=== delta_forward ===
File: config.mk
export PLATFORM = sky130hd
export DESIGN_NAME = delta_forward
export DESIGN_NICKNAME = d
export VERILOG_FILES = /design/src/rtl/delta_forward.sv
export SDC_FILE = /design/constraint.sdc
export NUM_CORES = 1
export LEC_CHECK = 0
export CORE_UTILIZATION = 50
export CTS_BUF_LIST = sky130_fd_sc_hd__clkbuf_16
export DETAILED_ROUTE_END_ITERATION = 8
export HOLD_SLACK_MARGIN = 0.08
export PLACE_DENSITY = 0.8
export REMOVE_ABC_BUFFERS = 1
export SKIP_LAST_GASP = 1
export SLEW_MARGIN = 20
export SYNTH_ARGS = -nofsm -noshare
export SYNTH_HDL_FRONTEND = slang
export SYNTH_SLANG_ARGS = --single-unit
File: constraint.sdc
create_clock -name clk_i -period 2.2 [get_ports clk_i]
set_input_delay 0.44 -clock clk_i [delete_from_list [all_inputs] [get_ports clk_i]]
set_output_delay 0.44 -clock clk_i [all_outputs]
set_load 0.01 [all_outputs]
File: src/rtl/delta_forward.sv
// -----------------------------------------------------------------------------
// delta_forward
//   Encoder-side delta + bit-plane stage. Collects BLOCK_SIZE serial signed
//   words. Word 0 is kept as the block base. The remaining words are turned
//   into BLOCK_SIZE-1 successive differences, each DATA_W+1 bits wide, and the
//   differences are stored transposed as bit planes. One valid/ready handshake
//   hands over each block. delta_reverse on the decoder side is the exact
//   inverse of this stage.
//
// Ports
//   clk_i    in   clock
//   rst_ni   in   asynchronous active-low reset
//   data_i   in   [DATA_W-1:0]  signed input word
//   vld_i    in   data_i valid
//   rdy_o    out  data_i accepted when vld_i && rdy_o (combinational)
//   flush_i  in   close a partial block; the missing diffs read as zero
//   base_o   out  [DATA_W-1:0]  block base (word 0)
//   dbp_o    out  [DATA_W:0][BLOCK_SIZE-2:0]
//                 dbp_o[j][BLOCK_SIZE-2-i] = bit j of diff i
//   vld_o    out  block valid
//   rdy_i    in   block consumed when vld_o && rdy_i
//   clr_i    in   synchronous clear; it has priority over everything else
// -----------------------------------------------------------------------------
module delta_forward #(
  parameter int DATA_W     = 8,
  parameter int BLOCK_SIZE = 8
) (
  input  logic                                clk_i,
  input  logic                                rst_ni,
  input  logic [DATA_W-1:0]                   data_i,
  input  logic                                vld_i,
  output logic                                rdy_o,
  input  logic                                flush_i,
  output logic [DATA_W-1:0]                   base_o,
  output logic [DATA_W:0][BLOCK_SIZE-2:0]     dbp_o,
  output logic                                vld_o,
  input  logic                                rdy_i,
  input  logic                                clr_i
);

  localparam int               IDX_W    = (BLOCK_SIZE > 1) ? $clog2(BLOCK_SIZE) : 1;
  localparam logic [IDX_W-1:0] IDX_ZERO = IDX_W'(0);
  localparam logic [IDX_W-1:0] IDX_ONE  = IDX_W'(1);
  localparam logic [IDX_W-1:0] IDX_LAST = IDX_W'(BLOCK_SIZE - 1);

  typedef enum logic [0:0] {
    ST_FILL = 1'b0,
    ST_HOLD = 1'b1
  } state_e;

  state_e                           state_r;
  state_e                           state_nxt_s;
  logic [IDX_W-1:0]                 idx_r;
  logic [IDX_W-1:0]                 idx_nxt_s;
  logic [DATA_W-1:0]                prev_r;
  logic [DATA_W-1:0]                base_r;
  logic [DATA_W:0][BLOCK_SIZE-2:0]  dbp_r;
  logic [DATA_W:0][BLOCK_SIZE-2:0]  dbp_wr_s;
  logic [DATA_W:0]                  diff_s;
  logic                             rdy_s;
  logic                             vld_s;
  logic                             accept_s;

  // Sign-extend both operands by one bit so that the difference is always exact.
  function automatic logic [DATA_W:0] word_diff(input logic [DATA_W-1:0] cur,
                                                input logic [DATA_W-1:0] prv);
    word_diff = {cur[DATA_W-1], cur} - {prv[DATA_W-1], prv};
  endfunction

  // A word is taken only when the handshake holds and no clear is pending.
  assign accept_s = vld_i & rdy_s & ~clr_i;
  assign diff_s   = word_diff(data_i, prev_r);

  // FSM state register: the block phase and the word index inside the block.
  always_ff @(posedge clk_i or negedge rst_ni) begin
    if (!rst_ni) begin
      state_r <= ST_FILL;
      idx_r   <= IDX_ZERO;
    end else begin
      state_r <= state_nxt_s;
      idx_r   <= idx_nxt_s;
    end
  end

  // FSM next-state logic: block close on the last word or on flush, release on handshake.
  always_comb begin
    state_nxt_s = state_r;
    idx_nxt_s   = idx_r;
    if (clr_i) begin
      state_nxt_s = ST_FILL;
      idx_nxt_s   = IDX_ZERO;
    end else begin
      case (state_r)
        ST_FILL: begin
          if (accept_s) begin
            if (idx_r == IDX_LAST) begin
              // The last word and a flush in the same cycle close the block only once.
              state_nxt_s = ST_HOLD;
              idx_nxt_s   = IDX_ZERO;
            end else if (flush_i) begin
              // The index after this accept is non-zero, so the partial block closes.
              state_nxt_s = ST_HOLD;
              idx_nxt_s   = IDX_ZERO;
            end else begin
              state_nxt_s = ST_FILL;
              idx_nxt_s   = idx_r + IDX_ONE;
            end
          end else begin
            if (flush_i && (idx_r != IDX_ZERO)) begin
              state_nxt_s = ST_HOLD;
              idx_nxt_s   = IDX_ZERO;
            end else begin
              state_nxt_s = ST_FILL;
              idx_nxt_s   = idx_r;
            end
          end
        end
        ST_HOLD: begin
          if (rdy_i) begin
            // A word accepted during the handshake becomes word 0 of the next block.
            state_nxt_s = ST_FILL;
            idx_nxt_s   = accept_s ? IDX_ONE : IDX_ZERO;
          end else begin
            state_nxt_s = ST_HOLD;
            idx_nxt_s   = IDX_ZERO;
          end
        end
        default: begin
          state_nxt_s = ST_FILL;
          idx_nxt_s   = IDX_ZERO;
        end
      endcase
    end
  end

  // FSM output decode: in HOLD, acceptance passes through from the downstream ready.
  always_comb begin
    rdy_s = 1'b0;
    vld_s = 1'b0;
    case (state_r)
      ST_FILL: begin
        rdy_s = 1'b1;
        vld_s = 1'b0;
      end
      ST_HOLD: begin
        rdy_s = rdy_i;
        vld_s = 1'b1;
      end
      default: begin
        rdy_s = 1'b0;
        vld_s = 1'b0;
      end
    endcase
  end

  // Column insert: the diff produced at index k lands in column BLOCK_SIZE-1-k of every plane.
  always_comb begin
    dbp_wr_s = dbp_r;
    for (int c = 0; c < BLOCK_SIZE - 1; c++) begin
      if (idx_r == IDX_W'(BLOCK_SIZE - 1 - c)) begin
        for (int j = 0; j <= DATA_W; j++) begin
          dbp_wr_s[j][c] = diff_s[j];
        end
      end else begin
        for (int j = 0; j <= DATA_W; j++) begin
          dbp_wr_s[j][c] = dbp_r[j][c];
        end
      end
    end
  end

  // Datapath registers: base, last accepted word and the bit-plane array.
  always_ff @(posedge clk_i or negedge rst_ni) begin
    if (!rst_ni) begin
      base_r <= {DATA_W{1'b0}};
      prev_r <= {DATA_W{1'b0}};
      dbp_r  <= '0;
    end else if (clr_i) begin
      base_r <= {DATA_W{1'b0}};
      prev_r <= {DATA_W{1'b0}};
      dbp_r  <= '0;
    end else if (accept_s) begin
      prev_r <= data_i;
      if (idx_r == IDX_ZERO) begin
        // A new block starts. Clearing the planes makes unwritten diffs read as zero.
        base_r <= data_i;
        dbp_r  <= '0;
      end else begin
        base_r <= base_r;
        dbp_r  <= dbp_wr_s;
      end
    end else begin
      base_r <= base_r;
      prev_r <= prev_r;
      dbp_r  <= dbp_r;
    end
  end

  assign rdy_o  = rdy_s;
  assign vld_o  = vld_s;
  assign base_o = base_r;
  assign dbp_o  = dbp_r;

endmodule
**delta_forward: wiring by layer**

Drawn at 4 px/um. Only two layers are drawn.
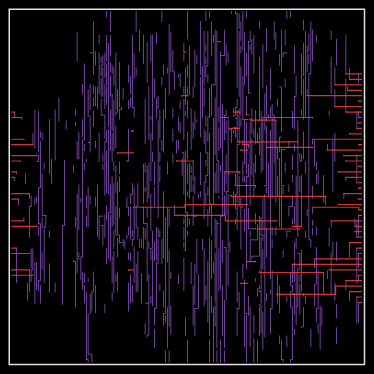
Purple is M2, wire length 4210 um. Red is M3, wire length 439 um.

**delta_forward: wiring heat map**

Drawn at 3 px/um. The die is cut into 18 by 18 equal tiles; dark purple is low, yellow is high, scaled to the fullest tile. Values are wire area over tile area, all layers added.
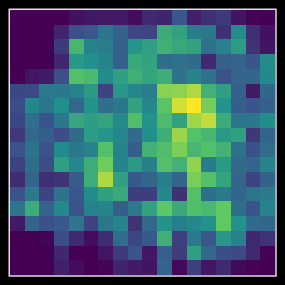
28% of the tiles are over half the peak. The mean over all tiles is 0.17. The fullest tile reaches 0.49.

**delta_forward: cell placement**

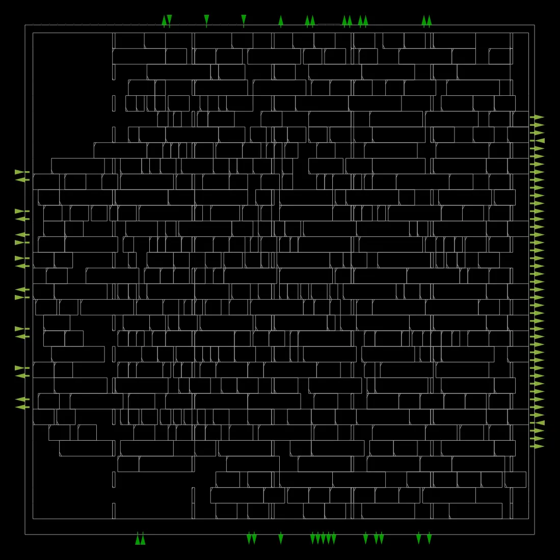
fillcell total: 498
tapcell count: 99

==> results.sh <==
# implementation run metrics
export IMPL_status="complete, no violations"
export IMPL_globalRouteOverflowTotal=0
export IMPL_place_inst=515
export IMPL_drt_vias_per_instance=5.36
export IMPL_yosysWarningCount=0
export IMPL_top_power_group="registers"
export IMPL_clockNetworkAreaShare_pct=5.91
export IMPL_top_level_ports=87
export IMPL_crit_type="in -> reg"
export IMPL_gr_usage_met3_pct=3.73
export IMPL_htree_levels=3
export IMPL_startpoint="data_i[0]"
export IMPL_ys_flops=83
export IMPL_wl_per_cell_um=16.1
export IMPL_wl_met2_mm=4.21
export IMPL_cts_buffers=9
export IMPL_cts_resized_gates=5
export IMPL_setup_worst_path_start_class="input pin"
export IMPL_log_warning_count=31
export IMPL_drc=0
export IMPL_clock_latency_ps=330
export IMPL_clock_sinks=83

=== regfile_scoreboard ===
**regfile_scoreboard: wiring by layer**

Drawn at 1 px/um. Only two layers are drawn.
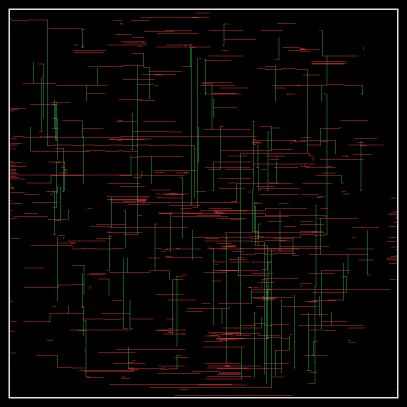
**regfile_scoreboard: wiring heat map**

The die is cut into 39 by 39 equal tiles; dark purple is low, yellow is high, scaled to the fullest tile. Values are wire area over tile area, all layers added.
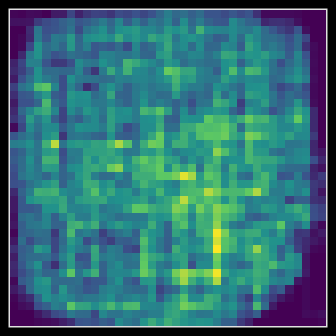
$ cat src/rtl/regfile_pkg.sv
// Shared defaults and types for the register file with pending-write scoreboard.
package regfile_pkg;
  localparam int DEF_DATA_W = 32;
  localparam int DEF_ADDR_W = 5;

  typedef logic [DEF_DATA_W-1:0] data_t;
  typedef logic [DEF_ADDR_W-1:0] addr_t;
endpackage

$ cat src/rtl/rf_scoreboard.sv
// Busy-bit vector: one pending flag per register, set by Reserve, cleared by a write.
// Builds with REGFILE_BYPASS_EN expose the post-edge view to the read ports.
module rf_scoreboard
  import regfile_pkg::*;
#(
  parameter int ADDR_W   = DEF_ADDR_W,
  parameter int ZERO_REG = 1
) (
  input  logic                   clk,
  input  logic                   rst_n,
  input  logic                   set_en,
  input  logic [ADDR_W-1:0]      set_addr,
  input  logic                   clr_en,
  input  logic [ADDR_W-1:0]      clr_addr,
  output logic [(2**ADDR_W)-1:0] busy_rd
);
  localparam int NREG = 2**ADDR_W;

  logic [NREG-1:0] busy_q;
  logic [NREG-1:0] busy_d;

  // Set is applied after clear so a new producer reserving in the same
  // cycle as the old producer's write keeps the register pending.
  always_comb begin
    busy_d = busy_q;
    if (clr_en) busy_d[clr_addr] = 1'b0;
    if (set_en) busy_d[set_addr] = 1'b1;
    if (ZERO_REG != 0) busy_d[0] = 1'b0;
  end

  always_ff @(posedge clk or negedge rst_n) begin
    if (!rst_n) busy_q <= '0;
    else        busy_q <= busy_d;
  end

`ifdef REGFILE_BYPASS_EN
  assign busy_rd = busy_d;
`else
  assign busy_rd = busy_q;
`endif
endmodule

$ cat src/rtl/regfile_scoreboard.sv
// Two-read/one-write register file with registered reads and per-register busy flags.
// Define REGFILE_BYPASS_EN to forward same-cycle write data and busy state to reads.
module regfile_scoreboard
  import regfile_pkg::*;
#(
  parameter int DATA_W   = DEF_DATA_W,
  parameter int ADDR_W   = DEF_ADDR_W,
  parameter int ZERO_REG = 1
) (
  input  logic              Clk,
  input  logic              Rst_n,
  input  logic              RdEn,
  input  logic [ADDR_W-1:0] ReadRegister1,
  input  logic [ADDR_W-1:0] ReadRegister2,
  input  logic              RegWrite,
  input  logic [ADDR_W-1:0] WriteRegister,
  input  logic [DATA_W-1:0] WriteData,
  input  logic              Reserve,
  input  logic [ADDR_W-1:0] ReserveRegister,
  output logic [DATA_W-1:0] ReadData1,
  output logic [DATA_W-1:0] ReadData2,
  output logic              RdValid,
  output logic              Busy1,
  output logic              Busy2
);
  localparam int NREG = 2**ADDR_W;

  logic [DATA_W-1:0] regs [NREG];
  logic [NREG-1:0]   busy_rd;
  logic              write_eff;
  logic              hit1;
  logic              hit2;

  // Register 0 never takes a write when hardwired, so it stays at its reset value.
  assign write_eff = RegWrite && !((ZERO_REG != 0) && (WriteRegister == '0));

`ifdef REGFILE_BYPASS_EN
  assign hit1 = write_eff && (WriteRegister == ReadRegister1);
  assign hit2 = write_eff && (WriteRegister == ReadRegister2);
`else
  assign hit1 = 1'b0;
  assign hit2 = 1'b0;
`endif

  rf_scoreboard #(
    .ADDR_W   (ADDR_W),
    .ZERO_REG (ZERO_REG)
  ) u_scoreboard (
    .clk      (Clk),
    .rst_n    (Rst_n),
    .set_en   (Reserve),
    .set_addr (ReserveRegister),
    .clr_en   (RegWrite),
    .clr_addr (WriteRegister),
    .busy_rd  (busy_rd)
  );

  always_ff @(posedge Clk or negedge Rst_n) begin
    if (!Rst_n) begin
      for (int i = 0; i < NREG; i++) regs[i] <= '0;
    end else if (write_eff) begin
      regs[WriteRegister] <= WriteData;
    end
  end

  // Read pipeline: outputs hold their last result while RdEn is low.
  always_ff @(posedge Clk or negedge Rst_n) begin
    if (!Rst_n) begin
      ReadData1 <= '0;
      ReadData2 <= '0;
      Busy1     <= 1'b0;
      Busy2     <= 1'b0;
      RdValid   <= 1'b0;
    end else begin
      RdValid <= RdEn;
      if (RdEn) begin
        ReadData1 <= hit1 ? WriteData : regs[ReadRegister1];
        ReadData2 <= hit2 ? WriteData : regs[ReadRegister2];
        Busy1     <= busy_rd[ReadRegister1];
        Busy2     <= busy_rd[ReadRegister2];
      end
    end
  end
endmodule

$ cat config.mk
export PLATFORM = sky130hd
export DESIGN_NAME = regfile_scoreboard
export DESIGN_NICKNAME = d
export VERILOG_FILES = /design/src/rtl/regfile_pkg.sv /design/src/rtl/rf_scoreboard.sv /design/src/rtl/regfile_scoreboard.sv
export SDC_FILE = /design/constraint.sdc
export NUM_CORES = 2
export LEC_CHECK = 0
export CORE_MARGIN = 2
export CORE_UTILIZATION = 40
export DETAILED_ROUTE_END_ITERATION = 10
export PLACE_DENSITY_LB_ADDON = 0.05
export SYNTH_ARGS = -nofsm -noshare
export SYNTH_HDL_FRONTEND = slang
export SYNTH_SLANG_ARGS = --single-unit
export TNS_END_PERCENT = 5
$ cat constraint.sdc
create_clock -name Clk -period 3.7 [get_ports Clk]
set_input_delay 0.555 -clock Clk [delete_from_list [all_inputs] [get_ports Clk]]
set_output_delay 0.555 -clock Clk [all_outputs]
set_load 0.03 [all_outputs]
==> results.sh <==
# implementation run metrics
export IMPL_status="complete, no violations"
export IMPL_synthTopCellsByArea="dfrtp_1 48%, mux2_2 19%, mux4_2 10%, mux2i_1 8.6%, a22oi_1 2.9%"
export IMPL_wl_per_cell_um=35.1
export IMPL_power_internal_uw=26800
export IMPL_die_width_um=387
export IMPL_place_inst=5967
export IMPL_crit_end="ReadData1[17]"
export IMPL_p_sw_uw=10500
export IMPL_ctsHoldBuffers=1
export IMPL_portBuffers=123
export IMPL_final_setup_tns_ps=0
export IMPL_first_pass_iters=5
export IMPL_r2r_start="regs[282]$_DFFE_PN0P_"
export IMPL_clockPowerShare_pct=37.2
export IMPL_highest_layer="met5"
export IMPL_place_ws_ps=178
export IMPL_syn_area_um2=58700
export IMPL_drive_gt1_share_pct=41.6
export IMPL_cts_buffers=137
export IMPL_reg_top3="regs: 1024 flops, ReadData1: 32 flops, ReadData2: 32 flops"
export IMPL_clock_power_uw=13900
export IMPL_grt_pass1_vias=39400
export IMPL_vias=38800
export IMPL_yosysSeqAreaShare_pct=47.9
export IMPL_synth_cell_types=50
export IMPL_first_iter_violations=3243
export IMPL_clockBufferDepth=3
export IMPL_rsz0062_at_grt="false"
export IMPL_final_cell_mix="1122 x dfrtp_1, 1001 x mux2_2, 503 x mux2i_1, 270 x mux4_2, 229 x a22oi_1"
About 'wiring by layer' of regfile_scoreboard:
Red is M3, wire length 10900 um. Green is M4, wire length 5050 um.

About 'wiring heat map' of regfile_scoreboard:
33% of the tiles are over half the peak. The mean over all tiles is 0.23. 4.9% of the tiles are nearly empty.


=== mod_count_match_fsm ===
**mod_count_match_fsm: wiring heat map**

Drawn at 4 px/um. The die is cut into 12 by 10 equal tiles; dark purple is low, yellow is high, scaled to the fullest tile. Values are wire area over tile area, all layers added.
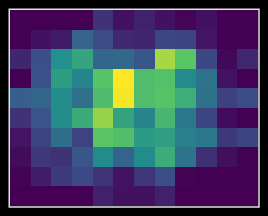
**mod_count_match_fsm: wiring by layer**

Drawn at 6 px/um. Only two layers are drawn.
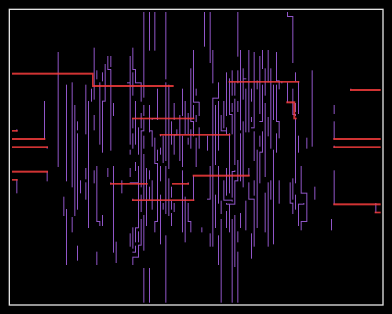
$ cat src/rtl/mod_count_match_fsm.sv
// Serial bit-stream monitor: tracks ones/zeros residues over valid bits and flags
// every accepted bit that lands both residues on zero (Mealy hit, registered hit, saturating count).
module mod_count_match_fsm #(
  parameter int ONES_MOD  = 2,
  parameter int ZEROS_MOD = 2,
  parameter int CNT_W     = 16,
  localparam int OW = (ONES_MOD  > 2) ? $clog2(ONES_MOD)  : 1,
  localparam int ZW = (ZEROS_MOD > 2) ? $clog2(ZEROS_MOD) : 1
) (
  input  logic             clk,
  input  logic             reset,
  input  logic             in_valid,
  input  logic             data_in,
  input  logic             clear,
  output logic             hit,
  output logic             hit_q,
  output logic [CNT_W-1:0] hit_count,
  output logic [OW-1:0]    ones_res,
  output logic [ZW-1:0]    zeros_res
);

  localparam logic [OW-1:0] ONES_LAST  = OW'(ONES_MOD - 1);
  localparam logic [ZW-1:0] ZEROS_LAST = ZW'(ZEROS_MOD - 1);

  logic          accept;
  logic [OW-1:0] ones_nxt;
  logic [ZW-1:0] zeros_nxt;
  logic          cnt_sat;

  always_comb begin
    accept    = in_valid & ~clear & ~reset;
    ones_nxt  = ones_res;
    zeros_nxt = zeros_res;
    if (accept) begin
      // Explicit wrap so non-power-of-2 moduli never walk into unused codes.
      if (data_in) ones_nxt  = (ones_res  == ONES_LAST)  ? '0 : ones_res  + 1'b1;
      else         zeros_nxt = (zeros_res == ZEROS_LAST) ? '0 : zeros_res + 1'b1;
    end
    hit     = accept & (ones_nxt == '0) & (zeros_nxt == '0);
    cnt_sat = &hit_count;
  end

  always_ff @(posedge clk) begin
    if (reset || clear) begin
      ones_res  <= '0;
      zeros_res <= '0;
      hit_q     <= 1'b0;
      hit_count <= '0;
    end else begin
      ones_res  <= ones_nxt;
      zeros_res <= zeros_nxt;
      hit_q     <= hit;
      if (hit && !cnt_sat) hit_count <= hit_count + 1'b1;
    end
  end

endmodule
$ cat config.mk
export PLATFORM = sky130hd
export DESIGN_NAME = mod_count_match_fsm
export DESIGN_NICKNAME = d
export VERILOG_FILES = /design/src/rtl/mod_count_match_fsm.sv
export SDC_FILE = /design/constraint.sdc
export NUM_CORES = 1
export LEC_CHECK = 0
export CORE_ASPECT_RATIO = 0.75
export CORE_MARGIN = 5
export CORE_UTILIZATION = 50
export DETAILED_ROUTE_END_ITERATION = 16
export GPL_ROUTABILITY_DRIVEN = 0
export GPL_TIMING_DRIVEN = 0
export PLACE_DENSITY = 0.79
export SETUP_SLACK_MARGIN = 0.1
export SLEW_MARGIN = 20
export SYNTH_ARGS = -nofsm -noshare
export SYNTH_HDL_FRONTEND = slang
export SYNTH_SLANG_ARGS = --single-unit
$ cat constraint.sdc
create_clock -name clk -period 3.6 [get_ports clk]
set_clock_uncertainty 0.1 [all_clocks]
set_input_delay 0.72 -clock clk [delete_from_list [all_inputs] [get_ports clk]]
set_output_delay 0.72 -clock clk [all_outputs]
set_load 0.05 [all_outputs]
==> results.sh <==
# implementation run metrics
export IMPL_status="complete, no violations"
export IMPL_worstMarginPinSlew_ps=510
export IMPL_top_area_cell="dfxtp_1"
export IMPL_hold_violations=0
export IMPL_inv_count=2
export IMPL_row_count=14
export IMPL_clockNetworkAreaShare_pct=1.97
export IMPL_leakage_uw=0.000445
export IMPL_fin_cells=166
export IMPL_layout_nets=149
export IMPL_mux_share_pct=5.91
export IMPL_setup_viol=0
export IMPL_highest_layer="met4"
export IMPL_grt_pass1_vias=896
export IMPL_endpoint_kind="output pin"
export IMPL_crit_cells=6
export IMPL_cp_slowest_stage_delay_ps=510
export IMPL_clockPowerShare_pct=31.4
export IMPL_r2r_setup_slack_ps=1470
export IMPL_p_sw_uw=79.0
export IMPL_flop_cell="dfxtp_1"
export IMPL_regMostFlops="hit_count"
export IMPL_peakVddDrop_uv=219
export IMPL_largest_reg_flops=16
export IMPL_gr_usage_met3_pct=5.56
export IMPL_cts_root_buf="clkbuf_4"
export IMPL_synth_adder_area_share_pct=1.23
About 'wiring heat map' of mod_count_match_fsm:
23% of the tiles are nearly empty. The mean over all tiles is 0.13. 18% of the tiles are over half the peak. The emptiest ninth of the die: south-east.

About 'wiring by layer' of mod_count_match_fsm:
Red is M3, wire length 140 um. Purple is M2, wire length 1220 um.


=== stat_poller ===
**stat_poller: zoomed window**

Region (55, 55) to (85, 85) um. Cells in gray, sequential cells in the stronger gray; small squares are vias.
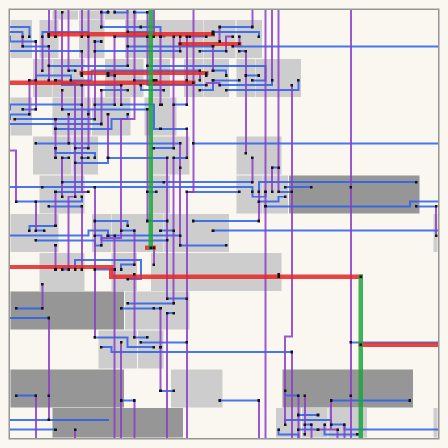
**stat_poller: cell placement**

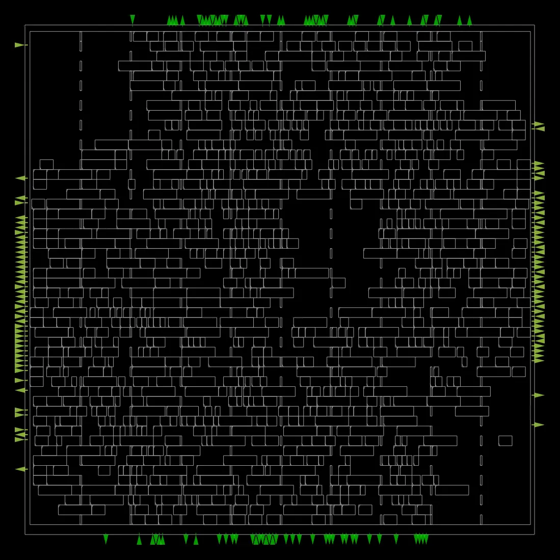
==> src/rtl/stat_poller.sv <==
// Statistics read poller: sweeps a flow range, reads each flow's counter with a response
// timeout, streams (flow, count) results and accumulates a per-sweep total.
module stat_poller #(
    parameter int unsigned A_WIDTH = 10,
    parameter int unsigned D_WIDTH = 32,
    parameter int unsigned TIMEOUT = 15
) (
    input  logic                       clk_i,
    input  logic                       rst_i,
    input  logic                       start_i,
    input  logic [A_WIDTH-1:0]         flow_first_i,
    input  logic [A_WIDTH-1:0]         flow_last_i,
    output logic                       busy_o,
    output logic                       done_o,
    output logic                       rd_stb_o,
    output logic [A_WIDTH-1:0]         rd_flow_num_o,
    input  logic [D_WIDTH-1:0]         rd_data_i,
    input  logic                       rd_data_val_i,
    output logic                       out_val_o,
    input  logic                       out_rdy_i,
    output logic [A_WIDTH-1:0]         out_flow_o,
    output logic [D_WIDTH-1:0]         out_data_o,
    output logic                       out_err_o,
    output logic [D_WIDTH+A_WIDTH-1:0] total_o,
    output logic [A_WIDTH:0]           timeouts_o
);

    localparam int unsigned T_WIDTH = $clog2(TIMEOUT + 1);
    localparam int unsigned TOT_W   = D_WIDTH + A_WIDTH;

    typedef enum logic [2:0] {StIdle, StReq, StWait, StOut, StDone} state_e;

    state_e               state_q, state_d;
    logic [A_WIDTH-1:0]   cur_q, cur_d;
    logic [A_WIDTH-1:0]   last_q, last_d;
    logic [T_WIDTH-1:0]   timer_q, timer_d;
    logic                 busy_q, busy_d;
    logic                 done_q, done_d;
    logic                 rd_stb_q, rd_stb_d;
    logic [A_WIDTH-1:0]   rd_flow_num_q, rd_flow_num_d;
    logic                 out_val_q, out_val_d;
    logic [A_WIDTH-1:0]   out_flow_q, out_flow_d;
    logic [D_WIDTH-1:0]   out_data_q, out_data_d;
    logic                 out_err_q, out_err_d;
    logic [TOT_W-1:0]     total_q, total_d;
    logic [A_WIDTH:0]     timeouts_q, timeouts_d;

    always_comb begin
        state_d       = state_q;
        cur_d         = cur_q;
        last_d        = last_q;
        timer_d       = timer_q;
        rd_flow_num_d = rd_flow_num_q;
        out_flow_d    = out_flow_q;
        out_data_d    = out_data_q;
        out_err_d     = out_err_q;
        total_d       = total_q;
        timeouts_d    = timeouts_q;

        unique case (state_q)
            StIdle: begin
                if (start_i) begin
                    total_d    = '0;
                    timeouts_d = '0;
                    if (flow_first_i <= flow_last_i) begin
                        cur_d   = flow_first_i;
                        last_d  = flow_last_i;
                        state_d = StReq;
                    end else begin
                        state_d = StDone;
                    end
                end
            end
            StReq: begin
                timer_d = '0;
                state_d = StWait;
            end
            StWait: begin
                if (rd_data_val_i) begin
                    out_flow_d = cur_q;
                    out_data_d = rd_data_i;
                    out_err_d  = 1'b0;
                    total_d    = total_q + TOT_W'(rd_data_i);
                    state_d    = StOut;
                end else if (timer_q == T_WIDTH'(TIMEOUT - 1)) begin
                    // This idle cycle is the TIMEOUT-th one without a response.
                    out_flow_d = cur_q;
                    out_data_d = '0;
                    out_err_d  = 1'b1;
                    timeouts_d = timeouts_q + 1'b1;
                    state_d    = StOut;
                end else begin
                    timer_d = timer_q + 1'b1;
                end
            end
            StOut: begin
                if (out_rdy_i) begin
                    // Compare before increment so the top flow number never wraps.
                    if (cur_q == last_q) begin
                        state_d = StDone;
                    end else begin
                        cur_d   = cur_q + 1'b1;
                        state_d = StReq;
                    end
                end
            end
            StDone: begin
                state_d = StIdle;
            end
            default: begin
                state_d = StIdle;
            end
        endcase

        // Outputs are registered, decoded from the next state.
        busy_d    = (state_d == StReq) || (state_d == StWait) || (state_d == StOut);
        done_d    = (state_d == StDone);
        rd_stb_d  = (state_d == StReq);
        out_val_d = (state_d == StOut);
        if (state_d == StReq) begin
            rd_flow_num_d = cur_d;
        end
    end

    always_ff @(posedge clk_i or posedge rst_i) begin
        if (rst_i) begin
            state_q       <= StIdle;
            cur_q         <= '0;
            last_q        <= '0;
            timer_q       <= '0;
            busy_q        <= 1'b0;
            done_q        <= 1'b0;
            rd_stb_q      <= 1'b0;
            rd_flow_num_q <= '0;
            out_val_q     <= 1'b0;
            out_flow_q    <= '0;
            out_data_q    <= '0;
            out_err_q     <= 1'b0;
            total_q       <= '0;
            timeouts_q    <= '0;
        end else begin
            state_q       <= state_d;
            cur_q         <= cur_d;
            last_q        <= last_d;
            timer_q       <= timer_d;
            busy_q        <= busy_d;
            done_q        <= done_d;
            rd_stb_q      <= rd_stb_d;
            rd_flow_num_q <= rd_flow_num_d;
            out_val_q     <= out_val_d;
            out_flow_q    <= out_flow_d;
            out_data_q    <= out_data_d;
            out_err_q     <= out_err_d;
            total_q       <= total_d;
            timeouts_q    <= timeouts_d;
        end
    end

    assign busy_o        = busy_q;
    assign done_o        = done_q;
    assign rd_stb_o      = rd_stb_q;
    assign rd_flow_num_o = rd_flow_num_q;
    assign out_val_o     = out_val_q;
    assign out_flow_o    = out_flow_q;
    assign out_data_o    = out_data_q;
    assign out_err_o     = out_err_q;
    assign total_o       = total_q;
    assign timeouts_o    = timeouts_q;

endmodule
==> config.mk <==
export PLATFORM = sky130hd
export DESIGN_NAME = stat_poller
export DESIGN_NICKNAME = d
export VERILOG_FILES = /design/src/rtl/stat_poller.sv
export SDC_FILE = /design/constraint.sdc
export NUM_CORES = 1
export LEC_CHECK = 0
export CORE_UTILIZATION = 40
export DETAILED_ROUTE_END_ITERATION = 8
export PLACE_DENSITY = 0.66
export SYNTH_ARGS = -nofsm -noshare
export SYNTH_HDL_FRONTEND = slang
export SYNTH_SLANG_ARGS = --single-unit
==> constraint.sdc <==
create_clock -name clk_i -period 9.6 [get_ports clk_i]
set_input_delay 1.92 -clock clk_i [delete_from_list [all_inputs] [get_ports clk_i]]
set_output_delay 1.92 -clock clk_i [all_outputs]
set_load 0.005 [all_outputs]
==> results.sh <==
# implementation run metrics
export IMPL_fin_area_um2=10100
export IMPL_gr_usage_met3_pct=4.31
export IMPL_endpoint_kind="flop"
export IMPL_status="complete, no violations"
export IMPL_final_period_utilization_pct=52.0
export IMPL_wl_met1_mm=9.46
export IMPL_antenna_found_initial=0
export IMPL_die_width_um=141
export IMPL_yosysSeqAreaShare_pct=44.7
export IMPL_p_sw_uw=1150
export IMPL_aoi_share_pct=21.0
export IMPL_cp_arrival_ps=5330
export IMPL_clock_sinks=137
export IMPL_final_setup_tns_ps=0
export IMPL_portBuffers=166
export IMPL_crit_chain="clkdlybuf4s50_1, ha_1, inv_1, fa_1, and2b_1, o2111ai_2, a2111oi_4, nor3_2, o41ai_4, a21oi_2, or4_1, a21oi_1"
Notes on 'zoomed window' of stat_poller above:
Purple is M2. Blue is M1. Green is M4. Red is M3.
Sequential cells in the window: 5. 46 logic cells have their middle in the window. Most frequent: a21oi_1 (6), o21ai_0 (5), dfrtp_1 (5). Netlist names of flops here include `total_o` (3), `timer_q` (2).

Notes on 'cell placement' of stat_poller above:
flop count: 137
core area: 18800 um2
tapcell count: 234


=== cla_share_seq ===
**cla_share_seq: cell placement**

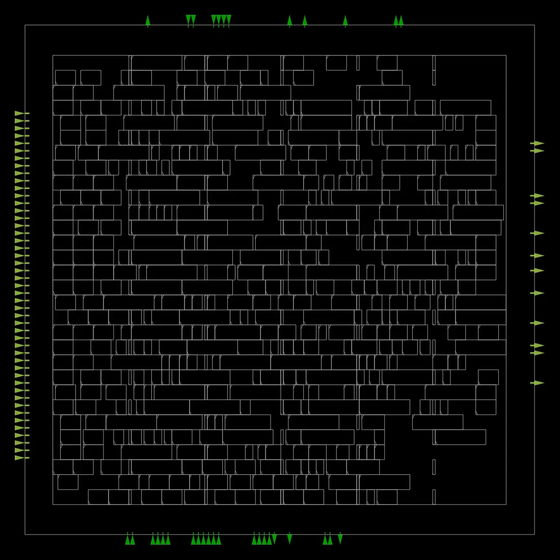
### src/rtl/cla_pkg.sv
// Shared types and sizing helpers for the nibble-serial CLA sequencer.
package cla_pkg;

  typedef enum logic [1:0] {
    ST_IDLE = 2'd0,
    ST_RUN  = 2'd1,
    ST_DONE = 2'd2
  } state_e;

  localparam int unsigned NIBBLE_W = 4;

  function automatic int unsigned nib_count(input int unsigned width);
    return width / NIBBLE_W;
  endfunction

  function automatic int unsigned idx_width(input int unsigned nib);
    return (nib <= 1) ? 1 : $clog2(nib);
  endfunction

endpackage

### src/rtl/cla4_slice.sv
// Combinational 4-bit generate/propagate carry-look-ahead adder slice.
module cla4_slice (
  input  logic [3:0] a,
  input  logic [3:0] b,
  input  logic       cin,
  output logic [3:0] sum,
  output logic       cout
);

  logic [3:0] g;
  logic [3:0] p;
  logic [3:0] c;

  assign g = a & b;
  assign p = a ^ b;

  // Every carry is a flat sum of products back to cin; no ripple between bits.
  assign c[0] = g[0] | (p[0] & cin);
  assign c[1] = g[1] | (p[1] & g[0]) | (p[1] & p[0] & cin);
  assign c[2] = g[2] | (p[2] & g[1]) | (p[2] & p[1] & g[0])
              | (p[2] & p[1] & p[0] & cin);
  assign c[3] = g[3] | (p[3] & g[2]) | (p[3] & p[2] & g[1])
              | (p[3] & p[2] & p[1] & g[0]) | (p[3] & p[2] & p[1] & p[0] & cin);

  assign sum  = p ^ {c[2:0], cin};
  assign cout = c[3];

endmodule

### src/rtl/cla_share_seq.sv
// Round-robin sequencer pushing WIDTH-bit adds nibble by nibble through one shared CLA slice.
module cla_share_seq
  import cla_pkg::*;
#(
  parameter int unsigned WIDTH = 16
) (
  input  logic             clk,
  input  logic             rst,
  input  logic             req0_valid,
  output logic             req0_ready,
  input  logic [WIDTH-1:0] req0_a,
  input  logic [WIDTH-1:0] req0_b,
  input  logic             req0_cin,
  input  logic             req1_valid,
  output logic             req1_ready,
  input  logic [WIDTH-1:0] req1_a,
  input  logic [WIDTH-1:0] req1_b,
  input  logic             req1_cin,
  output logic             rsp_valid,
  input  logic             rsp_ready,
  output logic [WIDTH-1:0] rsp_sum,
  output logic             rsp_cout,
  output logic             rsp_id
);

  localparam int unsigned NIB  = nib_count(WIDTH);
  localparam int unsigned IDXW = idx_width(NIB);

  state_e            state_q, state_d;
  logic [WIDTH-1:0]  a_q, a_d;
  logic [WIDTH-1:0]  b_q, b_d;
  logic [WIDTH-1:0]  res_q, res_d;
  logic              carry_q, carry_d;
  logic [IDXW-1:0]   idx_q, idx_d;
  logic              id_q, id_d;
  logic              last_id_q, last_id_d;
  logic              rsp_valid_q, rsp_valid_d;
  logic [WIDTH-1:0]  rsp_sum_q, rsp_sum_d;
  logic              rsp_cout_q, rsp_cout_d;
  logic              rsp_id_q, rsp_id_d;

  logic              idle;
  logic              grant0;
  logic              grant1;
  logic [IDXW+1:0]   nib_sh;
  logic [3:0]        slice_a;
  logic [3:0]        slice_b;
  logic [3:0]        slice_sum;
  logic              slice_cout;
  logic [WIDTH-1:0]  nib_mask;
  logic [WIDTH-1:0]  sum_ext;

  // Under contention the requester that did not win last time goes first.
  assign idle   = (state_q == ST_IDLE) && !rst;
  assign grant0 = req0_valid && (!req1_valid || last_id_q);
  assign grant1 = req1_valid && (!req0_valid || !last_id_q);

  assign req0_ready = idle && grant0;
  assign req1_ready = idle && grant1;

  assign nib_sh   = {idx_q, 2'b00};
  assign slice_a  = NIBBLE_W'(a_q >> nib_sh);
  assign slice_b  = NIBBLE_W'(b_q >> nib_sh);
  assign nib_mask = WIDTH'(4'hF) << nib_sh;
  assign sum_ext  = WIDTH'(slice_sum) << nib_sh;

  cla4_slice u_slice (
    .a    (slice_a),
    .b    (slice_b),
    .cin  (carry_q),
    .sum  (slice_sum),
    .cout (slice_cout)
  );

  always_comb begin
    state_d     = state_q;
    a_d         = a_q;
    b_d         = b_q;
    res_d       = res_q;
    carry_d     = carry_q;
    idx_d       = idx_q;
    id_d        = id_q;
    last_id_d   = last_id_q;
    rsp_valid_d = rsp_valid_q;
    rsp_sum_d   = rsp_sum_q;
    rsp_cout_d  = rsp_cout_q;
    rsp_id_d    = rsp_id_q;

    case (state_q)
      ST_IDLE: begin
        if (req0_ready || req1_ready) begin
          a_d       = req1_ready ? req1_a   : req0_a;
          b_d       = req1_ready ? req1_b   : req0_b;
          carry_d   = req1_ready ? req1_cin : req0_cin;
          idx_d     = '0;
          id_d      = req1_ready;
          last_id_d = req1_ready;
          state_d   = ST_RUN;
        end
      end
      ST_RUN: begin
        res_d   = (res_q & ~nib_mask) | sum_ext;
        carry_d = slice_cout;
        idx_d   = idx_q + IDXW'(1);
        if (idx_q == IDXW'(NIB - 1)) begin
          idx_d       = '0;
          state_d     = ST_DONE;
          rsp_valid_d = 1'b1;
          rsp_sum_d   = res_d;
          rsp_cout_d  = slice_cout;
          rsp_id_d    = id_q;
        end
      end
      ST_DONE: begin
        if (rsp_ready) begin
          rsp_valid_d = 1'b0;
          state_d     = ST_IDLE;
        end
      end
      default: begin
        state_d = ST_IDLE;
      end
    endcase
  end

  always_ff @(posedge clk or posedge rst) begin
    if (rst) begin
      state_q     <= ST_IDLE;
      a_q         <= '0;
      b_q         <= '0;
      res_q       <= '0;
      carry_q     <= 1'b0;
      idx_q       <= '0;
      id_q        <= 1'b0;
      last_id_q   <= 1'b1;
      rsp_valid_q <= 1'b0;
      rsp_sum_q   <= '0;
      rsp_cout_q  <= 1'b0;
      rsp_id_q    <= 1'b0;
    end else begin
      state_q     <= state_d;
      a_q         <= a_d;
      b_q         <= b_d;
      res_q       <= res_d;
      carry_q     <= carry_d;
      idx_q       <= idx_d;
      id_q        <= id_d;
      last_id_q   <= last_id_d;
      rsp_valid_q <= rsp_valid_d;
      rsp_sum_q   <= rsp_sum_d;
      rsp_cout_q  <= rsp_cout_d;
      rsp_id_q    <= rsp_id_d;
    end
  end

  assign rsp_valid = rsp_valid_q;
  assign rsp_sum   = rsp_sum_q;
  assign rsp_cout  = rsp_cout_q;
  assign rsp_id    = rsp_id_q;

endmodule

### config.mk
export PLATFORM = sky130hd
export DESIGN_NAME = cla_share_seq
export DESIGN_NICKNAME = d
export VERILOG_FILES = /design/src/rtl/cla_pkg.sv /design/src/rtl/cla4_slice.sv /design/src/rtl/cla_share_seq.sv
export SDC_FILE = /design/constraint.sdc
export NUM_CORES = 1
export LEC_CHECK = 0
export CORE_MARGIN = 5
export CORE_UTILIZATION = 53
export DETAILED_ROUTE_END_ITERATION = 16
export GPL_TIMING_DRIVEN = 0
export PLACE_DENSITY = 0.89
export SYNTH_ARGS = -nofsm -noshare
export SYNTH_HDL_FRONTEND = slang
export SYNTH_SLANG_ARGS = --single-unit
### constraint.sdc
create_clock -name clk -period 7 [get_ports clk]
set_input_delay 0.7 -clock clk [delete_from_list [all_inputs] [get_ports clk]]
set_output_delay 0.7 -clock clk [all_outputs]
set_load 0.1 [all_outputs]
==> results.sh <==
# implementation run metrics
export IMPL_layout_nets=525
export IMPL_wl_met2_mm=4.58
export IMPL_r2r_cells=9
export IMPL_highest_layer="met4"
export IMPL_switching_share_pct=49.6
export IMPL_edf_count=0
export IMPL_cts_tree="built"
export IMPL_final_cell_mix="91 x clkdlybuf4s50_1, 69 x dfrtp_1, 55 x nand2_1, 35 x mux2i_1, 34 x o21ai_1"
export IMPL_p_seq_share_pct=27.9
export IMPL_row_count=30
export IMPL_grt_pass1_vias=3068
export IMPL_clockPowerShare_pct=11.6
export IMPL_r2r_setup_slack_ps=3950
export IMPL_hpwl_mm=6.81
export IMPL_status="complete, no violations"
export IMPL_clockBufferDepth=2
export IMPL_power_density_nw_per_um2=522
export IMPL_fp_util_pct=53.8
export IMPL_vias=2960
export IMPL_min_path_cells=2
export IMPL_final_setup_tns_ps=0
export IMPL_ys_chip_area_um2=3610
About 'cell placement' of cla_share_seq:
fillcell total: 498
tapcell count: 80
core area: 6720 um2
flop count: 70


=== icb_wfifo_packer_flat ===
**icb_wfifo_packer_flat: wiring heat map**

Drawn at 2 px/um. The die is cut into 30 by 24 equal tiles; dark purple is low, yellow is high, scaled to the fullest tile. Values are wire area over tile area, all layers added.
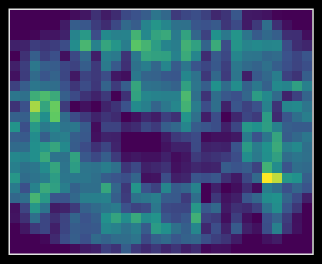
**icb_wfifo_packer_flat: zoomed window**

Region (61, 46) to (91, 76) um. Cells in gray, sequential cells in the stronger gray; small squares are vias.
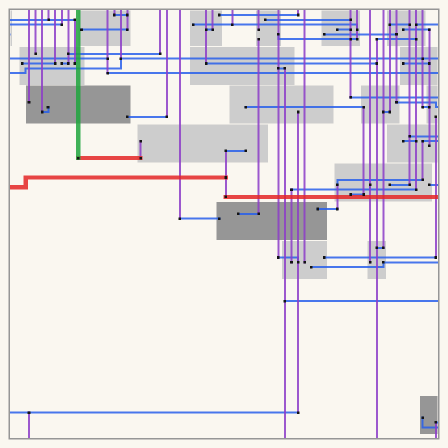
$ cat src/rtl/icb_wfifo_packer_pkg.sv
// icb_apb_pkg: word layout, slave select codes and FSM states
// shared by the ICB packer and the APB master that drains the WFIFO.
package icb_apb_pkg;

  localparam int WORD_W         = 32;
  localparam int WORD_DATA_BIT  = 0;
  localparam int WORD_WRITE_BIT = 1;
  localparam int SEL_LO         = 2;
  localparam int SEL_W          = 6;
  localparam int ADDR_LO        = 8;
  localparam int ADDR_W         = 24;

  localparam logic [SEL_W-1:0] SEL_S0 = 6'b000001;
  localparam logic [SEL_W-1:0] SEL_S1 = 6'b000010;
  localparam logic [SEL_W-1:0] SEL_S2 = 6'b000100;
  localparam logic [SEL_W-1:0] SEL_S3 = 6'b001000;

  typedef enum logic [2:0] {
    ST_IDLE,
    ST_CMD,
    ST_DATA,
    ST_RD_WAIT,
    ST_RD_POP,
    ST_RSP
  } state_t;

  function automatic logic [WORD_W-1:0] pack_cmd(
    input logic              wr,
    input logic [SEL_W-1:0]  sel,
    input logic [ADDR_W-1:0] addr
  );
    logic [WORD_W-1:0] w;
    w                    = '0;
    w[WORD_DATA_BIT]     = 1'b0;
    w[WORD_WRITE_BIT]    = wr;
    w[SEL_LO +: SEL_W]   = sel;
    w[ADDR_LO +: ADDR_W] = addr;
    return w;
  endfunction

  function automatic logic [WORD_W-1:0] pack_data(
    input logic [WORD_W-2:0] d
  );
    logic [WORD_W-1:0] w;
    w                = {d, 1'b0};
    w[WORD_DATA_BIT] = 1'b1;
    return w;
  endfunction

endpackage

$ cat src/rtl/icb_wfifo_packer_if.sv
// icb_wfifo_packer_if: ICB cmd/rsp channels plus WFIFO/RFIFO ports.
// slave = packer view, master = ICB host / FIFO side view.
interface icb_wfifo_packer_if;
  import icb_apb_pkg::*;

  logic              icb_cmd_valid;
  logic              icb_cmd_ready;
  logic [WORD_W-1:0] icb_cmd_addr;
  logic              icb_cmd_read;
  logic [WORD_W-1:0] icb_cmd_wdata;
  logic              icb_rsp_valid;
  logic              icb_rsp_ready;
  logic [WORD_W-1:0] icb_rsp_rdata;
  logic              icb_rsp_err;
  logic              wfifo_full;
  logic              wfifo_wen;
  logic [WORD_W-1:0] wfifo_wdata;
  logic              rfifo_empty;
  logic              rfifo_ren;
  logic [WORD_W-1:0] rfifo_rdata;

  modport slave (
    input  icb_cmd_valid, icb_cmd_addr, icb_cmd_read,
    input  icb_cmd_wdata, icb_rsp_ready,
    input  wfifo_full, rfifo_empty, rfifo_rdata,
    output icb_cmd_ready, icb_rsp_valid, icb_rsp_rdata,
    output icb_rsp_err, wfifo_wen, wfifo_wdata, rfifo_ren
  );

  modport master (
    output icb_cmd_valid, icb_cmd_addr, icb_cmd_read,
    output icb_cmd_wdata, icb_rsp_ready,
    output wfifo_full, rfifo_empty, rfifo_rdata,
    input  icb_cmd_ready, icb_rsp_valid, icb_rsp_rdata,
    input  icb_rsp_err, wfifo_wen, wfifo_wdata, rfifo_ren
  );

endinterface

$ cat src/rtl/icb_wfifo_packer_addr_decode.sv
// icb_addr_decode: base-window hit check and one-hot slave select.
// Pure combinational; also hands back the 24-bit packed address.
module icb_addr_decode
  import icb_apb_pkg::*;
#(
  parameter int         SEL_LSB = 12,
  parameter logic [7:0] BASE_HI = 8'h10
) (
  input  logic [WORD_W-1:0] i_addr,
  output logic              o_hit,
  output logic [SEL_W-1:0]  o_sel,
  output logic [ADDR_W-1:0] o_addr
);

  logic [1:0] w_idx;

  assign w_idx  = i_addr[SEL_LSB+1:SEL_LSB];
  assign o_hit  = (i_addr[31:24] == BASE_HI);
  assign o_addr = i_addr[ADDR_W-1:0];

  // slave index -> one-hot select
  always_comb begin
    o_sel = SEL_S0;
    unique case (w_idx)
      2'd0: o_sel = SEL_S0;
      2'd1: o_sel = SEL_S1;
      2'd2: o_sel = SEL_S2;
      2'd3: o_sel = SEL_S3;
    endcase
  end

endmodule

$ cat src/rtl/icb_wfifo_packer.sv
// icb_wfifo_packer: ICB front stage, packs cmd/data words into WFIFO.
// Optional read watchdog enabled by `define ICB_PACKER_TIMEOUT_EN.
module icb_wfifo_packer
  import icb_apb_pkg::*;
#(
  parameter int         SEL_LSB     = 12,
  parameter logic [7:0] BASE_HI     = 8'h10,
  parameter int         TIMEOUT_CYC = 1024
) (
  input  logic              clk,
  input  logic              rst,
  input  logic              control_en,
  icb_wfifo_packer_if.slave bus
);

  state_t            r_state;
  state_t            w_next;
  logic              r_write;
  logic              r_err;
  logic [WORD_W-1:0] r_cmd_word;
  logic [WORD_W-1:0] r_data_word;
  logic [WORD_W-1:0] r_rdata;
  logic              w_hit;
  logic [SEL_W-1:0]  w_sel;
  logic [ADDR_W-1:0] w_addr;
  logic              w_accept;
  logic              w_to;
  logic              w_unused_wd;

  icb_addr_decode #(
    .SEL_LSB (SEL_LSB),
    .BASE_HI (BASE_HI)
  ) u_dec (
    .i_addr (bus.icb_cmd_addr),
    .o_hit  (w_hit),
    .o_sel  (w_sel),
    .o_addr (w_addr)
  );

  assign w_accept = (r_state == ST_IDLE) & control_en
                  & ~rst & bus.icb_cmd_valid;

  // bit31 of write data has no slot in the data word
  assign w_unused_wd = bus.icb_cmd_wdata[31];

`ifdef ICB_PACKER_TIMEOUT_EN
  logic [15:0] r_tmo;

  // count cycles spent waiting for read data; cleared elsewhere
  always_ff @(posedge clk) begin
    if (rst)
      r_tmo <= '0;
    else if (r_state == ST_RD_WAIT)
      r_tmo <= r_tmo + 16'd1;
    else
      r_tmo <= '0;
  end

  assign w_to = (r_tmo == 16'(TIMEOUT_CYC - 1));
`else
  localparam int unused_tmo = TIMEOUT_CYC;
  assign w_to = 1'b0;
`endif

  // state register
  always_ff @(posedge clk) begin
    if (rst) r_state <= ST_IDLE;
    else     r_state <= w_next;
  end

  // next state and handshake/FIFO strobes
  always_comb begin
    w_next            = r_state;
    bus.icb_cmd_ready = 1'b0;
    bus.icb_rsp_valid = 1'b0;
    bus.wfifo_wen     = 1'b0;
    bus.wfifo_wdata   = '0;
    bus.rfifo_ren     = 1'b0;
    unique case (r_state)
      ST_IDLE: begin
        bus.icb_cmd_ready = control_en & ~rst;
        if (w_accept) w_next = w_hit ? ST_CMD : ST_RSP;
      end
      ST_CMD: begin
        bus.wfifo_wdata = r_cmd_word;
        bus.wfifo_wen   = ~bus.wfifo_full;
        if (!bus.wfifo_full)
          w_next = r_write ? ST_DATA : ST_RD_WAIT;
      end
      ST_DATA: begin
        bus.wfifo_wdata = r_data_word;
        bus.wfifo_wen   = ~bus.wfifo_full;
        if (!bus.wfifo_full) w_next = ST_RSP;
      end
      ST_RD_WAIT: begin
        bus.rfifo_ren = ~bus.rfifo_empty;
        if (!bus.rfifo_empty) w_next = ST_RD_POP;
        else if (w_to)        w_next = ST_RSP;
      end
      ST_RD_POP: w_next = ST_RSP;
      ST_RSP: begin
        bus.icb_rsp_valid = 1'b1;
        if (bus.icb_rsp_ready) w_next = ST_IDLE;
      end
      default: w_next = ST_IDLE;
    endcase
  end

  // latch the command, pre-pack words, capture read data / error
  always_ff @(posedge clk) begin
    if (rst) begin
      r_write     <= 1'b0;
      r_err       <= 1'b0;
      r_cmd_word  <= '0;
      r_data_word <= '0;
      r_rdata     <= '0;
    end else begin
      if (w_accept) begin
        r_write     <= ~bus.icb_cmd_read;
        r_err       <= ~w_hit;
        r_rdata     <= '0;
        r_cmd_word  <= pack_cmd(~bus.icb_cmd_read, w_sel, w_addr);
        r_data_word <= pack_data(bus.icb_cmd_wdata[30:0]);
      end
      if (r_state == ST_RD_POP)
        r_rdata <= bus.rfifo_rdata;
      if (r_state == ST_RD_WAIT && w_next == ST_RSP)
        r_err <= 1'b1;
    end
  end

  assign bus.icb_rsp_rdata = (r_state == ST_RSP) ? r_rdata : '0;
  assign bus.icb_rsp_err   = (r_state == ST_RSP) & r_err;

endmodule

$ cat src/flat_wrapper.sv
// flat-port wrapper written by rule: the top's interface ports become plain ports
module icb_wfifo_packer_flat import icb_apb_pkg::*;
#(
  parameter int         SEL_LSB     = 12,
  parameter logic [7:0] BASE_HI     = 8'h10,
  parameter int         TIMEOUT_CYC = 1024
)
  (clk, rst, control_en, bus_icb_cmd_valid, bus_icb_cmd_addr, bus_icb_cmd_read, bus_icb_cmd_wdata, bus_icb_rsp_ready, bus_wfifo_full, bus_rfifo_empty, bus_rfifo_rdata, bus_icb_cmd_ready, bus_icb_rsp_valid, bus_icb_rsp_rdata, bus_icb_rsp_err, bus_wfifo_wen, bus_wfifo_wdata, bus_rfifo_ren);
  icb_wfifo_packer_if bus_i ();
  input  logic clk;
  input  logic rst;
  input  logic control_en;
  input wire logic [$bits(bus_i.icb_cmd_valid)-1:0] bus_icb_cmd_valid;
  input wire logic [$bits(bus_i.icb_cmd_addr)-1:0] bus_icb_cmd_addr;
  input wire logic [$bits(bus_i.icb_cmd_read)-1:0] bus_icb_cmd_read;
  input wire logic [$bits(bus_i.icb_cmd_wdata)-1:0] bus_icb_cmd_wdata;
  input wire logic [$bits(bus_i.icb_rsp_ready)-1:0] bus_icb_rsp_ready;
  input wire logic [$bits(bus_i.wfifo_full)-1:0] bus_wfifo_full;
  input wire logic [$bits(bus_i.rfifo_empty)-1:0] bus_rfifo_empty;
  input wire logic [$bits(bus_i.rfifo_rdata)-1:0] bus_rfifo_rdata;
  output wire logic [$bits(bus_i.icb_cmd_ready)-1:0] bus_icb_cmd_ready;
  output wire logic [$bits(bus_i.icb_rsp_valid)-1:0] bus_icb_rsp_valid;
  output wire logic [$bits(bus_i.icb_rsp_rdata)-1:0] bus_icb_rsp_rdata;
  output wire logic [$bits(bus_i.icb_rsp_err)-1:0] bus_icb_rsp_err;
  output wire logic [$bits(bus_i.wfifo_wen)-1:0] bus_wfifo_wen;
  output wire logic [$bits(bus_i.wfifo_wdata)-1:0] bus_wfifo_wdata;
  output wire logic [$bits(bus_i.rfifo_ren)-1:0] bus_rfifo_ren;
  assign bus_i.icb_cmd_valid = bus_icb_cmd_valid;
  assign bus_i.icb_cmd_addr = bus_icb_cmd_addr;
  assign bus_i.icb_cmd_read = bus_icb_cmd_read;
  assign bus_i.icb_cmd_wdata = bus_icb_cmd_wdata;
  assign bus_i.icb_rsp_ready = bus_icb_rsp_ready;
  assign bus_i.wfifo_full = bus_wfifo_full;
  assign bus_i.rfifo_empty = bus_rfifo_empty;
  assign bus_i.rfifo_rdata = bus_rfifo_rdata;
  assign bus_icb_cmd_ready = bus_i.icb_cmd_ready;
  assign bus_icb_rsp_valid = bus_i.icb_rsp_valid;
  assign bus_icb_rsp_rdata = bus_i.icb_rsp_rdata;
  assign bus_icb_rsp_err = bus_i.icb_rsp_err;
  assign bus_wfifo_wen = bus_i.wfifo_wen;
  assign bus_wfifo_wdata = bus_i.wfifo_wdata;
  assign bus_rfifo_ren = bus_i.rfifo_ren;
  icb_wfifo_packer #(.SEL_LSB(SEL_LSB), .BASE_HI(BASE_HI), .TIMEOUT_CYC(TIMEOUT_CYC)) u_core (.clk(clk), .rst(rst), .control_en(control_en), .bus(bus_i));
endmodule
$ cat config.mk
export PLATFORM = sky130hd
export DESIGN_NAME = icb_wfifo_packer_flat
export DESIGN_NICKNAME = d
export VERILOG_FILES = /design/src/rtl/icb_wfifo_packer_pkg.sv /design/src/rtl/icb_wfifo_packer_if.sv /design/src/rtl/icb_wfifo_packer_addr_decode.sv /design/src/rtl/icb_wfifo_packer.sv /design/src/flat_wrapper.sv
export SDC_FILE = /design/constraint.sdc
export NUM_CORES = 1
export LEC_CHECK = 0
export CAP_MARGIN = 20
export CELL_PAD_IN_SITES_DETAIL_PLACEMENT = 2
export CELL_PAD_IN_SITES_GLOBAL_PLACEMENT = 2
export CORE_ASPECT_RATIO = 0.8
export CORE_MARGIN = 2
export CORE_UTILIZATION = 27
export DETAILED_ROUTE_END_ITERATION = 10
export HOLD_SLACK_MARGIN = 0.03
export PLACE_DENSITY = 0.93
export SKIP_LAST_GASP = 1
export SYNTH_ARGS = -nofsm -noshare
export SYNTH_HDL_FRONTEND = slang
export SYNTH_HIERARCHICAL = 1
export SYNTH_SLANG_ARGS = --single-unit
$ cat constraint.sdc
create_clock -name clk -period 2.7 [get_ports clk]
set_input_delay 0.54 -clock clk [delete_from_list [all_inputs] [get_ports clk]]
set_output_delay 0.54 -clock clk [all_outputs]
set_load 0.01 [all_outputs]
==> results.sh <==
# implementation run metrics
export IMPL_cp_slowest_stage_delay_ps=630
export IMPL_status="complete, no violations"
export IMPL_yosysSeqAreaShare_pct=42.4
export IMPL_antenna_found_initial=0
export IMPL_fin_cells=917
export IMPL_track_usage_pct=19.5
export IMPL_logic_gates=384
export IMPL_clockBufferDepth=2
export IMPL_top_power_group="registers"
export IMPL_flop_cell="dfxtp_1"
export IMPL_timing_fmax_mhz=379
export IMPL_cp_arrival_ps=2100
export IMPL_postCtsSetupBuffers=1
export IMPL_layout_nets=792
export IMPL_clock_power_uw=1370
About 'wiring heat map' of icb_wfifo_packer_flat:
The mean over all tiles is 0.15. 8.9% of the tiles are nearly empty. 10% of the tiles are over half the peak. The fullest tile reaches 0.57.

About 'zoomed window' of icb_wfifo_packer_flat:
Red is M3. Purple is M2. Blue is M1. Green is M4.
17 logic cells have their middle in the window. Most frequent: buf_12 (2), buf_4 (2). Netlist names of flops here include `u_core/r_cmd_word` (1), `u_core/r_state` (1). Sequential cells in the window: 2.


=== snf_rxreq_flat ===
**src/rtl/snf_rxreq_pkg.sv**
```systemverilog
// snf_rxreq_pkg: shared CHI request flit type, opcodes and link credit limit
package snf_rxreq_pkg;
  localparam int CHI_CRD_MAX = 15;
  localparam logic [6:0] OP_REQLCRDRETURN = 7'h00;
  localparam logic [6:0] OP_READONCE = 7'h03;
  localparam logic [6:0] OP_READNOSNP = 7'h04;
  localparam logic [6:0] OP_WRITENOSNPPTL = 7'h1C;
  localparam logic [6:0] OP_WRITENOSNPFULL = 7'h1D;
  typedef struct packed {
    logic [3:0]  qos;
    logic [6:0]  tgtid;
    logic [6:0]  srcid;
    logic [11:0] txnid;
    logic [6:0]  opcode;
    logic [2:0]  size;
    logic [43:0] addr;
  } reqflit_t;
endpackage

```
**src/rtl/snf_rxreq_if.sv**
```systemverilog
// snf_rxreq_if: CHI RXREQ link channel between an HN-F transmitter and the SN-F receiver
interface snf_rxreq_if;
  import snf_rxreq_pkg::*;
  logic RXREQFLITPEND;
  logic RXREQFLITV;
  reqflit_t RXREQFLIT;
  logic RXREQLCRDV;
  modport master (output RXREQFLITPEND, output RXREQFLITV, output RXREQFLIT, input RXREQLCRDV);
  modport slave (input RXREQFLITPEND, input RXREQFLITV, input RXREQFLIT, output RXREQLCRDV);
endinterface

```
**src/rtl/snf_rxreq_fifo.sv**
```systemverilog
// chi_sync_fifo: single-clock FIFO with occupancy count, used as the request buffer
module chi_sync_fifo #(
  parameter type T = logic,
  parameter int DEPTH = 4
) (
  input  logic clock,
  input  logic reset,
  input  logic push,
  input  logic pop,
  input  T din,
  output T dout,
  output logic empty,
  output logic full,
  output logic [$clog2(DEPTH+1)-1:0] count
);
  localparam int CW = $clog2(DEPTH + 1);
  localparam int PW = DEPTH > 1 ? $clog2(DEPTH) : 1;
  localparam logic [PW-1:0] LAST = PW'(DEPTH - 1);
  T mem [DEPTH];
  logic [PW-1:0] wr_q, rd_q;
  logic [CW-1:0] cnt_q;
  logic do_push, do_pop;
  assign do_push = push & !full;
  assign do_pop = pop & !empty;
  assign empty = cnt_q == '0;
  assign full = cnt_q == CW'(DEPTH);
  assign count = cnt_q;
  assign dout = mem[rd_q];
  // Storage array; contents need no reset since only counted entries are ever read
  always_ff @(posedge clock) begin
    if (do_push) mem[wr_q] <= din;
  end
  // Circular pointers and occupancy
  always_ff @(posedge clock) begin
    if (reset) begin
      wr_q <= '0;
      rd_q <= '0;
      cnt_q <= '0;
    end else begin
      if (do_push) wr_q <= wr_q == LAST ? '0 : wr_q + 1'b1;
      if (do_pop) rd_q <= rd_q == LAST ? '0 : rd_q + 1'b1;
      cnt_q <= cnt_q + CW'(do_push) - CW'(do_pop);
    end
  end
endmodule

```
**src/rtl/snf_rxreq.sv**
```systemverilog
// snf_rxreq: CHI SN-F RXREQ receiver issuing L-credits against free buffer space
module snf_rxreq
  import snf_rxreq_pkg::*;
#(
  parameter int DEPTH = 4
) (
  input  logic clock,
  input  logic reset,
  snf_rxreq_if.slave rx,
  output logic req_valid,
  input  logic req_ready,
  output reqflit_t req_flit,
  output logic crd_err,
  output logic [15:0] req_cnt
);
  localparam int W = $clog2(DEPTH + 1);
  localparam int CW = W + 2;
  logic [W-1:0] occ, crd_q, crd_d;
  logic [CW-1:0] committed;
  logic lcrdv_q, lcrdv_d, err_q, err_d, accept, pop, empty, full;
  logic [15:0] cnt_q, cnt_d;
  chi_sync_fifo #(.T(reqflit_t), .DEPTH(DEPTH)) u_buf (
    .clock(clock),
    .reset(reset),
    .push(accept),
    .pop(pop),
    .din(rx.RXREQFLIT),
    .dout(req_flit),
    .empty(empty),
    .full(full),
    .count(occ)
  );
  assign req_valid = !empty;
  assign pop = req_valid & req_ready;
  // Grant a credit only while buffered, granted and in-flight credits leave a free entry
  always_comb begin
    committed = CW'(occ) + CW'(crd_q) + CW'(lcrdv_q);
    accept = rx.RXREQFLITV & (crd_q != '0) & !full;
    lcrdv_d = committed < CW'(DEPTH);
    crd_d = crd_q + W'(lcrdv_q) - W'(accept);
    err_d = err_q | (rx.RXREQFLITV & !accept);
    cnt_d = cnt_q + 16'(accept);
  end
  // Credit, error and accept-count state
  always_ff @(posedge clock) begin
    if (reset) begin
      crd_q <= '0;
      lcrdv_q <= 1'b0;
      err_q <= 1'b0;
      cnt_q <= '0;
    end else begin
      crd_q <= crd_d;
      lcrdv_q <= lcrdv_d;
      err_q <= err_d;
      cnt_q <= cnt_d;
    end
  end
  assign rx.RXREQLCRDV = lcrdv_q;
  assign crd_err = err_q;
  assign req_cnt = cnt_q;
endmodule

```
**src/flat_wrapper.sv**
```systemverilog
// flat-port wrapper written by rule: the top's interface ports become plain ports
module snf_rxreq_flat import snf_rxreq_pkg::*;
#(
  parameter int DEPTH = 4
)
  (clock, reset, req_valid, req_ready, req_flit, crd_err, req_cnt, rx_RXREQFLITPEND, rx_RXREQFLITV, rx_RXREQFLIT, rx_RXREQLCRDV);
  snf_rxreq_if rx_i ();
  input  logic clock;
  input  logic reset;
  output logic req_valid;
  input  logic req_ready;
  output reqflit_t req_flit;
  output logic crd_err;
  output logic [15:0] req_cnt;
  input wire logic [$bits(rx_i.RXREQFLITPEND)-1:0] rx_RXREQFLITPEND;
  input wire logic [$bits(rx_i.RXREQFLITV)-1:0] rx_RXREQFLITV;
  input wire logic [$bits(rx_i.RXREQFLIT)-1:0] rx_RXREQFLIT;
  output wire logic [$bits(rx_i.RXREQLCRDV)-1:0] rx_RXREQLCRDV;
  assign rx_i.RXREQFLITPEND = rx_RXREQFLITPEND;
  assign rx_i.RXREQFLITV = rx_RXREQFLITV;
  assign rx_i.RXREQFLIT = rx_RXREQFLIT;
  assign rx_RXREQLCRDV = rx_i.RXREQLCRDV;
  snf_rxreq #(.DEPTH(DEPTH)) u_core (.clock(clock), .reset(reset), .rx(rx_i), .req_valid(req_valid), .req_ready(req_ready), .req_flit(req_flit), .crd_err(crd_err), .req_cnt(req_cnt));
endmodule
```
**config.mk**
```make
export PLATFORM = sky130hd
export DESIGN_NAME = snf_rxreq_flat
export DESIGN_NICKNAME = d
export VERILOG_FILES = /design/src/rtl/snf_rxreq_pkg.sv /design/src/rtl/snf_rxreq_if.sv /design/src/rtl/snf_rxreq_fifo.sv /design/src/rtl/snf_rxreq.sv /design/src/flat_wrapper.sv
export SDC_FILE = /design/constraint.sdc
export NUM_CORES = 1
export LEC_CHECK = 0
export ABC_AREA = 1
export CAP_MARGIN = 30
export CORE_MARGIN = 3
export CORE_UTILIZATION = 55
export CTS_CLUSTER_DIAMETER = 100
export DETAILED_ROUTE_END_ITERATION = 8
export PLACE_DENSITY = 0.8
export SYNTH_ARGS = -nofsm -noshare
export SYNTH_HDL_FRONTEND = slang
export SYNTH_SLANG_ARGS = --single-unit
```
**constraint.sdc**
```tcl
create_clock -name clock -period 7.1 [get_ports clock]
set_clock_uncertainty 0.1 [all_clocks]
set_input_delay 1.42 -clock clock [delete_from_list [all_inputs] [get_ports clock]]
set_output_delay 1.42 -clock clock [all_outputs]
set_load 0.01 [all_outputs]
```
==> results.sh <==
# implementation run metrics
export IMPL_vias=8733
export IMPL_crit_cells=6
export IMPL_fp_dieH_um=165
export IMPL_required_ps=5580
export IMPL_mux_share_pct=0
export IMPL_grt_use_met2_pct=37.7
export IMPL_clock_power_uw=1890
export IMPL_first_iter_violations=606
export IMPL_top_area_cell="edfxtp_1"
export IMPL_seq_share_pct=61.7
export IMPL_worstMarginPinSlew_ps=932
export IMPL_edf_count=336
export IMPL_peakVddDrop_uv=308
export IMPL_yosysWarningCount=0
export IMPL_largest_reg_flops=336
export IMPL_place_inst=1492
export IMPL_drt_vias_per_instance=5.61
export IMPL_worst_slack_ps=2140
export IMPL_n_antenna_cell=0
export IMPL_status="complete, no violations"
**snf_rxreq_flat: cells by drive strength**

Drawn at 2 px/um.
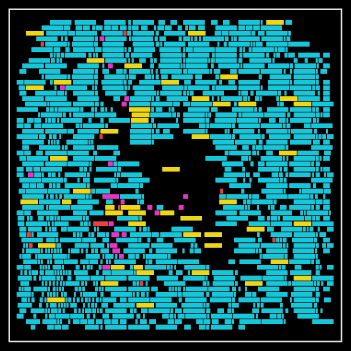
Cyan is x1 and smaller, cells 1154, share 94%. Yellow is x6 and larger, cells 49, share 4.0%. Magenta is x3 and x4, cells 20, share 1.6%. Red is x2, cells 10, share 0.81%.


=== weight_spad_loader ===
**weight_spad_loader: wiring by layer**

Drawn at 2 px/um. Only two layers are drawn.
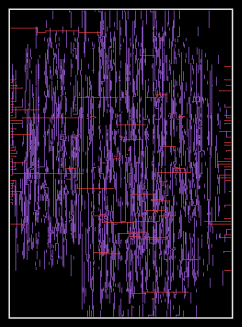
**weight_spad_loader: zoomed window**

Region (40, 62) to (70, 92) um. Cells in gray, sequential cells in the stronger gray; small squares are vias.
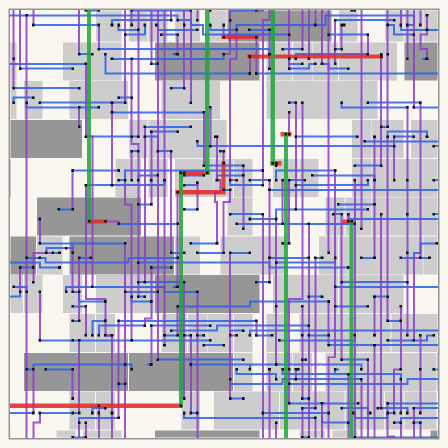
--- src/rtl/weight_spad_loader.sv ---
// weight_spad_loader: packs a valid/ready byte stream of weights into scratchpad words
// written at consecutive, wrapping addresses, then raises a level done flag.
module weight_spad_loader #(
    parameter int SPAD_DATA_WIDTH = 64,
    parameter int ADDR_WIDTH      = 8,
    parameter int DATA_WIDTH      = 8,
    parameter int DATA_LENGTH     = 8
) (
    input  logic                       i_clk,
    input  logic                       i_rst,
    input  logic                       i_clear,
    input  logic                       i_start,
    input  logic [ADDR_WIDTH-1:0]      i_base_addr,
    input  logic [ADDR_WIDTH:0]        i_word_count,
    input  logic [DATA_WIDTH-1:0]      i_data,
    input  logic                       i_valid,
    input  logic                       i_last,
    output logic                       o_ready,
    output logic                       o_spad_write_en,
    output logic [ADDR_WIDTH-1:0]      o_spad_write_addr,
    output logic [SPAD_DATA_WIDTH-1:0] o_spad_data,
    output logic [ADDR_WIDTH:0]        o_words_written,
    output logic                       o_busy,
    output logic                       o_done
);
    localparam int LW = DATA_LENGTH > 1 ? $clog2(DATA_LENGTH) : 1;

    typedef enum logic [1:0] {IDLE, LOAD, DRAIN, DONE} state_t;

    state_t                     state_q;
    logic [ADDR_WIDTH-1:0]      base_q;
    logic [ADDR_WIDTH:0]        count_q;
    logic [ADDR_WIDTH:0]        words_q;
    logic [LW-1:0]              lane_q;
    logic [SPAD_DATA_WIDTH-1:0] pack_q;
    logic [SPAD_DATA_WIDTH-1:0] pack_d;
    logic                       beat;
    logic                       complete;
    logic                       we_q;
    logic [ADDR_WIDTH-1:0]      addr_q;
    logic [SPAD_DATA_WIDTH-1:0] data_q;
    logic                       busy_q;
    logic                       done_q;

    assign o_ready           = state_q == LOAD;
    assign beat              = i_valid & o_ready;
    assign complete          = beat & (i_last | (lane_q == LW'(DATA_LENGTH - 1)));
    assign o_spad_write_en   = we_q;
    assign o_spad_write_addr = addr_q;
    assign o_spad_data       = data_q;
    assign o_words_written   = words_q;
    assign o_busy            = busy_q;
    assign o_done            = done_q;

    always_comb begin
        pack_d = pack_q;
        pack_d[lane_q*DATA_WIDTH +: DATA_WIDTH] = i_data;
    end

    always_ff @(posedge i_clk) begin
        if (i_rst | i_clear) begin
            state_q <= IDLE;
            base_q  <= '0;
            count_q <= '0;
            words_q <= '0;
            lane_q  <= '0;
            pack_q  <= '0;
            we_q    <= 1'b0;
            addr_q  <= '0;
            data_q  <= '0;
            busy_q  <= 1'b0;
            done_q  <= 1'b0;
        end else begin
            we_q <= 1'b0;
            case (state_q)
                IDLE, DONE: if (i_start) begin
                    base_q  <= i_base_addr;
                    count_q <= i_word_count;
                    words_q <= '0;
                    lane_q  <= '0;
                    pack_q  <= '0;
                    done_q  <= i_word_count == '0;
                    busy_q  <= i_word_count != '0;
                    state_q <= i_word_count == '0 ? DONE : LOAD;
                end
                LOAD: if (complete) begin
                    // unfilled lanes are already zero because the pack register restarts clean
                    we_q    <= 1'b1;
                    addr_q  <= base_q + words_q[ADDR_WIDTH-1:0];
                    data_q  <= pack_d;
                    words_q <= words_q + 1'b1;
                    lane_q  <= '0;
                    pack_q  <= '0;
                    if (i_last || (words_q + 1'b1) == count_q) state_q <= DRAIN;
                end else if (beat) begin
                    pack_q <= pack_d;
                    lane_q <= lane_q + 1'b1;
                end
                DRAIN: begin
                    busy_q  <= 1'b0;
                    done_q  <= 1'b1;
                    state_q <= DONE;
                end
                default: state_q <= IDLE;
            endcase
        end
    end
endmodule

--- config.mk ---
export PLATFORM = sky130hd
export DESIGN_NAME = weight_spad_loader
export DESIGN_NICKNAME = d
export VERILOG_FILES = /design/src/rtl/weight_spad_loader.sv
export SDC_FILE = /design/constraint.sdc
export NUM_CORES = 1
export LEC_CHECK = 0
export ABC_AREA = 1
export ABC_CLOCK_PERIOD_IN_PS = 3300
export CAP_MARGIN = 20
export CORE_ASPECT_RATIO = 1.4
export CORE_MARGIN = 2
export CORE_UTILIZATION = 50
export CTS_BUF_LIST = sky130_fd_sc_hd__clkbuf_4
export DETAILED_ROUTE_END_ITERATION = 16
export PLACE_DENSITY = 0.74
export SYNTH_ARGS = -nofsm -noshare
export SYNTH_HDL_FRONTEND = slang
export SYNTH_SLANG_ARGS = --single-unit
export TNS_END_PERCENT = 30
--- constraint.sdc ---
create_clock -name i_clk -period 3.3 [get_ports i_clk]
set_input_delay 0.33 -clock i_clk [delete_from_list [all_inputs] [get_ports i_clk]]
set_output_delay 0.33 -clock i_clk [all_outputs]
set_load 0.02 [all_outputs]
==> results.sh <==
# implementation run metrics
export IMPL_status="complete, no violations"
export IMPL_crit_cells=8
export IMPL_grt_pass1_wl_mm=31.9
export IMPL_cts_root_buf="clkbuf_4"
export IMPL_drive_gt1_share_pct=9.52
export IMPL_p_total_uw=3740
export IMPL_simple_gate_share_pct=24.4
export IMPL_yosysSeqAreaShare_pct=42.6
export IMPL_grt_busiest_layer="met2"
export IMPL_min_from="i_base_addr[2]"
export IMPL_fin_area_um2=9560
export IMPL_flop_cell="dfxtp_1"
export IMPL_min_path_cells=3
export IMPL_xor_share_pct=0.877
export IMPL_top_cells_by_count="208 x nand2_1, 200 x nor2_1, 170 x dfxtp_1, 112 x inv_1, 98 x a21oi_1"
export IMPL_clockPowerShare_pct=33.9
export IMPL_grtUsageMet1_pct=27.5
export IMPL_fp_util_pct=51.2
export IMPL_timing_fmax_mhz=351
export IMPL_die_area_um2=17000
export IMPL_die_width_um=111
export IMPL_top_power_group="registers"
export IMPL_placed_area_um2=9260
export IMPL_p_sw_uw=1010
export IMPL_worstReg2RegEnd="o_spad_data[11]$_SDFFE_PP0P_"
export IMPL_seq_power_uw=2100
export IMPL_path_buffers=2
Notes on 'wiring by layer' of weight_spad_loader above:
Purple is M2, wire length 9920 um. Red is M3, wire length 700 um.

Notes on 'zoomed window' of weight_spad_loader above:
Blue is M1. Red is M3. Green is M4. Purple is M2.
Netlist names of flops here include `pack_q` (4), `lane_q` (2), `o_spad_data` (2). Most frequent: nor2_1 (12), inv_1 (11), nand2_1 (10). 79 logic cells have their middle in the window. Sequential cells in the window: 8.


=== pipe_hazard_sequencer ===
==> src/rtl/pipe_pkg.sv <==
// Shared opcode map, FSM encoding and decode record for the 4-stage pipeline
// sequencer.
package pipe_pkg;

    localparam logic [3:0] OP_LOAD  = 4'b0000;
    localparam logic [3:0] OP_STORE = 4'b0010;
    localparam logic [3:0] OP_ADD   = 4'b0100;
    localparam logic [3:0] OP_SUB   = 4'b0110;
    localparam logic [3:0] OP_NAND  = 4'b1000;
    localparam logic [3:0] OP_BPZ   = 4'b1101;
    localparam logic [3:0] OP_BZ    = 4'b0101;
    localparam logic [3:0] OP_BNZ   = 4'b1001;
    localparam logic [3:0] OP_NOP   = 4'b1010;
    localparam logic [3:0] OP_STOP  = 4'b0001;
    localparam logic [2:0] SHIFT_LOW3 = 3'b011;
    localparam logic [2:0] ORI_LOW3   = 3'b111;

    localparam logic [7:0] NOP_WORD_DEF = 8'b00001010;

    typedef enum logic [1:0] {
        ST_IDLE  = 2'd0,
        ST_RUN   = 2'd1,
        ST_STALL = 2'd2,
        ST_HALT  = 2'd3
    } state_t;

    typedef struct packed {
        logic reads_r1;
        logic reads_r2;
        logic reads_k1;
        logic is_load;
        logic is_branch;
        logic is_stop;
    } dec_t;

endpackage

==> src/rtl/pipe_instr_decode.sv <==
// Classifies one instruction word: which registers it reads and whether it
// is a load, branch or stop.
module pipe_instr_decode
    import pipe_pkg::*;
(
    input  logic [7:0] instr,
    output logic       reads_r1,
    output logic       reads_r2,
    output logic       reads_k1,
    output logic       is_load,
    output logic       is_branch,
    output logic       is_stop
);

    logic [3:0] op;
    logic       unused_fields;

    assign op            = instr[3:0];
    assign unused_fields = ^instr[7:4];

    always_comb begin
        reads_r1  = 1'b0;
        reads_r2  = 1'b0;
        reads_k1  = 1'b0;
        is_load   = 1'b0;
        is_branch = 1'b0;
        is_stop   = 1'b0;
        case (op)
            OP_LOAD: begin
                reads_r2 = 1'b1;
                is_load  = 1'b1;
            end
            OP_STORE, OP_ADD, OP_SUB, OP_NAND: begin
                reads_r1 = 1'b1;
                reads_r2 = 1'b1;
            end
            OP_BPZ, OP_BZ, OP_BNZ: is_branch = 1'b1;
            OP_STOP:               is_stop   = 1'b1;
            OP_NOP:                ;
            default: begin
                // shift and ori occupy two opcodes each, keyed on the low 3 bits
                if (op[2:0] == SHIFT_LOW3)
                    reads_r1 = 1'b1;
                else if (op[2:0] == ORI_LOW3)
                    reads_k1 = 1'b1;
            end
        endcase
    end

endmodule

==> src/rtl/pipe_hazard_sequencer.sv <==
// Pipeline sequencer: per-stage load/flush/bubble and PC controls, load-use
// stall, taken-branch flush, stop/halt and saturating performance counters.
module pipe_hazard_sequencer
    import pipe_pkg::*;
#(
    parameter int         CNT_W    = 16,
    parameter logic [7:0] NOP_WORD = NOP_WORD_DEF
) (
    input  logic             clock,
    input  logic             reset,
    input  logic [7:0]       IR2Out,
    input  logic [7:0]       IR3Out,
    input  logic [7:0]       IR4Out,
    input  logic             Z,
    input  logic             N,
    output logic             PCWrite,
    output logic             PCSel,
    output logic             IR1Load,
    output logic             IR2Load,
    output logic             IR3Load,
    output logic             IR4Load,
    output logic             IR1Flush,
    output logic             IR2Flush,
    output logic             IR3Bubble,
    output logic             Halted,
    output logic [CNT_W-1:0] CycleCount,
    output logic [CNT_W-1:0] StallCount,
    output logic [CNT_W-1:0] FlushCount
);

    localparam logic [CNT_W-1:0] CNT_ONE = CNT_W'(1);
    localparam logic [CNT_W-1:0] CNT_MAX = '1;

    state_t          state, nxt;
    logic [2:0][7:0] ir;
    dec_t [2:0]      dec;
    logic [1:0]      dest;
    logic            ir3_live, taken, hazard, stop4;
    logic            cyc_inc, stall_inc, flush_inc;
    logic            unused_dec;

    // ir[0]=IR2, ir[1]=IR3, ir[2]=IR4
    assign ir = {IR4Out, IR3Out, IR2Out};

    generate
        for (genvar g = 0; g < 3; g++) begin : g_dec
            pipe_instr_decode u_dec (
                .instr     (ir[g]),
                .reads_r1  (dec[g].reads_r1),
                .reads_r2  (dec[g].reads_r2),
                .reads_k1  (dec[g].reads_k1),
                .is_load   (dec[g].is_load),
                .is_branch (dec[g].is_branch),
                .is_stop   (dec[g].is_stop)
            );
        end
    endgenerate

    assign unused_dec = ^{dec[0].is_load, dec[0].is_branch, dec[0].is_stop,
                          dec[1].reads_r1, dec[1].reads_r2, dec[1].reads_k1,
                          dec[1].is_stop,
                          dec[2].reads_r1, dec[2].reads_r2, dec[2].reads_k1,
                          dec[2].is_load, dec[2].is_branch};

    // An injected bubble in IR3 must never resolve as a branch or a load,
    // even if NOP_WORD is overridden to collide with one.
    assign ir3_live = (IR3Out != NOP_WORD);
    assign dest     = IR3Out[7:6];
    assign stop4    = dec[2].is_stop;

    assign taken = ir3_live && dec[1].is_branch &&
                   (((IR3Out[3:0] == OP_BPZ) && !N) ||
                    ((IR3Out[3:0] == OP_BZ)  &&  Z) ||
                    ((IR3Out[3:0] == OP_BNZ) && !Z));

    assign hazard = ir3_live && dec[1].is_load &&
                    ((dec[0].reads_r1 && (IR2Out[7:6] == dest)) ||
                     (dec[0].reads_r2 && (IR2Out[5:4] == dest)) ||
                     (dec[0].reads_k1 && (dest == 2'd1)));

    always_comb begin
        nxt       = state;
        PCWrite   = 1'b0;
        PCSel     = 1'b0;
        IR1Load   = 1'b0;
        IR2Load   = 1'b0;
        IR3Load   = 1'b0;
        IR4Load   = 1'b0;
        IR1Flush  = 1'b0;
        IR2Flush  = 1'b0;
        IR3Bubble = 1'b0;
        Halted    = 1'b0;
        cyc_inc   = 1'b0;
        stall_inc = 1'b0;
        flush_inc = 1'b0;
        case (state)
            ST_IDLE: nxt = ST_RUN;
            ST_RUN, ST_STALL: begin
                cyc_inc = 1'b1;
                if (stop4) begin
                    nxt = ST_HALT;
                end else if (taken) begin
                    {PCWrite, PCSel, IR1Load, IR2Load, IR3Load, IR4Load} = '1;
                    {IR1Flush, IR2Flush, IR3Bubble} = '1;
                    flush_inc = 1'b1;
                    nxt       = ST_RUN;
                end else if ((state == ST_RUN) && hazard) begin
                    // hold IR1/IR2 and PC; the load moves on to IR4
                    IR3Load   = 1'b1;
                    IR3Bubble = 1'b1;
                    IR4Load   = 1'b1;
                    stall_inc = 1'b1;
                    nxt       = ST_STALL;
                end else begin
                    {PCWrite, IR1Load, IR2Load, IR3Load, IR4Load} = '1;
                    nxt = ST_RUN;
                end
            end
            ST_HALT: Halted = 1'b1;
            default: nxt = ST_IDLE;
        endcase
    end

    always_ff @(posedge clock) begin
        if (reset) begin
            state      <= ST_IDLE;
            CycleCount <= '0;
            StallCount <= '0;
            FlushCount <= '0;
        end else begin
            state <= nxt;
            if (cyc_inc && (CycleCount != CNT_MAX))
                CycleCount <= CycleCount + CNT_ONE;
            if (stall_inc && (StallCount != CNT_MAX))
                StallCount <= StallCount + CNT_ONE;
            if (flush_inc && (FlushCount != CNT_MAX))
                FlushCount <= FlushCount + CNT_ONE;
        end
    end

endmodule

==> config.mk <==
export PLATFORM = sky130hd
export DESIGN_NAME = pipe_hazard_sequencer
export DESIGN_NICKNAME = d
export VERILOG_FILES = /design/src/rtl/pipe_pkg.sv /design/src/rtl/pipe_instr_decode.sv /design/src/rtl/pipe_hazard_sequencer.sv
export SDC_FILE = /design/constraint.sdc
export NUM_CORES = 1
export LEC_CHECK = 0
export CAP_MARGIN = 20
export CORE_MARGIN = 4
export CORE_UTILIZATION = 25
export CTS_CLUSTER_SIZE = 24
export DETAILED_ROUTE_END_ITERATION = 8
export PLACE_DENSITY_LB_ADDON = 0.05
export SETUP_SLACK_MARGIN = 0.15
export SKIP_CTS_REPAIR_TIMING = 1
export SLEW_MARGIN = 0
export SYNTH_ARGS = -nofsm -noshare
export SYNTH_HDL_FRONTEND = slang
export SYNTH_HIERARCHICAL = 1
export SYNTH_SLANG_ARGS = --single-unit
export TNS_END_PERCENT = 30
==> constraint.sdc <==
create_clock -name clock -period 3.1 [get_ports clock]
set_input_delay 0.465 -clock clock [delete_from_list [all_inputs] [get_ports clock]]
set_output_delay 0.465 -clock clock [all_outputs]
set_load 0.03 [all_outputs]
**pipe_hazard_sequencer: cell placement**

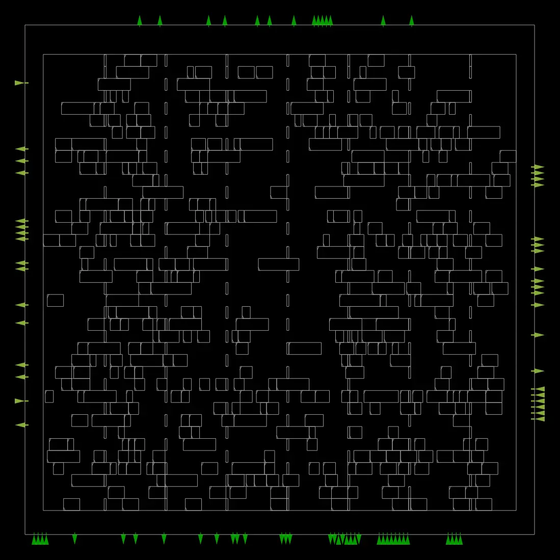
flop count: 50
cell row count: 38
fillcell total: 1160
Seq/total area: 25.3%

**pipe_hazard_sequencer: wiring by layer**

Drawn at 3 px/um. Only two layers are drawn.
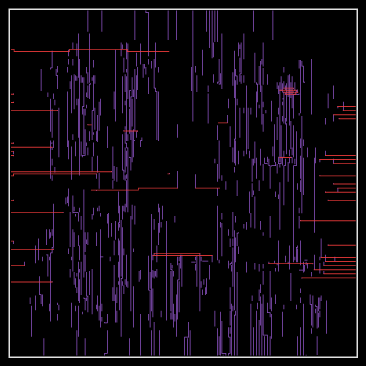
Red is M3, wire length 512 um. Purple is M2, wire length 3660 um.

==> results.sh <==
# implementation run metrics
export IMPL_status="complete, no violations"
export IMPL_fp_util_pct=26.1
export IMPL_p_comb_uw=140
export IMPL_cts_buffers=5
export IMPL_wl_met2_mm=3.66
export IMPL_largest_cell_class="logic gates"
export IMPL_drt_vias_per_instance=4.99
export IMPL_highest_layer="met4"
export IMPL_antenna_found_initial=0
export IMPL_cts_root_buf="clkbuf_16"
export IMPL_clock_sinks=50
export IMPL_rsz0062_at_grt="false"
export IMPL_grt_pass1_vias=2622
export IMPL_place_ws_ps=281
export IMPL_first_iter_violations=157
export IMPL_place_inst=547
export IMPL_startpoint="IR2Out[0]"
export IMPL_grt_pass1_wl_mm=12.9
export IMPL_wl_met1_mm=3.62
export IMPL_crit_chain="clkdlybuf4s50_1, mux2i_1, a211o_1, a32o_1, or2_2, a21oi_1, nor3_1, buf_4"
export IMPL_period_needed_ps=2790
export IMPL_grt_max_degree=32
**pipe_hazard_sequencer: zoomed window**

Region (43, 43) to (73, 73) um. Cells in gray, sequential cells in the stronger gray; small squares are vias.
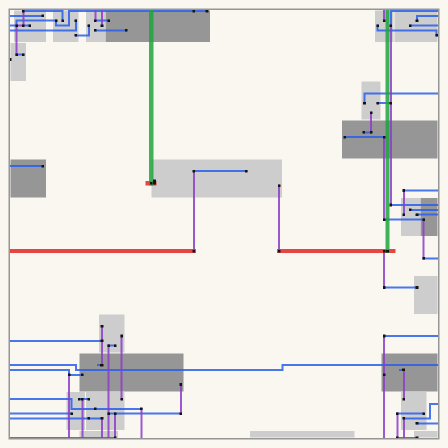
Green is M4. Blue is M1. Red is M3. Purple is M2.
Most frequent: dfxtp_1 (4), nor2_1 (4), a21oi_1 (2). Sequential cells in the window: 4. 17 logic cells have their middle in the window.


=== counter_sched ===
<file path="src/rtl/counter_sched_pkg.sv">
// counter_sched_pkg
//   Shared definitions for the counter scheduler:
//     state_e  - FSM encoding (IDLE/RUN/DONE; 2'd3 is unused)
//     rr_pick  - round-robin winner search starting at a pointer
package counter_sched_pkg;

  typedef enum logic [1:0] {
    ST_IDLE = 2'd0,
    ST_RUN  = 2'd1,
    ST_DONE = 2'd2
  } state_e;

  // Returns the first index i with req[i]=1, searching ptr, ptr+1, ... mod n.
  // The loop runs downward so the smallest distance from ptr wins last.
  // Returns ptr when req is empty; callers only use the result when |req.
  // n must be in 2..32 and ptr < n.
  function automatic int rr_pick(input logic [31:0] req, input int n, input int ptr);
    int pick;
    int idx;
    pick = ptr;
    for (int k = 31; k >= 0; k--) begin
      if (k < n) begin
        idx = ptr + k;
        if (idx >= n) idx = idx - n;
        if (req[idx[4:0]]) pick = idx;
      end
    end
    return pick;
  endfunction

endpackage

</file>
<file path="src/rtl/counter_sched_core.sv">
// counter_core
//   Shared W-bit up-counter driven by the scheduler.
//   Ports:
//     clk - clock, rising edge
//     rst - synchronous active-high reset (cnt -> 0)
//     clr - synchronous clear, priority over en
//     en  - increment enable
//     cnt - current count
module counter_core #(
  parameter int W = 4
) (
  input  logic         clk,
  input  logic         rst,
  input  logic         clr,
  input  logic         en,
  output logic [W-1:0] cnt
);

  logic [W-1:0] cnt_q;

  always_ff @(posedge clk) begin
    if (rst || clr) cnt_q <= '0;
    else if (en)    cnt_q <= cnt_q + 1'b1;
  end

  assign cnt = cnt_q;

endmodule

</file>
<file path="src/rtl/counter_sched.sv">
// counter_sched
//   Round-robin scheduler sharing one W-bit up-counter between N requesters.
//   A winner is granted, the counter runs 0..limit, done pulses to the owner
//   for one cycle, then the scheduler re-arbitrates from owner+1.
//   Ports:
//     clk  - clock, rising edge
//     rst  - synchronous active-high reset
//     req  - per-requester run request (level)
//     len  - per-requester run length, slice i = len[i*W +: W]
//     gnt  - one-hot owner of the counter, 0 when idle (registered)
//     done - one-cycle completion pulse to the owner (registered)
//     busy - high in RUN or DONE
//     cnt  - current counter value
module counter_sched
  import counter_sched_pkg::*;
#(
  parameter int N = 4,
  parameter int W = 4
) (
  input  logic           clk,
  input  logic           rst,
  input  logic [N-1:0]   req,
  input  logic [N*W-1:0] len,
  output logic [N-1:0]   gnt,
  output logic [N-1:0]   done,
  output logic           busy,
  output logic [W-1:0]   cnt
);

  localparam int IW = (N > 1) ? $clog2(N) : 1;

  state_e        state_q;
  logic [N-1:0]  gnt_q;
  logic [N-1:0]  done_q;
  logic [IW-1:0] rr_ptr_q;
  logic [IW-1:0] owner_q;
  logic [W-1:0]  limit_q;

  logic [IW-1:0] win_d;
  logic [IW-1:0] rr_ptr_d;
  logic          start;
  logic          clr;
  logic          en;
  logic [W-1:0]  cnt_w;

  assign win_d    = IW'(rr_pick(32'(req), N, int'(rr_ptr_q)));
  assign rr_ptr_d = (owner_q == IW'(N - 1)) ? '0 : owner_q + 1'b1;
  assign start    = (state_q == ST_IDLE) && (|req);

  // Counter is cleared on the grant edge and only advances while below limit,
  // so it stops exactly at limit and can never wrap.
  assign clr = start;
  assign en  = (state_q == ST_RUN) && (cnt_w != limit_q);

  counter_core #(.W(W)) u_core (
    .clk (clk),
    .rst (rst),
    .clr (clr),
    .en  (en),
    .cnt (cnt_w)
  );

  always_ff @(posedge clk) begin
    if (rst) begin
      state_q  <= ST_IDLE;
      gnt_q    <= '0;
      done_q   <= '0;
      rr_ptr_q <= '0;
    end else begin
      done_q <= '0;
      case (state_q)
        ST_IDLE: begin
          if (|req) begin
            gnt_q   <= N'(1) << win_d;
            state_q <= ST_RUN;
          end
        end
        ST_RUN: begin
          if (cnt_w == limit_q) begin
            done_q  <= N'(1) << owner_q;
            state_q <= ST_DONE;
          end
        end
        ST_DONE: begin
          gnt_q    <= '0;
          rr_ptr_q <= rr_ptr_d;
          state_q  <= ST_IDLE;
        end
        default: begin
          gnt_q   <= '0;
          state_q <= ST_IDLE;
        end
      endcase
    end
  end

  // Owner and run length are captured once at grant; later req/len changes
  // are ignored until the run finishes.
  always_ff @(posedge clk) begin
    if (start) begin
      owner_q <= win_d;
      limit_q <= len[int'(win_d)*W +: W];
    end
  end

  assign gnt  = gnt_q;
  assign done = done_q;
  assign busy = (state_q != ST_IDLE);
  assign cnt  = cnt_w;

endmodule
</file>
<file path="config.mk">
export PLATFORM = sky130hd
export DESIGN_NAME = counter_sched
export DESIGN_NICKNAME = d
export VERILOG_FILES = /design/src/rtl/counter_sched_pkg.sv /design/src/rtl/counter_sched_core.sv /design/src/rtl/counter_sched.sv
export SDC_FILE = /design/constraint.sdc
export NUM_CORES = 1
export LEC_CHECK = 0
export CAP_MARGIN = 20
export CORE_MARGIN = 8
export CORE_UTILIZATION = 50
export CTS_CLUSTER_SIZE = 25
export DETAILED_ROUTE_END_ITERATION = 8
export PLACE_DENSITY = 0.8
export SKIP_CTS_REPAIR_TIMING = 1
export SYNTH_ARGS = -nofsm -noshare
export SYNTH_HDL_FRONTEND = slang
export SYNTH_SLANG_ARGS = --single-unit
</file>
<file path="constraint.sdc">
create_clock -name clk -period 3.7 [get_ports clk]
set_input_delay 1.11 -clock clk [delete_from_list [all_inputs] [get_ports clk]]
set_output_delay 1.11 -clock clk [all_outputs]
set_load 0.01 [all_outputs]
</file>
**counter_sched: wiring heat map**

Drawn at 4 px/um. The die is cut into 14 by 14 equal tiles; dark purple is low, yellow is high, scaled to the fullest tile. Values are wire area over tile area, all layers added.
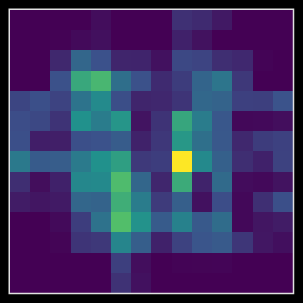
29% of the tiles are nearly empty. The fullest tile reaches 0.72. The densest ninth of the die: center. The emptiest ninth of the die: south-west.

==> results.sh <==
# implementation run metrics
export IMPL_status="complete, no violations"
export IMPL_antenna_found_initial=0
export IMPL_min_path_cells=2
export IMPL_syn_area_per_cell_um2=8.69
export IMPL_hold_path_endpoint="gnt[3]$_SDFFE_PP0P_"
export IMPL_first_pass_iters=5
export IMPL_log_warning_count=30
export IMPL_clockNetworkAreaShare_pct=1.39
export IMPL_slew_viol_final=0
export IMPL_p_sw_uw=162
export IMPL_finalHoldWorstSlack_ps=493
export IMPL_grt_busiest_layer="met2"
export IMPL_gr_usage_met3_pct=4.66
export IMPL_drt_wl_total_mm=3.63
export IMPL_switching_share_pct=29.2

=== mc_control_fsm ===
**mc_control_fsm: wiring heat map**

Drawn at 8 px/um. The die is cut into 8 by 8 equal tiles; dark purple is low, yellow is high, scaled to the fullest tile. Values are wire area over tile area, all layers added.
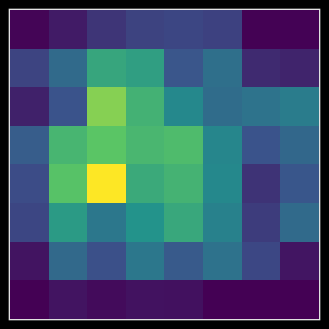
**mc_control_fsm: cells by drive strength**

Drawn at 10 px/um.
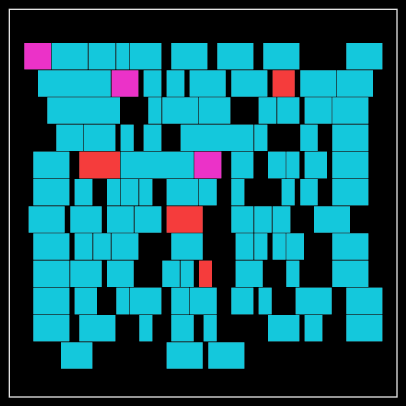
[src/rtl/mc_ctrl_pkg.sv]
// Shared encodings for the multi-cycle MIPS control path: state codes, opcodes
// and the mux/ALU select encodings used by the datapath and ALU decoder.
package mc_ctrl_pkg;

    localparam int OP_W    = 6;
    localparam int STATE_W = 4;

    typedef enum logic [STATE_W-1:0] {
        S_RST    = 4'd0,
        S_FETCH  = 4'd1,
        S_DECODE = 4'd2,
        S_MEMADR = 4'd3,
        S_MEMRD  = 4'd4,
        S_MEMWB  = 4'd5,
        S_MEMWR  = 4'd6,
        S_EXEC   = 4'd7,
        S_ALUWB  = 4'd8,
        S_BRANCH = 4'd9,
        S_ADDIEX = 4'd10,
        S_ADDIWB = 4'd11,
        S_JUMP   = 4'd12
    } state_t;

    localparam logic [OP_W-1:0] OP_RTYPE = 6'h00;
    localparam logic [OP_W-1:0] OP_J     = 6'h02;
    localparam logic [OP_W-1:0] OP_BEQ   = 6'h04;
    localparam logic [OP_W-1:0] OP_ADDI  = 6'h08;
    localparam logic [OP_W-1:0] OP_LW    = 6'h23;
    localparam logic [OP_W-1:0] OP_SW    = 6'h2B;

    localparam logic [1:0] SRCB_B       = 2'b00;
    localparam logic [1:0] SRCB_FOUR    = 2'b01;
    localparam logic [1:0] SRCB_IMM     = 2'b10;
    localparam logic [1:0] SRCB_IMM_SH2 = 2'b11;

    localparam logic [1:0] ALUOP_ADD   = 2'b00;
    localparam logic [1:0] ALUOP_SUB   = 2'b01;
    localparam logic [1:0] ALUOP_FUNCT = 2'b10;

    localparam logic [1:0] PCSRC_ALU    = 2'b00;
    localparam logic [1:0] PCSRC_ALUOUT = 2'b01;
    localparam logic [1:0] PCSRC_JUMP   = 2'b10;

    function automatic logic is_legal_op(input logic [OP_W-1:0] op);
        return (op == OP_RTYPE) || (op == OP_J)  || (op == OP_BEQ) ||
               (op == OP_ADDI)  || (op == OP_LW) || (op == OP_SW);
    endfunction

endpackage

[src/rtl/mc_ctrl_outdec.sv]
// Combinational state -> control-signal decode for the multi-cycle MIPS FSM.
// Only FETCH looks at mem_ready, so IR and PC load on the cycle the fetch completes.
module mc_ctrl_outdec
    import mc_ctrl_pkg::*;
(
    input  state_t          state,
    input  logic            mem_ready,
    input  logic [OP_W-1:0] opcode,
    output logic            IorD,
    output logic            MemRead,
    output logic            MemWrite,
    output logic            IRWrite,
    output logic            RegDst,
    output logic            MemtoReg,
    output logic            RegWrite,
    output logic            ALUSrcA,
    output logic [1:0]      ALUSrcB,
    output logic [1:0]      ALUOp,
    output logic [1:0]      PCSrc,
    output logic            PCWrite,
    output logic            Branch,
    output logic            illegal_op
);

    always_comb begin
        IorD       = 1'b0;
        MemRead    = 1'b0;
        MemWrite   = 1'b0;
        IRWrite    = 1'b0;
        RegDst     = 1'b0;
        MemtoReg   = 1'b0;
        RegWrite   = 1'b0;
        ALUSrcA    = 1'b0;
        ALUSrcB    = SRCB_B;
        ALUOp      = ALUOP_ADD;
        PCSrc      = PCSRC_ALU;
        PCWrite    = 1'b0;
        Branch     = 1'b0;
        illegal_op = 1'b0;
        case (state)
            S_FETCH: begin
                MemRead = 1'b1;
                ALUSrcB = SRCB_FOUR;
                IRWrite = mem_ready;
                PCWrite = mem_ready;
            end
            S_DECODE: begin
                ALUSrcB    = SRCB_IMM_SH2;
                illegal_op = !is_legal_op(opcode);
            end
            S_MEMADR: begin
                ALUSrcA = 1'b1;
                ALUSrcB = SRCB_IMM;
            end
            S_MEMRD: begin
                IorD    = 1'b1;
                MemRead = 1'b1;
            end
            S_MEMWB: begin
                MemtoReg = 1'b1;
                RegWrite = 1'b1;
            end
            S_MEMWR: begin
                IorD     = 1'b1;
                MemWrite = 1'b1;
            end
            S_EXEC: begin
                ALUSrcA = 1'b1;
                ALUOp   = ALUOP_FUNCT;
            end
            S_ALUWB: begin
                RegDst   = 1'b1;
                RegWrite = 1'b1;
            end
            S_BRANCH: begin
                ALUSrcA = 1'b1;
                ALUOp   = ALUOP_SUB;
                PCSrc   = PCSRC_ALUOUT;
                Branch  = 1'b1;
            end
            S_ADDIEX: begin
                ALUSrcA = 1'b1;
                ALUSrcB = SRCB_IMM;
            end
            S_ADDIWB: begin
                RegWrite = 1'b1;
            end
            S_JUMP: begin
                PCSrc   = PCSRC_JUMP;
                PCWrite = 1'b1;
            end
            default: ;
        endcase
    end

endmodule

[src/rtl/mc_control_fsm.sv]
// Main control FSM of the multi-cycle MIPS datapath: state register and next-state
// logic here, output decode in mc_ctrl_outdec.
module mc_control_fsm
    import mc_ctrl_pkg::*;
#(
    parameter int OP_W    = 6,
    parameter int STATE_W = 4
) (
    input  logic               clk,
    input  logic               rst_n,
    input  logic [OP_W-1:0]    opcode,
    input  logic               mem_ready,
    output logic               IorD,
    output logic               MemRead,
    output logic               MemWrite,
    output logic               IRWrite,
    output logic               RegDst,
    output logic               MemtoReg,
    output logic               RegWrite,
    output logic               ALUSrcA,
    output logic [1:0]         ALUSrcB,
    output logic [1:0]         ALUOp,
    output logic [1:0]         PCSrc,
    output logic               PCWrite,
    output logic               Branch,
    output logic               illegal_op,
    output logic [STATE_W-1:0] state_o
);

    state_t state_q;
    state_t state_d;

    always_ff @(posedge clk) begin
        if (!rst_n) state_q <= S_RST;
        else        state_q <= state_d;
    end

    // Memory handshake: a request (MemRead/MemWrite) is held as a level for the
    // whole wait state; the FSM advances only in the cycle mem_ready=1 is seen.
    always_comb begin
        state_d = state_q;
        case (state_q)
            S_RST:    state_d = S_FETCH;
            S_FETCH:  if (mem_ready) state_d = S_DECODE;
            S_DECODE: begin
                case (opcode)
                    OP_LW, OP_SW: state_d = S_MEMADR;
                    OP_RTYPE:     state_d = S_EXEC;
                    OP_BEQ:       state_d = S_BRANCH;
                    OP_ADDI:      state_d = S_ADDIEX;
                    OP_J:         state_d = S_JUMP;
                    default:      state_d = S_FETCH;
                endcase
            end
            S_MEMADR: state_d = (opcode == OP_LW) ? S_MEMRD : S_MEMWR;
            S_MEMRD:  if (mem_ready) state_d = S_MEMWB;
            S_MEMWB:  state_d = S_FETCH;
            S_MEMWR:  if (mem_ready) state_d = S_FETCH;
            S_EXEC:   state_d = S_ALUWB;
            S_ALUWB:  state_d = S_FETCH;
            S_BRANCH: state_d = S_FETCH;
            S_ADDIEX: state_d = S_ADDIWB;
            S_ADDIWB: state_d = S_FETCH;
            S_JUMP:   state_d = S_FETCH;
            default:  state_d = S_RST;
        endcase
    end

    mc_ctrl_outdec u_outdec (
        .state      (state_q),
        .mem_ready  (mem_ready),
        .opcode     (opcode),
        .IorD       (IorD),
        .MemRead    (MemRead),
        .MemWrite   (MemWrite),
        .IRWrite    (IRWrite),
        .RegDst     (RegDst),
        .MemtoReg   (MemtoReg),
        .RegWrite   (RegWrite),
        .ALUSrcA    (ALUSrcA),
        .ALUSrcB    (ALUSrcB),
        .ALUOp      (ALUOp),
        .PCSrc      (PCSrc),
        .PCWrite    (PCWrite),
        .Branch     (Branch),
        .illegal_op (illegal_op)
    );

    assign state_o = state_q;

endmodule
[config.mk]
export PLATFORM = sky130hd
export DESIGN_NAME = mc_control_fsm
export DESIGN_NICKNAME = d
export VERILOG_FILES = /design/src/rtl/mc_ctrl_pkg.sv /design/src/rtl/mc_ctrl_outdec.sv /design/src/rtl/mc_control_fsm.sv
export SDC_FILE = /design/constraint.sdc
export NUM_CORES = 1
export LEC_CHECK = 0
export ABC_CLOCK_PERIOD_IN_PS = 3400
export CORE_UTILIZATION = 39
export DETAILED_ROUTE_END_ITERATION = 12
export MAX_ROUTING_LAYER = met4
export PLACE_DENSITY = 0.82
export SKIP_LAST_GASP = 1
export SLEW_MARGIN = 40
export SYNTH_ARGS = -nofsm -noshare
export SYNTH_HDL_FRONTEND = slang
export SYNTH_SLANG_ARGS = --single-unit
export TNS_END_PERCENT = 20
[constraint.sdc]
create_clock -name clk -period 3.4 [get_ports clk]
set_input_delay 0.68 -clock clk [delete_from_list [all_inputs] [get_ports clk]]
set_output_delay 0.68 -clock clk [all_outputs]
set_load 0.005 [all_outputs]
==> results.sh <==
# implementation run metrics
export IMPL_worstMarginPinSlew_ps=667
export IMPL_synth_most_common_cell="nand2_1"
export IMPL_p_comb_share_pct=40.1
export IMPL_peakVddDrop_uv=267
export IMPL_status="complete, no violations"
export IMPL_yosysWarningCount=0
export IMPL_async_reset_ff_share_pct=0
export IMPL_flop_cell="dfxtp_1"
export IMPL_globalRouteOverflowTotal=0
export IMPL_gr_usage_met3_pct=5.20
export IMPL_gp_congestion=0.826
export IMPL_clock_sinks=4
export IMPL_wl_met2_um=720
export IMPL_xor_share_pct=6.70
export IMPL_ys_chip_area_um2=523
export IMPL_cp_arrival_ps=2330
export IMPL_critPathMaxFanout=6
export IMPL_worst_slack_ps=391
export IMPL_top_level_ports=30
export IMPL_first_iter_violations=10
export IMPL_simple_gate_share_pct=39.5
export IMPL_startpoint="opcode[1]"
export IMPL_yosysSeqAreaShare_pct=15.3
export IMPL_clkbuf_count=3
## Picture notes: 'wiring heat map' of mc_control_fsm
11% of the tiles are nearly empty. The densest ninth of the die: center. 23% of the tiles are over half the peak. The emptiest ninth of the die: south-east.

## Picture notes: 'cells by drive strength' of mc_control_fsm
Cyan is x1 and smaller, cells 96, share 93%. Magenta is x3 and x4, cells 3, share 2.9%. Red is x2, cells 4, share 3.9%.


=== pixel_stream_arbiter ===
### config.mk
export PLATFORM = sky130hd
export DESIGN_NAME = pixel_stream_arbiter
export DESIGN_NICKNAME = d
export VERILOG_FILES = /design/src/rtl/pixel_stream_arbiter.sv
export SDC_FILE = /design/constraint.sdc
export NUM_CORES = 1
export LEC_CHECK = 0
export CORE_AREA = 2 2 132 134
export CTS_CLUSTER_SIZE = 28
export DETAILED_ROUTE_END_ITERATION = 8
export DIE_AREA = 0 0 134 136
export GPL_TIMING_DRIVEN = 0
export PLACE_DENSITY = 0.73
export REMOVE_ABC_BUFFERS = 1
export SKIP_CTS_REPAIR_TIMING = 1
export SLEW_MARGIN = 10
export SYNTH_ARGS = -nofsm -noshare
export SYNTH_HDL_FRONTEND = slang
export SYNTH_SLANG_ARGS = --single-unit
### constraint.sdc
create_clock -name clk -period 5.25 [get_ports clk]
set_input_delay 0.525 -clock clk [delete_from_list [all_inputs] [get_ports clk]]
set_output_delay 0.525 -clock clk [all_outputs]
set_load 0.005 [all_outputs]
### src/rtl/pixel_stream_arbiter.sv
// ============================================================================
// Module      : pixel_stream_arbiter
// Description : Round-robin arbiter that merges N_REQ tile-renderer pixel
//               streams into one registered output stage. It also counts the
//               pixels handed downstream and pulses frame_done at frame end.
// Revision    : 1.0 - initial release
// ============================================================================
`default_nettype none

module pixel_stream_arbiter #(
    parameter int N_REQ  = 4,
    parameter int X_W    = 11,
    parameter int Y_W    = 12,
    parameter int C_W    = 32,
    parameter int X_LAST = 1079,
    parameter int Y_LAST = 2159,
    parameter int CNT_W  = 22
) (
    input  logic                       clk,
    input  logic                       rst_n,
    input  logic [N_REQ-1:0]           req_valid,
    input  logic [N_REQ*X_W-1:0]       req_x,
    input  logic [N_REQ*Y_W-1:0]       req_y,
    input  logic [N_REQ*C_W-1:0]       req_color,
    output logic [N_REQ-1:0]           req_ready,
    output logic                       out_valid,
    input  logic                       out_ready,
    output logic [X_W-1:0]             x_out,
    output logic [Y_W-1:0]             y_out,
    output logic [C_W-1:0]             color_out,
    output logic [$clog2(N_REQ)-1:0]   grant_id,
    output logic [CNT_W-1:0]           pix_count,
    output logic                       frame_done
);

    localparam int              c_id_w    = $clog2(N_REQ);
    localparam logic [c_id_w-1:0] c_last_id = c_id_w'(N_REQ - 1);

    logic [c_id_w-1:0] r_rr_ptr;
    logic [c_id_w-1:0] r_grant_id;
    logic              r_out_valid;
    logic [X_W-1:0]    r_x;
    logic [Y_W-1:0]    r_y;
    logic [C_W-1:0]    r_color;
    logic [CNT_W-1:0]  r_pix_count;
    logic              r_frame_done;

    logic              w_found;
    logic [c_id_w-1:0] w_winner;
    logic [c_id_w-1:0] w_next_ptr;
    logic              w_load_en;
    logic              w_accept;
    logic              w_handshake;
    logic              w_last_pix;
    logic [N_REQ-1:0]  w_onehot;

    // Scan requesters starting at the round-robin pointer; first hit wins.
    always_comb begin : p_arb
        int idx;
        idx      = 0;
        w_found  = 1'b0;
        w_winner = '0;
        for (int k = 0; k < N_REQ; k++) begin
            idx = int'(r_rr_ptr) + k;
            if (idx >= N_REQ) begin
                idx = idx - N_REQ;
            end
            if (!w_found && req_valid[idx]) begin
                w_found  = 1'b1;
                w_winner = c_id_w'(idx);
            end
        end
    end

    assign w_load_en   = !r_out_valid || out_ready;
    assign w_accept    = w_found && w_load_en;
    assign w_handshake = r_out_valid && out_ready;
    assign w_last_pix  = (r_x == X_W'(X_LAST)) && (r_y == Y_W'(Y_LAST));
    assign w_next_ptr  = (w_winner == c_last_id) ? '0 : w_winner + 1'b1;
    assign w_onehot    = w_found ? (N_REQ'(1) << w_winner) : '0;

    // Gated by rst_n so no requester sees an accept while reset is held.
    assign req_ready   = (rst_n && w_load_en) ? w_onehot : '0;

    always_ff @(posedge clk or negedge rst_n) begin
        if (!rst_n) begin
            r_out_valid <= 1'b0;
            r_rr_ptr    <= '0;
            r_grant_id  <= '0;
            r_x         <= '0;
            r_y         <= '0;
            r_color     <= '0;
        end else begin
            if (w_accept) begin
                r_out_valid <= 1'b1;
                r_rr_ptr    <= w_next_ptr;
                r_grant_id  <= w_winner;
                r_x         <= req_x[w_winner*X_W +: X_W];
                r_y         <= req_y[w_winner*Y_W +: Y_W];
                r_color     <= req_color[w_winner*C_W +: C_W];
            end else if (w_handshake) begin
                r_out_valid <= 1'b0;
            end
        end
    end

    // Frame counter: clears on the final coordinate, otherwise saturates.
    always_ff @(posedge clk or negedge rst_n) begin
        if (!rst_n) begin
            r_pix_count  <= '0;
            r_frame_done <= 1'b0;
        end else begin
            r_frame_done <= 1'b0;
            if (w_handshake) begin
                if (w_last_pix) begin
                    r_pix_count  <= '0;
                    r_frame_done <= 1'b1;
                end else if (r_pix_count != '1) begin
                    r_pix_count <= r_pix_count + 1'b1;
                end
            end
        end
    end

    assign out_valid  = r_out_valid;
    assign x_out      = r_x;
    assign y_out      = r_y;
    assign color_out  = r_color;
    assign grant_id   = r_grant_id;
    assign pix_count  = r_pix_count;
    assign frame_done = r_frame_done;

endmodule

`default_nettype wire

**pixel_stream_arbiter: wiring by layer**

Drawn at 3 px/um. Only two layers are drawn.
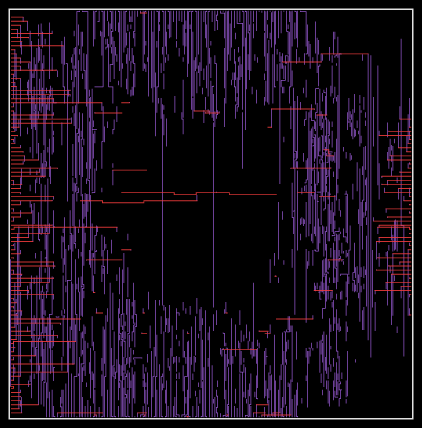
Red is M3, wire length 1230 um. Purple is M2, wire length 9320 um.

**pixel_stream_arbiter: cells by drive strength**

Drawn at 3 px/um.
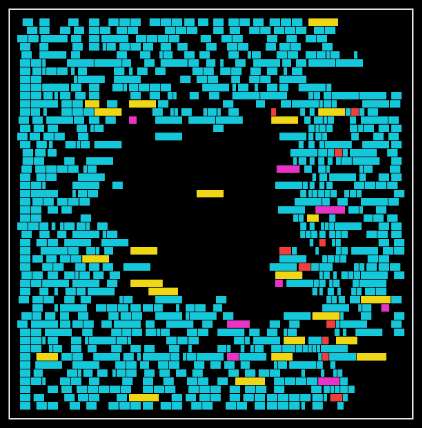
Red is x2, cells 10, share 1.3%. Cyan is x1 and smaller, cells 757, share 95%. Magenta is x3 and x4, cells 8, share 1.0%. Yellow is x6 and larger, cells 22, share 2.8%.

**pixel_stream_arbiter: wiring heat map**

Drawn at 2 px/um. The die is cut into 27 by 27 equal tiles; dark purple is low, yellow is high, scaled to the fullest tile. Values are wire area over tile area, all layers added.
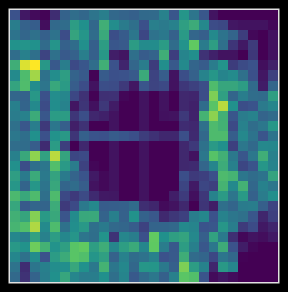
The mean over all tiles is 0.16. The fullest tile reaches 0.51. 11% of the tiles are nearly empty. The emptiest ninth of the die: center. 20% of the tiles are over half the peak. The densest ninth of the die: south-west.

==> results.sh <==
# implementation run metrics
export IMPL_critPathMaxFanout=15
export IMPL_slowest_stage="o22ai_4"
export IMPL_flop_cell="dfrtp_1"
export IMPL_fin_cells=1022
export IMPL_synthTopCellsByArea="dfrtp_1 42%, mux2i_1 22%, o221ai_1 9.7%, nand2_1 5.6%, a21oi_1 2.3%"
export IMPL_clkbuf_count=12
export IMPL_wl_met1_mm=7.10
export IMPL_synth_top_cell_area_share_pct=41.9
export IMPL_clock_power_uw=646
export IMPL_wl_met3_mm=1.23
export IMPL_period_needed_ps=3530
export IMPL_status="complete, no violations"
export IMPL_first_iter_violations=195
export IMPL_xor_share_pct=0
export IMPL_worstMarginPinSlew_ps=744

=== i2c_slave_byte_ctrl ===
[config.mk]
export PLATFORM = sky130hd
export DESIGN_NAME = i2c_slave_byte_ctrl
export DESIGN_NICKNAME = d
export VERILOG_FILES = /design/src/rtl/i2c_slave_byte_ctrl.sv
export SDC_FILE = /design/constraint.sdc
export NUM_CORES = 1
export LEC_CHECK = 0
export ABC_AREA = 1
export ABC_CLOCK_PERIOD_IN_PS = 1300
export CAP_MARGIN = 20
export CORE_UTILIZATION = 46
export CTS_BUF_LIST = sky130_fd_sc_hd__clkbuf_8 sky130_fd_sc_hd__clkbuf_16
export DETAILED_ROUTE_END_ITERATION = 16
export HOLD_SLACK_MARGIN = 0.15
export PLACE_DENSITY_LB_ADDON = 0.15
export SYNTH_ARGS = -nofsm -noshare
export SYNTH_HDL_FRONTEND = slang
export SYNTH_SLANG_ARGS = --single-unit
[constraint.sdc]
create_clock -name pclk -period 1.3 [get_ports pclk]
set_input_delay 0.26 -clock pclk [delete_from_list [all_inputs] [get_ports pclk]]
set_output_delay 0.26 -clock pclk [all_outputs]
set_load 0.05 [all_outputs]
[src/rtl/i2c_slave_byte_ctrl.sv]
// I2C slave byte-level controller: synchronizes SCL/SDA, detects START/STOP, matches address,
// receives write bytes and serializes read bytes. Optional macro: I2C_SLAVE_GLITCH_FILT_EN.
module i2c_slave_byte_ctrl (
    input  logic       pclk,
    input  logic       preset,
    input  logic       scl_i,
    input  logic       sda_i,
    input  logic [6:0] slv_addr,
    input  logic       tx_eq8,
    output logic       counter_en,
    output logic       counter_clr,
    output logic       sda_oe,
    output logic [7:0] rx_data,
    output logic       rx_valid,
    input  logic [7:0] tx_data,
    output logic       tx_load,
    output logic       rw,
    output logic       busy
);

    localparam int unsigned BYTE_W = 8;
    localparam int unsigned ADDR_W = 7;

    localparam logic [2:0] S_IDLE     = 3'd0;
    localparam logic [2:0] S_ADDR     = 3'd1;
    localparam logic [2:0] S_ADDR_ACK = 3'd2;
    localparam logic [2:0] S_WR_DATA  = 3'd3;
    localparam logic [2:0] S_WR_ACK   = 3'd4;
    localparam logic [2:0] S_RD_DATA  = 3'd5;
    localparam logic [2:0] S_RD_ACK   = 3'd6;

    logic              r_scl_s1;
    logic              r_scl_s2;
    logic              r_sda_s1;
    logic              r_sda_s2;
    logic              r_scl_d;
    logic              r_sda_d;
    logic              w_scl;
    logic              w_sda;
    logic              w_scl_rise;
    logic              w_scl_fall;
    logic              w_start;
    logic              w_stop;

    logic [2:0]        r_state;
    logic [BYTE_W-1:0] r_rx_sr;
    logic [BYTE_W-2:0] r_tx_sr;
    logic              r_ack;
    logic              r_rw;
    logic [BYTE_W-1:0] r_rx_data;
    logic              r_sda_oe;
    logic              r_cnt_en;
    logic              r_cnt_clr;
    logic              r_rx_valid;
    logic              r_tx_load;
    logic              r_busy;

    logic [2:0]        w_nxt_state;
    logic [BYTE_W-1:0] w_nxt_rx_sr;
    logic [BYTE_W-2:0] w_nxt_tx_sr;
    logic              w_nxt_ack;
    logic              w_nxt_rw;
    logic [BYTE_W-1:0] w_nxt_rx_data;
    logic              w_nxt_sda_oe;
    logic              w_nxt_cnt_en;
    logic              w_nxt_cnt_clr;
    logic              w_nxt_rx_valid;
    logic              w_nxt_tx_load;

    // Two-flop synchronizers plus previous-value flops for edge detection (idle bus = 1)
    always_ff @(posedge pclk) begin
        if (preset) begin
            r_scl_s1 <= 1'b1;
            r_scl_s2 <= 1'b1;
            r_sda_s1 <= 1'b1;
            r_sda_s2 <= 1'b1;
            r_scl_d  <= 1'b1;
            r_sda_d  <= 1'b1;
        end else begin
            r_scl_s1 <= scl_i;
            r_scl_s2 <= r_scl_s1;
            r_sda_s1 <= sda_i;
            r_sda_s2 <= r_sda_s1;
            r_scl_d  <= w_scl;
            r_sda_d  <= w_sda;
        end
    end

`ifdef I2C_SLAVE_GLITCH_FILT_EN
    logic [2:0] r_scl_h;
    logic [2:0] r_sda_h;
    logic       r_scl_f;
    logic       r_sda_f;

    function automatic logic maj3(input logic [2:0] v);
        return (v[0] & v[1]) | (v[1] & v[2]) | (v[0] & v[2]);
    endfunction

    // 3-sample majority vote removes single-pclk spikes on the synced lines
    always_ff @(posedge pclk) begin
        if (preset) begin
            r_scl_h <= 3'b111;
            r_sda_h <= 3'b111;
            r_scl_f <= 1'b1;
            r_sda_f <= 1'b1;
        end else begin
            r_scl_h <= {r_scl_h[1:0], r_scl_s2};
            r_sda_h <= {r_sda_h[1:0], r_sda_s2};
            r_scl_f <= maj3(r_scl_h);
            r_sda_f <= maj3(r_sda_h);
        end
    end

    assign w_scl = r_scl_f;
    assign w_sda = r_sda_f;
`else
    assign w_scl = r_scl_s2;
    assign w_sda = r_sda_s2;
`endif

    assign w_scl_rise = w_scl & ~r_scl_d;
    assign w_scl_fall = ~w_scl & r_scl_d;
    assign w_start    = r_sda_d & ~w_sda & w_scl & r_scl_d;
    assign w_stop     = ~r_sda_d & w_sda & w_scl & r_scl_d;

    // Next-state and next-output logic; START/STOP override every state
    always_comb begin
        w_nxt_state    = r_state;
        w_nxt_rx_sr    = r_rx_sr;
        w_nxt_tx_sr    = r_tx_sr;
        w_nxt_ack      = r_ack;
        w_nxt_rw       = r_rw;
        w_nxt_rx_data  = r_rx_data;
        w_nxt_sda_oe   = r_sda_oe;
        w_nxt_cnt_en   = 1'b0;
        w_nxt_cnt_clr  = 1'b0;
        w_nxt_rx_valid = 1'b0;
        w_nxt_tx_load  = 1'b0;

        if (w_stop) begin
            w_nxt_state   = S_IDLE;
            w_nxt_cnt_clr = 1'b1;
            w_nxt_sda_oe  = 1'b0;
        end else if (w_start) begin
            w_nxt_state   = S_ADDR;
            w_nxt_cnt_clr = 1'b1;
            w_nxt_sda_oe  = 1'b0;
            w_nxt_rx_sr   = '0;
        end else begin
            case (r_state)
                S_IDLE: begin
                    w_nxt_sda_oe = 1'b0;
                end
                S_ADDR: begin
                    if (w_scl_rise) begin
                        w_nxt_rx_sr  = {r_rx_sr[BYTE_W-2:0], w_sda};
                        w_nxt_cnt_en = 1'b1;
                    end else if (w_scl_fall && tx_eq8) begin
                        if (r_rx_sr[BYTE_W-1:1] == slv_addr) begin
                            w_nxt_state  = S_ADDR_ACK;
                            w_nxt_rw     = r_rx_sr[0];
                            w_nxt_sda_oe = 1'b1;
                        end else begin
                            w_nxt_state  = S_IDLE;
                            w_nxt_sda_oe = 1'b0;
                        end
                    end
                end
                S_ADDR_ACK: begin
                    if (w_scl_fall) begin
                        w_nxt_cnt_clr = 1'b1;
                        if (r_rw) begin
                            w_nxt_tx_sr   = tx_data[BYTE_W-2:0];
                            w_nxt_tx_load = 1'b1;
                            w_nxt_sda_oe  = ~tx_data[BYTE_W-1];
                            w_nxt_state   = S_RD_DATA;
                        end else begin
                            w_nxt_sda_oe  = 1'b0;
                            w_nxt_state   = S_WR_DATA;
                        end
                    end
                end
                S_WR_DATA: begin
                    if (w_scl_rise) begin
                        w_nxt_rx_sr  = {r_rx_sr[BYTE_W-2:0], w_sda};
                        w_nxt_cnt_en = 1'b1;
                    end else if (w_scl_fall && tx_eq8) begin
                        w_nxt_rx_data  = r_rx_sr;
                        w_nxt_rx_valid = 1'b1;
                        w_nxt_sda_oe   = 1'b1;
                        w_nxt_state    = S_WR_ACK;
                    end
                end
                S_WR_ACK: begin
                    if (w_scl_fall) begin
                        w_nxt_sda_oe  = 1'b0;
                        w_nxt_cnt_clr = 1'b1;
                        w_nxt_state   = S_WR_DATA;
                    end
                end
                S_RD_DATA: begin
                    if (w_scl_rise) begin
                        w_nxt_cnt_en = 1'b1;
                    end else if (w_scl_fall) begin
                        if (tx_eq8) begin
                            w_nxt_sda_oe = 1'b0;
                            w_nxt_state  = S_RD_ACK;
                        end else begin
                            w_nxt_tx_sr  = {r_tx_sr[BYTE_W-3:0], 1'b0};
                            w_nxt_sda_oe = ~r_tx_sr[BYTE_W-2];
                        end
                    end
                end
                S_RD_ACK: begin
                    if (w_scl_rise) begin
                        w_nxt_ack = w_sda;
                    end else if (w_scl_fall) begin
                        w_nxt_cnt_clr = 1'b1;
                        if (!r_ack) begin
                            w_nxt_tx_sr   = tx_data[BYTE_W-2:0];
                            w_nxt_tx_load = 1'b1;
                            w_nxt_sda_oe  = ~tx_data[BYTE_W-1];
                            w_nxt_state   = S_RD_DATA;
                        end else begin
                            w_nxt_sda_oe  = 1'b0;
                            w_nxt_state   = S_IDLE;
                        end
                    end
                end
                default: begin
                    w_nxt_state  = S_IDLE;
                    w_nxt_sda_oe = 1'b0;
                end
            endcase
        end
    end

    // State and registered outputs
    always_ff @(posedge pclk) begin
        if (preset) begin
            r_state    <= S_IDLE;
            r_rx_sr    <= '0;
            r_tx_sr    <= '0;
            r_ack      <= 1'b0;
            r_rw       <= 1'b0;
            r_rx_data  <= '0;
            r_sda_oe   <= 1'b0;
            r_cnt_en   <= 1'b0;
            r_cnt_clr  <= 1'b0;
            r_rx_valid <= 1'b0;
            r_tx_load  <= 1'b0;
            r_busy     <= 1'b0;
        end else begin
            r_state    <= w_nxt_state;
            r_rx_sr    <= w_nxt_rx_sr;
            r_tx_sr    <= w_nxt_tx_sr;
            r_ack      <= w_nxt_ack;
            r_rw       <= w_nxt_rw;
            r_rx_data  <= w_nxt_rx_data;
            r_sda_oe   <= w_nxt_sda_oe;
            r_cnt_en   <= w_nxt_cnt_en;
            r_cnt_clr  <= w_nxt_cnt_clr;
            r_rx_valid <= w_nxt_rx_valid;
            r_tx_load  <= w_nxt_tx_load;
            r_busy     <= (w_nxt_state != S_IDLE);
        end
    end

    assign counter_en  = r_cnt_en;
    assign counter_clr = r_cnt_clr;
    assign sda_oe      = r_sda_oe;
    assign rx_data     = r_rx_data;
    assign rx_valid    = r_rx_valid;
    assign tx_load     = r_tx_load;
    assign rw          = r_rw;
    assign busy        = r_busy;

    localparam int unsigned ADDR_CHK = ADDR_W;
    if (ADDR_CHK != BYTE_W - 1) begin : g_width_guard
        $error("address width must be one less than byte width");
    end

endmodule

==> results.sh <==
# implementation run metrics
export IMPL_synth_top_cell_area_share_pct=42.9
export IMPL_first_pass_iters=4
export IMPL_aoi_share_pct=12.5
export IMPL_grt_pass1_vias=1807
export IMPL_status="finished with violations"
export IMPL_grt_pass1_wl_mm=7.80
export IMPL_timing_fmax_mhz=730
export IMPL_synth_adder_area_share_pct=0
export IMPL_drc=0
export IMPL_power_internal_uw=2000
export IMPL_worst_slack_ps=-69.3
export IMPL_failed_checks="setup timing"
export IMPL_synthTopCellsByArea="dfxtp_1 43%, nand2_1 14%, inv_1 7.0%, a21oi_1 5.1%, nor2_1 5.0%"
export IMPL_syn_inst=265
export IMPL_clkbuf_count=6
export IMPL_setup_viol=17
export IMPL_simple_gate_share_pct=33.0
export IMPL_rsz0062_at_grt="true"
export IMPL_wl_met1_mm=2.23
export IMPL_seq_share_pct=26.8
**i2c_slave_byte_ctrl: cell placement**

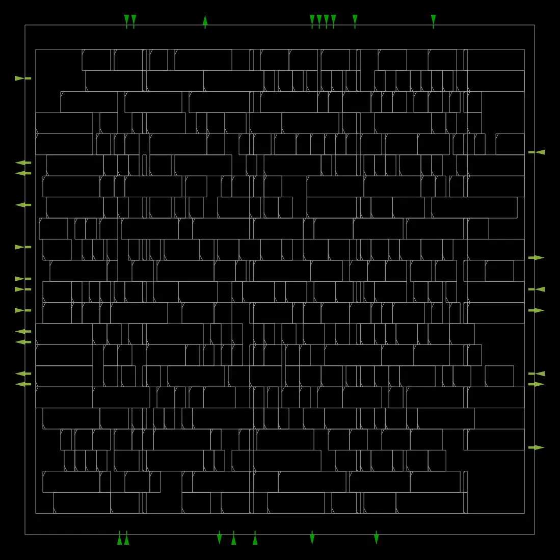
flop count: 40
Final Non-Filler Cells: 391


=== alu_seq ===
## config.mk

```make
export PLATFORM = sky130hd
export DESIGN_NAME = alu_seq
export DESIGN_NICKNAME = d
export VERILOG_FILES = /design/src/rtl/alu_seq.sv
export SDC_FILE = /design/constraint.sdc
export NUM_CORES = 1
export LEC_CHECK = 0
export CAP_MARGIN = 20
export CORE_MARGIN = 3
export CORE_UTILIZATION = 45
export CTS_BUF_LIST = sky130_fd_sc_hd__clkbuf_8
export DETAILED_ROUTE_END_ITERATION = 8
export GPL_ROUTABILITY_DRIVEN = 0
export PLACE_DENSITY = 0.73
export SLEW_MARGIN = 20
export SYNTH_ARGS = -nofsm -noshare
export SYNTH_HDL_FRONTEND = slang
export SYNTH_SLANG_ARGS = --single-unit
```

## constraint.sdc

```tcl
create_clock -name clk -period 5.1 [get_ports clk]
set_input_delay 1.275 -clock clk [delete_from_list [all_inputs] [get_ports clk]]
set_output_delay 1.275 -clock clk [all_outputs]
set_load 0.02 [all_outputs]
```

## src/rtl/alu_seq.sv

```systemverilog
// Command sequencer in front of a 4-bit combinational ALU: FIFO-buffered commands, in-order issue, registered results.
// Optional ALU_SEQ_ACC_EN: a command with acc=1 takes operand a from the accumulator.
module alu_seq #(
  parameter int DEPTH = 4,
  parameter int CNT_W = 8
) (
  input  logic             clk,
  input  logic             rst,
  input  logic             cmd_valid,
  output logic             cmd_ready,
  input  logic [2:0]       cmd_op,
  input  logic [3:0]       cmd_a,
  input  logic [3:0]       cmd_b,
  input  logic             cmd_acc,
  output logic [3:0]       alu_a,
  output logic [3:0]       alu_b,
  output logic [2:0]       alu_ch,
  input  logic [3:0]       alu_f,
  input  logic             zero_f,
  input  logic             over_f,
  input  logic             cout_f,
  output logic             res_valid,
  input  logic             res_ready,
  output logic [3:0]       res_data,
  output logic             res_zero,
  output logic             res_over,
  output logic             res_cout,
  output logic             busy,
  output logic [CNT_W-1:0] op_cnt
);

  // Handshakes: a transfer happens on any rising edge where valid && ready.
  // cmd_ready depends only on occupancy; res_valid is held with stable data until res_ready.

  localparam int AW = (DEPTH > 1) ? $clog2(DEPTH) : 1;
  localparam int CW = AW + 1;
  localparam logic [CW-1:0] FULL_CNT = CW'(DEPTH);

  typedef enum logic [1:0] {IDLE, EXEC, DONE} state_t;

  typedef struct packed {
    logic [2:0] op;
    logic [3:0] a;
    logic [3:0] b;
    logic       acc;
  } entry_t;

  entry_t        fifo_mem [DEPTH];
  logic [AW-1:0] wr_ptr;
  logic [AW-1:0] rd_ptr;
  logic [CW-1:0] count;
  state_t        state;
  logic [3:0]    acc_q;
  entry_t        head;
  logic [3:0]    next_a;
  logic          push;
  logic          pop;
  logic          fifo_empty;

  assign fifo_empty = (count == '0);
  assign cmd_ready  = (count != FULL_CNT);
  assign push       = cmd_valid && cmd_ready;
  assign pop        = !fifo_empty && ((state == IDLE) || ((state == DONE) && res_ready));
  assign head       = fifo_mem[rd_ptr];
  assign busy       = (state != IDLE) || !fifo_empty;

`ifdef ALU_SEQ_ACC_EN
  assign next_a = head.acc ? acc_q : head.a;
`else
  // Accumulator still tracks results but never feeds the ALU in this build.
  logic unused_acc;
  assign next_a     = head.a;
  assign unused_acc = ^{head.acc, acc_q};
`endif

  always_ff @(posedge clk) begin
    if (push) begin
      fifo_mem[wr_ptr] <= '{op: cmd_op, a: cmd_a, b: cmd_b, acc: cmd_acc};
    end
  end

  always_ff @(posedge clk) begin
    if (rst) begin
      wr_ptr <= '0;
      rd_ptr <= '0;
      count  <= '0;
    end else begin
      if (push) wr_ptr <= wr_ptr + AW'(1);
      if (pop)  rd_ptr <= rd_ptr + AW'(1);
      case ({push, pop})
        2'b10:   count <= count + CW'(1);
        2'b01:   count <= count - CW'(1);
        default: count <= count;
      endcase
    end
  end

  always_ff @(posedge clk) begin
    if (rst) begin
      state     <= IDLE;
      alu_a     <= '0;
      alu_b     <= '0;
      alu_ch    <= '0;
      res_valid <= 1'b0;
      res_data  <= '0;
      res_zero  <= 1'b0;
      res_over  <= 1'b0;
      res_cout  <= 1'b0;
      acc_q     <= '0;
      op_cnt    <= '0;
    end else begin
      case (state)
        IDLE: begin
          if (pop) begin
            alu_a  <= next_a;
            alu_b  <= head.b;
            alu_ch <= head.op;
            state  <= EXEC;
          end
        end
        EXEC: begin
          res_data  <= alu_f;
          res_zero  <= zero_f;
          res_over  <= over_f;
          res_cout  <= cout_f;
          acc_q     <= alu_f;
          res_valid <= 1'b1;
          state     <= DONE;
        end
        DONE: begin
          if (res_ready) begin
            op_cnt    <= op_cnt + CNT_W'(1);
            res_valid <= 1'b0;
            // Chain straight into the next command to keep one result per two cycles.
            if (pop) begin
              alu_a  <= next_a;
              alu_b  <= head.b;
              alu_ch <= head.op;
              state  <= EXEC;
            end else begin
              state <= IDLE;
            end
          end
        end
        default: state <= IDLE;
      endcase
    end
  end

endmodule

```

**alu_seq: gate-type map**

Drawn at 4 px/um.
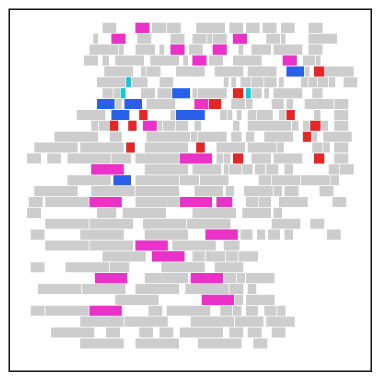
Blue is fa/ha/maj cells, cells 7. Magenta is mux cells, cells 21. Red is and/or cells, cells 13. Cyan is inv cells, cells 3.

==> results.sh <==
# implementation run metrics
export IMPL_clk_pin_slew_ps=90
export IMPL_yosysWarningCount=0
export IMPL_globalRouteOverflowTotal=0
export IMPL_rsz0062_at_grt="false"
export IMPL_syn_inst=222
export IMPL_crit_chain="or3b_2, clkdlybuf4s50_1"
export IMPL_p_comb_share_pct=28.4
export IMPL_critical_path_top_delay_family="simple AND/OR/NAND/NOR gates"
export IMPL_grt_max_degree=39
export IMPL_switching_share_pct=30.7
export IMPL_worstReg2RegEnd="count[2]$_SDFFE_PP0P_"
export IMPL_status="complete, no violations"
export IMPL_fin_worst_skew_ps=11.8
export IMPL_hold_violations=0
export IMPL_wl_met2_mm=2.73
export IMPL_buffers=53
export IMPL_cp_arrival_ps=1880
export IMPL_seq_share_pct=52.0
export IMPL_power_internal_uw=1390

=== uart_reg_cmd ===
**uart_reg_cmd: wiring heat map**

Drawn at 4 px/um. The die is cut into 15 by 14 equal tiles; dark purple is low, yellow is high, scaled to the fullest tile. Values are wire area over tile area, all layers added.
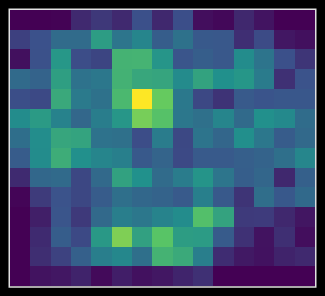
**uart_reg_cmd: zoomed window**

Region (23, 20) to (53, 50) um. Cells in gray, sequential cells in the stronger gray; small squares are vias.
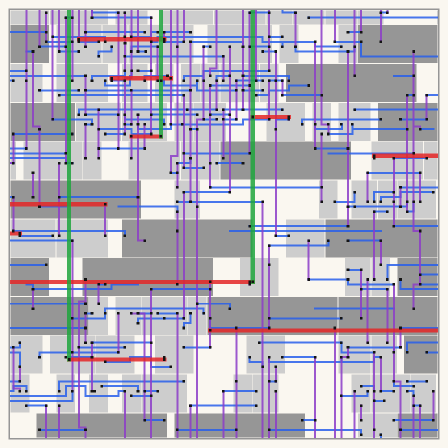
**uart_reg_cmd: gate-type map**

Drawn at 4 px/um.
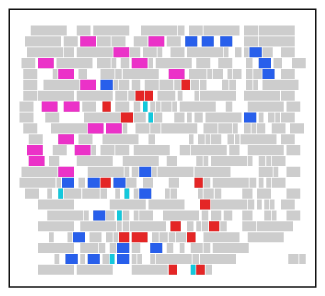
### src/rtl/uart_reg_cmd.sv
`default_nettype none
// ============================================================================
//  Module   : uart_reg_cmd
//  Purpose  : Binary byte-command decoder sitting between a UART byte stream
//             and a 16x8 register file. 'W' addr data writes a register,
//             'R' addr returns the register contents as one tx byte.
//             Includes an inter-byte timeout and a saturating drop counter.
//  Revision : 1.0 - initial release
// ============================================================================
module uart_reg_cmd #(
  parameter int DataWidth  = 8,
  parameter int NumRegs    = 16,
  parameter int IndexWidth = $clog2(NumRegs),
  parameter int TimeoutCyc = 1000000
) (
  input  logic                  clk,
  input  logic                  rst_n,
  input  logic                  rx_valid,
  input  logic [DataWidth-1:0]  rx_data,
  input  logic                  tx_ready,
  output logic                  tx_valid,
  output logic [DataWidth-1:0]  tx_data,
  output logic                  reg_we,
  output logic [IndexWidth-1:0] reg_waddr,
  output logic [DataWidth-1:0]  reg_wdata,
  output logic [IndexWidth-1:0] reg_raddr,
  input  logic [DataWidth-1:0]  reg_rdata,
  output logic                  busy,
  output logic [7:0]            drop_cnt
);

  localparam int TimerWidth = $clog2(TimeoutCyc) + 1;

  localparam logic [DataWidth-1:0]  c_cmd_write  = DataWidth'(8'h57);
  localparam logic [DataWidth-1:0]  c_cmd_read   = DataWidth'(8'h52);
  localparam logic [DataWidth-1:0]  c_err_byte   = DataWidth'(8'h3F);
  localparam logic [TimerWidth-1:0] c_timer_last = TimerWidth'(TimeoutCyc - 1);

  typedef enum logic [2:0] {
    IDLE    = 3'd0,
    W_ADDR  = 3'd1,
    W_DATA  = 3'd2,
    R_ADDR  = 3'd3,
    R_LOAD  = 3'd4,
    ERR     = 3'd5,
    TX_WAIT = 3'd6
  } state_t;

  state_t                state_q,     state_d;
  logic [TimerWidth-1:0] timer_q,     timer_d;
  logic                  tx_valid_q,  tx_valid_d;
  logic [DataWidth-1:0]  tx_data_q,   tx_data_d;
  logic                  reg_we_q,    reg_we_d;
  logic [IndexWidth-1:0] reg_waddr_q, reg_waddr_d;
  logic [DataWidth-1:0]  reg_wdata_q, reg_wdata_d;
  logic [IndexWidth-1:0] reg_raddr_q, reg_raddr_d;
  logic [7:0]            drop_cnt_q,  drop_cnt_d;

  logic w_addr_ok;
  logic w_timed_state;
  logic w_drop_state;

  // Address byte is legal only when the bits above the register index are zero.
  assign w_addr_ok     = (rx_data[DataWidth-1:IndexWidth] == '0);
  assign w_timed_state = (state_q == W_ADDR) || (state_q == W_DATA) || (state_q == R_ADDR);
  assign w_drop_state  = (state_q == R_LOAD) || (state_q == ERR)    || (state_q == TX_WAIT);

  // Next-state, datapath updates, inter-byte timer and drop counter.
  always_comb begin
    state_d     = state_q;
    timer_d     = '0;
    tx_valid_d  = tx_valid_q;
    tx_data_d   = tx_data_q;
    reg_we_d    = 1'b0;
    reg_waddr_d = reg_waddr_q;
    reg_wdata_d = reg_wdata_q;
    reg_raddr_d = reg_raddr_q;
    drop_cnt_d  = drop_cnt_q;

    case (state_q)
      IDLE: begin
        if (rx_valid) begin
          if (rx_data == c_cmd_write) begin
            state_d = W_ADDR;
          end else if (rx_data == c_cmd_read) begin
            state_d = R_ADDR;
          end else begin
            state_d = ERR;
          end
        end
      end
      W_ADDR: begin
        if (rx_valid) begin
          if (w_addr_ok) begin
            reg_waddr_d = rx_data[IndexWidth-1:0];
            state_d     = W_DATA;
          end else begin
            state_d = ERR;
          end
        end
      end
      W_DATA: begin
        if (rx_valid) begin
          reg_wdata_d = rx_data;
          reg_we_d    = 1'b1;
          state_d     = IDLE;
        end
      end
      R_ADDR: begin
        if (rx_valid) begin
          if (w_addr_ok) begin
            reg_raddr_d = rx_data[IndexWidth-1:0];
            state_d     = R_LOAD;
          end else begin
            state_d = ERR;
          end
        end
      end
      R_LOAD: begin
        // reg_raddr_q was set last cycle, so reg_rdata is now valid.
        tx_data_d  = reg_rdata;
        tx_valid_d = 1'b1;
        state_d    = TX_WAIT;
      end
      ERR: begin
        tx_data_d  = c_err_byte;
        tx_valid_d = 1'b1;
        state_d    = TX_WAIT;
      end
      TX_WAIT: begin
        if (tx_valid_q && tx_ready) begin
          tx_valid_d = 1'b0;
          state_d    = IDLE;
        end
      end
      default: begin
        state_d = IDLE;
      end
    endcase

    // A received byte always wins over timeout expiry in the same cycle.
    if (w_timed_state && !rx_valid) begin
      if (timer_q == c_timer_last) begin
        state_d = IDLE;
      end else begin
        timer_d = timer_q + TimerWidth'(1);
      end
    end

    // Bytes arriving while a response is pending are counted, never wrapping.
    if (rx_valid && w_drop_state && (drop_cnt_q != 8'hFF)) begin
      drop_cnt_d = drop_cnt_q + 8'd1;
    end
  end

  // State and output registers, cleared asynchronously by reset.
  always_ff @(posedge clk or negedge rst_n) begin
    if (!rst_n) begin
      state_q     <= IDLE;
      timer_q     <= '0;
      tx_valid_q  <= 1'b0;
      tx_data_q   <= '0;
      reg_we_q    <= 1'b0;
      reg_waddr_q <= '0;
      reg_wdata_q <= '0;
      reg_raddr_q <= '0;
      drop_cnt_q  <= '0;
    end else begin
      state_q     <= state_d;
      timer_q     <= timer_d;
      tx_valid_q  <= tx_valid_d;
      tx_data_q   <= tx_data_d;
      reg_we_q    <= reg_we_d;
      reg_waddr_q <= reg_waddr_d;
      reg_wdata_q <= reg_wdata_d;
      reg_raddr_q <= reg_raddr_d;
      drop_cnt_q  <= drop_cnt_d;
    end
  end

  assign tx_valid  = tx_valid_q;
  assign tx_data   = tx_data_q;
  assign reg_we    = reg_we_q;
  assign reg_waddr = reg_waddr_q;
  assign reg_wdata = reg_wdata_q;
  assign reg_raddr = reg_raddr_q;
  assign busy      = (state_q != IDLE);
  assign drop_cnt  = drop_cnt_q;

endmodule
`default_nettype wire

### config.mk
export PLATFORM = sky130hd
export DESIGN_NAME = uart_reg_cmd
export DESIGN_NICKNAME = d
export VERILOG_FILES = /design/src/rtl/uart_reg_cmd.sv
export SDC_FILE = /design/constraint.sdc
export NUM_CORES = 1
export LEC_CHECK = 0
export CAP_MARGIN = 20
export CORE_ASPECT_RATIO = 0.9
export CORE_MARGIN = 2
export CORE_UTILIZATION = 57
export CTS_BUF_LIST = sky130_fd_sc_hd__clkbuf_4
export DETAILED_ROUTE_END_ITERATION = 12
export PLACE_DENSITY_LB_ADDON = 0.3
export REMOVE_ABC_BUFFERS = 1
export SLEW_MARGIN = 40
export SYNTH_ARGS = -nofsm -noshare
export SYNTH_HDL_FRONTEND = slang
export SYNTH_SLANG_ARGS = --single-unit
export TNS_END_PERCENT = 5
### constraint.sdc
create_clock -name clk -period 4.83 [get_ports clk]
set_input_delay 0.483 -clock clk [delete_from_list [all_inputs] [get_ports clk]]
set_output_delay 0.483 -clock clk [all_outputs]
set_load 0.01 [all_outputs]
==> results.sh <==
# implementation run metrics
export IMPL_status="complete, no violations"
export IMPL_final_setup_tns_ps=0
export IMPL_multiInputGateArea_um2=1170
export IMPL_syn_area_per_cell_um2=10.4
export IMPL_rsz0062_at_grt="false"
export IMPL_nWellTaps=62
export IMPL_worstReg2RegEnd="timer_q[20]$_DFF_PN0_"
export IMPL_fp_util_pct=59.7
export IMPL_top_power_group="registers"
export IMPL_wl_per_cell_um=14.2
export IMPL_grt_busiest_layer="met2"
export IMPL_highest_layer="met4"
export IMPL_clkbuf_count=11
export IMPL_p_seq_share_pct=46.3
export IMPL_ctsHoldBuffers=0
export IMPL_r2r_start="timer_q[0]$_DFF_PN0_"
export IMPL_hp_class="in -> async"
export IMPL_place_ws_ps=2400
export IMPL_first_pass_iters=4
export IMPL_path_buffers=1
export IMPL_p_sw_uw=530
export IMPL_finalHoldWorstSlack_ps=231
export IMPL_grt_pass1_vias=1936
export IMPL_top_area_cell="dfrtp_1"
export IMPL_aoi_share_pct=6.82
export IMPL_cp_slowest_stage_delay_ps=680
export IMPL_yosysSeqAreaShare_pct=54.2
Notes on 'wiring heat map' of uart_reg_cmd above:
The fullest tile reaches 0.54. 16% of the tiles are over half the peak. 7.1% of the tiles are nearly empty. The emptiest ninth of the die: south-east. The mean over all tiles is 0.17.

Notes on 'zoomed window' of uart_reg_cmd above:
Red is M3. Purple is M2. Blue is M1. Green is M4.
Netlist names of flops here include `timer_q` (6), `state_q` (3), `reg_waddr` (2). Most frequent: dfrtp_1 (13), nand2_1 (8), nor2_1 (7). Sequential cells in the window: 13. 73 logic cells have their middle in the window.

Notes on 'gate-type map' of uart_reg_cmd above:
Cyan is inv cells, cells 7. Magenta is mux cells, cells 17. Blue is xor and xnor cells, cells 20. Red is and/or cells, cells 15.


=== code_entry_tracker_flat ===
**code_entry_tracker_flat: cell placement**

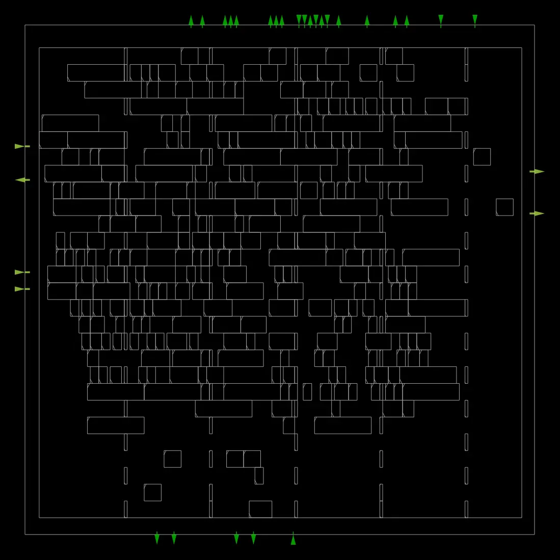
**code_entry_tracker_flat: wiring heat map**

Drawn at 3 px/um. The die is cut into 17 by 17 equal tiles; dark purple is low, yellow is high, scaled to the fullest tile. Values are wire area over tile area, all layers added.
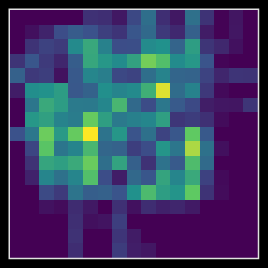
**src/rtl/code_entry_tracker_if.sv**
```systemverilog
// -----------------------------------------------------------------------------
// code_entry_tracker_if
// Bundles the keypad-side strobes and the tracker status outputs of
// code_entry_tracker.
//   master : keypad/controller side (drives entry/digit/backspace/clear/tick)
//   slave  : tracker side (drives digit_idx/entering_last_digit/code_valid/
//            code/timeout)
// NUM_DIGITS and DIGIT_W must match the parameters of the attached tracker.
// -----------------------------------------------------------------------------
interface code_entry_tracker_if #(
    parameter int NUM_DIGITS = 4,
    parameter int DIGIT_W    = 4
);
    localparam int IDX_W  = (NUM_DIGITS > 1) ? $clog2(NUM_DIGITS) : 1;
    localparam int CODE_W = NUM_DIGITS * DIGIT_W;

    logic                 entry_i;
    logic [DIGIT_W-1:0]   digit_i;
    logic                 backspace_i;
    logic                 clear_i;
    logic                 tick_i;
    logic [IDX_W-1:0]     digit_idx_o;
    logic                 entering_last_digit_o;
    logic                 code_valid_o;
    logic [CODE_W-1:0]    code_o;
    logic                 timeout_o;

    modport master (
        output entry_i, digit_i, backspace_i, clear_i, tick_i,
        input  digit_idx_o, entering_last_digit_o, code_valid_o, code_o, timeout_o
    );

    modport slave (
        input  entry_i, digit_i, backspace_i, clear_i, tick_i,
        output digit_idx_o, entering_last_digit_o, code_valid_o, code_o, timeout_o
    );
endinterface

```
**src/rtl/code_entry_tracker.sv**
```systemverilog
// -----------------------------------------------------------------------------
// code_entry_tracker
// Collects NUM_DIGITS keypad digits into a code word, supporting backspace,
// clear and an inter-entry timeout counted in tick_i pulses.
// Ports:
//   clk_i   : clock, all state changes on the rising edge
//   rst_ni  : asynchronous active-low reset
//   bus     : code_entry_tracker_if.slave
//             in : entry_i (key level, rising edge accepted), digit_i,
//                  backspace_i, clear_i, tick_i (single-cycle strobes)
//             out: digit_idx_o (digits stored), entering_last_digit_o,
//                  code_valid_o (one-cycle pulse), code_o (first digit in MS
//                  slot), timeout_o (one-cycle pulse)
// All outputs come straight from flops.
// -----------------------------------------------------------------------------
module code_entry_tracker #(
    parameter int NUM_DIGITS    = 4,
    parameter int DIGIT_W       = 4,
    parameter int TIMEOUT_TICKS = 250
) (
    input  logic                   clk_i,
    input  logic                   rst_ni,
    code_entry_tracker_if.slave    bus
);
    localparam int IDX_W  = (NUM_DIGITS > 1) ? $clog2(NUM_DIGITS) : 1;
    localparam int CODE_W = NUM_DIGITS * DIGIT_W;
    localparam int TMO_W  = (TIMEOUT_TICKS > 0) ? $clog2(TIMEOUT_TICKS + 1) : 1;
    localparam bit TMO_EN = (TIMEOUT_TICKS != 0);

    localparam logic [IDX_W-1:0] LAST_IDX  = IDX_W'(NUM_DIGITS - 1);
    localparam logic [IDX_W-1:0] ONE_IDX   = IDX_W'(1);
    localparam logic [TMO_W:0]   TMO_LIMIT = (TMO_W + 1)'(TIMEOUT_TICKS);

    typedef enum logic [1:0] {
        IDLE     = 2'd0,
        ENTERING = 2'd1,
        DONE     = 2'd2
    } state_e;

    state_e              state_q, state_d;
    logic [IDX_W-1:0]    count_q, count_d;
    logic [CODE_W-1:0]   code_q, code_d;
    logic [TMO_W-1:0]    tmo_q, tmo_d;
    logic                entry_prev_q;
    logic                valid_q, valid_d;
    logic                last_q, last_d;
    logic                timeout_q, timeout_d;
    logic                accept_s;
    logic [TMO_W:0]      tmo_inc_s;

    // Returns code with slot k (0 = most significant) replaced by d.
    function automatic logic [CODE_W-1:0] put_digit(
        input logic [CODE_W-1:0]  code,
        input logic [IDX_W-1:0]   k,
        input logic [DIGIT_W-1:0] d
    );
        logic [CODE_W-1:0] r;
        r = code;
        for (int s = 0; s < NUM_DIGITS; s++) begin
            if (k == IDX_W'(s)) begin
                r[(NUM_DIGITS-1-s)*DIGIT_W +: DIGIT_W] = d;
            end
        end
        return r;
    endfunction

    // Rising-edge detect on the key level and timeout counter increment.
    assign accept_s  = bus.entry_i & ~entry_prev_q;
    assign tmo_inc_s = {1'b0, tmo_q} + {{TMO_W{1'b0}}, 1'b1};

    // Next-state logic: clear beats backspace beats entry beats timeout.
    always_comb begin
        state_d   = state_q;
        count_d   = count_q;
        code_d    = code_q;
        tmo_d     = tmo_q;
        timeout_d = 1'b0;

        if (bus.clear_i) begin
            state_d = IDLE;
            count_d = '0;
            code_d  = '0;
            tmo_d   = '0;
        end else if (bus.backspace_i) begin
            // A backspace outside ENTERING does nothing to the code, but it
            // still swallows a same-cycle entry and ends a DONE cycle.
            if (state_q == ENTERING) begin
                count_d = count_q - ONE_IDX;
                code_d  = put_digit(code_q, count_q - ONE_IDX, '0);
                tmo_d   = '0;
                if (count_q == ONE_IDX) begin
                    state_d = IDLE;
                end else begin
                    state_d = ENTERING;
                end
            end else begin
                state_d = IDLE;
            end
        end else if (accept_s) begin
            tmo_d = '0;
            if (state_q == ENTERING) begin
                code_d = put_digit(code_q, count_q, bus.digit_i);
                if (count_q == LAST_IDX) begin
                    state_d = DONE;
                    count_d = '0;
                end else begin
                    state_d = ENTERING;
                    count_d = count_q + ONE_IDX;
                end
            end else begin
                // First digit of a new code wipes whatever code was held.
                code_d  = put_digit('0, '0, bus.digit_i);
                state_d = ENTERING;
                count_d = ONE_IDX;
            end
        end else if (state_q == ENTERING) begin
            if (TMO_EN && bus.tick_i) begin
                if (tmo_inc_s == TMO_LIMIT) begin
                    state_d   = IDLE;
                    count_d   = '0;
                    code_d    = '0;
                    tmo_d     = '0;
                    timeout_d = 1'b1;
                end else begin
                    tmo_d = tmo_inc_s[TMO_W-1:0];
                end
            end else begin
                tmo_d = tmo_q;
            end
        end else if (state_q == DONE) begin
            state_d = IDLE;
        end else begin
            state_d = state_q;
        end

        valid_d = (state_d == DONE);
        last_d  = (state_d == ENTERING) && (count_d == LAST_IDX);
    end

    // State and output registers.
    always_ff @(posedge clk_i or negedge rst_ni) begin
        if (!rst_ni) begin
            state_q      <= IDLE;
            count_q      <= '0;
            code_q       <= '0;
            tmo_q        <= '0;
            entry_prev_q <= 1'b0;
            valid_q      <= 1'b0;
            last_q       <= 1'b0;
            timeout_q    <= 1'b0;
        end else begin
            state_q      <= state_d;
            count_q      <= count_d;
            code_q       <= code_d;
            tmo_q        <= tmo_d;
            entry_prev_q <= bus.entry_i;
            valid_q      <= valid_d;
            last_q       <= last_d;
            timeout_q    <= timeout_d;
        end
    end

    assign bus.digit_idx_o           = count_q;
    assign bus.entering_last_digit_o = last_q;
    assign bus.code_valid_o          = valid_q;
    assign bus.code_o                = code_q;
    assign bus.timeout_o             = timeout_q;

endmodule

```
**src/flat_wrapper.sv**
```systemverilog
// flat-port wrapper written by rule: the top's interface ports become plain ports
module code_entry_tracker_flat 
#(
    parameter int NUM_DIGITS    = 4,
    parameter int DIGIT_W       = 4,
    parameter int TIMEOUT_TICKS = 250
)
  (clk_i, rst_ni, bus_entry_i, bus_digit_i, bus_backspace_i, bus_clear_i, bus_tick_i, bus_digit_idx_o, bus_entering_last_digit_o, bus_code_valid_o, bus_code_o, bus_timeout_o);
  code_entry_tracker_if #(.NUM_DIGITS(NUM_DIGITS), .DIGIT_W(DIGIT_W)) bus_i ();
  input  logic clk_i;
  input  logic rst_ni;
  input wire logic [$bits(bus_i.entry_i)-1:0] bus_entry_i;
  input wire logic [$bits(bus_i.digit_i)-1:0] bus_digit_i;
  input wire logic [$bits(bus_i.backspace_i)-1:0] bus_backspace_i;
  input wire logic [$bits(bus_i.clear_i)-1:0] bus_clear_i;
  input wire logic [$bits(bus_i.tick_i)-1:0] bus_tick_i;
  output wire logic [$bits(bus_i.digit_idx_o)-1:0] bus_digit_idx_o;
  output wire logic [$bits(bus_i.entering_last_digit_o)-1:0] bus_entering_last_digit_o;
  output wire logic [$bits(bus_i.code_valid_o)-1:0] bus_code_valid_o;
  output wire logic [$bits(bus_i.code_o)-1:0] bus_code_o;
  output wire logic [$bits(bus_i.timeout_o)-1:0] bus_timeout_o;
  assign bus_i.entry_i = bus_entry_i;
  assign bus_i.digit_i = bus_digit_i;
  assign bus_i.backspace_i = bus_backspace_i;
  assign bus_i.clear_i = bus_clear_i;
  assign bus_i.tick_i = bus_tick_i;
  assign bus_digit_idx_o = bus_i.digit_idx_o;
  assign bus_entering_last_digit_o = bus_i.entering_last_digit_o;
  assign bus_code_valid_o = bus_i.code_valid_o;
  assign bus_code_o = bus_i.code_o;
  assign bus_timeout_o = bus_i.timeout_o;
  code_entry_tracker #(.NUM_DIGITS(NUM_DIGITS), .DIGIT_W(DIGIT_W), .TIMEOUT_TICKS(TIMEOUT_TICKS)) u_core (.clk_i(clk_i), .rst_ni(rst_ni), .bus(bus_i));
endmodule
```
**config.mk**
```make
export PLATFORM = sky130hd
export DESIGN_NAME = code_entry_tracker_flat
export DESIGN_NICKNAME = d
export VERILOG_FILES = /design/src/rtl/code_entry_tracker_if.sv /design/src/rtl/code_entry_tracker.sv /design/src/flat_wrapper.sv
export SDC_FILE = /design/constraint.sdc
export NUM_CORES = 1
export LEC_CHECK = 0
export ABC_AREA = 1
export CORE_MARGIN = 2
export CORE_UTILIZATION = 30
export DETAILED_ROUTE_END_ITERATION = 8
export PLACE_DENSITY = 0.58
export SLEW_MARGIN = 10
export SYNTH_ARGS = -nofsm -noshare
export SYNTH_HDL_FRONTEND = slang
export SYNTH_SLANG_ARGS = --single-unit
```
**constraint.sdc**
```tcl
create_clock -name clk_i -period 1.9 [get_ports clk_i]
set_input_delay 0.475 -clock clk_i [delete_from_list [all_inputs] [get_ports clk_i]]
set_output_delay 0.475 -clock clk_i [all_outputs]
set_load 0.05 [all_outputs]
```
==> results.sh <==
# implementation run metrics
export IMPL_yosysWarningCount=0
export IMPL_wl_per_cell_um=11.7
export IMPL_worstReg2RegEnd="u_core.tmo_q[0]$_DFFE_PN0P_"
export IMPL_sh_comb_area_pct=39.9
export IMPL_cp_slowest_stage_delay_ps=380
export IMPL_ys_chip_area_um2=1850
export IMPL_status="complete, no violations"
export IMPL_largest_reg_flops=16
export IMPL_vias=1563
export IMPL_clockNetworkAreaShare_pct=3.73
export IMPL_drt_wl_total_mm=4.07
export IMPL_final_period_utilization_pct=94.1
export IMPL_top_power_group="registers"
export IMPL_htree_levels=2
export IMPL_buffers=48
export IMPL_ant_nets=0
export IMPL_crit_cells=10
export IMPL_first_iter_violations=57
About 'cell placement' of code_entry_tracker_flat:
Seq/total area: 32.3%
tapcell count: 75
fillcell total: 633
final core occ: 41.6%
Final Non-Filler Cells: 349

About 'wiring heat map' of code_entry_tracker_flat:
The mean over all tiles is 0.092. The fullest tile reaches 0.40. 29% of the tiles are nearly empty. 15% of the tiles are over half the peak. The emptiest ninth of the die: south-east.


=== regfile_param ===
`config.mk`:
```
export PLATFORM = sky130hd
export DESIGN_NAME = regfile_param
export DESIGN_NICKNAME = d
export VERILOG_FILES = /design/src/rtl/regfile_pkg.sv /design/src/rtl/regfile_rd_port.sv /design/src/rtl/regfile_param.sv
export SDC_FILE = /design/constraint.sdc
export NUM_CORES = 1
export LEC_CHECK = 0
export CAP_MARGIN = 20
export CELL_PAD_IN_SITES_DETAIL_PLACEMENT = 0
export CELL_PAD_IN_SITES_GLOBAL_PLACEMENT = 2
export CORE_ASPECT_RATIO = 1.1
export CORE_MARGIN = 2
export CORE_UTILIZATION = 35
export CTS_BUF_LIST = sky130_fd_sc_hd__clkbuf_8
export DETAILED_ROUTE_END_ITERATION = 6
export PLACE_DENSITY = 0.69
export SLEW_MARGIN = 10
export SYNTH_ARGS = -nofsm -noshare
export SYNTH_HDL_FRONTEND = slang
export SYNTH_SLANG_ARGS = --single-unit
```
`constraint.sdc`:
```
create_clock -name clk -period 9.5 [get_ports clk]
set_input_delay 1.425 -clock clk [delete_from_list [all_inputs] [get_ports clk]]
set_output_delay 1.425 -clock clk [all_outputs]
set_load 0.05 [all_outputs]
```
`src/rtl/regfile_pkg.sv`:
```
// Shared types and helpers for the parametrised register file.
package regfile_pkg;

  typedef enum logic {
    IDLE  = 1'b0,
    CLEAR = 1'b1
  } state_e;

  // Number of entries addressed by an addr_w-bit index.
  function automatic int unsigned depth_f(input int unsigned addr_w);
    return 32'd1 << addr_w;
  endfunction

endpackage

```
`src/rtl/regfile_rd_port.sv`:
```
// Read-select mux for one read port: zero register, write bypass, array data.
// The output register lives in the top level.
module regfile_rd_port
  import regfile_pkg::*;
#(
  parameter int unsigned DATA_W   = 32,
  parameter int unsigned ADDR_W   = 5,
  parameter bit          ZERO_REG = 1'b1,
  parameter bit          BYPASS   = 1'b0
) (
  input  logic [ADDR_W-1:0] addr_i,
  input  logic              we_i,
  input  logic [ADDR_W-1:0] wr_i,
  input  logic [DATA_W-1:0] wd_i,
  input  logic [DATA_W-1:0] mem_data_i,
  output logic [DATA_W-1:0] data_o
);

  // Zero register wins over bypass; otherwise forward same-cycle write data.
  always_comb begin
    data_o = mem_data_i;
    if (ZERO_REG && (addr_i == '0)) begin
      data_o = '0;
    end else if (BYPASS && we_i && (wr_i == addr_i)) begin
      data_o = wd_i;
    end
  end

endmodule

```
`src/rtl/regfile_param.sv`:
```
// Parametrised register file: one write port, two registered read ports,
// optional zero register and bypass, and a sequential clear engine.
module regfile_param
  import regfile_pkg::*;
#(
  parameter int unsigned        DATA_W   = 32,
  parameter int unsigned        ADDR_W   = 5,
  parameter bit                 ZERO_REG = 1'b1,
  parameter bit                 BYPASS   = 1'b0,
  parameter logic [DATA_W-1:0]  INIT_VAL = '0
) (
  input  logic              clk,
  input  logic              rst_n,
  input  logic [ADDR_W-1:0] ra,
  input  logic [ADDR_W-1:0] rb,
  input  logic [ADDR_W-1:0] wr,
  input  logic [DATA_W-1:0] wd,
  input  logic              we,
  input  logic              clr_req,
  output logic [DATA_W-1:0] rda,
  output logic [DATA_W-1:0] rdb,
  output logic              busy
);

  // state | meaning
  // IDLE  | normal operation: writes accepted, reads registered
  // CLEAR | engine writes INIT_VAL to mem[cnt]; writes ignored, reads 0

  localparam int unsigned       DEPTH    = depth_f(ADDR_W);
  localparam logic [ADDR_W-1:0] LAST_IDX = ADDR_W'(DEPTH - 1);

  logic [DATA_W-1:0] mem [DEPTH];

  state_e            state_q, state_d;
  logic [ADDR_W-1:0] cnt_q, cnt_d;
  logic [DATA_W-1:0] rda_q, rda_d;
  logic [DATA_W-1:0] rdb_q, rdb_d;
  logic [DATA_W-1:0] sel_a, sel_b;
  logic              mem_we;
  logic [ADDR_W-1:0] mem_waddr;
  logic [DATA_W-1:0] mem_wdata;

  regfile_rd_port #(
    .DATA_W  (DATA_W),
    .ADDR_W  (ADDR_W),
    .ZERO_REG(ZERO_REG),
    .BYPASS  (BYPASS)
  ) u_rd_a (
    .addr_i    (ra),
    .we_i      (we),
    .wr_i      (wr),
    .wd_i      (wd),
    .mem_data_i(mem[ra]),
    .data_o    (sel_a)
  );

  regfile_rd_port #(
    .DATA_W  (DATA_W),
    .ADDR_W  (ADDR_W),
    .ZERO_REG(ZERO_REG),
    .BYPASS  (BYPASS)
  ) u_rd_b (
    .addr_i    (rb),
    .we_i      (we),
    .wr_i      (wr),
    .wd_i      (wd),
    .mem_data_i(mem[rb]),
    .data_o    (sel_b)
  );

  // Next-state, read data and the single array write request.
  always_comb begin
    state_d   = state_q;
    cnt_d     = cnt_q;
    rda_d     = '0;
    rdb_d     = '0;
    mem_we    = 1'b0;
    mem_waddr = cnt_q;
    mem_wdata = INIT_VAL;
    case (state_q)
      CLEAR: begin
        mem_we = 1'b1;
        cnt_d  = cnt_q + 1'b1;
        if (cnt_q == LAST_IDX) begin
          state_d = IDLE;
        end
      end
      IDLE: begin
        rda_d = sel_a;
        rdb_d = sel_b;
        if (we && !(ZERO_REG && (wr == '0))) begin
          mem_we    = 1'b1;
          mem_waddr = wr;
          mem_wdata = wd;
        end
        // Same-cycle write above still lands; the clear overwrites it later.
        if (clr_req) begin
          state_d = CLEAR;
          cnt_d   = '0;
        end
      end
      default: begin
        state_d = CLEAR;
        cnt_d   = '0;
      end
    endcase
  end

  // Control and output registers; reset restarts the clear from entry 0.
  always_ff @(posedge clk) begin
    if (!rst_n) begin
      state_q <= CLEAR;
      cnt_q   <= '0;
      rda_q   <= '0;
      rdb_q   <= '0;
    end else begin
      state_q <= state_d;
      cnt_q   <= cnt_d;
      rda_q   <= rda_d;
      rdb_q   <= rdb_d;
    end
  end

  // Array storage is not reset; the clear engine initialises it.
  always_ff @(posedge clk) begin
    if (rst_n && mem_we) begin
      mem[mem_waddr] <= mem_wdata;
    end
  end

  assign rda  = rda_q;
  assign rdb  = rdb_q;
  assign busy = (state_q == CLEAR);

endmodule
```
**regfile_param: wiring heat map**

The die is cut into 18 by 20 equal tiles; dark purple is low, yellow is high, scaled to the fullest tile. Values are wire area over tile area, all layers added.
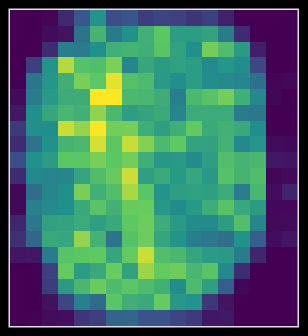
15% of the tiles are nearly empty. The densest ninth of the die: center. The emptiest ninth of the die: south-east. The fullest tile reaches 0.42. 51% of the tiles are over half the peak.

==> results.sh <==
# implementation run metrics
export IMPL_fill_cells=13000
export IMPL_first_pass_iters=7
export IMPL_endpoint_kind="flop"
export IMPL_placed_area_um2=53500
export IMPL_crit_end="mem[12][4]$_DFFE_PP_"
export IMPL_wl_per_cell_um=30.8
export IMPL_min_from="cnt_q[0]$_SDFFE_PN0P_"
export IMPL_setup_viol=0
export IMPL_status="complete, no violations"
export IMPL_power_density_nw_per_um2=174
export IMPL_fp_util_pct=35.2
export IMPL_largest_reg_flops=1024
export IMPL_finalHoldWorstSlack_ps=614
export IMPL_p_seq_share_pct=52.2
export IMPL_drive_gt1_share_pct=17.5
export IMPL_clk_pin_slew_ps=60
export IMPL_startpoint="we"
export IMPL_top_power_group="registers"
export IMPL_gr_usage_met3_pct=3.04
**regfile_param: wiring by layer**

Drawn at 1 px/um. Only two layers are drawn.
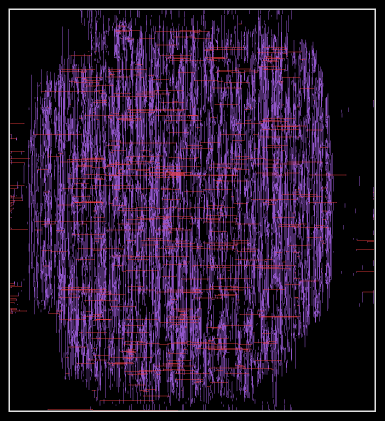
Purple is M2, wire length 81.8 mm. Red is M3, wire length 9010 um.


=== rtc_edit_ctrl ===
**rtc_edit_ctrl: gate-type map**

Drawn at 8 px/um.
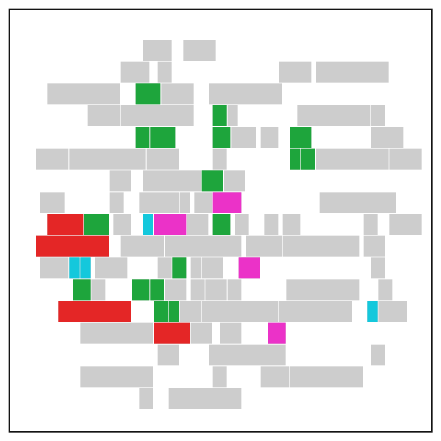
**rtc_edit_ctrl: zoomed window**

Region (11, 11) to (41, 41) um. Cells in gray, sequential cells in the stronger gray; small squares are vias.
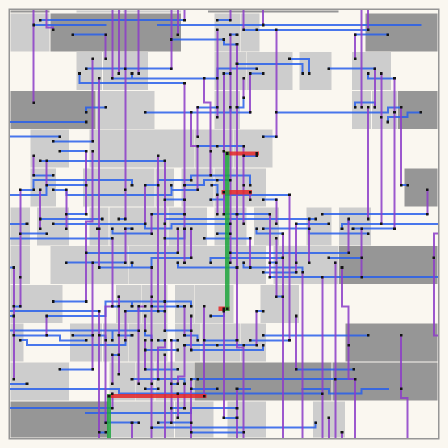
$ cat src/rtl/rtc_edit_ctrl.sv
// Edit-mode sequencer for the RTC time/date field registers: field select, button gating,
// snapshot-load gating and write-back handshake. Optional inactivity abort: RTC_EDIT_TIMEOUT_EN.
module rtc_edit_ctrl #(
    parameter int              TO_W    = 27,
    parameter logic [TO_W-1:0] TIMEOUT = 27'd100_000_000
) (
    input  logic       CLK,
    input  logic       RST,
    input  logic       EDIT_BTN,
    input  logic       NEXT_BTN,
    input  logic       UP_BTN,
    input  logic       DOWN_BTN,
    input  logic       RD_VALID,
    input  logic       WR_ACK,
    output logic [2:0] FIELD,
    output logic [5:0] MOD,
    output logic       UP_OUT,
    output logic       DOWN_OUT,
    output logic       ACT,
    output logic       WR_REQ,
    output logic       BUSY
);

    typedef enum logic [1:0] {
        IDLE   = 2'd0,
        EDIT   = 2'd1,
        COMMIT = 2'd2
    } state_t;

    localparam logic [2:0] LAST_FIELD = 3'd5;

    state_t     state_reg, state_next;
    logic [2:0] field_reg, field_next;
    logic [5:0] mod_reg, mod_next;
    logic       up_reg, up_next;
    logic       down_reg, down_next;
    logic       act_reg, act_next;
    logic       wr_req_reg, wr_req_next;
    logic       busy_reg, busy_next;

`ifdef RTC_EDIT_TIMEOUT_EN
    localparam logic [TO_W-1:0] TO_LAST = TIMEOUT - 1'b1;

    logic [TO_W-1:0] to_cnt_reg, to_cnt_next;
    logic            any_btn;
    logic            to_expired;

    assign any_btn    = EDIT_BTN | NEXT_BTN | UP_BTN | DOWN_BTN;
    assign to_expired = (to_cnt_reg == TO_LAST);

    // Idle cycles spent in EDIT; any button or a fresh entry restarts the count.
    always_comb begin
        to_cnt_next = '0;
        if (state_reg == EDIT && state_next == EDIT && !any_btn)
            to_cnt_next = to_cnt_reg + 1'b1;
    end

    always_ff @(posedge CLK or posedge RST) begin
        if (RST)
            to_cnt_reg <= '0;
        else
            to_cnt_reg <= to_cnt_next;
    end
`else
    localparam logic [TO_W-1:0] unused_timeout = TIMEOUT;
`endif

    always_comb begin
        state_next  = state_reg;
        field_next  = field_reg;
        mod_next    = 6'd0;
        up_next     = 1'b0;
        down_next   = 1'b0;
        act_next    = 1'b0;
        wr_req_next = 1'b0;
        case (state_reg)
            IDLE: begin
                act_next = RD_VALID;
                if (EDIT_BTN) begin
                    state_next = EDIT;
                    field_next = 3'd0;
                    mod_next   = 6'd1;
                end
            end
            EDIT: begin
                mod_next = 6'd1 << field_reg;
                if (EDIT_BTN) begin
                    state_next  = COMMIT;
                    mod_next    = 6'd0;
                    wr_req_next = 1'b1;
                end else if (NEXT_BTN) begin
                    field_next = (field_reg == LAST_FIELD) ? 3'd0 : field_reg + 3'd1;
                    mod_next   = 6'd1 << field_next;
                end else if (UP_BTN || DOWN_BTN) begin
                    // Simultaneous UP and DOWN cancel each other.
                    up_next   = UP_BTN & ~DOWN_BTN;
                    down_next = DOWN_BTN & ~UP_BTN;
                end
`ifdef RTC_EDIT_TIMEOUT_EN
                else if (to_expired) begin
                    state_next = IDLE;
                    mod_next   = 6'd0;
                end
`endif
            end
            COMMIT: begin
                if (WR_ACK)
                    state_next = IDLE;
                else
                    wr_req_next = 1'b1;
            end
            default: state_next = IDLE;
        endcase
        busy_next = (state_next != IDLE);
    end

    always_ff @(posedge CLK or posedge RST) begin
        if (RST) begin
            state_reg  <= IDLE;
            field_reg  <= 3'd0;
            mod_reg    <= 6'd0;
            up_reg     <= 1'b0;
            down_reg   <= 1'b0;
            act_reg    <= 1'b0;
            wr_req_reg <= 1'b0;
            busy_reg   <= 1'b0;
        end else begin
            state_reg  <= state_next;
            field_reg  <= field_next;
            mod_reg    <= mod_next;
            up_reg     <= up_next;
            down_reg   <= down_next;
            act_reg    <= act_next;
            wr_req_reg <= wr_req_next;
            busy_reg   <= busy_next;
        end
    end

    assign FIELD    = field_reg;
    assign MOD      = mod_reg;
    assign UP_OUT   = up_reg;
    assign DOWN_OUT = down_reg;
    assign ACT      = act_reg;
    assign WR_REQ   = wr_req_reg;
    assign BUSY     = busy_reg;

endmodule

$ cat config.mk
export PLATFORM = sky130hd
export DESIGN_NAME = rtc_edit_ctrl
export DESIGN_NICKNAME = d
export VERILOG_FILES = /design/src/rtl/rtc_edit_ctrl.sv
export SDC_FILE = /design/constraint.sdc
export NUM_CORES = 1
export LEC_CHECK = 0
export CAP_MARGIN = 20
export CORE_UTILIZATION = 30
export DETAILED_ROUTE_END_ITERATION = 10
export GPL_TIMING_DRIVEN = 0
export PLACE_DENSITY = 0.56
export SLEW_MARGIN = 20
export SYNTH_ARGS = -nofsm -noshare
export SYNTH_HDL_FRONTEND = slang
export SYNTH_SLANG_ARGS = --single-unit
$ cat constraint.sdc
create_clock -name CLK -period 1.39 [get_ports CLK]
set_input_delay 0.278 -clock CLK [delete_from_list [all_inputs] [get_ports CLK]]
set_output_delay 0.278 -clock CLK [all_outputs]
set_load 0.05 [all_outputs]
==> results.sh <==
# implementation run metrics
export IMPL_largest_cell_class="registers"
export IMPL_finalHoldWorstSlack_ps=280
export IMPL_hold_violations=0
export IMPL_syn_area_per_cell_um2=10.5
export IMPL_edf_count=0
export IMPL_simple_gate_share_pct=21.5
export IMPL_top_power_group="combinational cells"
export IMPL_grt_pass1_wl_mm=2.52
export IMPL_layout_top_cell="dfrtp_1"
export IMPL_antenna_found_initial=0
export IMPL_multiInputGateArea_um2=404
export IMPL_first_pass_iters=4
export IMPL_highest_layer="met4"
export IMPL_ant_nets=0
export IMPL_die_area_um2=2770
export IMPL_clock_power_uw=250
export IMPL_status="complete, no violations"
export IMPL_hold_path_endpoint="DOWN_OUT$_DFF_PP0_"
export IMPL_cts_root_buf="clkbuf_4"
export IMPL_startpoint="state_reg[0]$_DFF_PP0_"
export IMPL_wl_met2_um=789
export IMPL_setup_worst_path_start_class="flop"
export IMPL_ys_flops=16
export IMPL_r2r_start="state_reg[0]$_DFF_PP0_"
export IMPL_coreArea_um2=2320
export IMPL_final_period_utilization_pct=99.9
export IMPL_row_count=17
export IMPL_power_internal_uw=1140
export IMPL_fin_area_um2=1160
## Picture notes: 'gate-type map' of rtc_edit_ctrl
Cyan is inv cells, cells 4. Magenta is and/or cells, cells 4, where center. Green is nor cells, cells 17. Red is fa/ha/maj cells, cells 4.

## Picture notes: 'zoomed window' of rtc_edit_ctrl
Red is M3. Green is M4. Purple is M2. Blue is M1.
Netlist names of flops here include `MOD` (3), `FIELD` (2), `state_reg` (2). Sequential cells in the window: 8. 61 logic cells have their middle in the window. Most frequent: nor3_1 (6), dfrtp_1 (5), a21oi_1 (4).


=== equ1_pipe ===
**equ1_pipe: wiring by layer**

Drawn at 2 px/um. Only two layers are drawn.
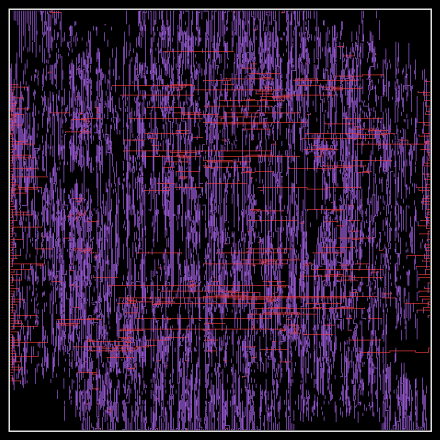
**equ1_pipe: gate-type map**

Drawn at 2 px/um.
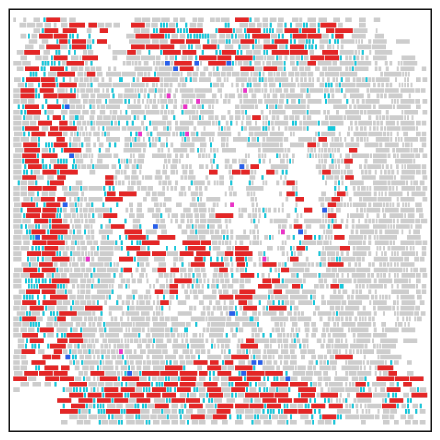
**config.mk**
```make
export PLATFORM = sky130hd
export DESIGN_NAME = equ1_pipe
export DESIGN_NICKNAME = d
export VERILOG_FILES = /design/src/rtl/equ1_pipe.sv
export SDC_FILE = /design/constraint.sdc
export NUM_CORES = 1
export LEC_CHECK = 0
export ABC_AREA = 1
export CAP_MARGIN = 20
export CORE_UTILIZATION = 49
export DETAILED_ROUTE_END_ITERATION = 10
export PLACE_DENSITY = 0.79
export SYNTH_ARGS = -nofsm -noshare
export SYNTH_HDL_FRONTEND = slang
export SYNTH_SLANG_ARGS = --single-unit
```
**constraint.sdc**
```tcl
create_clock -name clk -period 3.5 [get_ports clk]
set_clock_uncertainty 0.15 [all_clocks]
set_input_delay 0.525 -clock clk [delete_from_list [all_inputs] [get_ports clk]]
set_output_delay 0.525 -clock clk [all_outputs]
set_load 0.1 [all_outputs]
```
**src/rtl/equ1_pipe.sv**
```systemverilog
// Three-stage 5x5 window gradient: per-row sums, signed weighted row combination,
// then absolute value with saturation. One elastic enable stalls the whole pipe.
module equ1_pipe #(
  parameter int PIXEL_W = 12,
  parameter int GRAD_W  = PIXEL_W + 5
) (
  input  logic                       clk,
  input  logic                       rst,
  input  logic                       in_valid,
  output logic                       in_ready,
  input  logic [25*PIXEL_W-1:0]      pix_in,
  input  logic                       mode_in,
  output logic                       out_valid,
  input  logic                       out_ready,
  output logic [5*(PIXEL_W+3)-1:0]   row_sum,
  output logic [GRAD_W-1:0]          grad_out,
  output logic                       sat,
  output logic                       mode_out
);

  localparam int RW = PIXEL_W + 3;
  localparam int SW = PIXEL_W + 6;
  // Clip limit widened to the full signed width so every abs bit feeds the compare.
  localparam logic [SW-1:0] GMAX = {{(SW-GRAD_W){1'b0}}, {GRAD_W{1'b1}}};

  logic en;

  logic [4:0][RW-1:0] s1_row_d, s1_row_q;
  logic               s1_mode_q, s1_valid_q;

  logic signed [SW-1:0] s2_sum_d, s2_sum_q;
  logic [4:0][RW-1:0]   s2_row_q;
  logic                 s2_mode_q, s2_valid_q;

  logic [SW-1:0]        abs_full;
  logic [GRAD_W-1:0]    s3_grad_d, s3_grad_q;
  logic                 s3_sat_d, s3_sat_q;
  logic [4:0][RW-1:0]   s3_row_q;
  logic                 s3_mode_q, s3_valid_q;

  logic signed [SW-1:0] x0, x1, x2, x3, x4;

  assign en       = !s3_valid_q || out_ready;
  assign in_ready = en;

  always_comb begin
    s1_row_d = '0;
    for (int r = 0; r < 5; r++) begin
      for (int t = 0; t < 5; t++) begin
        s1_row_d[r] = s1_row_d[r] + RW'(pix_in[(5*r+t)*PIXEL_W +: PIXEL_W]);
      end
    end
  end

  always_comb begin
    x0 = $signed({3'b000, s1_row_q[0]});
    x1 = $signed({3'b000, s1_row_q[1]});
    x2 = $signed({3'b000, s1_row_q[2]});
    x3 = $signed({3'b000, s1_row_q[3]});
    x4 = $signed({3'b000, s1_row_q[4]});
    if (s1_mode_q) s2_sum_d = x0 - (x2 <<< 1) + x4;
    else           s2_sum_d = x0 - (x1 <<< 1) + (x3 <<< 1) - x4;
  end

  always_comb begin
    abs_full  = s2_sum_q[SW-1] ? $unsigned(-s2_sum_q) : $unsigned(s2_sum_q);
    s3_sat_d  = abs_full > GMAX;
    s3_grad_d = s3_sat_d ? {GRAD_W{1'b1}} : abs_full[GRAD_W-1:0];
  end

  always_ff @(posedge clk) begin
    if (!rst) begin
      s1_row_q   <= '0;
      s1_mode_q  <= 1'b0;
      s1_valid_q <= 1'b0;
      s2_sum_q   <= '0;
      s2_row_q   <= '0;
      s2_mode_q  <= 1'b0;
      s2_valid_q <= 1'b0;
      s3_grad_q  <= '0;
      s3_sat_q   <= 1'b0;
      s3_row_q   <= '0;
      s3_mode_q  <= 1'b0;
      s3_valid_q <= 1'b0;
    end else if (en) begin
      // en doubles as in_ready, so in_valid here is exactly an accepted transfer
      s1_row_q   <= s1_row_d;
      s1_mode_q  <= mode_in;
      s1_valid_q <= in_valid;
      s2_sum_q   <= s2_sum_d;
      s2_row_q   <= s1_row_q;
      s2_mode_q  <= s1_mode_q;
      s2_valid_q <= s1_valid_q;
      s3_grad_q  <= s3_grad_d;
      s3_sat_q   <= s3_sat_d;
      s3_row_q   <= s2_row_q;
      s3_mode_q  <= s2_mode_q;
      s3_valid_q <= s2_valid_q;
    end
  end

  assign out_valid = s3_valid_q;
  assign row_sum   = s3_row_q;
  assign grad_out  = s3_grad_q;
  assign sat       = s3_sat_q;
  assign mode_out  = s3_mode_q;

endmodule

```
==> results.sh <==
# implementation run metrics
export IMPL_slew_headroom_pct=30.9
export IMPL_multiInputGateArea_um2=15100
export IMPL_grt_pass1_vias=21000
export IMPL_min_from="rst"
export IMPL_synth_adder_area_share_pct=26.3
export IMPL_wl_per_cell_um=17.1
export IMPL_logic_gates=1817
export IMPL_grtUsageMet1_pct=39.7
export IMPL_seq_cell_count=267
export IMPL_layout_top_cell="inv_1"
export IMPL_drt_vias_per_instance=5.15
export IMPL_status="finished with violations"
export IMPL_failed_checks="setup timing"
export IMPL_mux_share_pct=0
export IMPL_synth_cell_types=46
export IMPL_worstMarginPinSlew_ps=1030
export IMPL_htree_levels=1
export IMPL_worst_slack_ps=-193
export IMPL_simple_gate_share_pct=16.0
export IMPL_setup_viol=8
export IMPL_utilization_pct=73.5
export IMPL_log_warning_count=35
export IMPL_yosysSeqAreaShare_pct=25.2
export IMPL_synthTopCellsByArea="dfxtp_1 25%, fa_1 18%, inv_1 12%, ha_1 8.1%, o21ai_0 6.8%"
export IMPL_ctsHoldBuffers=0
export IMPL_top_area_cell="dfxtp_1"
export IMPL_clock_latency_ps=540
Notes on 'wiring by layer' of equ1_pipe above:
Red is M3, wire length 3950 um. Purple is M2, wire length 34.5 mm.

Notes on 'gate-type map' of equ1_pipe above:
Magenta is and/or cells, cells 11. Cyan is inv cells, cells 711, where widely spread. Red is fa/ha/maj cells, cells 331, where widely spread. Blue is non-inverting ao/oa cells, cells 19.


=== uart_tx_arbiter ===
<file path="src/rtl/uart_tx_arbiter.sv">
// uart_tx_arbiter: round-robin sharing of one UART transmitter between nreq byte
// requesters, with burst limit, post-frame guard gap and tx_done watchdog.
module uart_tx_arbiter #(
  parameter int nreq           = 4,
  parameter int nbits          = 8,
  parameter int max_burst      = 4,
  parameter int gap_cycles     = 2,
  parameter int timeout_cycles = 4096
) (
  input  logic                     clk,
  input  logic                     reset,
  input  logic [nreq-1:0]          req_valid,
  input  logic [nreq*nbits-1:0]    req_data,
  output logic [nreq-1:0]          req_ack,
  output logic                     tx_start,
  output logic [nbits-1:0]         tx_din,
  input  logic                     tx_done,
  output logic [$clog2(nreq)-1:0]  grant_id,
  output logic                     busy,
  output logic                     timeout_err
);
  localparam int IW = $clog2(nreq);
  localparam int BW = $clog2(max_burst + 1);
  localparam int TW = timeout_cycles > 0 ? $clog2(timeout_cycles + 1) : 1;
  localparam int GW = gap_cycles > 0 ? $clog2(gap_cycles + 1) : 1;

  typedef enum logic [1:0] {IDLE, START, WAIT, GAP} state_t;

  state_t           state_q, state_d;
  logic [IW-1:0]    rr_q, rr_d, grant_q, grant_d, nxt;
  logic [BW-1:0]    burst_q, burst_d;
  logic [TW-1:0]    to_q, to_d;
  logic [GW-1:0]    gap_q, gap_d;
  logic [nbits-1:0] din_q, din_d;
  logic [IW:0]      win_idle, win_rot;
  logic             hit, dec, keep;

  // {found, index} of the first valid requester scanning p, p+1, ... mod nreq
  function automatic logic [IW:0] pick(input logic [nreq-1:0] v, input logic [IW-1:0] p);
    logic [IW:0]   r;
    logic [IW-1:0] idx;
    r = '0;
    for (int k = nreq - 1; k >= 0; k--) begin
      idx = IW'((int'(p) + k) % nreq);
      if (v[idx]) r = {1'b1, idx};
    end
    return r;
  endfunction

  function automatic logic [nbits-1:0] byte_of(input logic [nreq*nbits-1:0] d, input logic [IW-1:0] i);
    return d[int'(i)*nbits +: nbits];
  endfunction

  assign nxt      = IW'((int'(grant_q) + 1) % nreq);
  assign win_idle = pick(req_valid, rr_q);
  assign win_rot  = pick(req_valid, nxt);
  assign hit      = timeout_cycles != 0 && to_q == TW'(timeout_cycles);
  assign keep     = req_valid[grant_q] && burst_q < BW'(max_burst);
  assign dec      = (state_q == WAIT && tx_done && gap_cycles == 0) ||
                    (state_q == GAP && gap_q == GW'(gap_cycles - 1));

  assign tx_start = state_q == START;
  assign req_ack  = tx_start ? nreq'(1) << grant_q : '0;
  assign tx_din   = din_q;
  assign grant_id = grant_q;
  assign busy     = state_q != IDLE;

  always_comb begin
    state_d     = state_q;
    rr_d        = rr_q;
    grant_d     = grant_q;
    burst_d     = burst_q;
    din_d       = din_q;
    timeout_err = 1'b0;
    gap_d       = state_q == GAP ? gap_q + 1'b1 : '0;
    to_d        = timeout_cycles == 0 ? '0 :
                  state_q == START ? TW'(1) :
                  (state_q == WAIT && !hit) ? to_q + 1'b1 : '0;
    if (state_q == IDLE && win_idle[IW]) begin
      state_d = START;
      grant_d = win_idle[IW-1:0];
      burst_d = BW'(1);
      din_d   = byte_of(req_data, win_idle[IW-1:0]);
    end
    if (state_q == START) state_d = WAIT;
    if (state_q == WAIT && tx_done && gap_cycles != 0) state_d = GAP;
    // a done arriving on the expiry cycle wins over the watchdog
    if (state_q == WAIT && !tx_done && hit) begin
      timeout_err = 1'b1;
      rr_d        = nxt;
      burst_d     = '0;
      state_d     = IDLE;
    end
    if (dec && keep) begin
      state_d = START;
      burst_d = burst_q + 1'b1;
      din_d   = byte_of(req_data, grant_q);
    end else if (dec) begin
      rr_d    = nxt;
      burst_d = '0;
      state_d = win_rot[IW] ? START : IDLE;
      if (win_rot[IW]) begin
        grant_d = win_rot[IW-1:0];
        burst_d = BW'(1);
        din_d   = byte_of(req_data, win_rot[IW-1:0]);
      end
    end
  end

  always_ff @(posedge clk) begin
    if (reset) begin
      state_q <= IDLE;
      rr_q    <= '0;
      grant_q <= '0;
      burst_q <= '0;
      to_q    <= '0;
      gap_q   <= '0;
      din_q   <= '0;
    end else begin
      state_q <= state_d;
      rr_q    <= rr_d;
      grant_q <= grant_d;
      burst_q <= burst_d;
      to_q    <= to_d;
      gap_q   <= gap_d;
      din_q   <= din_d;
    end
  end
endmodule
</file>
<file path="config.mk">
export PLATFORM = sky130hd
export DESIGN_NAME = uart_tx_arbiter
export DESIGN_NICKNAME = d
export VERILOG_FILES = /design/src/rtl/uart_tx_arbiter.sv
export SDC_FILE = /design/constraint.sdc
export NUM_CORES = 1
export LEC_CHECK = 0
export CELL_PAD_IN_SITES_DETAIL_PLACEMENT = 0
export CELL_PAD_IN_SITES_GLOBAL_PLACEMENT = 2
export CORE_MARGIN = 2
export CORE_UTILIZATION = 24
export CTS_CLUSTER_SIZE = 30
export DETAILED_ROUTE_END_ITERATION = 10
export HOLD_SLACK_MARGIN = 0.12
export PLACE_DENSITY = 0.74
export SYNTH_ARGS = -nofsm -noshare
export SYNTH_HDL_FRONTEND = slang
export SYNTH_SLANG_ARGS = --single-unit
</file>
<file path="constraint.sdc">
create_clock -name clk -period 8 [get_ports clk]
set_input_delay 2.4 -clock clk [delete_from_list [all_inputs] [get_ports clk]]
set_output_delay 2.4 -clock clk [all_outputs]
set_load 0.01 [all_outputs]
</file>
**uart_tx_arbiter: wiring heat map**

Drawn at 2 px/um. The die is cut into 21 by 21 equal tiles; dark purple is low, yellow is high, scaled to the fullest tile. Values are wire area over tile area, all layers added.
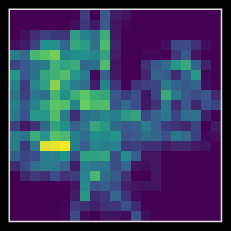
13% of the tiles are over half the peak. The emptiest ninth of the die: south-east. 32% of the tiles are nearly empty. The densest ninth of the die: west.

==> results.sh <==
# implementation run metrics
export IMPL_n_antenna_cell=0
export IMPL_globalRouteOverflowTotal=0
export IMPL_place_inst=453
export IMPL_worst_slack_ps=2000
export IMPL_clock_latency_ps=290
export IMPL_sh_comb_area_pct=51.7
export IMPL_slew_headroom_pct=37.2
export IMPL_final_cell_mix="55 x clkdlybuf4s50_1, 32 x nor2_1, 32 x dfxtp_1, 18 x inv_1, 15 x mux2_1"
export IMPL_drv_cap=0
export IMPL_p_total_uw=534
export IMPL_switching_share_pct=32.7
export IMPL_row_count=37
export IMPL_fin_worst_skew_ps=7.74
export IMPL_setup_worst_path_start_class="input pin"
export IMPL_synth_adder_area_share_pct=4.06
export IMPL_p_seq_share_pct=35.7
export IMPL_wl_per_cell_um=15.5
export IMPL_clk_pin_slew_ps=70
export IMPL_startpoint="tx_done"
export IMPL_status="complete, no violations"
export IMPL_synthTopCellsByArea="dfxtp_1 26%, mux4_2 8.2%, mux2_1 6.8%, nor2_1 4.9%, ha_1 4.1%"

=== frame_dispatch ===
**frame_dispatch: cell placement**

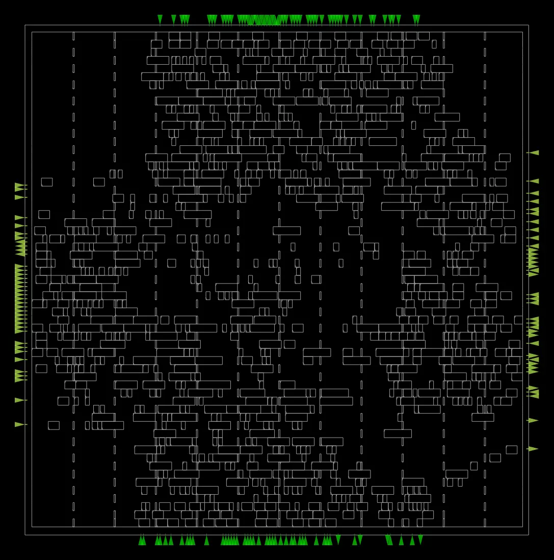
[src/rtl/frame_pkg.sv]
// Shared definitions for the frame parser and the frame dispatcher:
// field widths, the FIFO word layout and the dispatch state encoding.
package frame_pkg;

    localparam int DATA_W    = 16;
    localparam int CH_W      = 8;
    localparam int CNT_W     = 4;
    localparam int MAX_WORDS = 8;
    localparam int FIFO_W    = DATA_W * MAX_WORDS + CH_W + CNT_W;

    localparam logic [31:0] HEADER = 32'hE0E0_E0E0;
    localparam logic [31:0] TAIL   = 32'h0E0E_0E0E;

    typedef struct packed {
        logic [127:0] data;
        logic [7:0]   ch;
        logic [3:0]   cnt;
    } frame_word_t;

    typedef enum logic [2:0] {
        ST_IDLE,
        ST_FETCH,
        ST_LOAD,
        ST_SEND,
        ST_DROP
    } dispatch_state_t;

endpackage

[src/rtl/frame_dispatch.sv]
// Pops one frame at a time from the parser FIFO and replays its payload as
// 16-bit valid/ready beats on the one-hot channel named in the entry.
module frame_dispatch
    import frame_pkg::*;
(
    input  logic              clk_in,
    input  logic              rst,
    input  logic              fifo_empty,
    output logic              fifo_r_enable,
    input  logic [FIFO_W-1:0] data_from_fifo,
    output logic [DATA_W-1:0] data_out,
    output logic              data_out_valid,
    input  logic              data_out_ready,
    output logic [CH_W-1:0]   ch_sel,
    output logic              frame_last,
    output logic              frame_err,
    output logic              busy
);

    dispatch_state_t r_state;
    dispatch_state_t w_next;

    logic [DATA_W*MAX_WORDS-1:0] r_payload;
    logic [CH_W-1:0]             r_ch;
    logic [CNT_W-1:0]            r_idx;

    frame_word_t w_word;
    logic        w_entry_ok;
    logic        w_xfer;
    logic [6:0]  w_beat_base;

    assign w_word      = data_from_fifo;
    assign w_entry_ok  = $onehot(w_word.ch) && (w_word.cnt != '0) &&
                         (w_word.cnt <= CNT_W'(MAX_WORDS));
    assign w_xfer      = (r_state == ST_SEND) && data_out_ready;
    // idx never exceeds MAX_WORDS-1, so its low three bits select the beat.
    assign w_beat_base = {r_idx[2:0], 4'b0000};

    // NOTE: state and datapath registers use non-blocking assignments so every
    // flop samples the pre-edge values regardless of process ordering.
    always_ff @(posedge clk_in) begin
        if (rst) begin
            r_state <= ST_IDLE;
        end else begin
            r_state <= w_next;
        end
    end

    always_ff @(posedge clk_in) begin
        if (rst) begin
            r_payload <= '0;
            r_ch      <= '0;
            r_idx     <= '0;
        end else if (r_state == ST_LOAD) begin
            r_payload <= w_word.data;
            r_ch      <= w_word.ch;
            if (w_entry_ok) begin
                r_idx <= w_word.cnt - CNT_W'(1);
            end
        end else if (w_xfer && (r_idx != '0)) begin
            r_idx <= r_idx - CNT_W'(1);
        end
    end

    // NOTE: every combinational output gets a default first so no path can
    // leave a signal unassigned and infer a latch.
    always_comb begin
        w_next = r_state;
        case (r_state)
            ST_IDLE:  if (!fifo_empty) w_next = ST_FETCH;
            ST_FETCH: w_next = ST_LOAD;
            ST_LOAD:  w_next = w_entry_ok ? ST_SEND : ST_DROP;
            ST_SEND:  if (w_xfer && (r_idx == '0)) w_next = ST_IDLE;
            ST_DROP:  w_next = ST_IDLE;
            default:  w_next = ST_IDLE;
        endcase
    end

    always_comb begin
        fifo_r_enable  = 1'b0;
        data_out       = '0;
        data_out_valid = 1'b0;
        ch_sel         = '0;
        frame_last     = 1'b0;
        frame_err      = 1'b0;
        busy           = (r_state != ST_IDLE);
        case (r_state)
            ST_IDLE: fifo_r_enable = !fifo_empty && !rst;
            ST_SEND: begin
                data_out       = r_payload[w_beat_base +: DATA_W];
                data_out_valid = 1'b1;
                ch_sel         = r_ch;
                frame_last     = (r_idx == '0);
            end
            ST_DROP: frame_err = 1'b1;
            default: ;
        endcase
    end

endmodule

[config.mk]
export PLATFORM = sky130hd
export DESIGN_NAME = frame_dispatch
export DESIGN_NICKNAME = d
export VERILOG_FILES = /design/src/rtl/frame_pkg.sv /design/src/rtl/frame_dispatch.sv
export SDC_FILE = /design/constraint.sdc
export NUM_CORES = 1
export LEC_CHECK = 0
export CORE_AREA = 2 2 167 169
export DETAILED_ROUTE_END_ITERATION = 12
export DIE_AREA = 0 0 169 171
export MAX_ROUTING_LAYER = met4
export PLACE_DENSITY = 0.53
export SLEW_MARGIN = 20
export SYNTH_ARGS = -nofsm -noshare
export SYNTH_HDL_FRONTEND = slang
export SYNTH_SLANG_ARGS = --single-unit
[constraint.sdc]
create_clock -name clk_in -period 3.78 [get_ports clk_in]
set_clock_uncertainty 0.15 [all_clocks]
set_input_delay 0.567 -clock clk_in [delete_from_list [all_inputs] [get_ports clk_in]]
set_output_delay 0.567 -clock clk_in [all_outputs]
set_load 0.05 [all_outputs]
==> results.sh <==
# implementation run metrics
export IMPL_synth_top_cell_area_share_pct=44.5
export IMPL_status="complete, no violations"
export IMPL_syn_area_um2=6430
export IMPL_synth_cell_types=41
export IMPL_hp_class="in -> reg"
export IMPL_critPathMaxFanout=6
export IMPL_switching_share_pct=25.7
export IMPL_seq_share_pct=31.6
export IMPL_cts_resized_gates=19
export IMPL_logic_family="simple AND/OR/NAND/NOR gates"
export IMPL_portBuffers=172
export IMPL_simple_gate_share_pct=21.7
export IMPL_gp_congestion=0.743
export IMPL_async_reset_ff_share_pct=0
export IMPL_cp_slowest_stage_delay_ps=560
export IMPL_worst_slack_ps=129
export IMPL_crit_chain="buf_2, inv_2, fa_1, fa_1, fa_1, inv_2, ha_4, inv_2, fa_1, and4b_1, a31o_4, a21o_1, a211o_1"
export IMPL_grt_pass1_wl_mm=31.7
export IMPL_hpwl_mm=14.4
export IMPL_synth_most_common_cell="nand2_1"
export IMPL_min_path_cells=3
export IMPL_synthTopCellsByArea="dfxtp_1 45%, nand2_1 18%, a21oi_1 12%, mux4_2 11%, buf_2 1.9%"
About 'cell placement' of frame_dispatch:
Final Non-Filler Cells: 1281
flop count: 143


=== bin_frame_unpack ===
**bin_frame_unpack: zoomed window**

Region (59, 59) to (89, 89) um. Cells in gray, sequential cells in the stronger gray; small squares are vias.
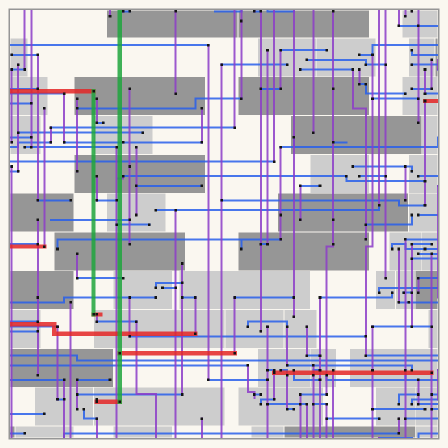
**bin_frame_unpack: cell placement**

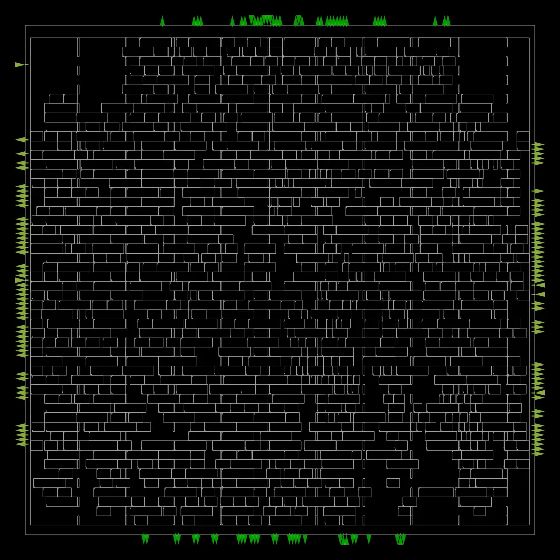
## src/rtl/bin_stream_pkg.sv

```systemverilog
// Shared types and helpers for the bin-averaging stream path.
package bin_stream_pkg;

  typedef enum logic [1:0] {
    IDLE = 2'd0,
    FILL = 2'd1,
    HOLD = 2'd2
  } unpack_state_t;

  localparam int FRAME_CNT_W = 16;

  // Number of narrow transport words that make up one frame of bin sums.
  function automatic int words_per_frame(input int bw, input int n_prl, input int bw_out);
    return (bw * n_prl) / bw_out;
  endfunction

endpackage

```

## src/rtl/bin_frame_unpack.sv

```systemverilog
// Reassembles narrow transport words into a full frame of bin sums and
// presents it downstream with a valid/ready handshake. Runt frames are
// dropped and reported; a fresh start-of-frame always resynchronises.
module bin_frame_unpack
  import bin_stream_pkg::*;
#(
  parameter int BW     = 32,
  parameter int N_PRL  = 4,
  parameter int BW_out = 8
) (
  input  logic                          clk,
  input  logic                          arest,
  input  logic                          in_valid,
  input  logic                          in_sof,
  input  logic [BW_out-1:0]             in_data,
  output logic                          in_ready,
  output logic                          out_valid,
  input  logic                          out_ready,
  output logic [N_PRL-1:0][BW-1:0]      y,
  output logic                          frame_err,
  output logic [FRAME_CNT_W-1:0]        frame_cnt
);

  localparam int TOT   = BW * N_PRL;
  localparam int WORDS = words_per_frame(BW, N_PRL, BW_out);
  localparam int CNT_W = (WORDS > 1) ? $clog2(WORDS) : 1;
  localparam logic [CNT_W-1:0] LAST_IDX = CNT_W'(WORDS - 1);

  if ((BW * N_PRL) % BW_out != 0) begin : g_width_check
    $error("bin_frame_unpack: BW*N_PRL must be a multiple of BW_out");
  end

  unpack_state_t    state_q, state_d;
  logic [CNT_W-1:0] cnt_q, cnt_d;
  logic [CNT_W-1:0] wr_idx;
  logic [TOT-1:0]   asm_q, asm_d;
  logic             accept, handshake, store, load_y, err_d;

  assign in_ready  = (state_q != HOLD);
  assign out_valid = (state_q == HOLD);
  assign accept    = in_valid && in_ready;
  assign handshake = out_valid && out_ready;

  // Next-state logic: decides where each accepted word lands and when the frame is complete.
  always_comb begin
    state_d = state_q;
    cnt_d   = cnt_q;
    wr_idx  = '0;
    store   = 1'b0;
    load_y  = 1'b0;
    err_d   = 1'b0;
    case (state_q)
      IDLE: begin
        if (accept && in_sof) begin
          store = 1'b1;
          if (WORDS == 1) begin
            state_d = HOLD;
            load_y  = 1'b1;
            cnt_d   = '0;
          end else begin
            state_d = FILL;
            cnt_d   = CNT_W'(1);
          end
        end
      end
      FILL: begin
        if (accept) begin
          store = 1'b1;
          if (in_sof) begin
            err_d = 1'b1;
            cnt_d = CNT_W'(1);
          end else begin
            wr_idx = cnt_q;
            if (cnt_q == LAST_IDX) begin
              state_d = HOLD;
              load_y  = 1'b1;
              cnt_d   = '0;
            end else begin
              cnt_d = cnt_q + 1'b1;
            end
          end
        end
      end
      HOLD: begin
        if (out_ready) state_d = IDLE;
      end
      default: state_d = IDLE;
    endcase
  end

  // Assembly image including the word being accepted this cycle, so the final word reaches y directly.
  always_comb begin
    asm_d = asm_q;
    if (store) asm_d[TOT-1 - int'(wr_idx)*BW_out -: BW_out] = in_data;
  end

  // State, assembly, output frame and status registers.
  always_ff @(posedge clk or posedge arest) begin
    if (arest) begin
      state_q   <= IDLE;
      cnt_q     <= '0;
      asm_q     <= '0;
      y         <= '0;
      frame_err <= 1'b0;
      frame_cnt <= '0;
    end else begin
      state_q   <= state_d;
      cnt_q     <= cnt_d;
      asm_q     <= asm_d;
      frame_err <= err_d;
      if (load_y) begin
        for (int i = 0; i < N_PRL; i++) begin
          y[i] <= asm_d[TOT-1 - i*BW -: BW];
        end
      end
      if (handshake) frame_cnt <= frame_cnt + 1'b1;
    end
  end

endmodule

```

## config.mk

```make
export PLATFORM = sky130hd
export DESIGN_NAME = bin_frame_unpack
export DESIGN_NICKNAME = d
export VERILOG_FILES = /design/src/rtl/bin_stream_pkg.sv /design/src/rtl/bin_frame_unpack.sv
export SDC_FILE = /design/constraint.sdc
export NUM_CORES = 1
export LEC_CHECK = 0
export CAP_MARGIN = 40
export CORE_UTILIZATION = 52
export DETAILED_ROUTE_END_ITERATION = 6
export PLACE_DENSITY = 0.77
export SYNTH_ARGS = -nofsm -noshare
export SYNTH_HDL_FRONTEND = slang
export SYNTH_SLANG_ARGS = --single-unit
export TNS_END_PERCENT = 10
```

## constraint.sdc

```tcl
create_clock -name clk -period 9.81 [get_ports clk]
set_input_delay 0.981 -clock clk [delete_from_list [all_inputs] [get_ports clk]]
set_output_delay 0.981 -clock clk [all_outputs]
set_load 0.02 [all_outputs]
```

==> results.sh <==
# implementation run metrics
export IMPL_status="complete, no violations"
export IMPL_startpoint="in_sof"
export IMPL_critical_path_top_delay_family="buffers and inverters"
export IMPL_cts_buffers=28
export IMPL_place_inst=1150
export IMPL_drive_gt1_share_pct=32.5
export IMPL_power_internal_uw=1970
export IMPL_switching_share_pct=21.9
export IMPL_portBuffers=159
export IMPL_logic_family="multiplexers"
export IMPL_grt_max_degree=132
export IMPL_edf_count=0
export IMPL_gr_usage_met3_pct=6.36
export IMPL_syn_area_um2=11000
export IMPL_antenna_found_initial=1
export IMPL_ys_flops=279
export IMPL_slew_headroom_pct=36.9
export IMPL_clockBufferDepth=3
export IMPL_cts_tree="built"
export IMPL_worst_slack_ps=6550
export IMPL_clkbuf_count=37
export IMPL_first_iter_violations=344
export IMPL_simple_gate_share_pct=4.77
export IMPL_power_density_nw_per_um2=180
Notes on 'zoomed window' of bin_frame_unpack above:
Blue is M1. Red is M3. Purple is M2. Green is M4.
Most frequent: dfrtp_1 (10), mux2_2 (8), mux2i_1 (4). Netlist names of flops here include `asm_q` (8), `y` (2). Sequential cells in the window: 10. 40 logic cells have their middle in the window.

Notes on 'cell placement' of bin_frame_unpack above:
Seq/total area: 49.8%
final core occ: 68.4%
cell row count: 52


=== bloom_lut_ctrl ===
**bloom_lut_ctrl: wiring heat map**

Drawn at 3 px/um. The die is cut into 20 by 21 equal tiles; dark purple is low, yellow is high, scaled to the fullest tile. Values are wire area over tile area, all layers added.
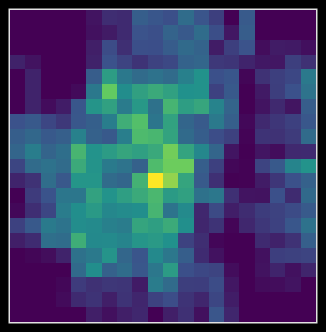
**bloom_lut_ctrl: gate-type map**

Drawn at 4 px/um.
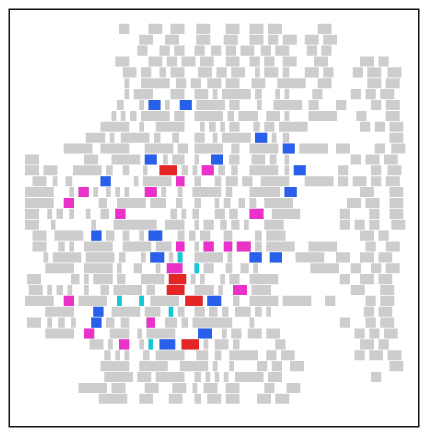
===== src/rtl/bloom_lut_ctrl.sv =====
// Bloom LUT programming controller: takes host clear/set/clear-bit commands,
// drains the lookup engines, then drives the per-hash LUT write ports.
module bloom_lut_ctrl #(
    parameter int unsigned HASHES_CNT = 6,
    parameter int unsigned HASH_W     = 12
) (
    input  logic                         clk_i,
    input  logic                         srst_i,
    input  logic [1:0]                   cmd_op_i,
    input  logic [HASHES_CNT-1:0]        cmd_lut_sel_i,
    input  logic [HASH_W-1:0]            cmd_addr_i,
    input  logic                         cmd_valid_i,
    output logic                         cmd_ready_o,
    output logic                         cmd_err_o,
    output logic [HASHES_CNT-1:0]        lut_write_o,
    output logic [HASHES_CNT*HASH_W-1:0] lut_address_o,
    output logic [HASHES_CNT-1:0]        lut_writedata_o,
    output logic                         engine_enable_o,
    input  logic                         engine_busy_i,
    output logic                         lut_ready_o,
    output logic                         busy_o
);

    localparam int unsigned LANES_W = HASHES_CNT * HASH_W;

    localparam logic [1:0] OP_CLEAR_ALL = 2'd0;
    localparam logic [1:0] OP_SET_BIT   = 2'd1;
    localparam logic [1:0] OP_RSVD      = 2'd3;

    typedef enum logic [1:0] {
        ST_IDLE,
        ST_DRAIN,
        ST_CLEAR,
        ST_WRITE
    } state_t;

    state_t                 state_q, state_d;
    logic [1:0]             op_q, op_d;
    logic [HASHES_CNT-1:0]  sel_q, sel_d;
    logic [HASH_W-1:0]      addr_q, addr_d;
    logic [HASH_W-1:0]      cnt_q, cnt_d;
    logic [HASHES_CNT-1:0]  mask_q, mask_d;
    logic                   rdy_en_q;

    logic                   err_q, err_d;
    logic [HASHES_CNT-1:0]  wr_q, wr_d;
    logic [LANES_W-1:0]     la_q, la_d;
    logic [HASHES_CNT-1:0]  wd_q, wd_d;
    logic                   en_q, en_d;
    logic                   lrdy_q, lrdy_d;
    logic                   busy_q, busy_d;

    logic                   accept;

    // Ready is held low for the first cycle out of reset.
    assign cmd_ready_o = rdy_en_q && (state_q == ST_IDLE);
    assign accept      = cmd_valid_i && cmd_ready_o;

    assign cmd_err_o       = err_q;
    assign lut_write_o     = wr_q;
    assign lut_address_o   = la_q;
    assign lut_writedata_o = wd_q;
    assign engine_enable_o = en_q;
    assign lut_ready_o     = lrdy_q;
    assign busy_o          = busy_q;

    always_ff @(posedge clk_i) begin
        if (srst_i) begin
            state_q  <= ST_IDLE;
            op_q     <= '0;
            sel_q    <= '0;
            addr_q   <= '0;
            cnt_q    <= '0;
            mask_q   <= '0;
            rdy_en_q <= 1'b0;
            err_q    <= 1'b0;
            wr_q     <= '0;
            la_q     <= '0;
            wd_q     <= '0;
            en_q     <= 1'b0;
            lrdy_q   <= 1'b0;
            busy_q   <= 1'b0;
        end else begin
            state_q  <= state_d;
            op_q     <= op_d;
            sel_q    <= sel_d;
            addr_q   <= addr_d;
            cnt_q    <= cnt_d;
            mask_q   <= mask_d;
            rdy_en_q <= 1'b1;
            err_q    <= err_d;
            wr_q     <= wr_d;
            la_q     <= la_d;
            wd_q     <= wd_d;
            en_q     <= en_d;
            lrdy_q   <= lrdy_d;
            busy_q   <= busy_d;
        end
    end

    // Next state; outputs are derived from the next state so they register in step with it.
    always_comb begin
        state_d = state_q;
        op_d    = op_q;
        sel_d   = sel_q;
        addr_d  = addr_q;
        cnt_d   = cnt_q;
        mask_d  = mask_q;
        err_d   = 1'b0;

        unique case (state_q)
            ST_IDLE: begin
                if (accept) begin
                    if (cmd_op_i == OP_RSVD) begin
                        err_d = 1'b1;
                    end else begin
                        op_d    = cmd_op_i;
                        sel_d   = cmd_lut_sel_i;
                        addr_d  = cmd_addr_i;
                        state_d = ST_DRAIN;
                    end
                end
            end
            ST_DRAIN: begin
                if (!engine_busy_i) begin
                    cnt_d   = '0;
                    state_d = (op_q == OP_CLEAR_ALL) ? ST_CLEAR : ST_WRITE;
                end
            end
            ST_CLEAR: begin
                cnt_d = cnt_q + HASH_W'(1);
                if (&cnt_q) begin
                    mask_d  = mask_q | sel_q;
                    state_d = ST_IDLE;
                end
            end
            ST_WRITE: begin
                state_d = ST_IDLE;
            end
            default: begin
                state_d = ST_IDLE;
            end
        endcase

        wr_d   = '0;
        wd_d   = '0;
        la_d   = {HASHES_CNT{addr_q}};
        if (state_d == ST_CLEAR) begin
            wr_d = sel_q;
            la_d = {HASHES_CNT{cnt_d}};
        end else if (state_d == ST_WRITE) begin
            wr_d = sel_q;
            wd_d = (op_q == OP_SET_BIT) ? '1 : '0;
        end
        lrdy_d = &mask_d;
        en_d   = (state_d == ST_IDLE) && (&mask_d);
        busy_d = (state_d != ST_IDLE);
    end

endmodule


===== config.mk =====
export PLATFORM = sky130hd
export DESIGN_NAME = bloom_lut_ctrl
export DESIGN_NICKNAME = d
export VERILOG_FILES = /design/src/rtl/bloom_lut_ctrl.sv
export SDC_FILE = /design/constraint.sdc
export NUM_CORES = 1
export LEC_CHECK = 0
export ABC_AREA = 0
export CELL_PAD_IN_SITES_DETAIL_PLACEMENT = 1
export CELL_PAD_IN_SITES_GLOBAL_PLACEMENT = 1
export CORE_AREA = 3 3 99 101
export CTS_CLUSTER_DIAMETER = 40
export DETAILED_ROUTE_END_ITERATION = 16
export DIE_AREA = 0 0 102 104
export GPL_TIMING_DRIVEN = 0
export PLACE_DENSITY = 0.94
export SLEW_MARGIN = 15
export SYNTH_ARGS = -nofsm -noshare
export SYNTH_HDL_FRONTEND = slang
export SYNTH_SLANG_ARGS = --single-unit

===== constraint.sdc =====
create_clock -name clk_i -period 3.4 [get_ports clk_i]
set_input_delay 1.02 -clock clk_i [delete_from_list [all_inputs] [get_ports clk_i]]
set_output_delay 1.02 -clock clk_i [all_outputs]
set_load 0.02 [all_outputs]

==> results.sh <==
# implementation run metrics
export IMPL_setup_worst_path_start_class="input pin"
export IMPL_worstReg2RegEnd="lut_address_o[61]$_SDFF_PP0_"
export IMPL_nWellTaps=111
export IMPL_fill_cells=1062
export IMPL_min_from="addr_q[9]$_SDFFE_PP0P_"
export IMPL_htree_levels=3
export IMPL_r2r_setup_slack_ps=910
export IMPL_layout_top_cell="clkdlybuf4s50_1"
export IMPL_status="complete, no violations"
export IMPL_mux_share_pct=0
export IMPL_clock_latency_ps=340
export IMPL_seq_power_uw=782
export IMPL_cts_resized_gates=0
export IMPL_top_power_group="registers"
export IMPL_final_period_utilization_pct=82.7
export IMPL_logic_family="buffers and inverters"
export IMPL_cts_buffers=9
export IMPL_gr_usage_met3_pct=4.90
export IMPL_sh_comb_area_pct=25.5
export IMPL_grtUsageMet1_pct=19.5
export IMPL_switching_share_pct=25.2
export IMPL_crit_type="in -> reg"
export IMPL_place_ws_ps=191
export IMPL_highest_layer="met4"
export IMPL_worst_slack_ps=588
export IMPL_vias=2776
export IMPL_critPathMaxFanout=10
export IMPL_fin_area_um2=4460
export IMPL_final_cell_mix="112 x clkdlybuf4s50_1, 66 x buf_4, 64 x dfxtp_1, 52 x nand2_1, 30 x a21oi_1"
export IMPL_coreArea_um2=9110
## Picture notes: 'wiring heat map' of bloom_lut_ctrl
20% of the tiles are nearly empty. The fullest tile reaches 0.56. The mean over all tiles is 0.13. 14% of the tiles are over half the peak.

## Picture notes: 'gate-type map' of bloom_lut_ctrl
Cyan is inv cells, cells 6. Blue is non-inverting ao/oa cells, cells 19. Red is fa/ha/maj cells, cells 5. Magenta is and/or cells, cells 17.


=== ber_exp_sampler ===
**ber_exp_sampler: wiring by layer**

Drawn at 2 px/um. Only two layers are drawn.
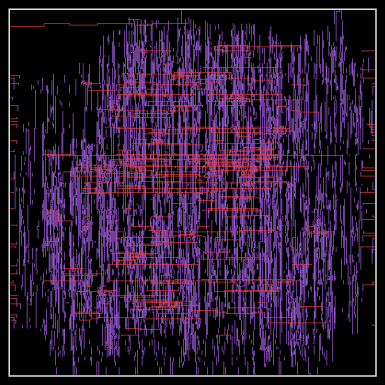
**ber_exp_sampler: gate-type map**

Drawn at 2 px/um.
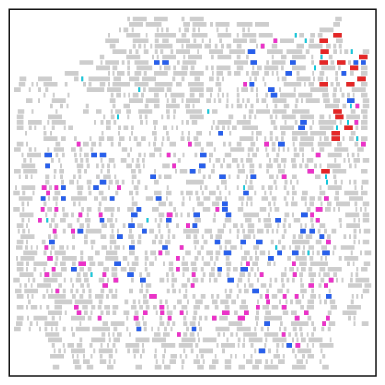
`src/rtl/ber_exp_pkg.sv`:
```
// Shared types and constants for the BerExp sampler: FSM state encoding and fixed widths.
package ber_exp_pkg;

  localparam int Z_WIDTH   = 64;
  localparam int S_MAX     = 63;
  localparam int NUM_BYTES = 8;

  typedef enum logic [1:0] {
    IDLE,
    ZCALC,
    CMP,
    OUT
  } state_t;

endpackage

```
`src/rtl/ber_exp_zcalc.sv`:
```
// Combinational z = ((2*exp - 1) mod 2^64) >> min(s, 63) for the BerExp byte comparison.
module ber_exp_zcalc
  import ber_exp_pkg::*;
#(
  parameter int S_WIDTH = 8
) (
  input  logic [Z_WIDTH-1:0] exp_v,
  input  logic [S_WIDTH-1:0] s,
  output logic [Z_WIDTH-1:0] z
);

  logic [5:0]         s_c;
  logic [Z_WIDTH-1:0] twice_m1;

  // The doubling drops exp[63] and the decrement wraps, so exp = 2^63 yields all ones.
  always_comb begin
    s_c      = (s > S_WIDTH'(S_MAX)) ? 6'(S_MAX) : s[5:0];
    twice_m1 = (exp_v << 1) - Z_WIDTH'(1);
    z        = twice_m1 >> s_c;
  end

endmodule

```
`src/rtl/ber_exp_sampler.sv`:
```
// Falcon BerExp back end: lazy MSB-first byte-wise Bernoulli test of z against a random byte stream.
// Build option BER_EXP_CONST_TIME_EN: always consume all 8 bytes, keeping the first difference.
//
// state | meaning
// IDLE  | waiting for a job, din_rdy high
// ZCALC | forming z from the captured exp/s, byte index set to 7
// CMP   | consuming random bytes, comparing against z byte k (MSB first)
// OUT   | result valid, holding bit_o until dout_rdy
module ber_exp_sampler
  import ber_exp_pkg::*;
#(
  parameter int S_WIDTH = 8,
  parameter int Z_WIDTH = 64
) (
  input  logic               clk,
  input  logic               rst_n,
  input  logic               din_val,
  output logic               din_rdy,
  input  logic [63:0]        exp_i,
  input  logic [S_WIDTH-1:0] s_i,
  input  logic               rnd_val,
  output logic               rnd_rdy,
  input  logic [7:0]         rnd_byte,
  output logic               dout_val,
  input  logic               dout_rdy,
  output logic               bit_o
);

  generate
    if (Z_WIDTH != ber_exp_pkg::Z_WIDTH) begin : g_bad_z_width
      $error("ber_exp_sampler: Z_WIDTH must be 64");
    end
  endgenerate

  state_t       state;
  logic [63:0]  exp_r;
  logic [63:0]  z_r;
  logic [63:0]  z_calc;
  logic [S_WIDTH-1:0] s_r;
  logic [2:0]   k;
  logic [7:0]   zb;
`ifdef BER_EXP_CONST_TIME_EN
  logic         decided;
`endif

  ber_exp_zcalc #(.S_WIDTH(S_WIDTH)) u_zcalc (
    .exp_v (exp_r),
    .s     (s_r),
    .z     (z_calc)
  );

  assign zb      = z_r[{k, 3'b000} +: 8];
  assign din_rdy = rst_n && (state == IDLE);
  assign rnd_rdy = rst_n && (state == CMP);

  always_ff @(posedge clk) begin
    if (!rst_n) begin
      state    <= IDLE;
      exp_r    <= '0;
      s_r      <= '0;
      z_r      <= '0;
      k        <= '0;
      dout_val <= 1'b0;
      bit_o    <= 1'b0;
`ifdef BER_EXP_CONST_TIME_EN
      decided  <= 1'b0;
`endif
    end else begin
      case (state)
        IDLE: begin
          if (din_val) begin
            exp_r <= exp_i;
            s_r   <= s_i;
            state <= ZCALC;
          end
        end
        ZCALC: begin
          z_r   <= z_calc;
          k     <= 3'(NUM_BYTES - 1);
          bit_o <= 1'b0;
`ifdef BER_EXP_CONST_TIME_EN
          decided <= 1'b0;
`endif
          state <= CMP;
        end
        CMP: begin
          if (rnd_val) begin
`ifdef BER_EXP_CONST_TIME_EN
            // Only the first differing byte decides; the rest are drained for fixed timing.
            if (!decided && (rnd_byte != zb)) begin
              decided <= 1'b1;
              bit_o   <= (rnd_byte < zb);
            end
            if (k == 3'd0) begin
              dout_val <= 1'b1;
              state    <= OUT;
            end else begin
              k <= k - 3'd1;
            end
`else
            if (rnd_byte < zb) begin
              bit_o    <= 1'b1;
              dout_val <= 1'b1;
              state    <= OUT;
            end else if ((rnd_byte > zb) || (k == 3'd0)) begin
              bit_o    <= 1'b0;
              dout_val <= 1'b1;
              state    <= OUT;
            end else begin
              k <= k - 3'd1;
            end
`endif
          end
        end
        OUT: begin
          if (dout_rdy) begin
            dout_val <= 1'b0;
            state    <= IDLE;
          end
        end
        default: state <= IDLE;
      endcase
    end
  end

endmodule

```
`config.mk`:
```
export PLATFORM = sky130hd
export DESIGN_NAME = ber_exp_sampler
export DESIGN_NICKNAME = d
export VERILOG_FILES = /design/src/rtl/ber_exp_pkg.sv /design/src/rtl/ber_exp_zcalc.sv /design/src/rtl/ber_exp_sampler.sv
export SDC_FILE = /design/constraint.sdc
export NUM_CORES = 1
export LEC_CHECK = 0
export ABC_AREA = 0
export CELL_PAD_IN_SITES_DETAIL_PLACEMENT = 1
export CELL_PAD_IN_SITES_GLOBAL_PLACEMENT = 2
export CORE_UTILIZATION = 38
export DETAILED_ROUTE_END_ITERATION = 10
export HOLD_SLACK_MARGIN = 0.03
export PLACE_DENSITY = 0.87
export SYNTH_ARGS = -nofsm -noshare
export SYNTH_HDL_FRONTEND = slang
export SYNTH_SLANG_ARGS = --single-unit
```
`constraint.sdc`:
```
create_clock -name clk -period 8.2 [get_ports clk]
set_input_delay 2.05 -clock clk [delete_from_list [all_inputs] [get_ports clk]]
set_output_delay 2.05 -clock clk [all_outputs]
set_load 0.005 [all_outputs]
```
==> results.sh <==
# implementation run metrics
export IMPL_synth_most_common_cell="nand2_1"
export IMPL_yosysSeqAreaShare_pct=22.9
export IMPL_final_cell_mix="276 x nand2_1, 145 x a21oi_1, 144 x nor2_1, 142 x dfxtp_1, 87 x clkdlybuf4s50_1"
export IMPL_layout_top_cell="nand2_1"
export IMPL_final_setup_tns_ps=0
export IMPL_nWellTaps=435
export IMPL_grt_pass1_wl_mm=82.4
export IMPL_crit_end="din_rdy"
export IMPL_synth_top_cell_area_share_pct=22.9
export IMPL_grt_max_degree=97
export IMPL_status="complete, no violations"
export IMPL_fin_worst_skew_ps=17.3
export IMPL_period_needed_ps=5540
export IMPL_clock_latency_ps=470
export IMPL_regMostFlops="z_r"
export IMPL_synth_adder_area_share_pct=1.61
## Picture notes: 'wiring by layer' of ber_exp_sampler
Purple is M2, wire length 24.1 mm. Red is M3, wire length 4260 um.

## Picture notes: 'gate-type map' of ber_exp_sampler
Magenta is and/or cells, cells 82. Red is fa/ha/maj cells, cells 16, where north-east. Cyan is inv cells, cells 21. Blue is non-inverting ao/oa cells, cells 78.


=== dcache_fill_unit ===
**dcache_fill_unit: cell placement**

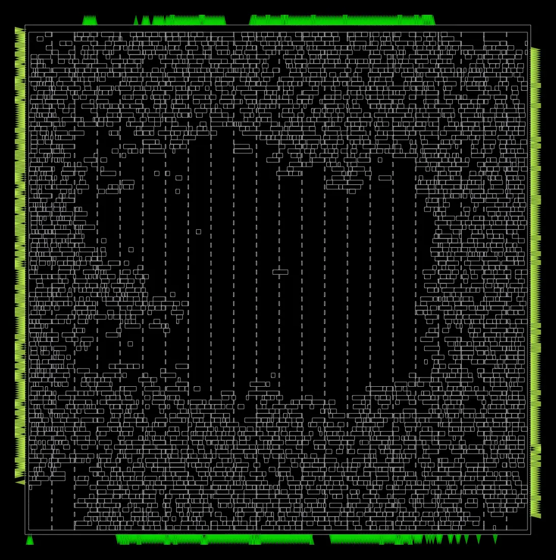
**src/rtl/dcache_fill_unit.sv**
```systemverilog
// Line-fill engine: one bus read per miss, beats assembled into a full line, single-cycle SRAM write.
// Optional macro DCACHE_FILL_CWF_EN selects critical-word-first (wrap-order) beat placement.
`timescale 1ns/1ps
module dcache_fill_unit #(
  parameter int WIDTH        = 512,
  parameter int WORD_SIZE    = 64,
  parameter int LOG_NUM_ROWS = 9,
  parameter int ADDR_WIDTH   = 64
) (
  input  logic                    clk,
  input  logic                    reset,
  input  logic                    req_valid,
  output logic                    req_ready,
  input  logic [ADDR_WIDTH-1:0]   req_addr,
  output logic                    bus_req_valid,
  input  logic                    bus_req_ready,
  output logic [ADDR_WIDTH-1:0]   bus_req_addr,
  input  logic                    bus_resp_valid,
  input  logic [WORD_SIZE-1:0]    bus_resp_data,
  output logic [LOG_NUM_ROWS-1:0] writeAddr,
  output logic [WIDTH-1:0]        writeData,
  output logic [WIDTH/WORD_SIZE-1:0] writeEnable,
  output logic                    crit_valid,
  output logic [WORD_SIZE-1:0]    crit_word,
  output logic                    fill_done
);

  localparam int BEATS     = WIDTH / WORD_SIZE;
  localparam int OFF_BITS  = $clog2(WIDTH / 8);
  localparam int WOFF_BITS = $clog2(BEATS);
  localparam int WB_BITS   = $clog2(WORD_SIZE / 8);
`ifdef DCACHE_FILL_CWF_EN
  localparam logic [ADDR_WIDTH-1:0] ALIGN_MASK = ~((ADDR_WIDTH'(1) << WB_BITS) - ADDR_WIDTH'(1));
`else
  localparam logic [ADDR_WIDTH-1:0] ALIGN_MASK = ~((ADDR_WIDTH'(1) << OFF_BITS) - ADDR_WIDTH'(1));
`endif

  typedef enum logic [1:0] {IDLE, REQ, RECV, WRITE} state_t;

  state_t                  state_q, state_d;
  logic [ADDR_WIDTH-1:0]   addr_q, addr_d;
  logic [LOG_NUM_ROWS-1:0] row_q, row_d;
  logic [WOFF_BITS-1:0]    cword_q, cword_d;
  logic [WOFF_BITS-1:0]    cnt_q, cnt_d;
  logic [WIDTH-1:0]        line_q, line_d;
  logic                    crit_valid_q, crit_valid_d;
  logic [WORD_SIZE-1:0]    crit_word_q, crit_word_d;
  logic [WOFF_BITS-1:0]    slot;

  // Word slot for the incoming beat; with wrap order the memory starts at the critical word.
`ifdef DCACHE_FILL_CWF_EN
  assign slot = cword_q + cnt_q;
`else
  assign slot = cnt_q;
`endif

  always_comb begin
    state_d      = state_q;
    addr_d       = addr_q;
    row_d        = row_q;
    cword_d      = cword_q;
    cnt_d        = cnt_q;
    line_d       = line_q;
    crit_valid_d = 1'b0;
    crit_word_d  = crit_word_q;
    case (state_q)
      IDLE: begin
        if (req_valid) begin
          addr_d  = req_addr;
          row_d   = req_addr[OFF_BITS +: LOG_NUM_ROWS];
          cword_d = req_addr[WB_BITS +: WOFF_BITS];
          state_d = REQ;
        end
      end
      REQ: begin
        if (bus_req_ready) begin
          cnt_d   = '0;
          state_d = RECV;
        end
      end
      RECV: begin
        if (bus_resp_valid) begin
          line_d[slot*WORD_SIZE +: WORD_SIZE] = bus_resp_data;
          cnt_d = cnt_q + WOFF_BITS'(1);
          if (slot == cword_q) begin
            crit_valid_d = 1'b1;
            crit_word_d  = bus_resp_data;
          end
          if (cnt_q == WOFF_BITS'(BEATS - 1)) state_d = WRITE;
        end
      end
      WRITE: state_d = IDLE;
      default: state_d = IDLE;
    endcase
  end

  // Reset also clears the line buffer so an aborted fill leaves nothing behind.
  always_ff @(posedge clk) begin
    if (reset) begin
      state_q      <= IDLE;
      addr_q       <= '0;
      row_q        <= '0;
      cword_q      <= '0;
      cnt_q        <= '0;
      line_q       <= '0;
      crit_valid_q <= 1'b0;
      crit_word_q  <= '0;
    end else begin
      state_q      <= state_d;
      addr_q       <= addr_d;
      row_q        <= row_d;
      cword_q      <= cword_d;
      cnt_q        <= cnt_d;
      line_q       <= line_d;
      crit_valid_q <= crit_valid_d;
      crit_word_q  <= crit_word_d;
    end
  end

  assign req_ready     = (state_q == IDLE);
  assign bus_req_valid = (state_q == REQ);
  assign bus_req_addr  = addr_q & ALIGN_MASK;
  assign fill_done     = (state_q == WRITE);
  assign writeEnable   = (state_q == WRITE) ? '1 : '0;
  assign writeAddr     = row_q;
  assign writeData     = line_q;
  assign crit_valid    = crit_valid_q;
  assign crit_word     = crit_word_q;

endmodule

```
**config.mk**
```make
export PLATFORM = sky130hd
export DESIGN_NAME = dcache_fill_unit
export DESIGN_NICKNAME = d
export VERILOG_FILES = /design/src/rtl/dcache_fill_unit.sv
export SDC_FILE = /design/constraint.sdc
export NUM_CORES = 1
export LEC_CHECK = 0
export CAP_MARGIN = 20
export CORE_AREA = 2 2 305 307
export CTS_CLUSTER_SIZE = 40
export DETAILED_ROUTE_END_ITERATION = 12
export DIE_AREA = 0 0 307 309
export PLACE_DENSITY = 0.61
export SYNTH_ARGS = -nofsm -noshare
export SYNTH_HDL_FRONTEND = slang
export SYNTH_SLANG_ARGS = --single-unit
```
**constraint.sdc**
```tcl
create_clock -name clk -period 5.8 [get_ports clk]
set_input_delay 1.74 -clock clk [delete_from_list [all_inputs] [get_ports clk]]
set_output_delay 1.74 -clock clk [all_outputs]
set_load 0.05 [all_outputs]
```
==> results.sh <==
# implementation run metrics
export IMPL_cts_root_buf="clkbuf_16"
export IMPL_fin_area_um2=37800
export IMPL_peakVddDrop_uv=391
export IMPL_gp_congestion=0.778
export IMPL_gr_usage_met3_pct=5.59
export IMPL_fp_util_pct=29.2
export IMPL_htree_levels=3
export IMPL_largest_cell_class="registers"
export IMPL_track_usage_pct=20.1
export IMPL_synth_adder_area_share_pct=0.516
export IMPL_timing_fmax_mhz=237
export IMPL_power_internal_uw=8500
export IMPL_wl_met3_mm=6.91
export IMPL_mux_share_pct=21.9
export IMPL_slew_viol_final=0
export IMPL_r2r_cells=7
export IMPL_p_comb_uw=2010
export IMPL_status="complete, no violations"
Notes on 'cell placement' of dcache_fill_unit above:
Final Non-Filler Cells: 4569
flop count: 643
tapcell count: 1186
final core occ: 41.4%
core area: 91400 um2


=== serial_add_ctrl ===
**serial_add_ctrl: gate-type map**

Drawn at 6 px/um.
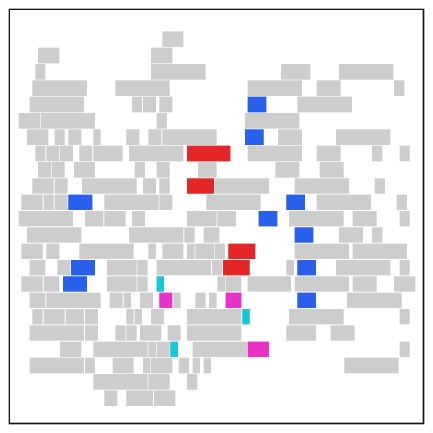
==> src/rtl/serial_add_ctrl_pkg.sv <==
// Shared definitions for the serial adder controller: FSM state type,
// state-encoding width and the default operand width.
package serial_add_ctrl_pkg;

    localparam int unsigned STATE_W       = 2;
    localparam int unsigned DEFAULT_WIDTH = 8;

    typedef enum logic [STATE_W-1:0] {
        IDLE = 2'd0,
        RUN  = 2'd1,
        DONE = 2'd2
    } state_t;

endpackage

==> src/rtl/serial_add_ctrl_fadd.sv <==
// One-bit full adder FAdd: F = A ^ B ^ C1, C2 = carry out.
module FAdd (
    input  logic A,
    input  logic B,
    input  logic C1,
    output logic F,
    output logic C2
);

    // Combinational sum and carry of one bit position.
    always_comb begin
        F  = A ^ B ^ C1;
        C2 = (A & B) | (C1 & (A ^ B));
    end

endmodule

==> src/rtl/serial_add_ctrl.sv <==
// Serial add controller: captures two WIDTH-bit operands and a carry-in,
// then adds them one bit per cycle (LSB first) through a single FAdd.
// Optional feature: define SERIAL_ADD_SUB_EN to add a 'sub' input that
// selects a - b (b inverted, initial carry forced to 1).
module serial_add_ctrl
    import serial_add_ctrl_pkg::*;
#(
    parameter int unsigned WIDTH = DEFAULT_WIDTH
) (
    input  logic             clk,
    input  logic             rst_n,
    input  logic             start,
    input  logic [WIDTH-1:0] a,
    input  logic [WIDTH-1:0] b,
    input  logic             cin,
`ifdef SERIAL_ADD_SUB_EN
    input  logic             sub,
`endif
    output logic             busy,
    output logic             done,
    output logic [WIDTH-1:0] sum,
    output logic             cout
);

    localparam int unsigned      CNT_W    = (WIDTH > 1) ? $clog2(WIDTH) : 1;
    localparam logic [CNT_W-1:0] CNT_LAST = CNT_W'(WIDTH - 1);

    state_t           state;
    logic [WIDTH-1:0] a_sh;
    logic [WIDTH-1:0] b_sh;
    logic [WIDTH-1:0] psum;
    logic [WIDTH-1:0] next_psum;
    logic [WIDTH-1:0] b_load;
    logic             c_load;
    logic             carry;
    logic [CNT_W-1:0] cnt;
    logic             fa_s;
    logic             fa_c;

    FAdd u_fadd (
        .A  (a_sh[0]),
        .B  (b_sh[0]),
        .C1 (carry),
        .F  (fa_s),
        .C2 (fa_c)
    );

    // Operand/carry values to capture on an accepted start.
    always_comb begin
        b_load = b;
        c_load = cin;
`ifdef SERIAL_ADD_SUB_EN
        if (sub) begin
            b_load = ~b;
            c_load = 1'b1;
        end
`endif
    end

    // New sum bit enters from the MSB side; written as shifts so WIDTH=1 needs no special slice.
    always_comb begin
        next_psum = (psum >> 1) | (WIDTH'(fa_s) << (WIDTH - 1));
    end

    // Control FSM with registered busy/done and result registers.
    always_ff @(posedge clk or negedge rst_n) begin
        if (!rst_n) begin
            state <= IDLE;
            a_sh  <= '0;
            b_sh  <= '0;
            psum  <= '0;
            carry <= 1'b0;
            cnt   <= '0;
            busy  <= 1'b0;
            done  <= 1'b0;
            sum   <= '0;
            cout  <= 1'b0;
        end else begin
            case (state)
                IDLE: begin
                    done <= 1'b0;
                    if (start) begin
                        a_sh  <= a;
                        b_sh  <= b_load;
                        carry <= c_load;
                        cnt   <= '0;
                        psum  <= '0;
                        busy  <= 1'b1;
                        state <= RUN;
                    end
                end
                RUN: begin
                    a_sh  <= a_sh >> 1;
                    b_sh  <= b_sh >> 1;
                    carry <= fa_c;
                    psum  <= next_psum;
                    if (cnt == CNT_LAST) begin
                        sum   <= next_psum;
                        cout  <= fa_c;
                        busy  <= 1'b0;
                        done  <= 1'b1;
                        state <= DONE;
                    end else begin
                        cnt <= cnt + 1'b1;
                    end
                end
                DONE: begin
                    done  <= 1'b0;
                    state <= IDLE;
                end
                default: begin
                    busy  <= 1'b0;
                    done  <= 1'b0;
                    state <= IDLE;
                end
            endcase
        end
    end

endmodule

==> config.mk <==
export PLATFORM = sky130hd
export DESIGN_NAME = serial_add_ctrl
export DESIGN_NICKNAME = d
export VERILOG_FILES = /design/src/rtl/serial_add_ctrl_pkg.sv /design/src/rtl/serial_add_ctrl_fadd.sv /design/src/rtl/serial_add_ctrl.sv
export SDC_FILE = /design/constraint.sdc
export NUM_CORES = 1
export LEC_CHECK = 0
export CAP_MARGIN = 20
export CORE_UTILIZATION = 40
export DETAILED_ROUTE_END_ITERATION = 8
export DONT_BUFFER_PORTS = 1
export HOLD_SLACK_MARGIN = 0.12
export PLACE_DENSITY = 0.61
export RECOVER_POWER = 100
export SYNTH_ARGS = -nofsm -noshare
export SYNTH_HDL_FRONTEND = slang
export SYNTH_SLANG_ARGS = --single-unit
==> constraint.sdc <==
create_clock -name clk -period 1.9 [get_ports clk]
set_clock_uncertainty 0.1 [all_clocks]
set_input_delay 0.19 -clock clk [delete_from_list [all_inputs] [get_ports clk]]
set_output_delay 0.19 -clock clk [all_outputs]
set_load 0.1 [all_outputs]
==> results.sh <==
# implementation run metrics
export IMPL_hpwl_mm=2.41
export IMPL_leakage_uw=0.000938
export IMPL_cp_arrival_ps=1870
export IMPL_slowest_stage="dlygate4sd3_1"
export IMPL_ant_nets=0
export IMPL_postCtsSetupBuffers=0
export IMPL_largest_cell_class="registers"
export IMPL_final_cell_mix="40 x dfrtp_1, 22 x o22ai_1, 20 x dlygate4sd3_1, 12 x a21oi_1, 12 x clkbuf_2"
export IMPL_grt_use_met2_pct=32.8
export IMPL_edf_count=0
export IMPL_drive_gt1_share_pct=13.6
export IMPL_rsz0062_at_grt="false"
export IMPL_status="complete, no violations"
export IMPL_r2r_start="state[1]$_DFFE_PN0P_"
export IMPL_clockNetworkAreaShare_pct=4.26
Notes on 'gate-type map' of serial_add_ctrl above:
Cyan is inv cells, cells 3. Magenta is and/or cells, cells 3. Red is fa/ha/maj cells, cells 4, where center. Blue is non-inverting ao/oa cells, cells 10.


=== ring_req_inject_arb_flat ===
**ring_req_inject_arb_flat: cell placement**

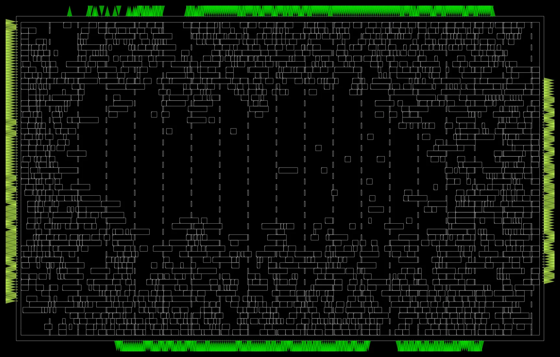
`src/rtl/lotr_pkg.sv`:
```
// ---------------------------------------------------------------------------
// lotr_pkg
// Shared ring-protocol types for the gpc tile ring controllers.
//   t_opcode : request opcode that rides with each ring request.
// ---------------------------------------------------------------------------
package lotr_pkg;

    typedef enum logic [3:0] {
        OP_NOP   = 4'd0,
        OP_LOAD  = 4'd1,
        OP_STORE = 4'd2,
        OP_AMO   = 4'd3,
        OP_FENCE = 4'd4
    } t_opcode;

endpackage : lotr_pkg

```
`src/rtl/ring_req_inject_arb_if.sv`:
```
// ---------------------------------------------------------------------------
// ring_req_inject_arb_if
// Groups the bus signals of the request-ring injection arbiter.
//   RingReqIn*Q500H   : incoming request-ring slot (stage 500)
//   RingRspIn*Q500H   : response-ring slot, observed for credit return
//   ThrReq*           : per-thread request offer, ThrReqReady grant pulse
//   ThrBusy           : per-thread outstanding-request flag
//   RingReqOut*Q501H  : registered outgoing request-ring slot (stage 501)
//   LocalReq*Q501H    : registered request consumed by this tile
//   StarveAlarm       : local injection has been blocked too long
// Modports:
//   slave  : the arbiter's view
//   master : the surrounding ring controller / environment view
// ---------------------------------------------------------------------------
interface ring_req_inject_arb_if #(
    parameter int NUM_THR = 4
);

    logic                                     RingReqInValidQ500H;
    logic [9:0]                               RingReqInRequestorQ500H;
    lotr_pkg::t_opcode                        RingReqInOpcodeQ500H;
    logic [31:0]                              RingReqInAddressQ500H;
    logic [31:0]                              RingReqInDataQ500H;

    logic                                     RingRspInValidQ500H;
    logic [9:0]                               RingRspInRequestorQ500H;

    logic [NUM_THR-1:0]                       ThrReqValid;
    lotr_pkg::t_opcode [NUM_THR-1:0]          ThrReqOpcode;
    logic [NUM_THR-1:0][31:0]                 ThrReqAddress;
    logic [NUM_THR-1:0][31:0]                 ThrReqData;
    logic [NUM_THR-1:0]                       ThrReqReady;
    logic [NUM_THR-1:0]                       ThrBusy;

    logic                                     RingReqOutValidQ501H;
    logic [9:0]                               RingReqOutRequestorQ501H;
    lotr_pkg::t_opcode                        RingReqOutOpcodeQ501H;
    logic [31:0]                              RingReqOutAddressQ501H;
    logic [31:0]                              RingReqOutDataQ501H;

    logic                                     LocalReqValidQ501H;
    logic [9:0]                               LocalReqRequestorQ501H;
    lotr_pkg::t_opcode                        LocalReqOpcodeQ501H;
    logic [31:0]                              LocalReqAddressQ501H;
    logic [31:0]                              LocalReqDataQ501H;

    logic                                     StarveAlarm;

    modport slave (
        input  RingReqInValidQ500H, RingReqInRequestorQ500H, RingReqInOpcodeQ500H,
               RingReqInAddressQ500H, RingReqInDataQ500H,
        input  RingRspInValidQ500H, RingRspInRequestorQ500H,
        input  ThrReqValid, ThrReqOpcode, ThrReqAddress, ThrReqData,
        output ThrReqReady, ThrBusy,
        output RingReqOutValidQ501H, RingReqOutRequestorQ501H, RingReqOutOpcodeQ501H,
               RingReqOutAddressQ501H, RingReqOutDataQ501H,
        output LocalReqValidQ501H, LocalReqRequestorQ501H, LocalReqOpcodeQ501H,
               LocalReqAddressQ501H, LocalReqDataQ501H,
        output StarveAlarm
    );

    modport master (
        output RingReqInValidQ500H, RingReqInRequestorQ500H, RingReqInOpcodeQ500H,
               RingReqInAddressQ500H, RingReqInDataQ500H,
        output RingRspInValidQ500H, RingRspInRequestorQ500H,
        output ThrReqValid, ThrReqOpcode, ThrReqAddress, ThrReqData,
        input  ThrReqReady, ThrBusy,
        input  RingReqOutValidQ501H, RingReqOutRequestorQ501H, RingReqOutOpcodeQ501H,
               RingReqOutAddressQ501H, RingReqOutDataQ501H,
        input  LocalReqValidQ501H, LocalReqRequestorQ501H, LocalReqOpcodeQ501H,
               LocalReqAddressQ501H, LocalReqDataQ501H,
        input  StarveAlarm
    );

endinterface : ring_req_inject_arb_if

```
`src/rtl/ring_req_inject_arb.sv`:
```
// ---------------------------------------------------------------------------
// ring_req_inject_arb
// Request-ring injection arbiter of a gpc tile ring controller.
// Each cycle the outgoing request slot is filled with either the
// pass-through ring request or, when the slot is free, a request from one
// of the local hardware threads picked round-robin. Ring requests aimed at
// this tile are pulled off the ring and exported on LocalReq*. Each thread
// may hold one outstanding request; its credit returns when the matching
// response is seen on the response ring.
//
// Ports:
//   QClk     : tile clock
//   RstQnnnL : asynchronous active-low reset
//   CoreID   : tile id, also the target-match key (Address[31:24])
//   bus      : ring_req_inject_arb_if.slave (see interface header)
//
// Parameters:
//   NUM_THR      : local hardware threads, power of 2, 2..4 (thread id
//                  lives in Requestor[TW-1:0] below the core id at [9:2])
//   STARVE_LIMIT : consecutive blocked cycles before StarveAlarm
// ---------------------------------------------------------------------------
module ring_req_inject_arb
    import lotr_pkg::*;
#(
    parameter int NUM_THR      = 4,
    parameter int STARVE_LIMIT = 8
) (
    input  logic                  QClk,
    input  logic                  RstQnnnL,
    input  logic [7:0]            CoreID,
    ring_req_inject_arb_if.slave  bus
);

    localparam int TW = $clog2(NUM_THR);
    localparam int CW = $clog2(STARVE_LIMIT + 1);

    // Saturating increment of the starvation counter.
    function automatic logic [CW-1:0] sat_inc(input logic [CW-1:0] cnt);
        if (cnt >= CW'(STARVE_LIMIT)) begin
            return CW'(STARVE_LIMIT);
        end
        return cnt + CW'(1);
    endfunction

    // Requestor encoding: core id in [9:2], thread id in the low TW bits.
    function automatic logic [9:0] mk_requestor(input logic [7:0]    core,
                                                input logic [TW-1:0] thr);
        logic [9:0] req;
        req         = '0;
        req[9:2]    = core;
        req[TW-1:0] = thr;
        return req;
    endfunction

    // Control state
    logic [NUM_THR-1:0] thr_busy_p1;
    logic [TW-1:0]      rr_ptr_p1;
    logic [CW-1:0]      starve_cnt_p1;
    logic               starve_alarm_p1;

    // Registered outgoing slot
    logic               ring_out_vld_p1;
    logic [9:0]         ring_out_req_p1;
    t_opcode            ring_out_op_p1;
    logic [31:0]        ring_out_addr_p1;
    logic [31:0]        ring_out_data_p1;

    // Registered local consume
    logic               loc_vld_p1;
    logic [9:0]         loc_req_p1;
    t_opcode            loc_op_p1;
    logic [31:0]        loc_addr_p1;
    logic [31:0]        loc_data_p1;

    // Stage 500 decode
    logic               ring_hit_p0;
    logic               slot_free_p0;
    logic [NUM_THR-1:0] eligible_p0;
    logic               gnt_found_p0;
    logic [TW-1:0]      gnt_idx_p0;
    logic [TW-1:0]      cand_p0;
    logic               gnt_vld_p0;
    logic [NUM_THR-1:0] gnt_mask_p0;
    logic               rsp_hit_p0;
    logic [NUM_THR-1:0] clr_mask_p0;
    logic [NUM_THR-1:0] busy_next_p0;
    logic [CW-1:0]      starve_next_p0;

    // ---- stage 500: slot classification, round-robin pick, credits ----
    always_comb begin
        ring_hit_p0  = bus.RingReqInValidQ500H &&
                       (bus.RingReqInAddressQ500H[31:24] == CoreID);
        slot_free_p0 = !bus.RingReqInValidQ500H || ring_hit_p0;
        eligible_p0  = bus.ThrReqValid & ~thr_busy_p1;

        // First eligible thread at or after the pointer; the TW-bit
        // addition wraps naturally at NUM_THR.
        gnt_found_p0 = 1'b0;
        gnt_idx_p0   = '0;
        cand_p0      = '0;
        for (int k = 0; k < NUM_THR; k++) begin
            cand_p0 = rr_ptr_p1 + TW'(k);
            if (!gnt_found_p0 && eligible_p0[cand_p0]) begin
                gnt_found_p0 = 1'b1;
                gnt_idx_p0   = cand_p0;
            end
        end

        gnt_vld_p0  = slot_free_p0 && gnt_found_p0;
        gnt_mask_p0 = gnt_vld_p0 ? (NUM_THR'(1) << gnt_idx_p0) : '0;

        rsp_hit_p0  = bus.RingRspInValidQ500H &&
                      (bus.RingRspInRequestorQ500H[9:2] == CoreID);
        clr_mask_p0 = rsp_hit_p0 ? (NUM_THR'(1) << bus.RingRspInRequestorQ500H[TW-1:0]) : '0;

        // A grant only targets a non-busy thread, so a clear aimed at the
        // same thread is a stray response and the grant must survive it.
        busy_next_p0 = (thr_busy_p1 & ~clr_mask_p0) | gnt_mask_p0;

        starve_next_p0 = starve_cnt_p1;
        if (gnt_vld_p0 || (eligible_p0 == '0)) begin
            starve_next_p0 = '0;
        end else if (!slot_free_p0) begin
            starve_next_p0 = sat_inc(starve_cnt_p1);
        end
    end

    // Grant pulse is forced low while reset is held so all outputs read 0.
    assign bus.ThrReqReady = gnt_mask_p0 & {NUM_THR{RstQnnnL}};

    // ---- stage 501: control registers ----
    always_ff @(posedge QClk or negedge RstQnnnL) begin
        if (!RstQnnnL) begin
            thr_busy_p1     <= '0;
            rr_ptr_p1       <= '0;
            starve_cnt_p1   <= '0;
            starve_alarm_p1 <= 1'b0;
        end else begin
            thr_busy_p1     <= busy_next_p0;
            starve_cnt_p1   <= starve_next_p0;
            starve_alarm_p1 <= (starve_next_p0 == CW'(STARVE_LIMIT));
            if (gnt_vld_p0) begin
                rr_ptr_p1 <= gnt_idx_p0 + TW'(1);
            end
        end
    end

    // ---- stage 501: outgoing ring slot ----
    always_ff @(posedge QClk or negedge RstQnnnL) begin
        if (!RstQnnnL) begin
            ring_out_vld_p1  <= 1'b0;
            ring_out_req_p1  <= '0;
            ring_out_op_p1   <= OP_NOP;
            ring_out_addr_p1 <= '0;
            ring_out_data_p1 <= '0;
        end else if (bus.RingReqInValidQ500H && !ring_hit_p0) begin
            // Ring traffic has priority and no backpressure.
            ring_out_vld_p1  <= 1'b1;
            ring_out_req_p1  <= bus.RingReqInRequestorQ500H;
            ring_out_op_p1   <= bus.RingReqInOpcodeQ500H;
            ring_out_addr_p1 <= bus.RingReqInAddressQ500H;
            ring_out_data_p1 <= bus.RingReqInDataQ500H;
        end else if (gnt_vld_p0) begin
            ring_out_vld_p1  <= 1'b1;
            ring_out_req_p1  <= mk_requestor(CoreID, gnt_idx_p0);
            ring_out_op_p1   <= bus.ThrReqOpcode[gnt_idx_p0];
            ring_out_addr_p1 <= bus.ThrReqAddress[gnt_idx_p0];
            ring_out_data_p1 <= bus.ThrReqData[gnt_idx_p0];
        end else begin
            // Empty slot: payload fields keep their last values.
            ring_out_vld_p1  <= 1'b0;
        end
    end

    // ---- stage 501: local consume ----
    always_ff @(posedge QClk or negedge RstQnnnL) begin
        if (!RstQnnnL) begin
            loc_vld_p1  <= 1'b0;
            loc_req_p1  <= '0;
            loc_op_p1   <= OP_NOP;
            loc_addr_p1 <= '0;
            loc_data_p1 <= '0;
        end else begin
            loc_vld_p1 <= ring_hit_p0;
            if (ring_hit_p0) begin
                loc_req_p1  <= bus.RingReqInRequestorQ500H;
                loc_op_p1   <= bus.RingReqInOpcodeQ500H;
                loc_addr_p1 <= bus.RingReqInAddressQ500H;
                loc_data_p1 <= bus.RingReqInDataQ500H;
            end
        end
    end

    assign bus.ThrBusy                  = thr_busy_p1;
    assign bus.StarveAlarm              = starve_alarm_p1;

    assign bus.RingReqOutValidQ501H     = ring_out_vld_p1;
    assign bus.RingReqOutRequestorQ501H = ring_out_req_p1;
    assign bus.RingReqOutOpcodeQ501H    = ring_out_op_p1;
    assign bus.RingReqOutAddressQ501H   = ring_out_addr_p1;
    assign bus.RingReqOutDataQ501H      = ring_out_data_p1;

    assign bus.LocalReqValidQ501H       = loc_vld_p1;
    assign bus.LocalReqRequestorQ501H   = loc_req_p1;
    assign bus.LocalReqOpcodeQ501H      = loc_op_p1;
    assign bus.LocalReqAddressQ501H     = loc_addr_p1;
    assign bus.LocalReqDataQ501H        = loc_data_p1;

endmodule : ring_req_inject_arb
```
`src/flat_wrapper.sv`:
```
// flat-port wrapper written by rule: the top's interface ports become plain ports
module ring_req_inject_arb_flat import lotr_pkg::*;
#(
    parameter int NUM_THR      = 4,
    parameter int STARVE_LIMIT = 8
)
  (QClk, RstQnnnL, CoreID, bus_RingReqInValidQ500H, bus_RingReqInRequestorQ500H, bus_RingReqInOpcodeQ500H, bus_RingReqInAddressQ500H, bus_RingReqInDataQ500H, bus_RingRspInValidQ500H, bus_RingRspInRequestorQ500H, bus_ThrReqValid, bus_ThrReqOpcode, bus_ThrReqAddress, bus_ThrReqData, bus_ThrReqReady, bus_ThrBusy, bus_RingReqOutValidQ501H, bus_RingReqOutRequestorQ501H, bus_RingReqOutOpcodeQ501H, bus_RingReqOutAddressQ501H, bus_RingReqOutDataQ501H, bus_LocalReqValidQ501H, bus_LocalReqRequestorQ501H, bus_LocalReqOpcodeQ501H, bus_LocalReqAddressQ501H, bus_LocalReqDataQ501H, bus_StarveAlarm);
  ring_req_inject_arb_if #(.NUM_THR(NUM_THR)) bus_i ();
  input  logic QClk;
  input  logic RstQnnnL;
  input  logic [7:0] CoreID;
  input wire logic [$bits(bus_i.RingReqInValidQ500H)-1:0] bus_RingReqInValidQ500H;
  input wire logic [$bits(bus_i.RingReqInRequestorQ500H)-1:0] bus_RingReqInRequestorQ500H;
  input wire logic [$bits(bus_i.RingReqInOpcodeQ500H)-1:0] bus_RingReqInOpcodeQ500H;
  input wire logic [$bits(bus_i.RingReqInAddressQ500H)-1:0] bus_RingReqInAddressQ500H;
  input wire logic [$bits(bus_i.RingReqInDataQ500H)-1:0] bus_RingReqInDataQ500H;
  input wire logic [$bits(bus_i.RingRspInValidQ500H)-1:0] bus_RingRspInValidQ500H;
  input wire logic [$bits(bus_i.RingRspInRequestorQ500H)-1:0] bus_RingRspInRequestorQ500H;
  input wire logic [$bits(bus_i.ThrReqValid)-1:0] bus_ThrReqValid;
  input wire logic [$bits(bus_i.ThrReqOpcode)-1:0] bus_ThrReqOpcode;
  input wire logic [$bits(bus_i.ThrReqAddress)-1:0] bus_ThrReqAddress;
  input wire logic [$bits(bus_i.ThrReqData)-1:0] bus_ThrReqData;
  output wire logic [$bits(bus_i.ThrReqReady)-1:0] bus_ThrReqReady;
  output wire logic [$bits(bus_i.ThrBusy)-1:0] bus_ThrBusy;
  output wire logic [$bits(bus_i.RingReqOutValidQ501H)-1:0] bus_RingReqOutValidQ501H;
  output wire logic [$bits(bus_i.RingReqOutRequestorQ501H)-1:0] bus_RingReqOutRequestorQ501H;
  output wire logic [$bits(bus_i.RingReqOutOpcodeQ501H)-1:0] bus_RingReqOutOpcodeQ501H;
  output wire logic [$bits(bus_i.RingReqOutAddressQ501H)-1:0] bus_RingReqOutAddressQ501H;
  output wire logic [$bits(bus_i.RingReqOutDataQ501H)-1:0] bus_RingReqOutDataQ501H;
  output wire logic [$bits(bus_i.LocalReqValidQ501H)-1:0] bus_LocalReqValidQ501H;
  output wire logic [$bits(bus_i.LocalReqRequestorQ501H)-1:0] bus_LocalReqRequestorQ501H;
  output wire logic [$bits(bus_i.LocalReqOpcodeQ501H)-1:0] bus_LocalReqOpcodeQ501H;
  output wire logic [$bits(bus_i.LocalReqAddressQ501H)-1:0] bus_LocalReqAddressQ501H;
  output wire logic [$bits(bus_i.LocalReqDataQ501H)-1:0] bus_LocalReqDataQ501H;
  output wire logic [$bits(bus_i.StarveAlarm)-1:0] bus_StarveAlarm;
  assign bus_i.RingReqInValidQ500H = bus_RingReqInValidQ500H;
  assign bus_i.RingReqInRequestorQ500H = bus_RingReqInRequestorQ500H;
  assign bus_i.RingReqInOpcodeQ500H = bus_RingReqInOpcodeQ500H;
  assign bus_i.RingReqInAddressQ500H = bus_RingReqInAddressQ500H;
  assign bus_i.RingReqInDataQ500H = bus_RingReqInDataQ500H;
  assign bus_i.RingRspInValidQ500H = bus_RingRspInValidQ500H;
  assign bus_i.RingRspInRequestorQ500H = bus_RingRspInRequestorQ500H;
  assign bus_i.ThrReqValid = bus_ThrReqValid;
  assign bus_i.ThrReqOpcode = bus_ThrReqOpcode;
  assign bus_i.ThrReqAddress = bus_ThrReqAddress;
  assign bus_i.ThrReqData = bus_ThrReqData;
  assign bus_ThrReqReady = bus_i.ThrReqReady;
  assign bus_ThrBusy = bus_i.ThrBusy;
  assign bus_RingReqOutValidQ501H = bus_i.RingReqOutValidQ501H;
  assign bus_RingReqOutRequestorQ501H = bus_i.RingReqOutRequestorQ501H;
  assign bus_RingReqOutOpcodeQ501H = bus_i.RingReqOutOpcodeQ501H;
  assign bus_RingReqOutAddressQ501H = bus_i.RingReqOutAddressQ501H;
  assign bus_RingReqOutDataQ501H = bus_i.RingReqOutDataQ501H;
  assign bus_LocalReqValidQ501H = bus_i.LocalReqValidQ501H;
  assign bus_LocalReqRequestorQ501H = bus_i.LocalReqRequestorQ501H;
  assign bus_LocalReqOpcodeQ501H = bus_i.LocalReqOpcodeQ501H;
  assign bus_LocalReqAddressQ501H = bus_i.LocalReqAddressQ501H;
  assign bus_LocalReqDataQ501H = bus_i.LocalReqDataQ501H;
  assign bus_StarveAlarm = bus_i.StarveAlarm;
  ring_req_inject_arb #(.NUM_THR(NUM_THR), .STARVE_LIMIT(STARVE_LIMIT)) u_core (.QClk(QClk), .RstQnnnL(RstQnnnL), .CoreID(CoreID), .bus(bus_i));
endmodule
```
`config.mk`:
```
export PLATFORM = sky130hd
export DESIGN_NAME = ring_req_inject_arb_flat
export DESIGN_NICKNAME = d
export VERILOG_FILES = /design/src/rtl/lotr_pkg.sv /design/src/rtl/ring_req_inject_arb_if.sv /design/src/rtl/ring_req_inject_arb.sv /design/src/flat_wrapper.sv
export SDC_FILE = /design/constraint.sdc
export NUM_CORES = 1
export LEC_CHECK = 0
export CORE_AREA = 2 2 255 156
export CTS_CLUSTER_DIAMETER = 200
export CTS_CLUSTER_SIZE = 28
export DETAILED_ROUTE_END_ITERATION = 16
export DIE_AREA = 0 0 257 158
export PLACE_DENSITY = 0.61
export SETUP_SLACK_MARGIN = 0.05
export SLEW_MARGIN = 20
export SYNTH_ARGS = -nofsm -noshare
export SYNTH_HDL_FRONTEND = slang
export SYNTH_SLANG_ARGS = --single-unit
```
`constraint.sdc`:
```
create_clock -name QClk -period 3.4 [get_ports QClk]
set_input_delay 0.68 -clock QClk [delete_from_list [all_inputs] [get_ports QClk]]
set_output_delay 0.68 -clock QClk [all_outputs]
set_load 0.02 [all_outputs]
```
==> results.sh <==
# implementation run metrics
export IMPL_antenna_found_initial=2
export IMPL_grt_busiest_layer="met2"
export IMPL_r2r_setup_slack_ps=540
export IMPL_fin_worst_skew_ps=14.0
export IMPL_synth_adder_area_share_pct=0.826
export IMPL_p_sw_uw=4590
export IMPL_clockNetworkAreaShare_pct=3.77
export IMPL_slew_viol_final=0
export IMPL_rsz0062_at_grt="false"
export IMPL_path_buffers=3
export IMPL_timing_fmax_mhz=308
export IMPL_grt_use_met2_pct=35.0
export IMPL_power_internal_uw=6240
export IMPL_area_growth_pct=75.9
export IMPL_p_comb_share_pct=55.2
export IMPL_ys_flops=169
export IMPL_clockBufferDepth=2
export IMPL_crit_type="in -> out"
export IMPL_ys_chip_area_um2=9090
export IMPL_status="complete, no violations"
export IMPL_wl_met2_mm=21.3
export IMPL_grt_max_degree=97
export IMPL_coreArea_um2=38500
export IMPL_worstMarginPinSlew_ps=1040
export IMPL_sh_comb_area_pct=28.1
## Picture notes: 'cell placement' of ring_req_inject_arb_flat
Final Non-Filler Cells: 2140
Seq/total area: 26.5%


=== pc_sequencer ===
<file path="config.mk">
export PLATFORM = sky130hd
export DESIGN_NAME = pc_sequencer
export DESIGN_NICKNAME = d
export VERILOG_FILES = /design/src/rtl/pc_sequencer.sv
export SDC_FILE = /design/constraint.sdc
export NUM_CORES = 1
export LEC_CHECK = 0
export CAP_MARGIN = 10
export CORE_MARGIN = 4
export CORE_UTILIZATION = 40
export CTS_CLUSTER_SIZE = 28
export DETAILED_ROUTE_END_ITERATION = 10
export DONT_BUFFER_PORTS = 1
export PLACE_DENSITY = 0.62
export SLEW_MARGIN = 20
export SYNTH_ARGS = -nofsm -noshare
export SYNTH_HDL_FRONTEND = slang
export SYNTH_SLANG_ARGS = --single-unit
</file>
<file path="constraint.sdc">
create_clock -name clk -period 4 [get_ports clk]
set_clock_uncertainty 0.05 [all_clocks]
set_input_delay 1.2 -clock clk [delete_from_list [all_inputs] [get_ports clk]]
set_output_delay 1.2 -clock clk [all_outputs]
set_load 0.005 [all_outputs]
</file>
<file path="src/rtl/pc_sequencer.sv">
// Next-PC unit: PC register, return-address stack, halt/resume FSM and sticky stack errors. One-cycle latency.
// A stall holds PC, RAS and FSM state. Define PC_TRAP_EN to redirect stack errors to TRAP_VEC and pulse trap.
module pc_sequencer #(
  parameter int unsigned          ADDR_W      = 12,
  parameter int unsigned          OFFSET_W    = 8,
  parameter int unsigned          STACK_DEPTH = 8,
  parameter logic [ADDR_W-1:0]    RESET_VEC   = '0,
  parameter logic [ADDR_W-1:0]    TRAP_VEC    = 12'hFF0,
  localparam int unsigned         SP_W        = $clog2(STACK_DEPTH + 1)
) (
  input  logic                clk,
  input  logic                rst,
  input  logic                stall,
  input  logic                branch,
  input  logic [OFFSET_W-1:0] br_offset,
  input  logic                jmp,
  input  logic                jsb,
  input  logic                ret,
  input  logic [ADDR_W-1:0]   jmp_addr,
  input  logic                halt,
  input  logic                resume,
  input  logic                err_clr,
  output logic [ADDR_W-1:0]   pc,
  output logic [ADDR_W-1:0]   pc_plus1,
  output logic [SP_W-1:0]     sp,
  output logic                stk_full,
  output logic                stk_empty,
  output logic                ovf_err,
  output logic                unf_err,
  output logic                halted,
  output logic                trap
);

  localparam int unsigned IDX_W = (STACK_DEPTH > 1) ? $clog2(STACK_DEPTH) : 1;
  localparam int unsigned EXT_W = ADDR_W - OFFSET_W;

  typedef enum logic {ST_RUN, ST_HALT} state_t;

  state_t            state_q, state_d;
  logic [ADDR_W-1:0] pc_q, pc_d;
  logic [SP_W-1:0]   sp_q, sp_d;
  logic              ovf_q, ovf_d;
  logic              unf_q, unf_d;
  logic              trap_d;
  logic              push;
  logic              err_ev;
  logic [IDX_W-1:0]  rd_idx;
  logic [IDX_W-1:0]  wr_idx;
  logic [ADDR_W-1:0] br_ext;
  logic [ADDR_W-1:0] ras_q [STACK_DEPTH];

  assign pc_plus1  = pc_q + ADDR_W'(1);
  assign br_ext    = {{EXT_W{br_offset[OFFSET_W-1]}}, br_offset};
  assign rd_idx    = IDX_W'(sp_q - SP_W'(1));
  assign wr_idx    = IDX_W'(sp_q);
  assign stk_full  = (sp_q == SP_W'(STACK_DEPTH));
  assign stk_empty = (sp_q == '0);

  always_comb begin
    state_d = state_q;
    pc_d    = pc_q;
    sp_d    = sp_q;
    ovf_d   = ovf_q;
    unf_d   = unf_q;
    trap_d  = 1'b0;
    push    = 1'b0;
    err_ev  = 1'b0;

    // Clear first so that a same-cycle error event below wins.
    if (err_clr) begin
      ovf_d = 1'b0;
      unf_d = 1'b0;
    end

    case (state_q)
      ST_RUN: begin
        if (!stall) begin
          if (halt) begin
            state_d = ST_HALT;
          end else if (ret) begin
            if (!stk_empty) begin
              pc_d = ras_q[rd_idx];
              sp_d = sp_q - SP_W'(1);
            end else begin
              unf_d  = 1'b1;
              err_ev = 1'b1;
              pc_d   = pc_plus1;
            end
          end else if (jsb) begin
            pc_d = jmp_addr;
            if (!stk_full) begin
              push = 1'b1;
              sp_d = sp_q + SP_W'(1);
            end else begin
              ovf_d  = 1'b1;
              err_ev = 1'b1;
            end
          end else if (jmp) begin
            pc_d = jmp_addr;
          end else if (branch) begin
            pc_d = pc_plus1 + br_ext;
          end else begin
            pc_d = pc_plus1;
          end
`ifdef PC_TRAP_EN
          if (err_ev) begin
            pc_d   = TRAP_VEC;
            trap_d = 1'b1;
          end
`endif
        end
      end
      ST_HALT: begin
        if (resume) state_d = ST_RUN;
      end
      default: state_d = ST_RUN;
    endcase
  end

  always_ff @(posedge clk or negedge rst) begin
    if (!rst) begin
      state_q <= ST_RUN;
      pc_q    <= RESET_VEC;
      sp_q    <= '0;
      ovf_q   <= 1'b0;
      unf_q   <= 1'b0;
    end else begin
      state_q <= state_d;
      pc_q    <= pc_d;
      sp_q    <= sp_d;
      ovf_q   <= ovf_d;
      unf_q   <= unf_d;
    end
  end

  // Stack contents are don't-care after reset; only sp qualifies them.
  always_ff @(posedge clk) begin
    if (push) ras_q[wr_idx] <= pc_plus1;
  end

`ifdef PC_TRAP_EN
  logic trap_q;
  always_ff @(posedge clk or negedge rst) begin
    if (!rst) trap_q <= 1'b0;
    else      trap_q <= trap_d;
  end
  assign trap = trap_q;
`else
  logic unused_trap;
  assign unused_trap = ^{TRAP_VEC, trap_d, err_ev};
  assign trap        = 1'b0;
`endif

  assign pc      = pc_q;
  assign sp      = sp_q;
  assign ovf_err = ovf_q;
  assign unf_err = unf_q;
  assign halted  = (state_q == ST_HALT);

endmodule

</file>
**pc_sequencer: zoomed window**

Region (49, 49) to (79, 79) um. Cells in gray, sequential cells in the stronger gray; small squares are vias.
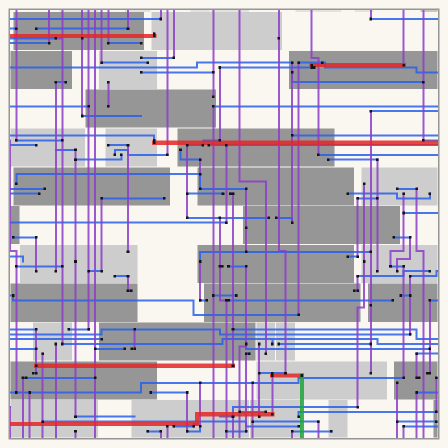
Red is M3. Green is M4. Purple is M2. Blue is M1.
Sequential cells in the window: 12. 27 logic cells have their middle in the window. Most frequent: edfxtp_1 (10), mux4_2 (5), clkbuf_16 (3). Netlist names of flops here include `ras_q` (10), `pc` (2).

**pc_sequencer: wiring by layer**

Drawn at 3 px/um. Only two layers are drawn.
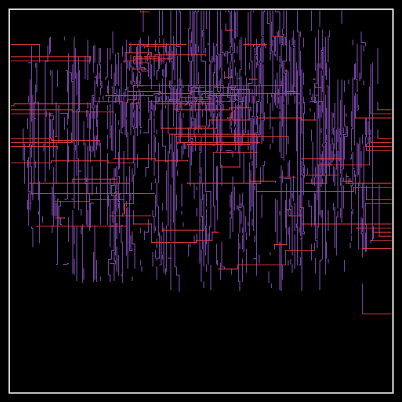
Purple is M2, wire length 7140 um. Red is M3, wire length 1390 um.

==> results.sh <==
# implementation run metrics
export IMPL_worst_slack_ps=480
export IMPL_highest_layer="met4"
export IMPL_p_sw_uw=1920
export IMPL_inv_count=13
export IMPL_slowest_stage="dfrtp_1"
export IMPL_final_cell_mix="96 x edfxtp_1, 29 x nor2_1, 25 x nand2_1, 24 x buf_4, 23 x a21oi_1"
export IMPL_fp_nets=465
export IMPL_clockNetworkAreaShare_pct=8.67
export IMPL_status="complete, no violations"
export IMPL_fp_dieH_um=127
export IMPL_setup_viol=0
export IMPL_first_pass_iters=5
export IMPL_hpwl_mm=10.1
export IMPL_largest_cell_class="registers"
export IMPL_postCtsSetupBuffers=0
export IMPL_fin_area_um2=6600
export IMPL_timing_fmax_mhz=284
export IMPL_power_density_nw_per_um2=809
export IMPL_logic_gates=270
export IMPL_clock_sinks=115
export IMPL_wl_per_cell_um=23.6
export IMPL_grt_max_degree=29
export IMPL_place_inst=602
export IMPL_largest_reg_flops=96
export IMPL_placed_area_um2=6030
export IMPL_final_period_utilization_pct=88.0
**pc_sequencer: cell placement**

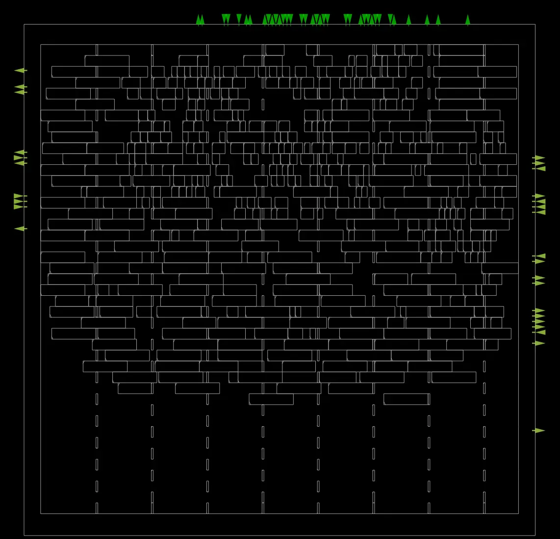
core area: 13900 um2
Seq/total area: 50.9%
flop count: 115
Final Non-Filler Cells: 633
final core occ: 47.4%



==> screenshots <==
Wiring heat map.
Plate I
Drawn at 3 px/um. The die is cut into 18 by 18 equal tiles; dark purple is low, yellow is high, scaled to the fullest tile. Values are wire area over tile area, all layers added.
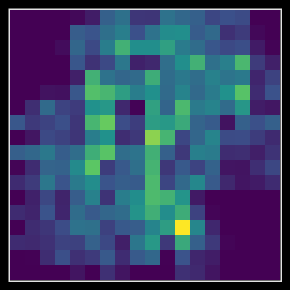
Plate II
Drawn at 4 px/um. The die is cut into 14 by 14 equal tiles; dark purple is low, yellow is high, scaled to the fullest tile. Values are wire area over tile area, all layers added.
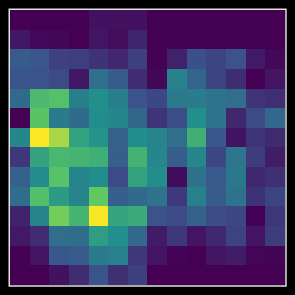
Plate III
Drawn at 1 px/um. The die is cut into 31 by 31 equal tiles; dark purple is low, yellow is high, scaled to the fullest tile. Values are wire area over tile area, all layers added.
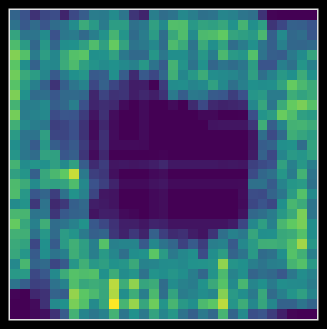
Plate IV
Drawn at 1.5 px/um. The die is cut into 37 by 37 equal tiles; dark purple is low, yellow is high, scaled to the fullest tile. Values are wire area over tile area, all layers added.
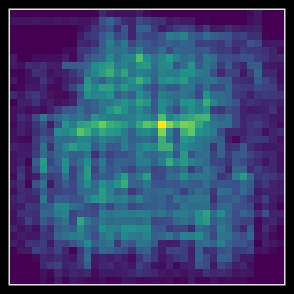
Plate V
Drawn at 1.5 px/um. The die is cut into 33 by 33 equal tiles; dark purple is low, yellow is high, scaled to the fullest tile. Values are wire area over tile area, all layers added.
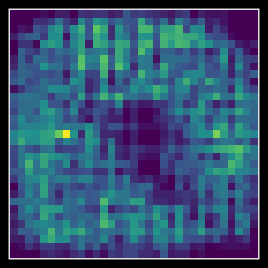
Plate VI
Drawn at 2 px/um. The die is cut into 22 by 31 equal tiles; dark purple is low, yellow is high, scaled to the fullest tile. Values are wire area over tile area, all layers added.
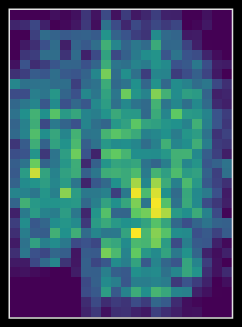
- Plate II = serial_add_ctrl
- Plate IV = ber_exp_sampler
- Plate I = alu_seq
- Plate III = dcache_fill_unit
- Plate VI = weight_spad_loader
- Plate V = snf_rxreq_flat
Of these, largest die: Plate III
Of these, smallest die: Plate II

Key to Plate I:
The mean over all tiles is 0.11. The fullest tile reaches 0.43. The emptiest ninth of the die: south-east. 21% of the tiles are nearly empty. 12% of the tiles are over half the peak.


==> notes/layouts.md <==
Pictures saved along the way, in no particular order.

Gate-type map.
picture 1
Drawn at 2 px/um.
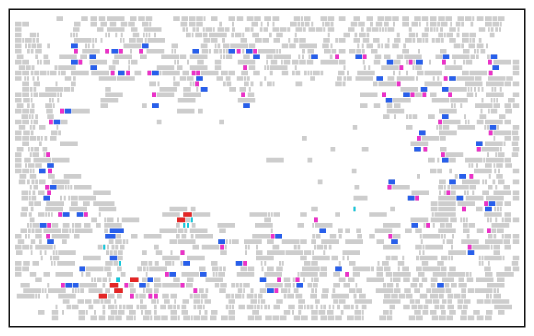
picture 2
Drawn at 4 px/um.
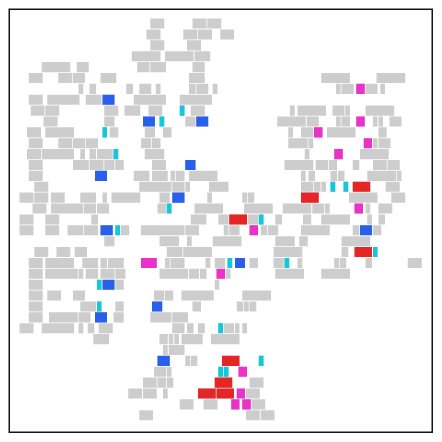
picture 3
Drawn at 3 px/um.
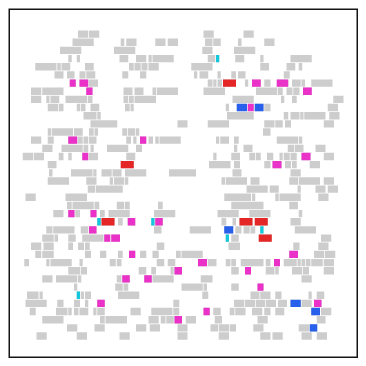
picture 4
Drawn at 3 px/um.
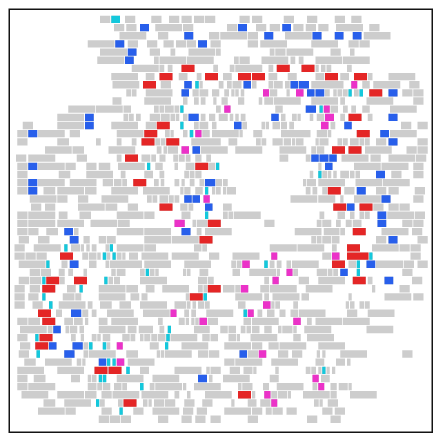
picture 5
Drawn at 6 px/um.
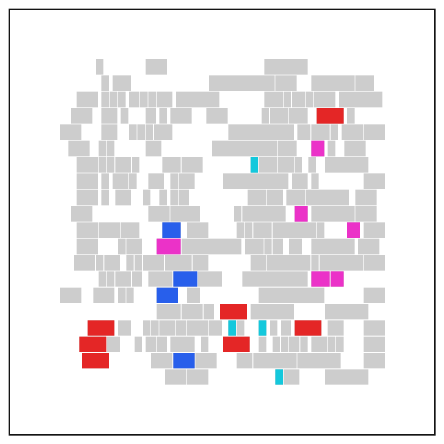
picture 6
Drawn at 2 px/um.
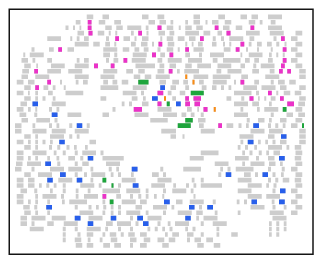
| picture | from |
|---|---|
| picture 1 | ring_req_inject_arb_flat |
| picture 5 | counter_sched |
| picture 2 | uart_tx_arbiter |
| picture 4 | stat_poller |
| picture 6 | icb_wfifo_packer_flat |
| picture 3 | pipe_hazard_sequencer |
Of these, most cells: picture 1

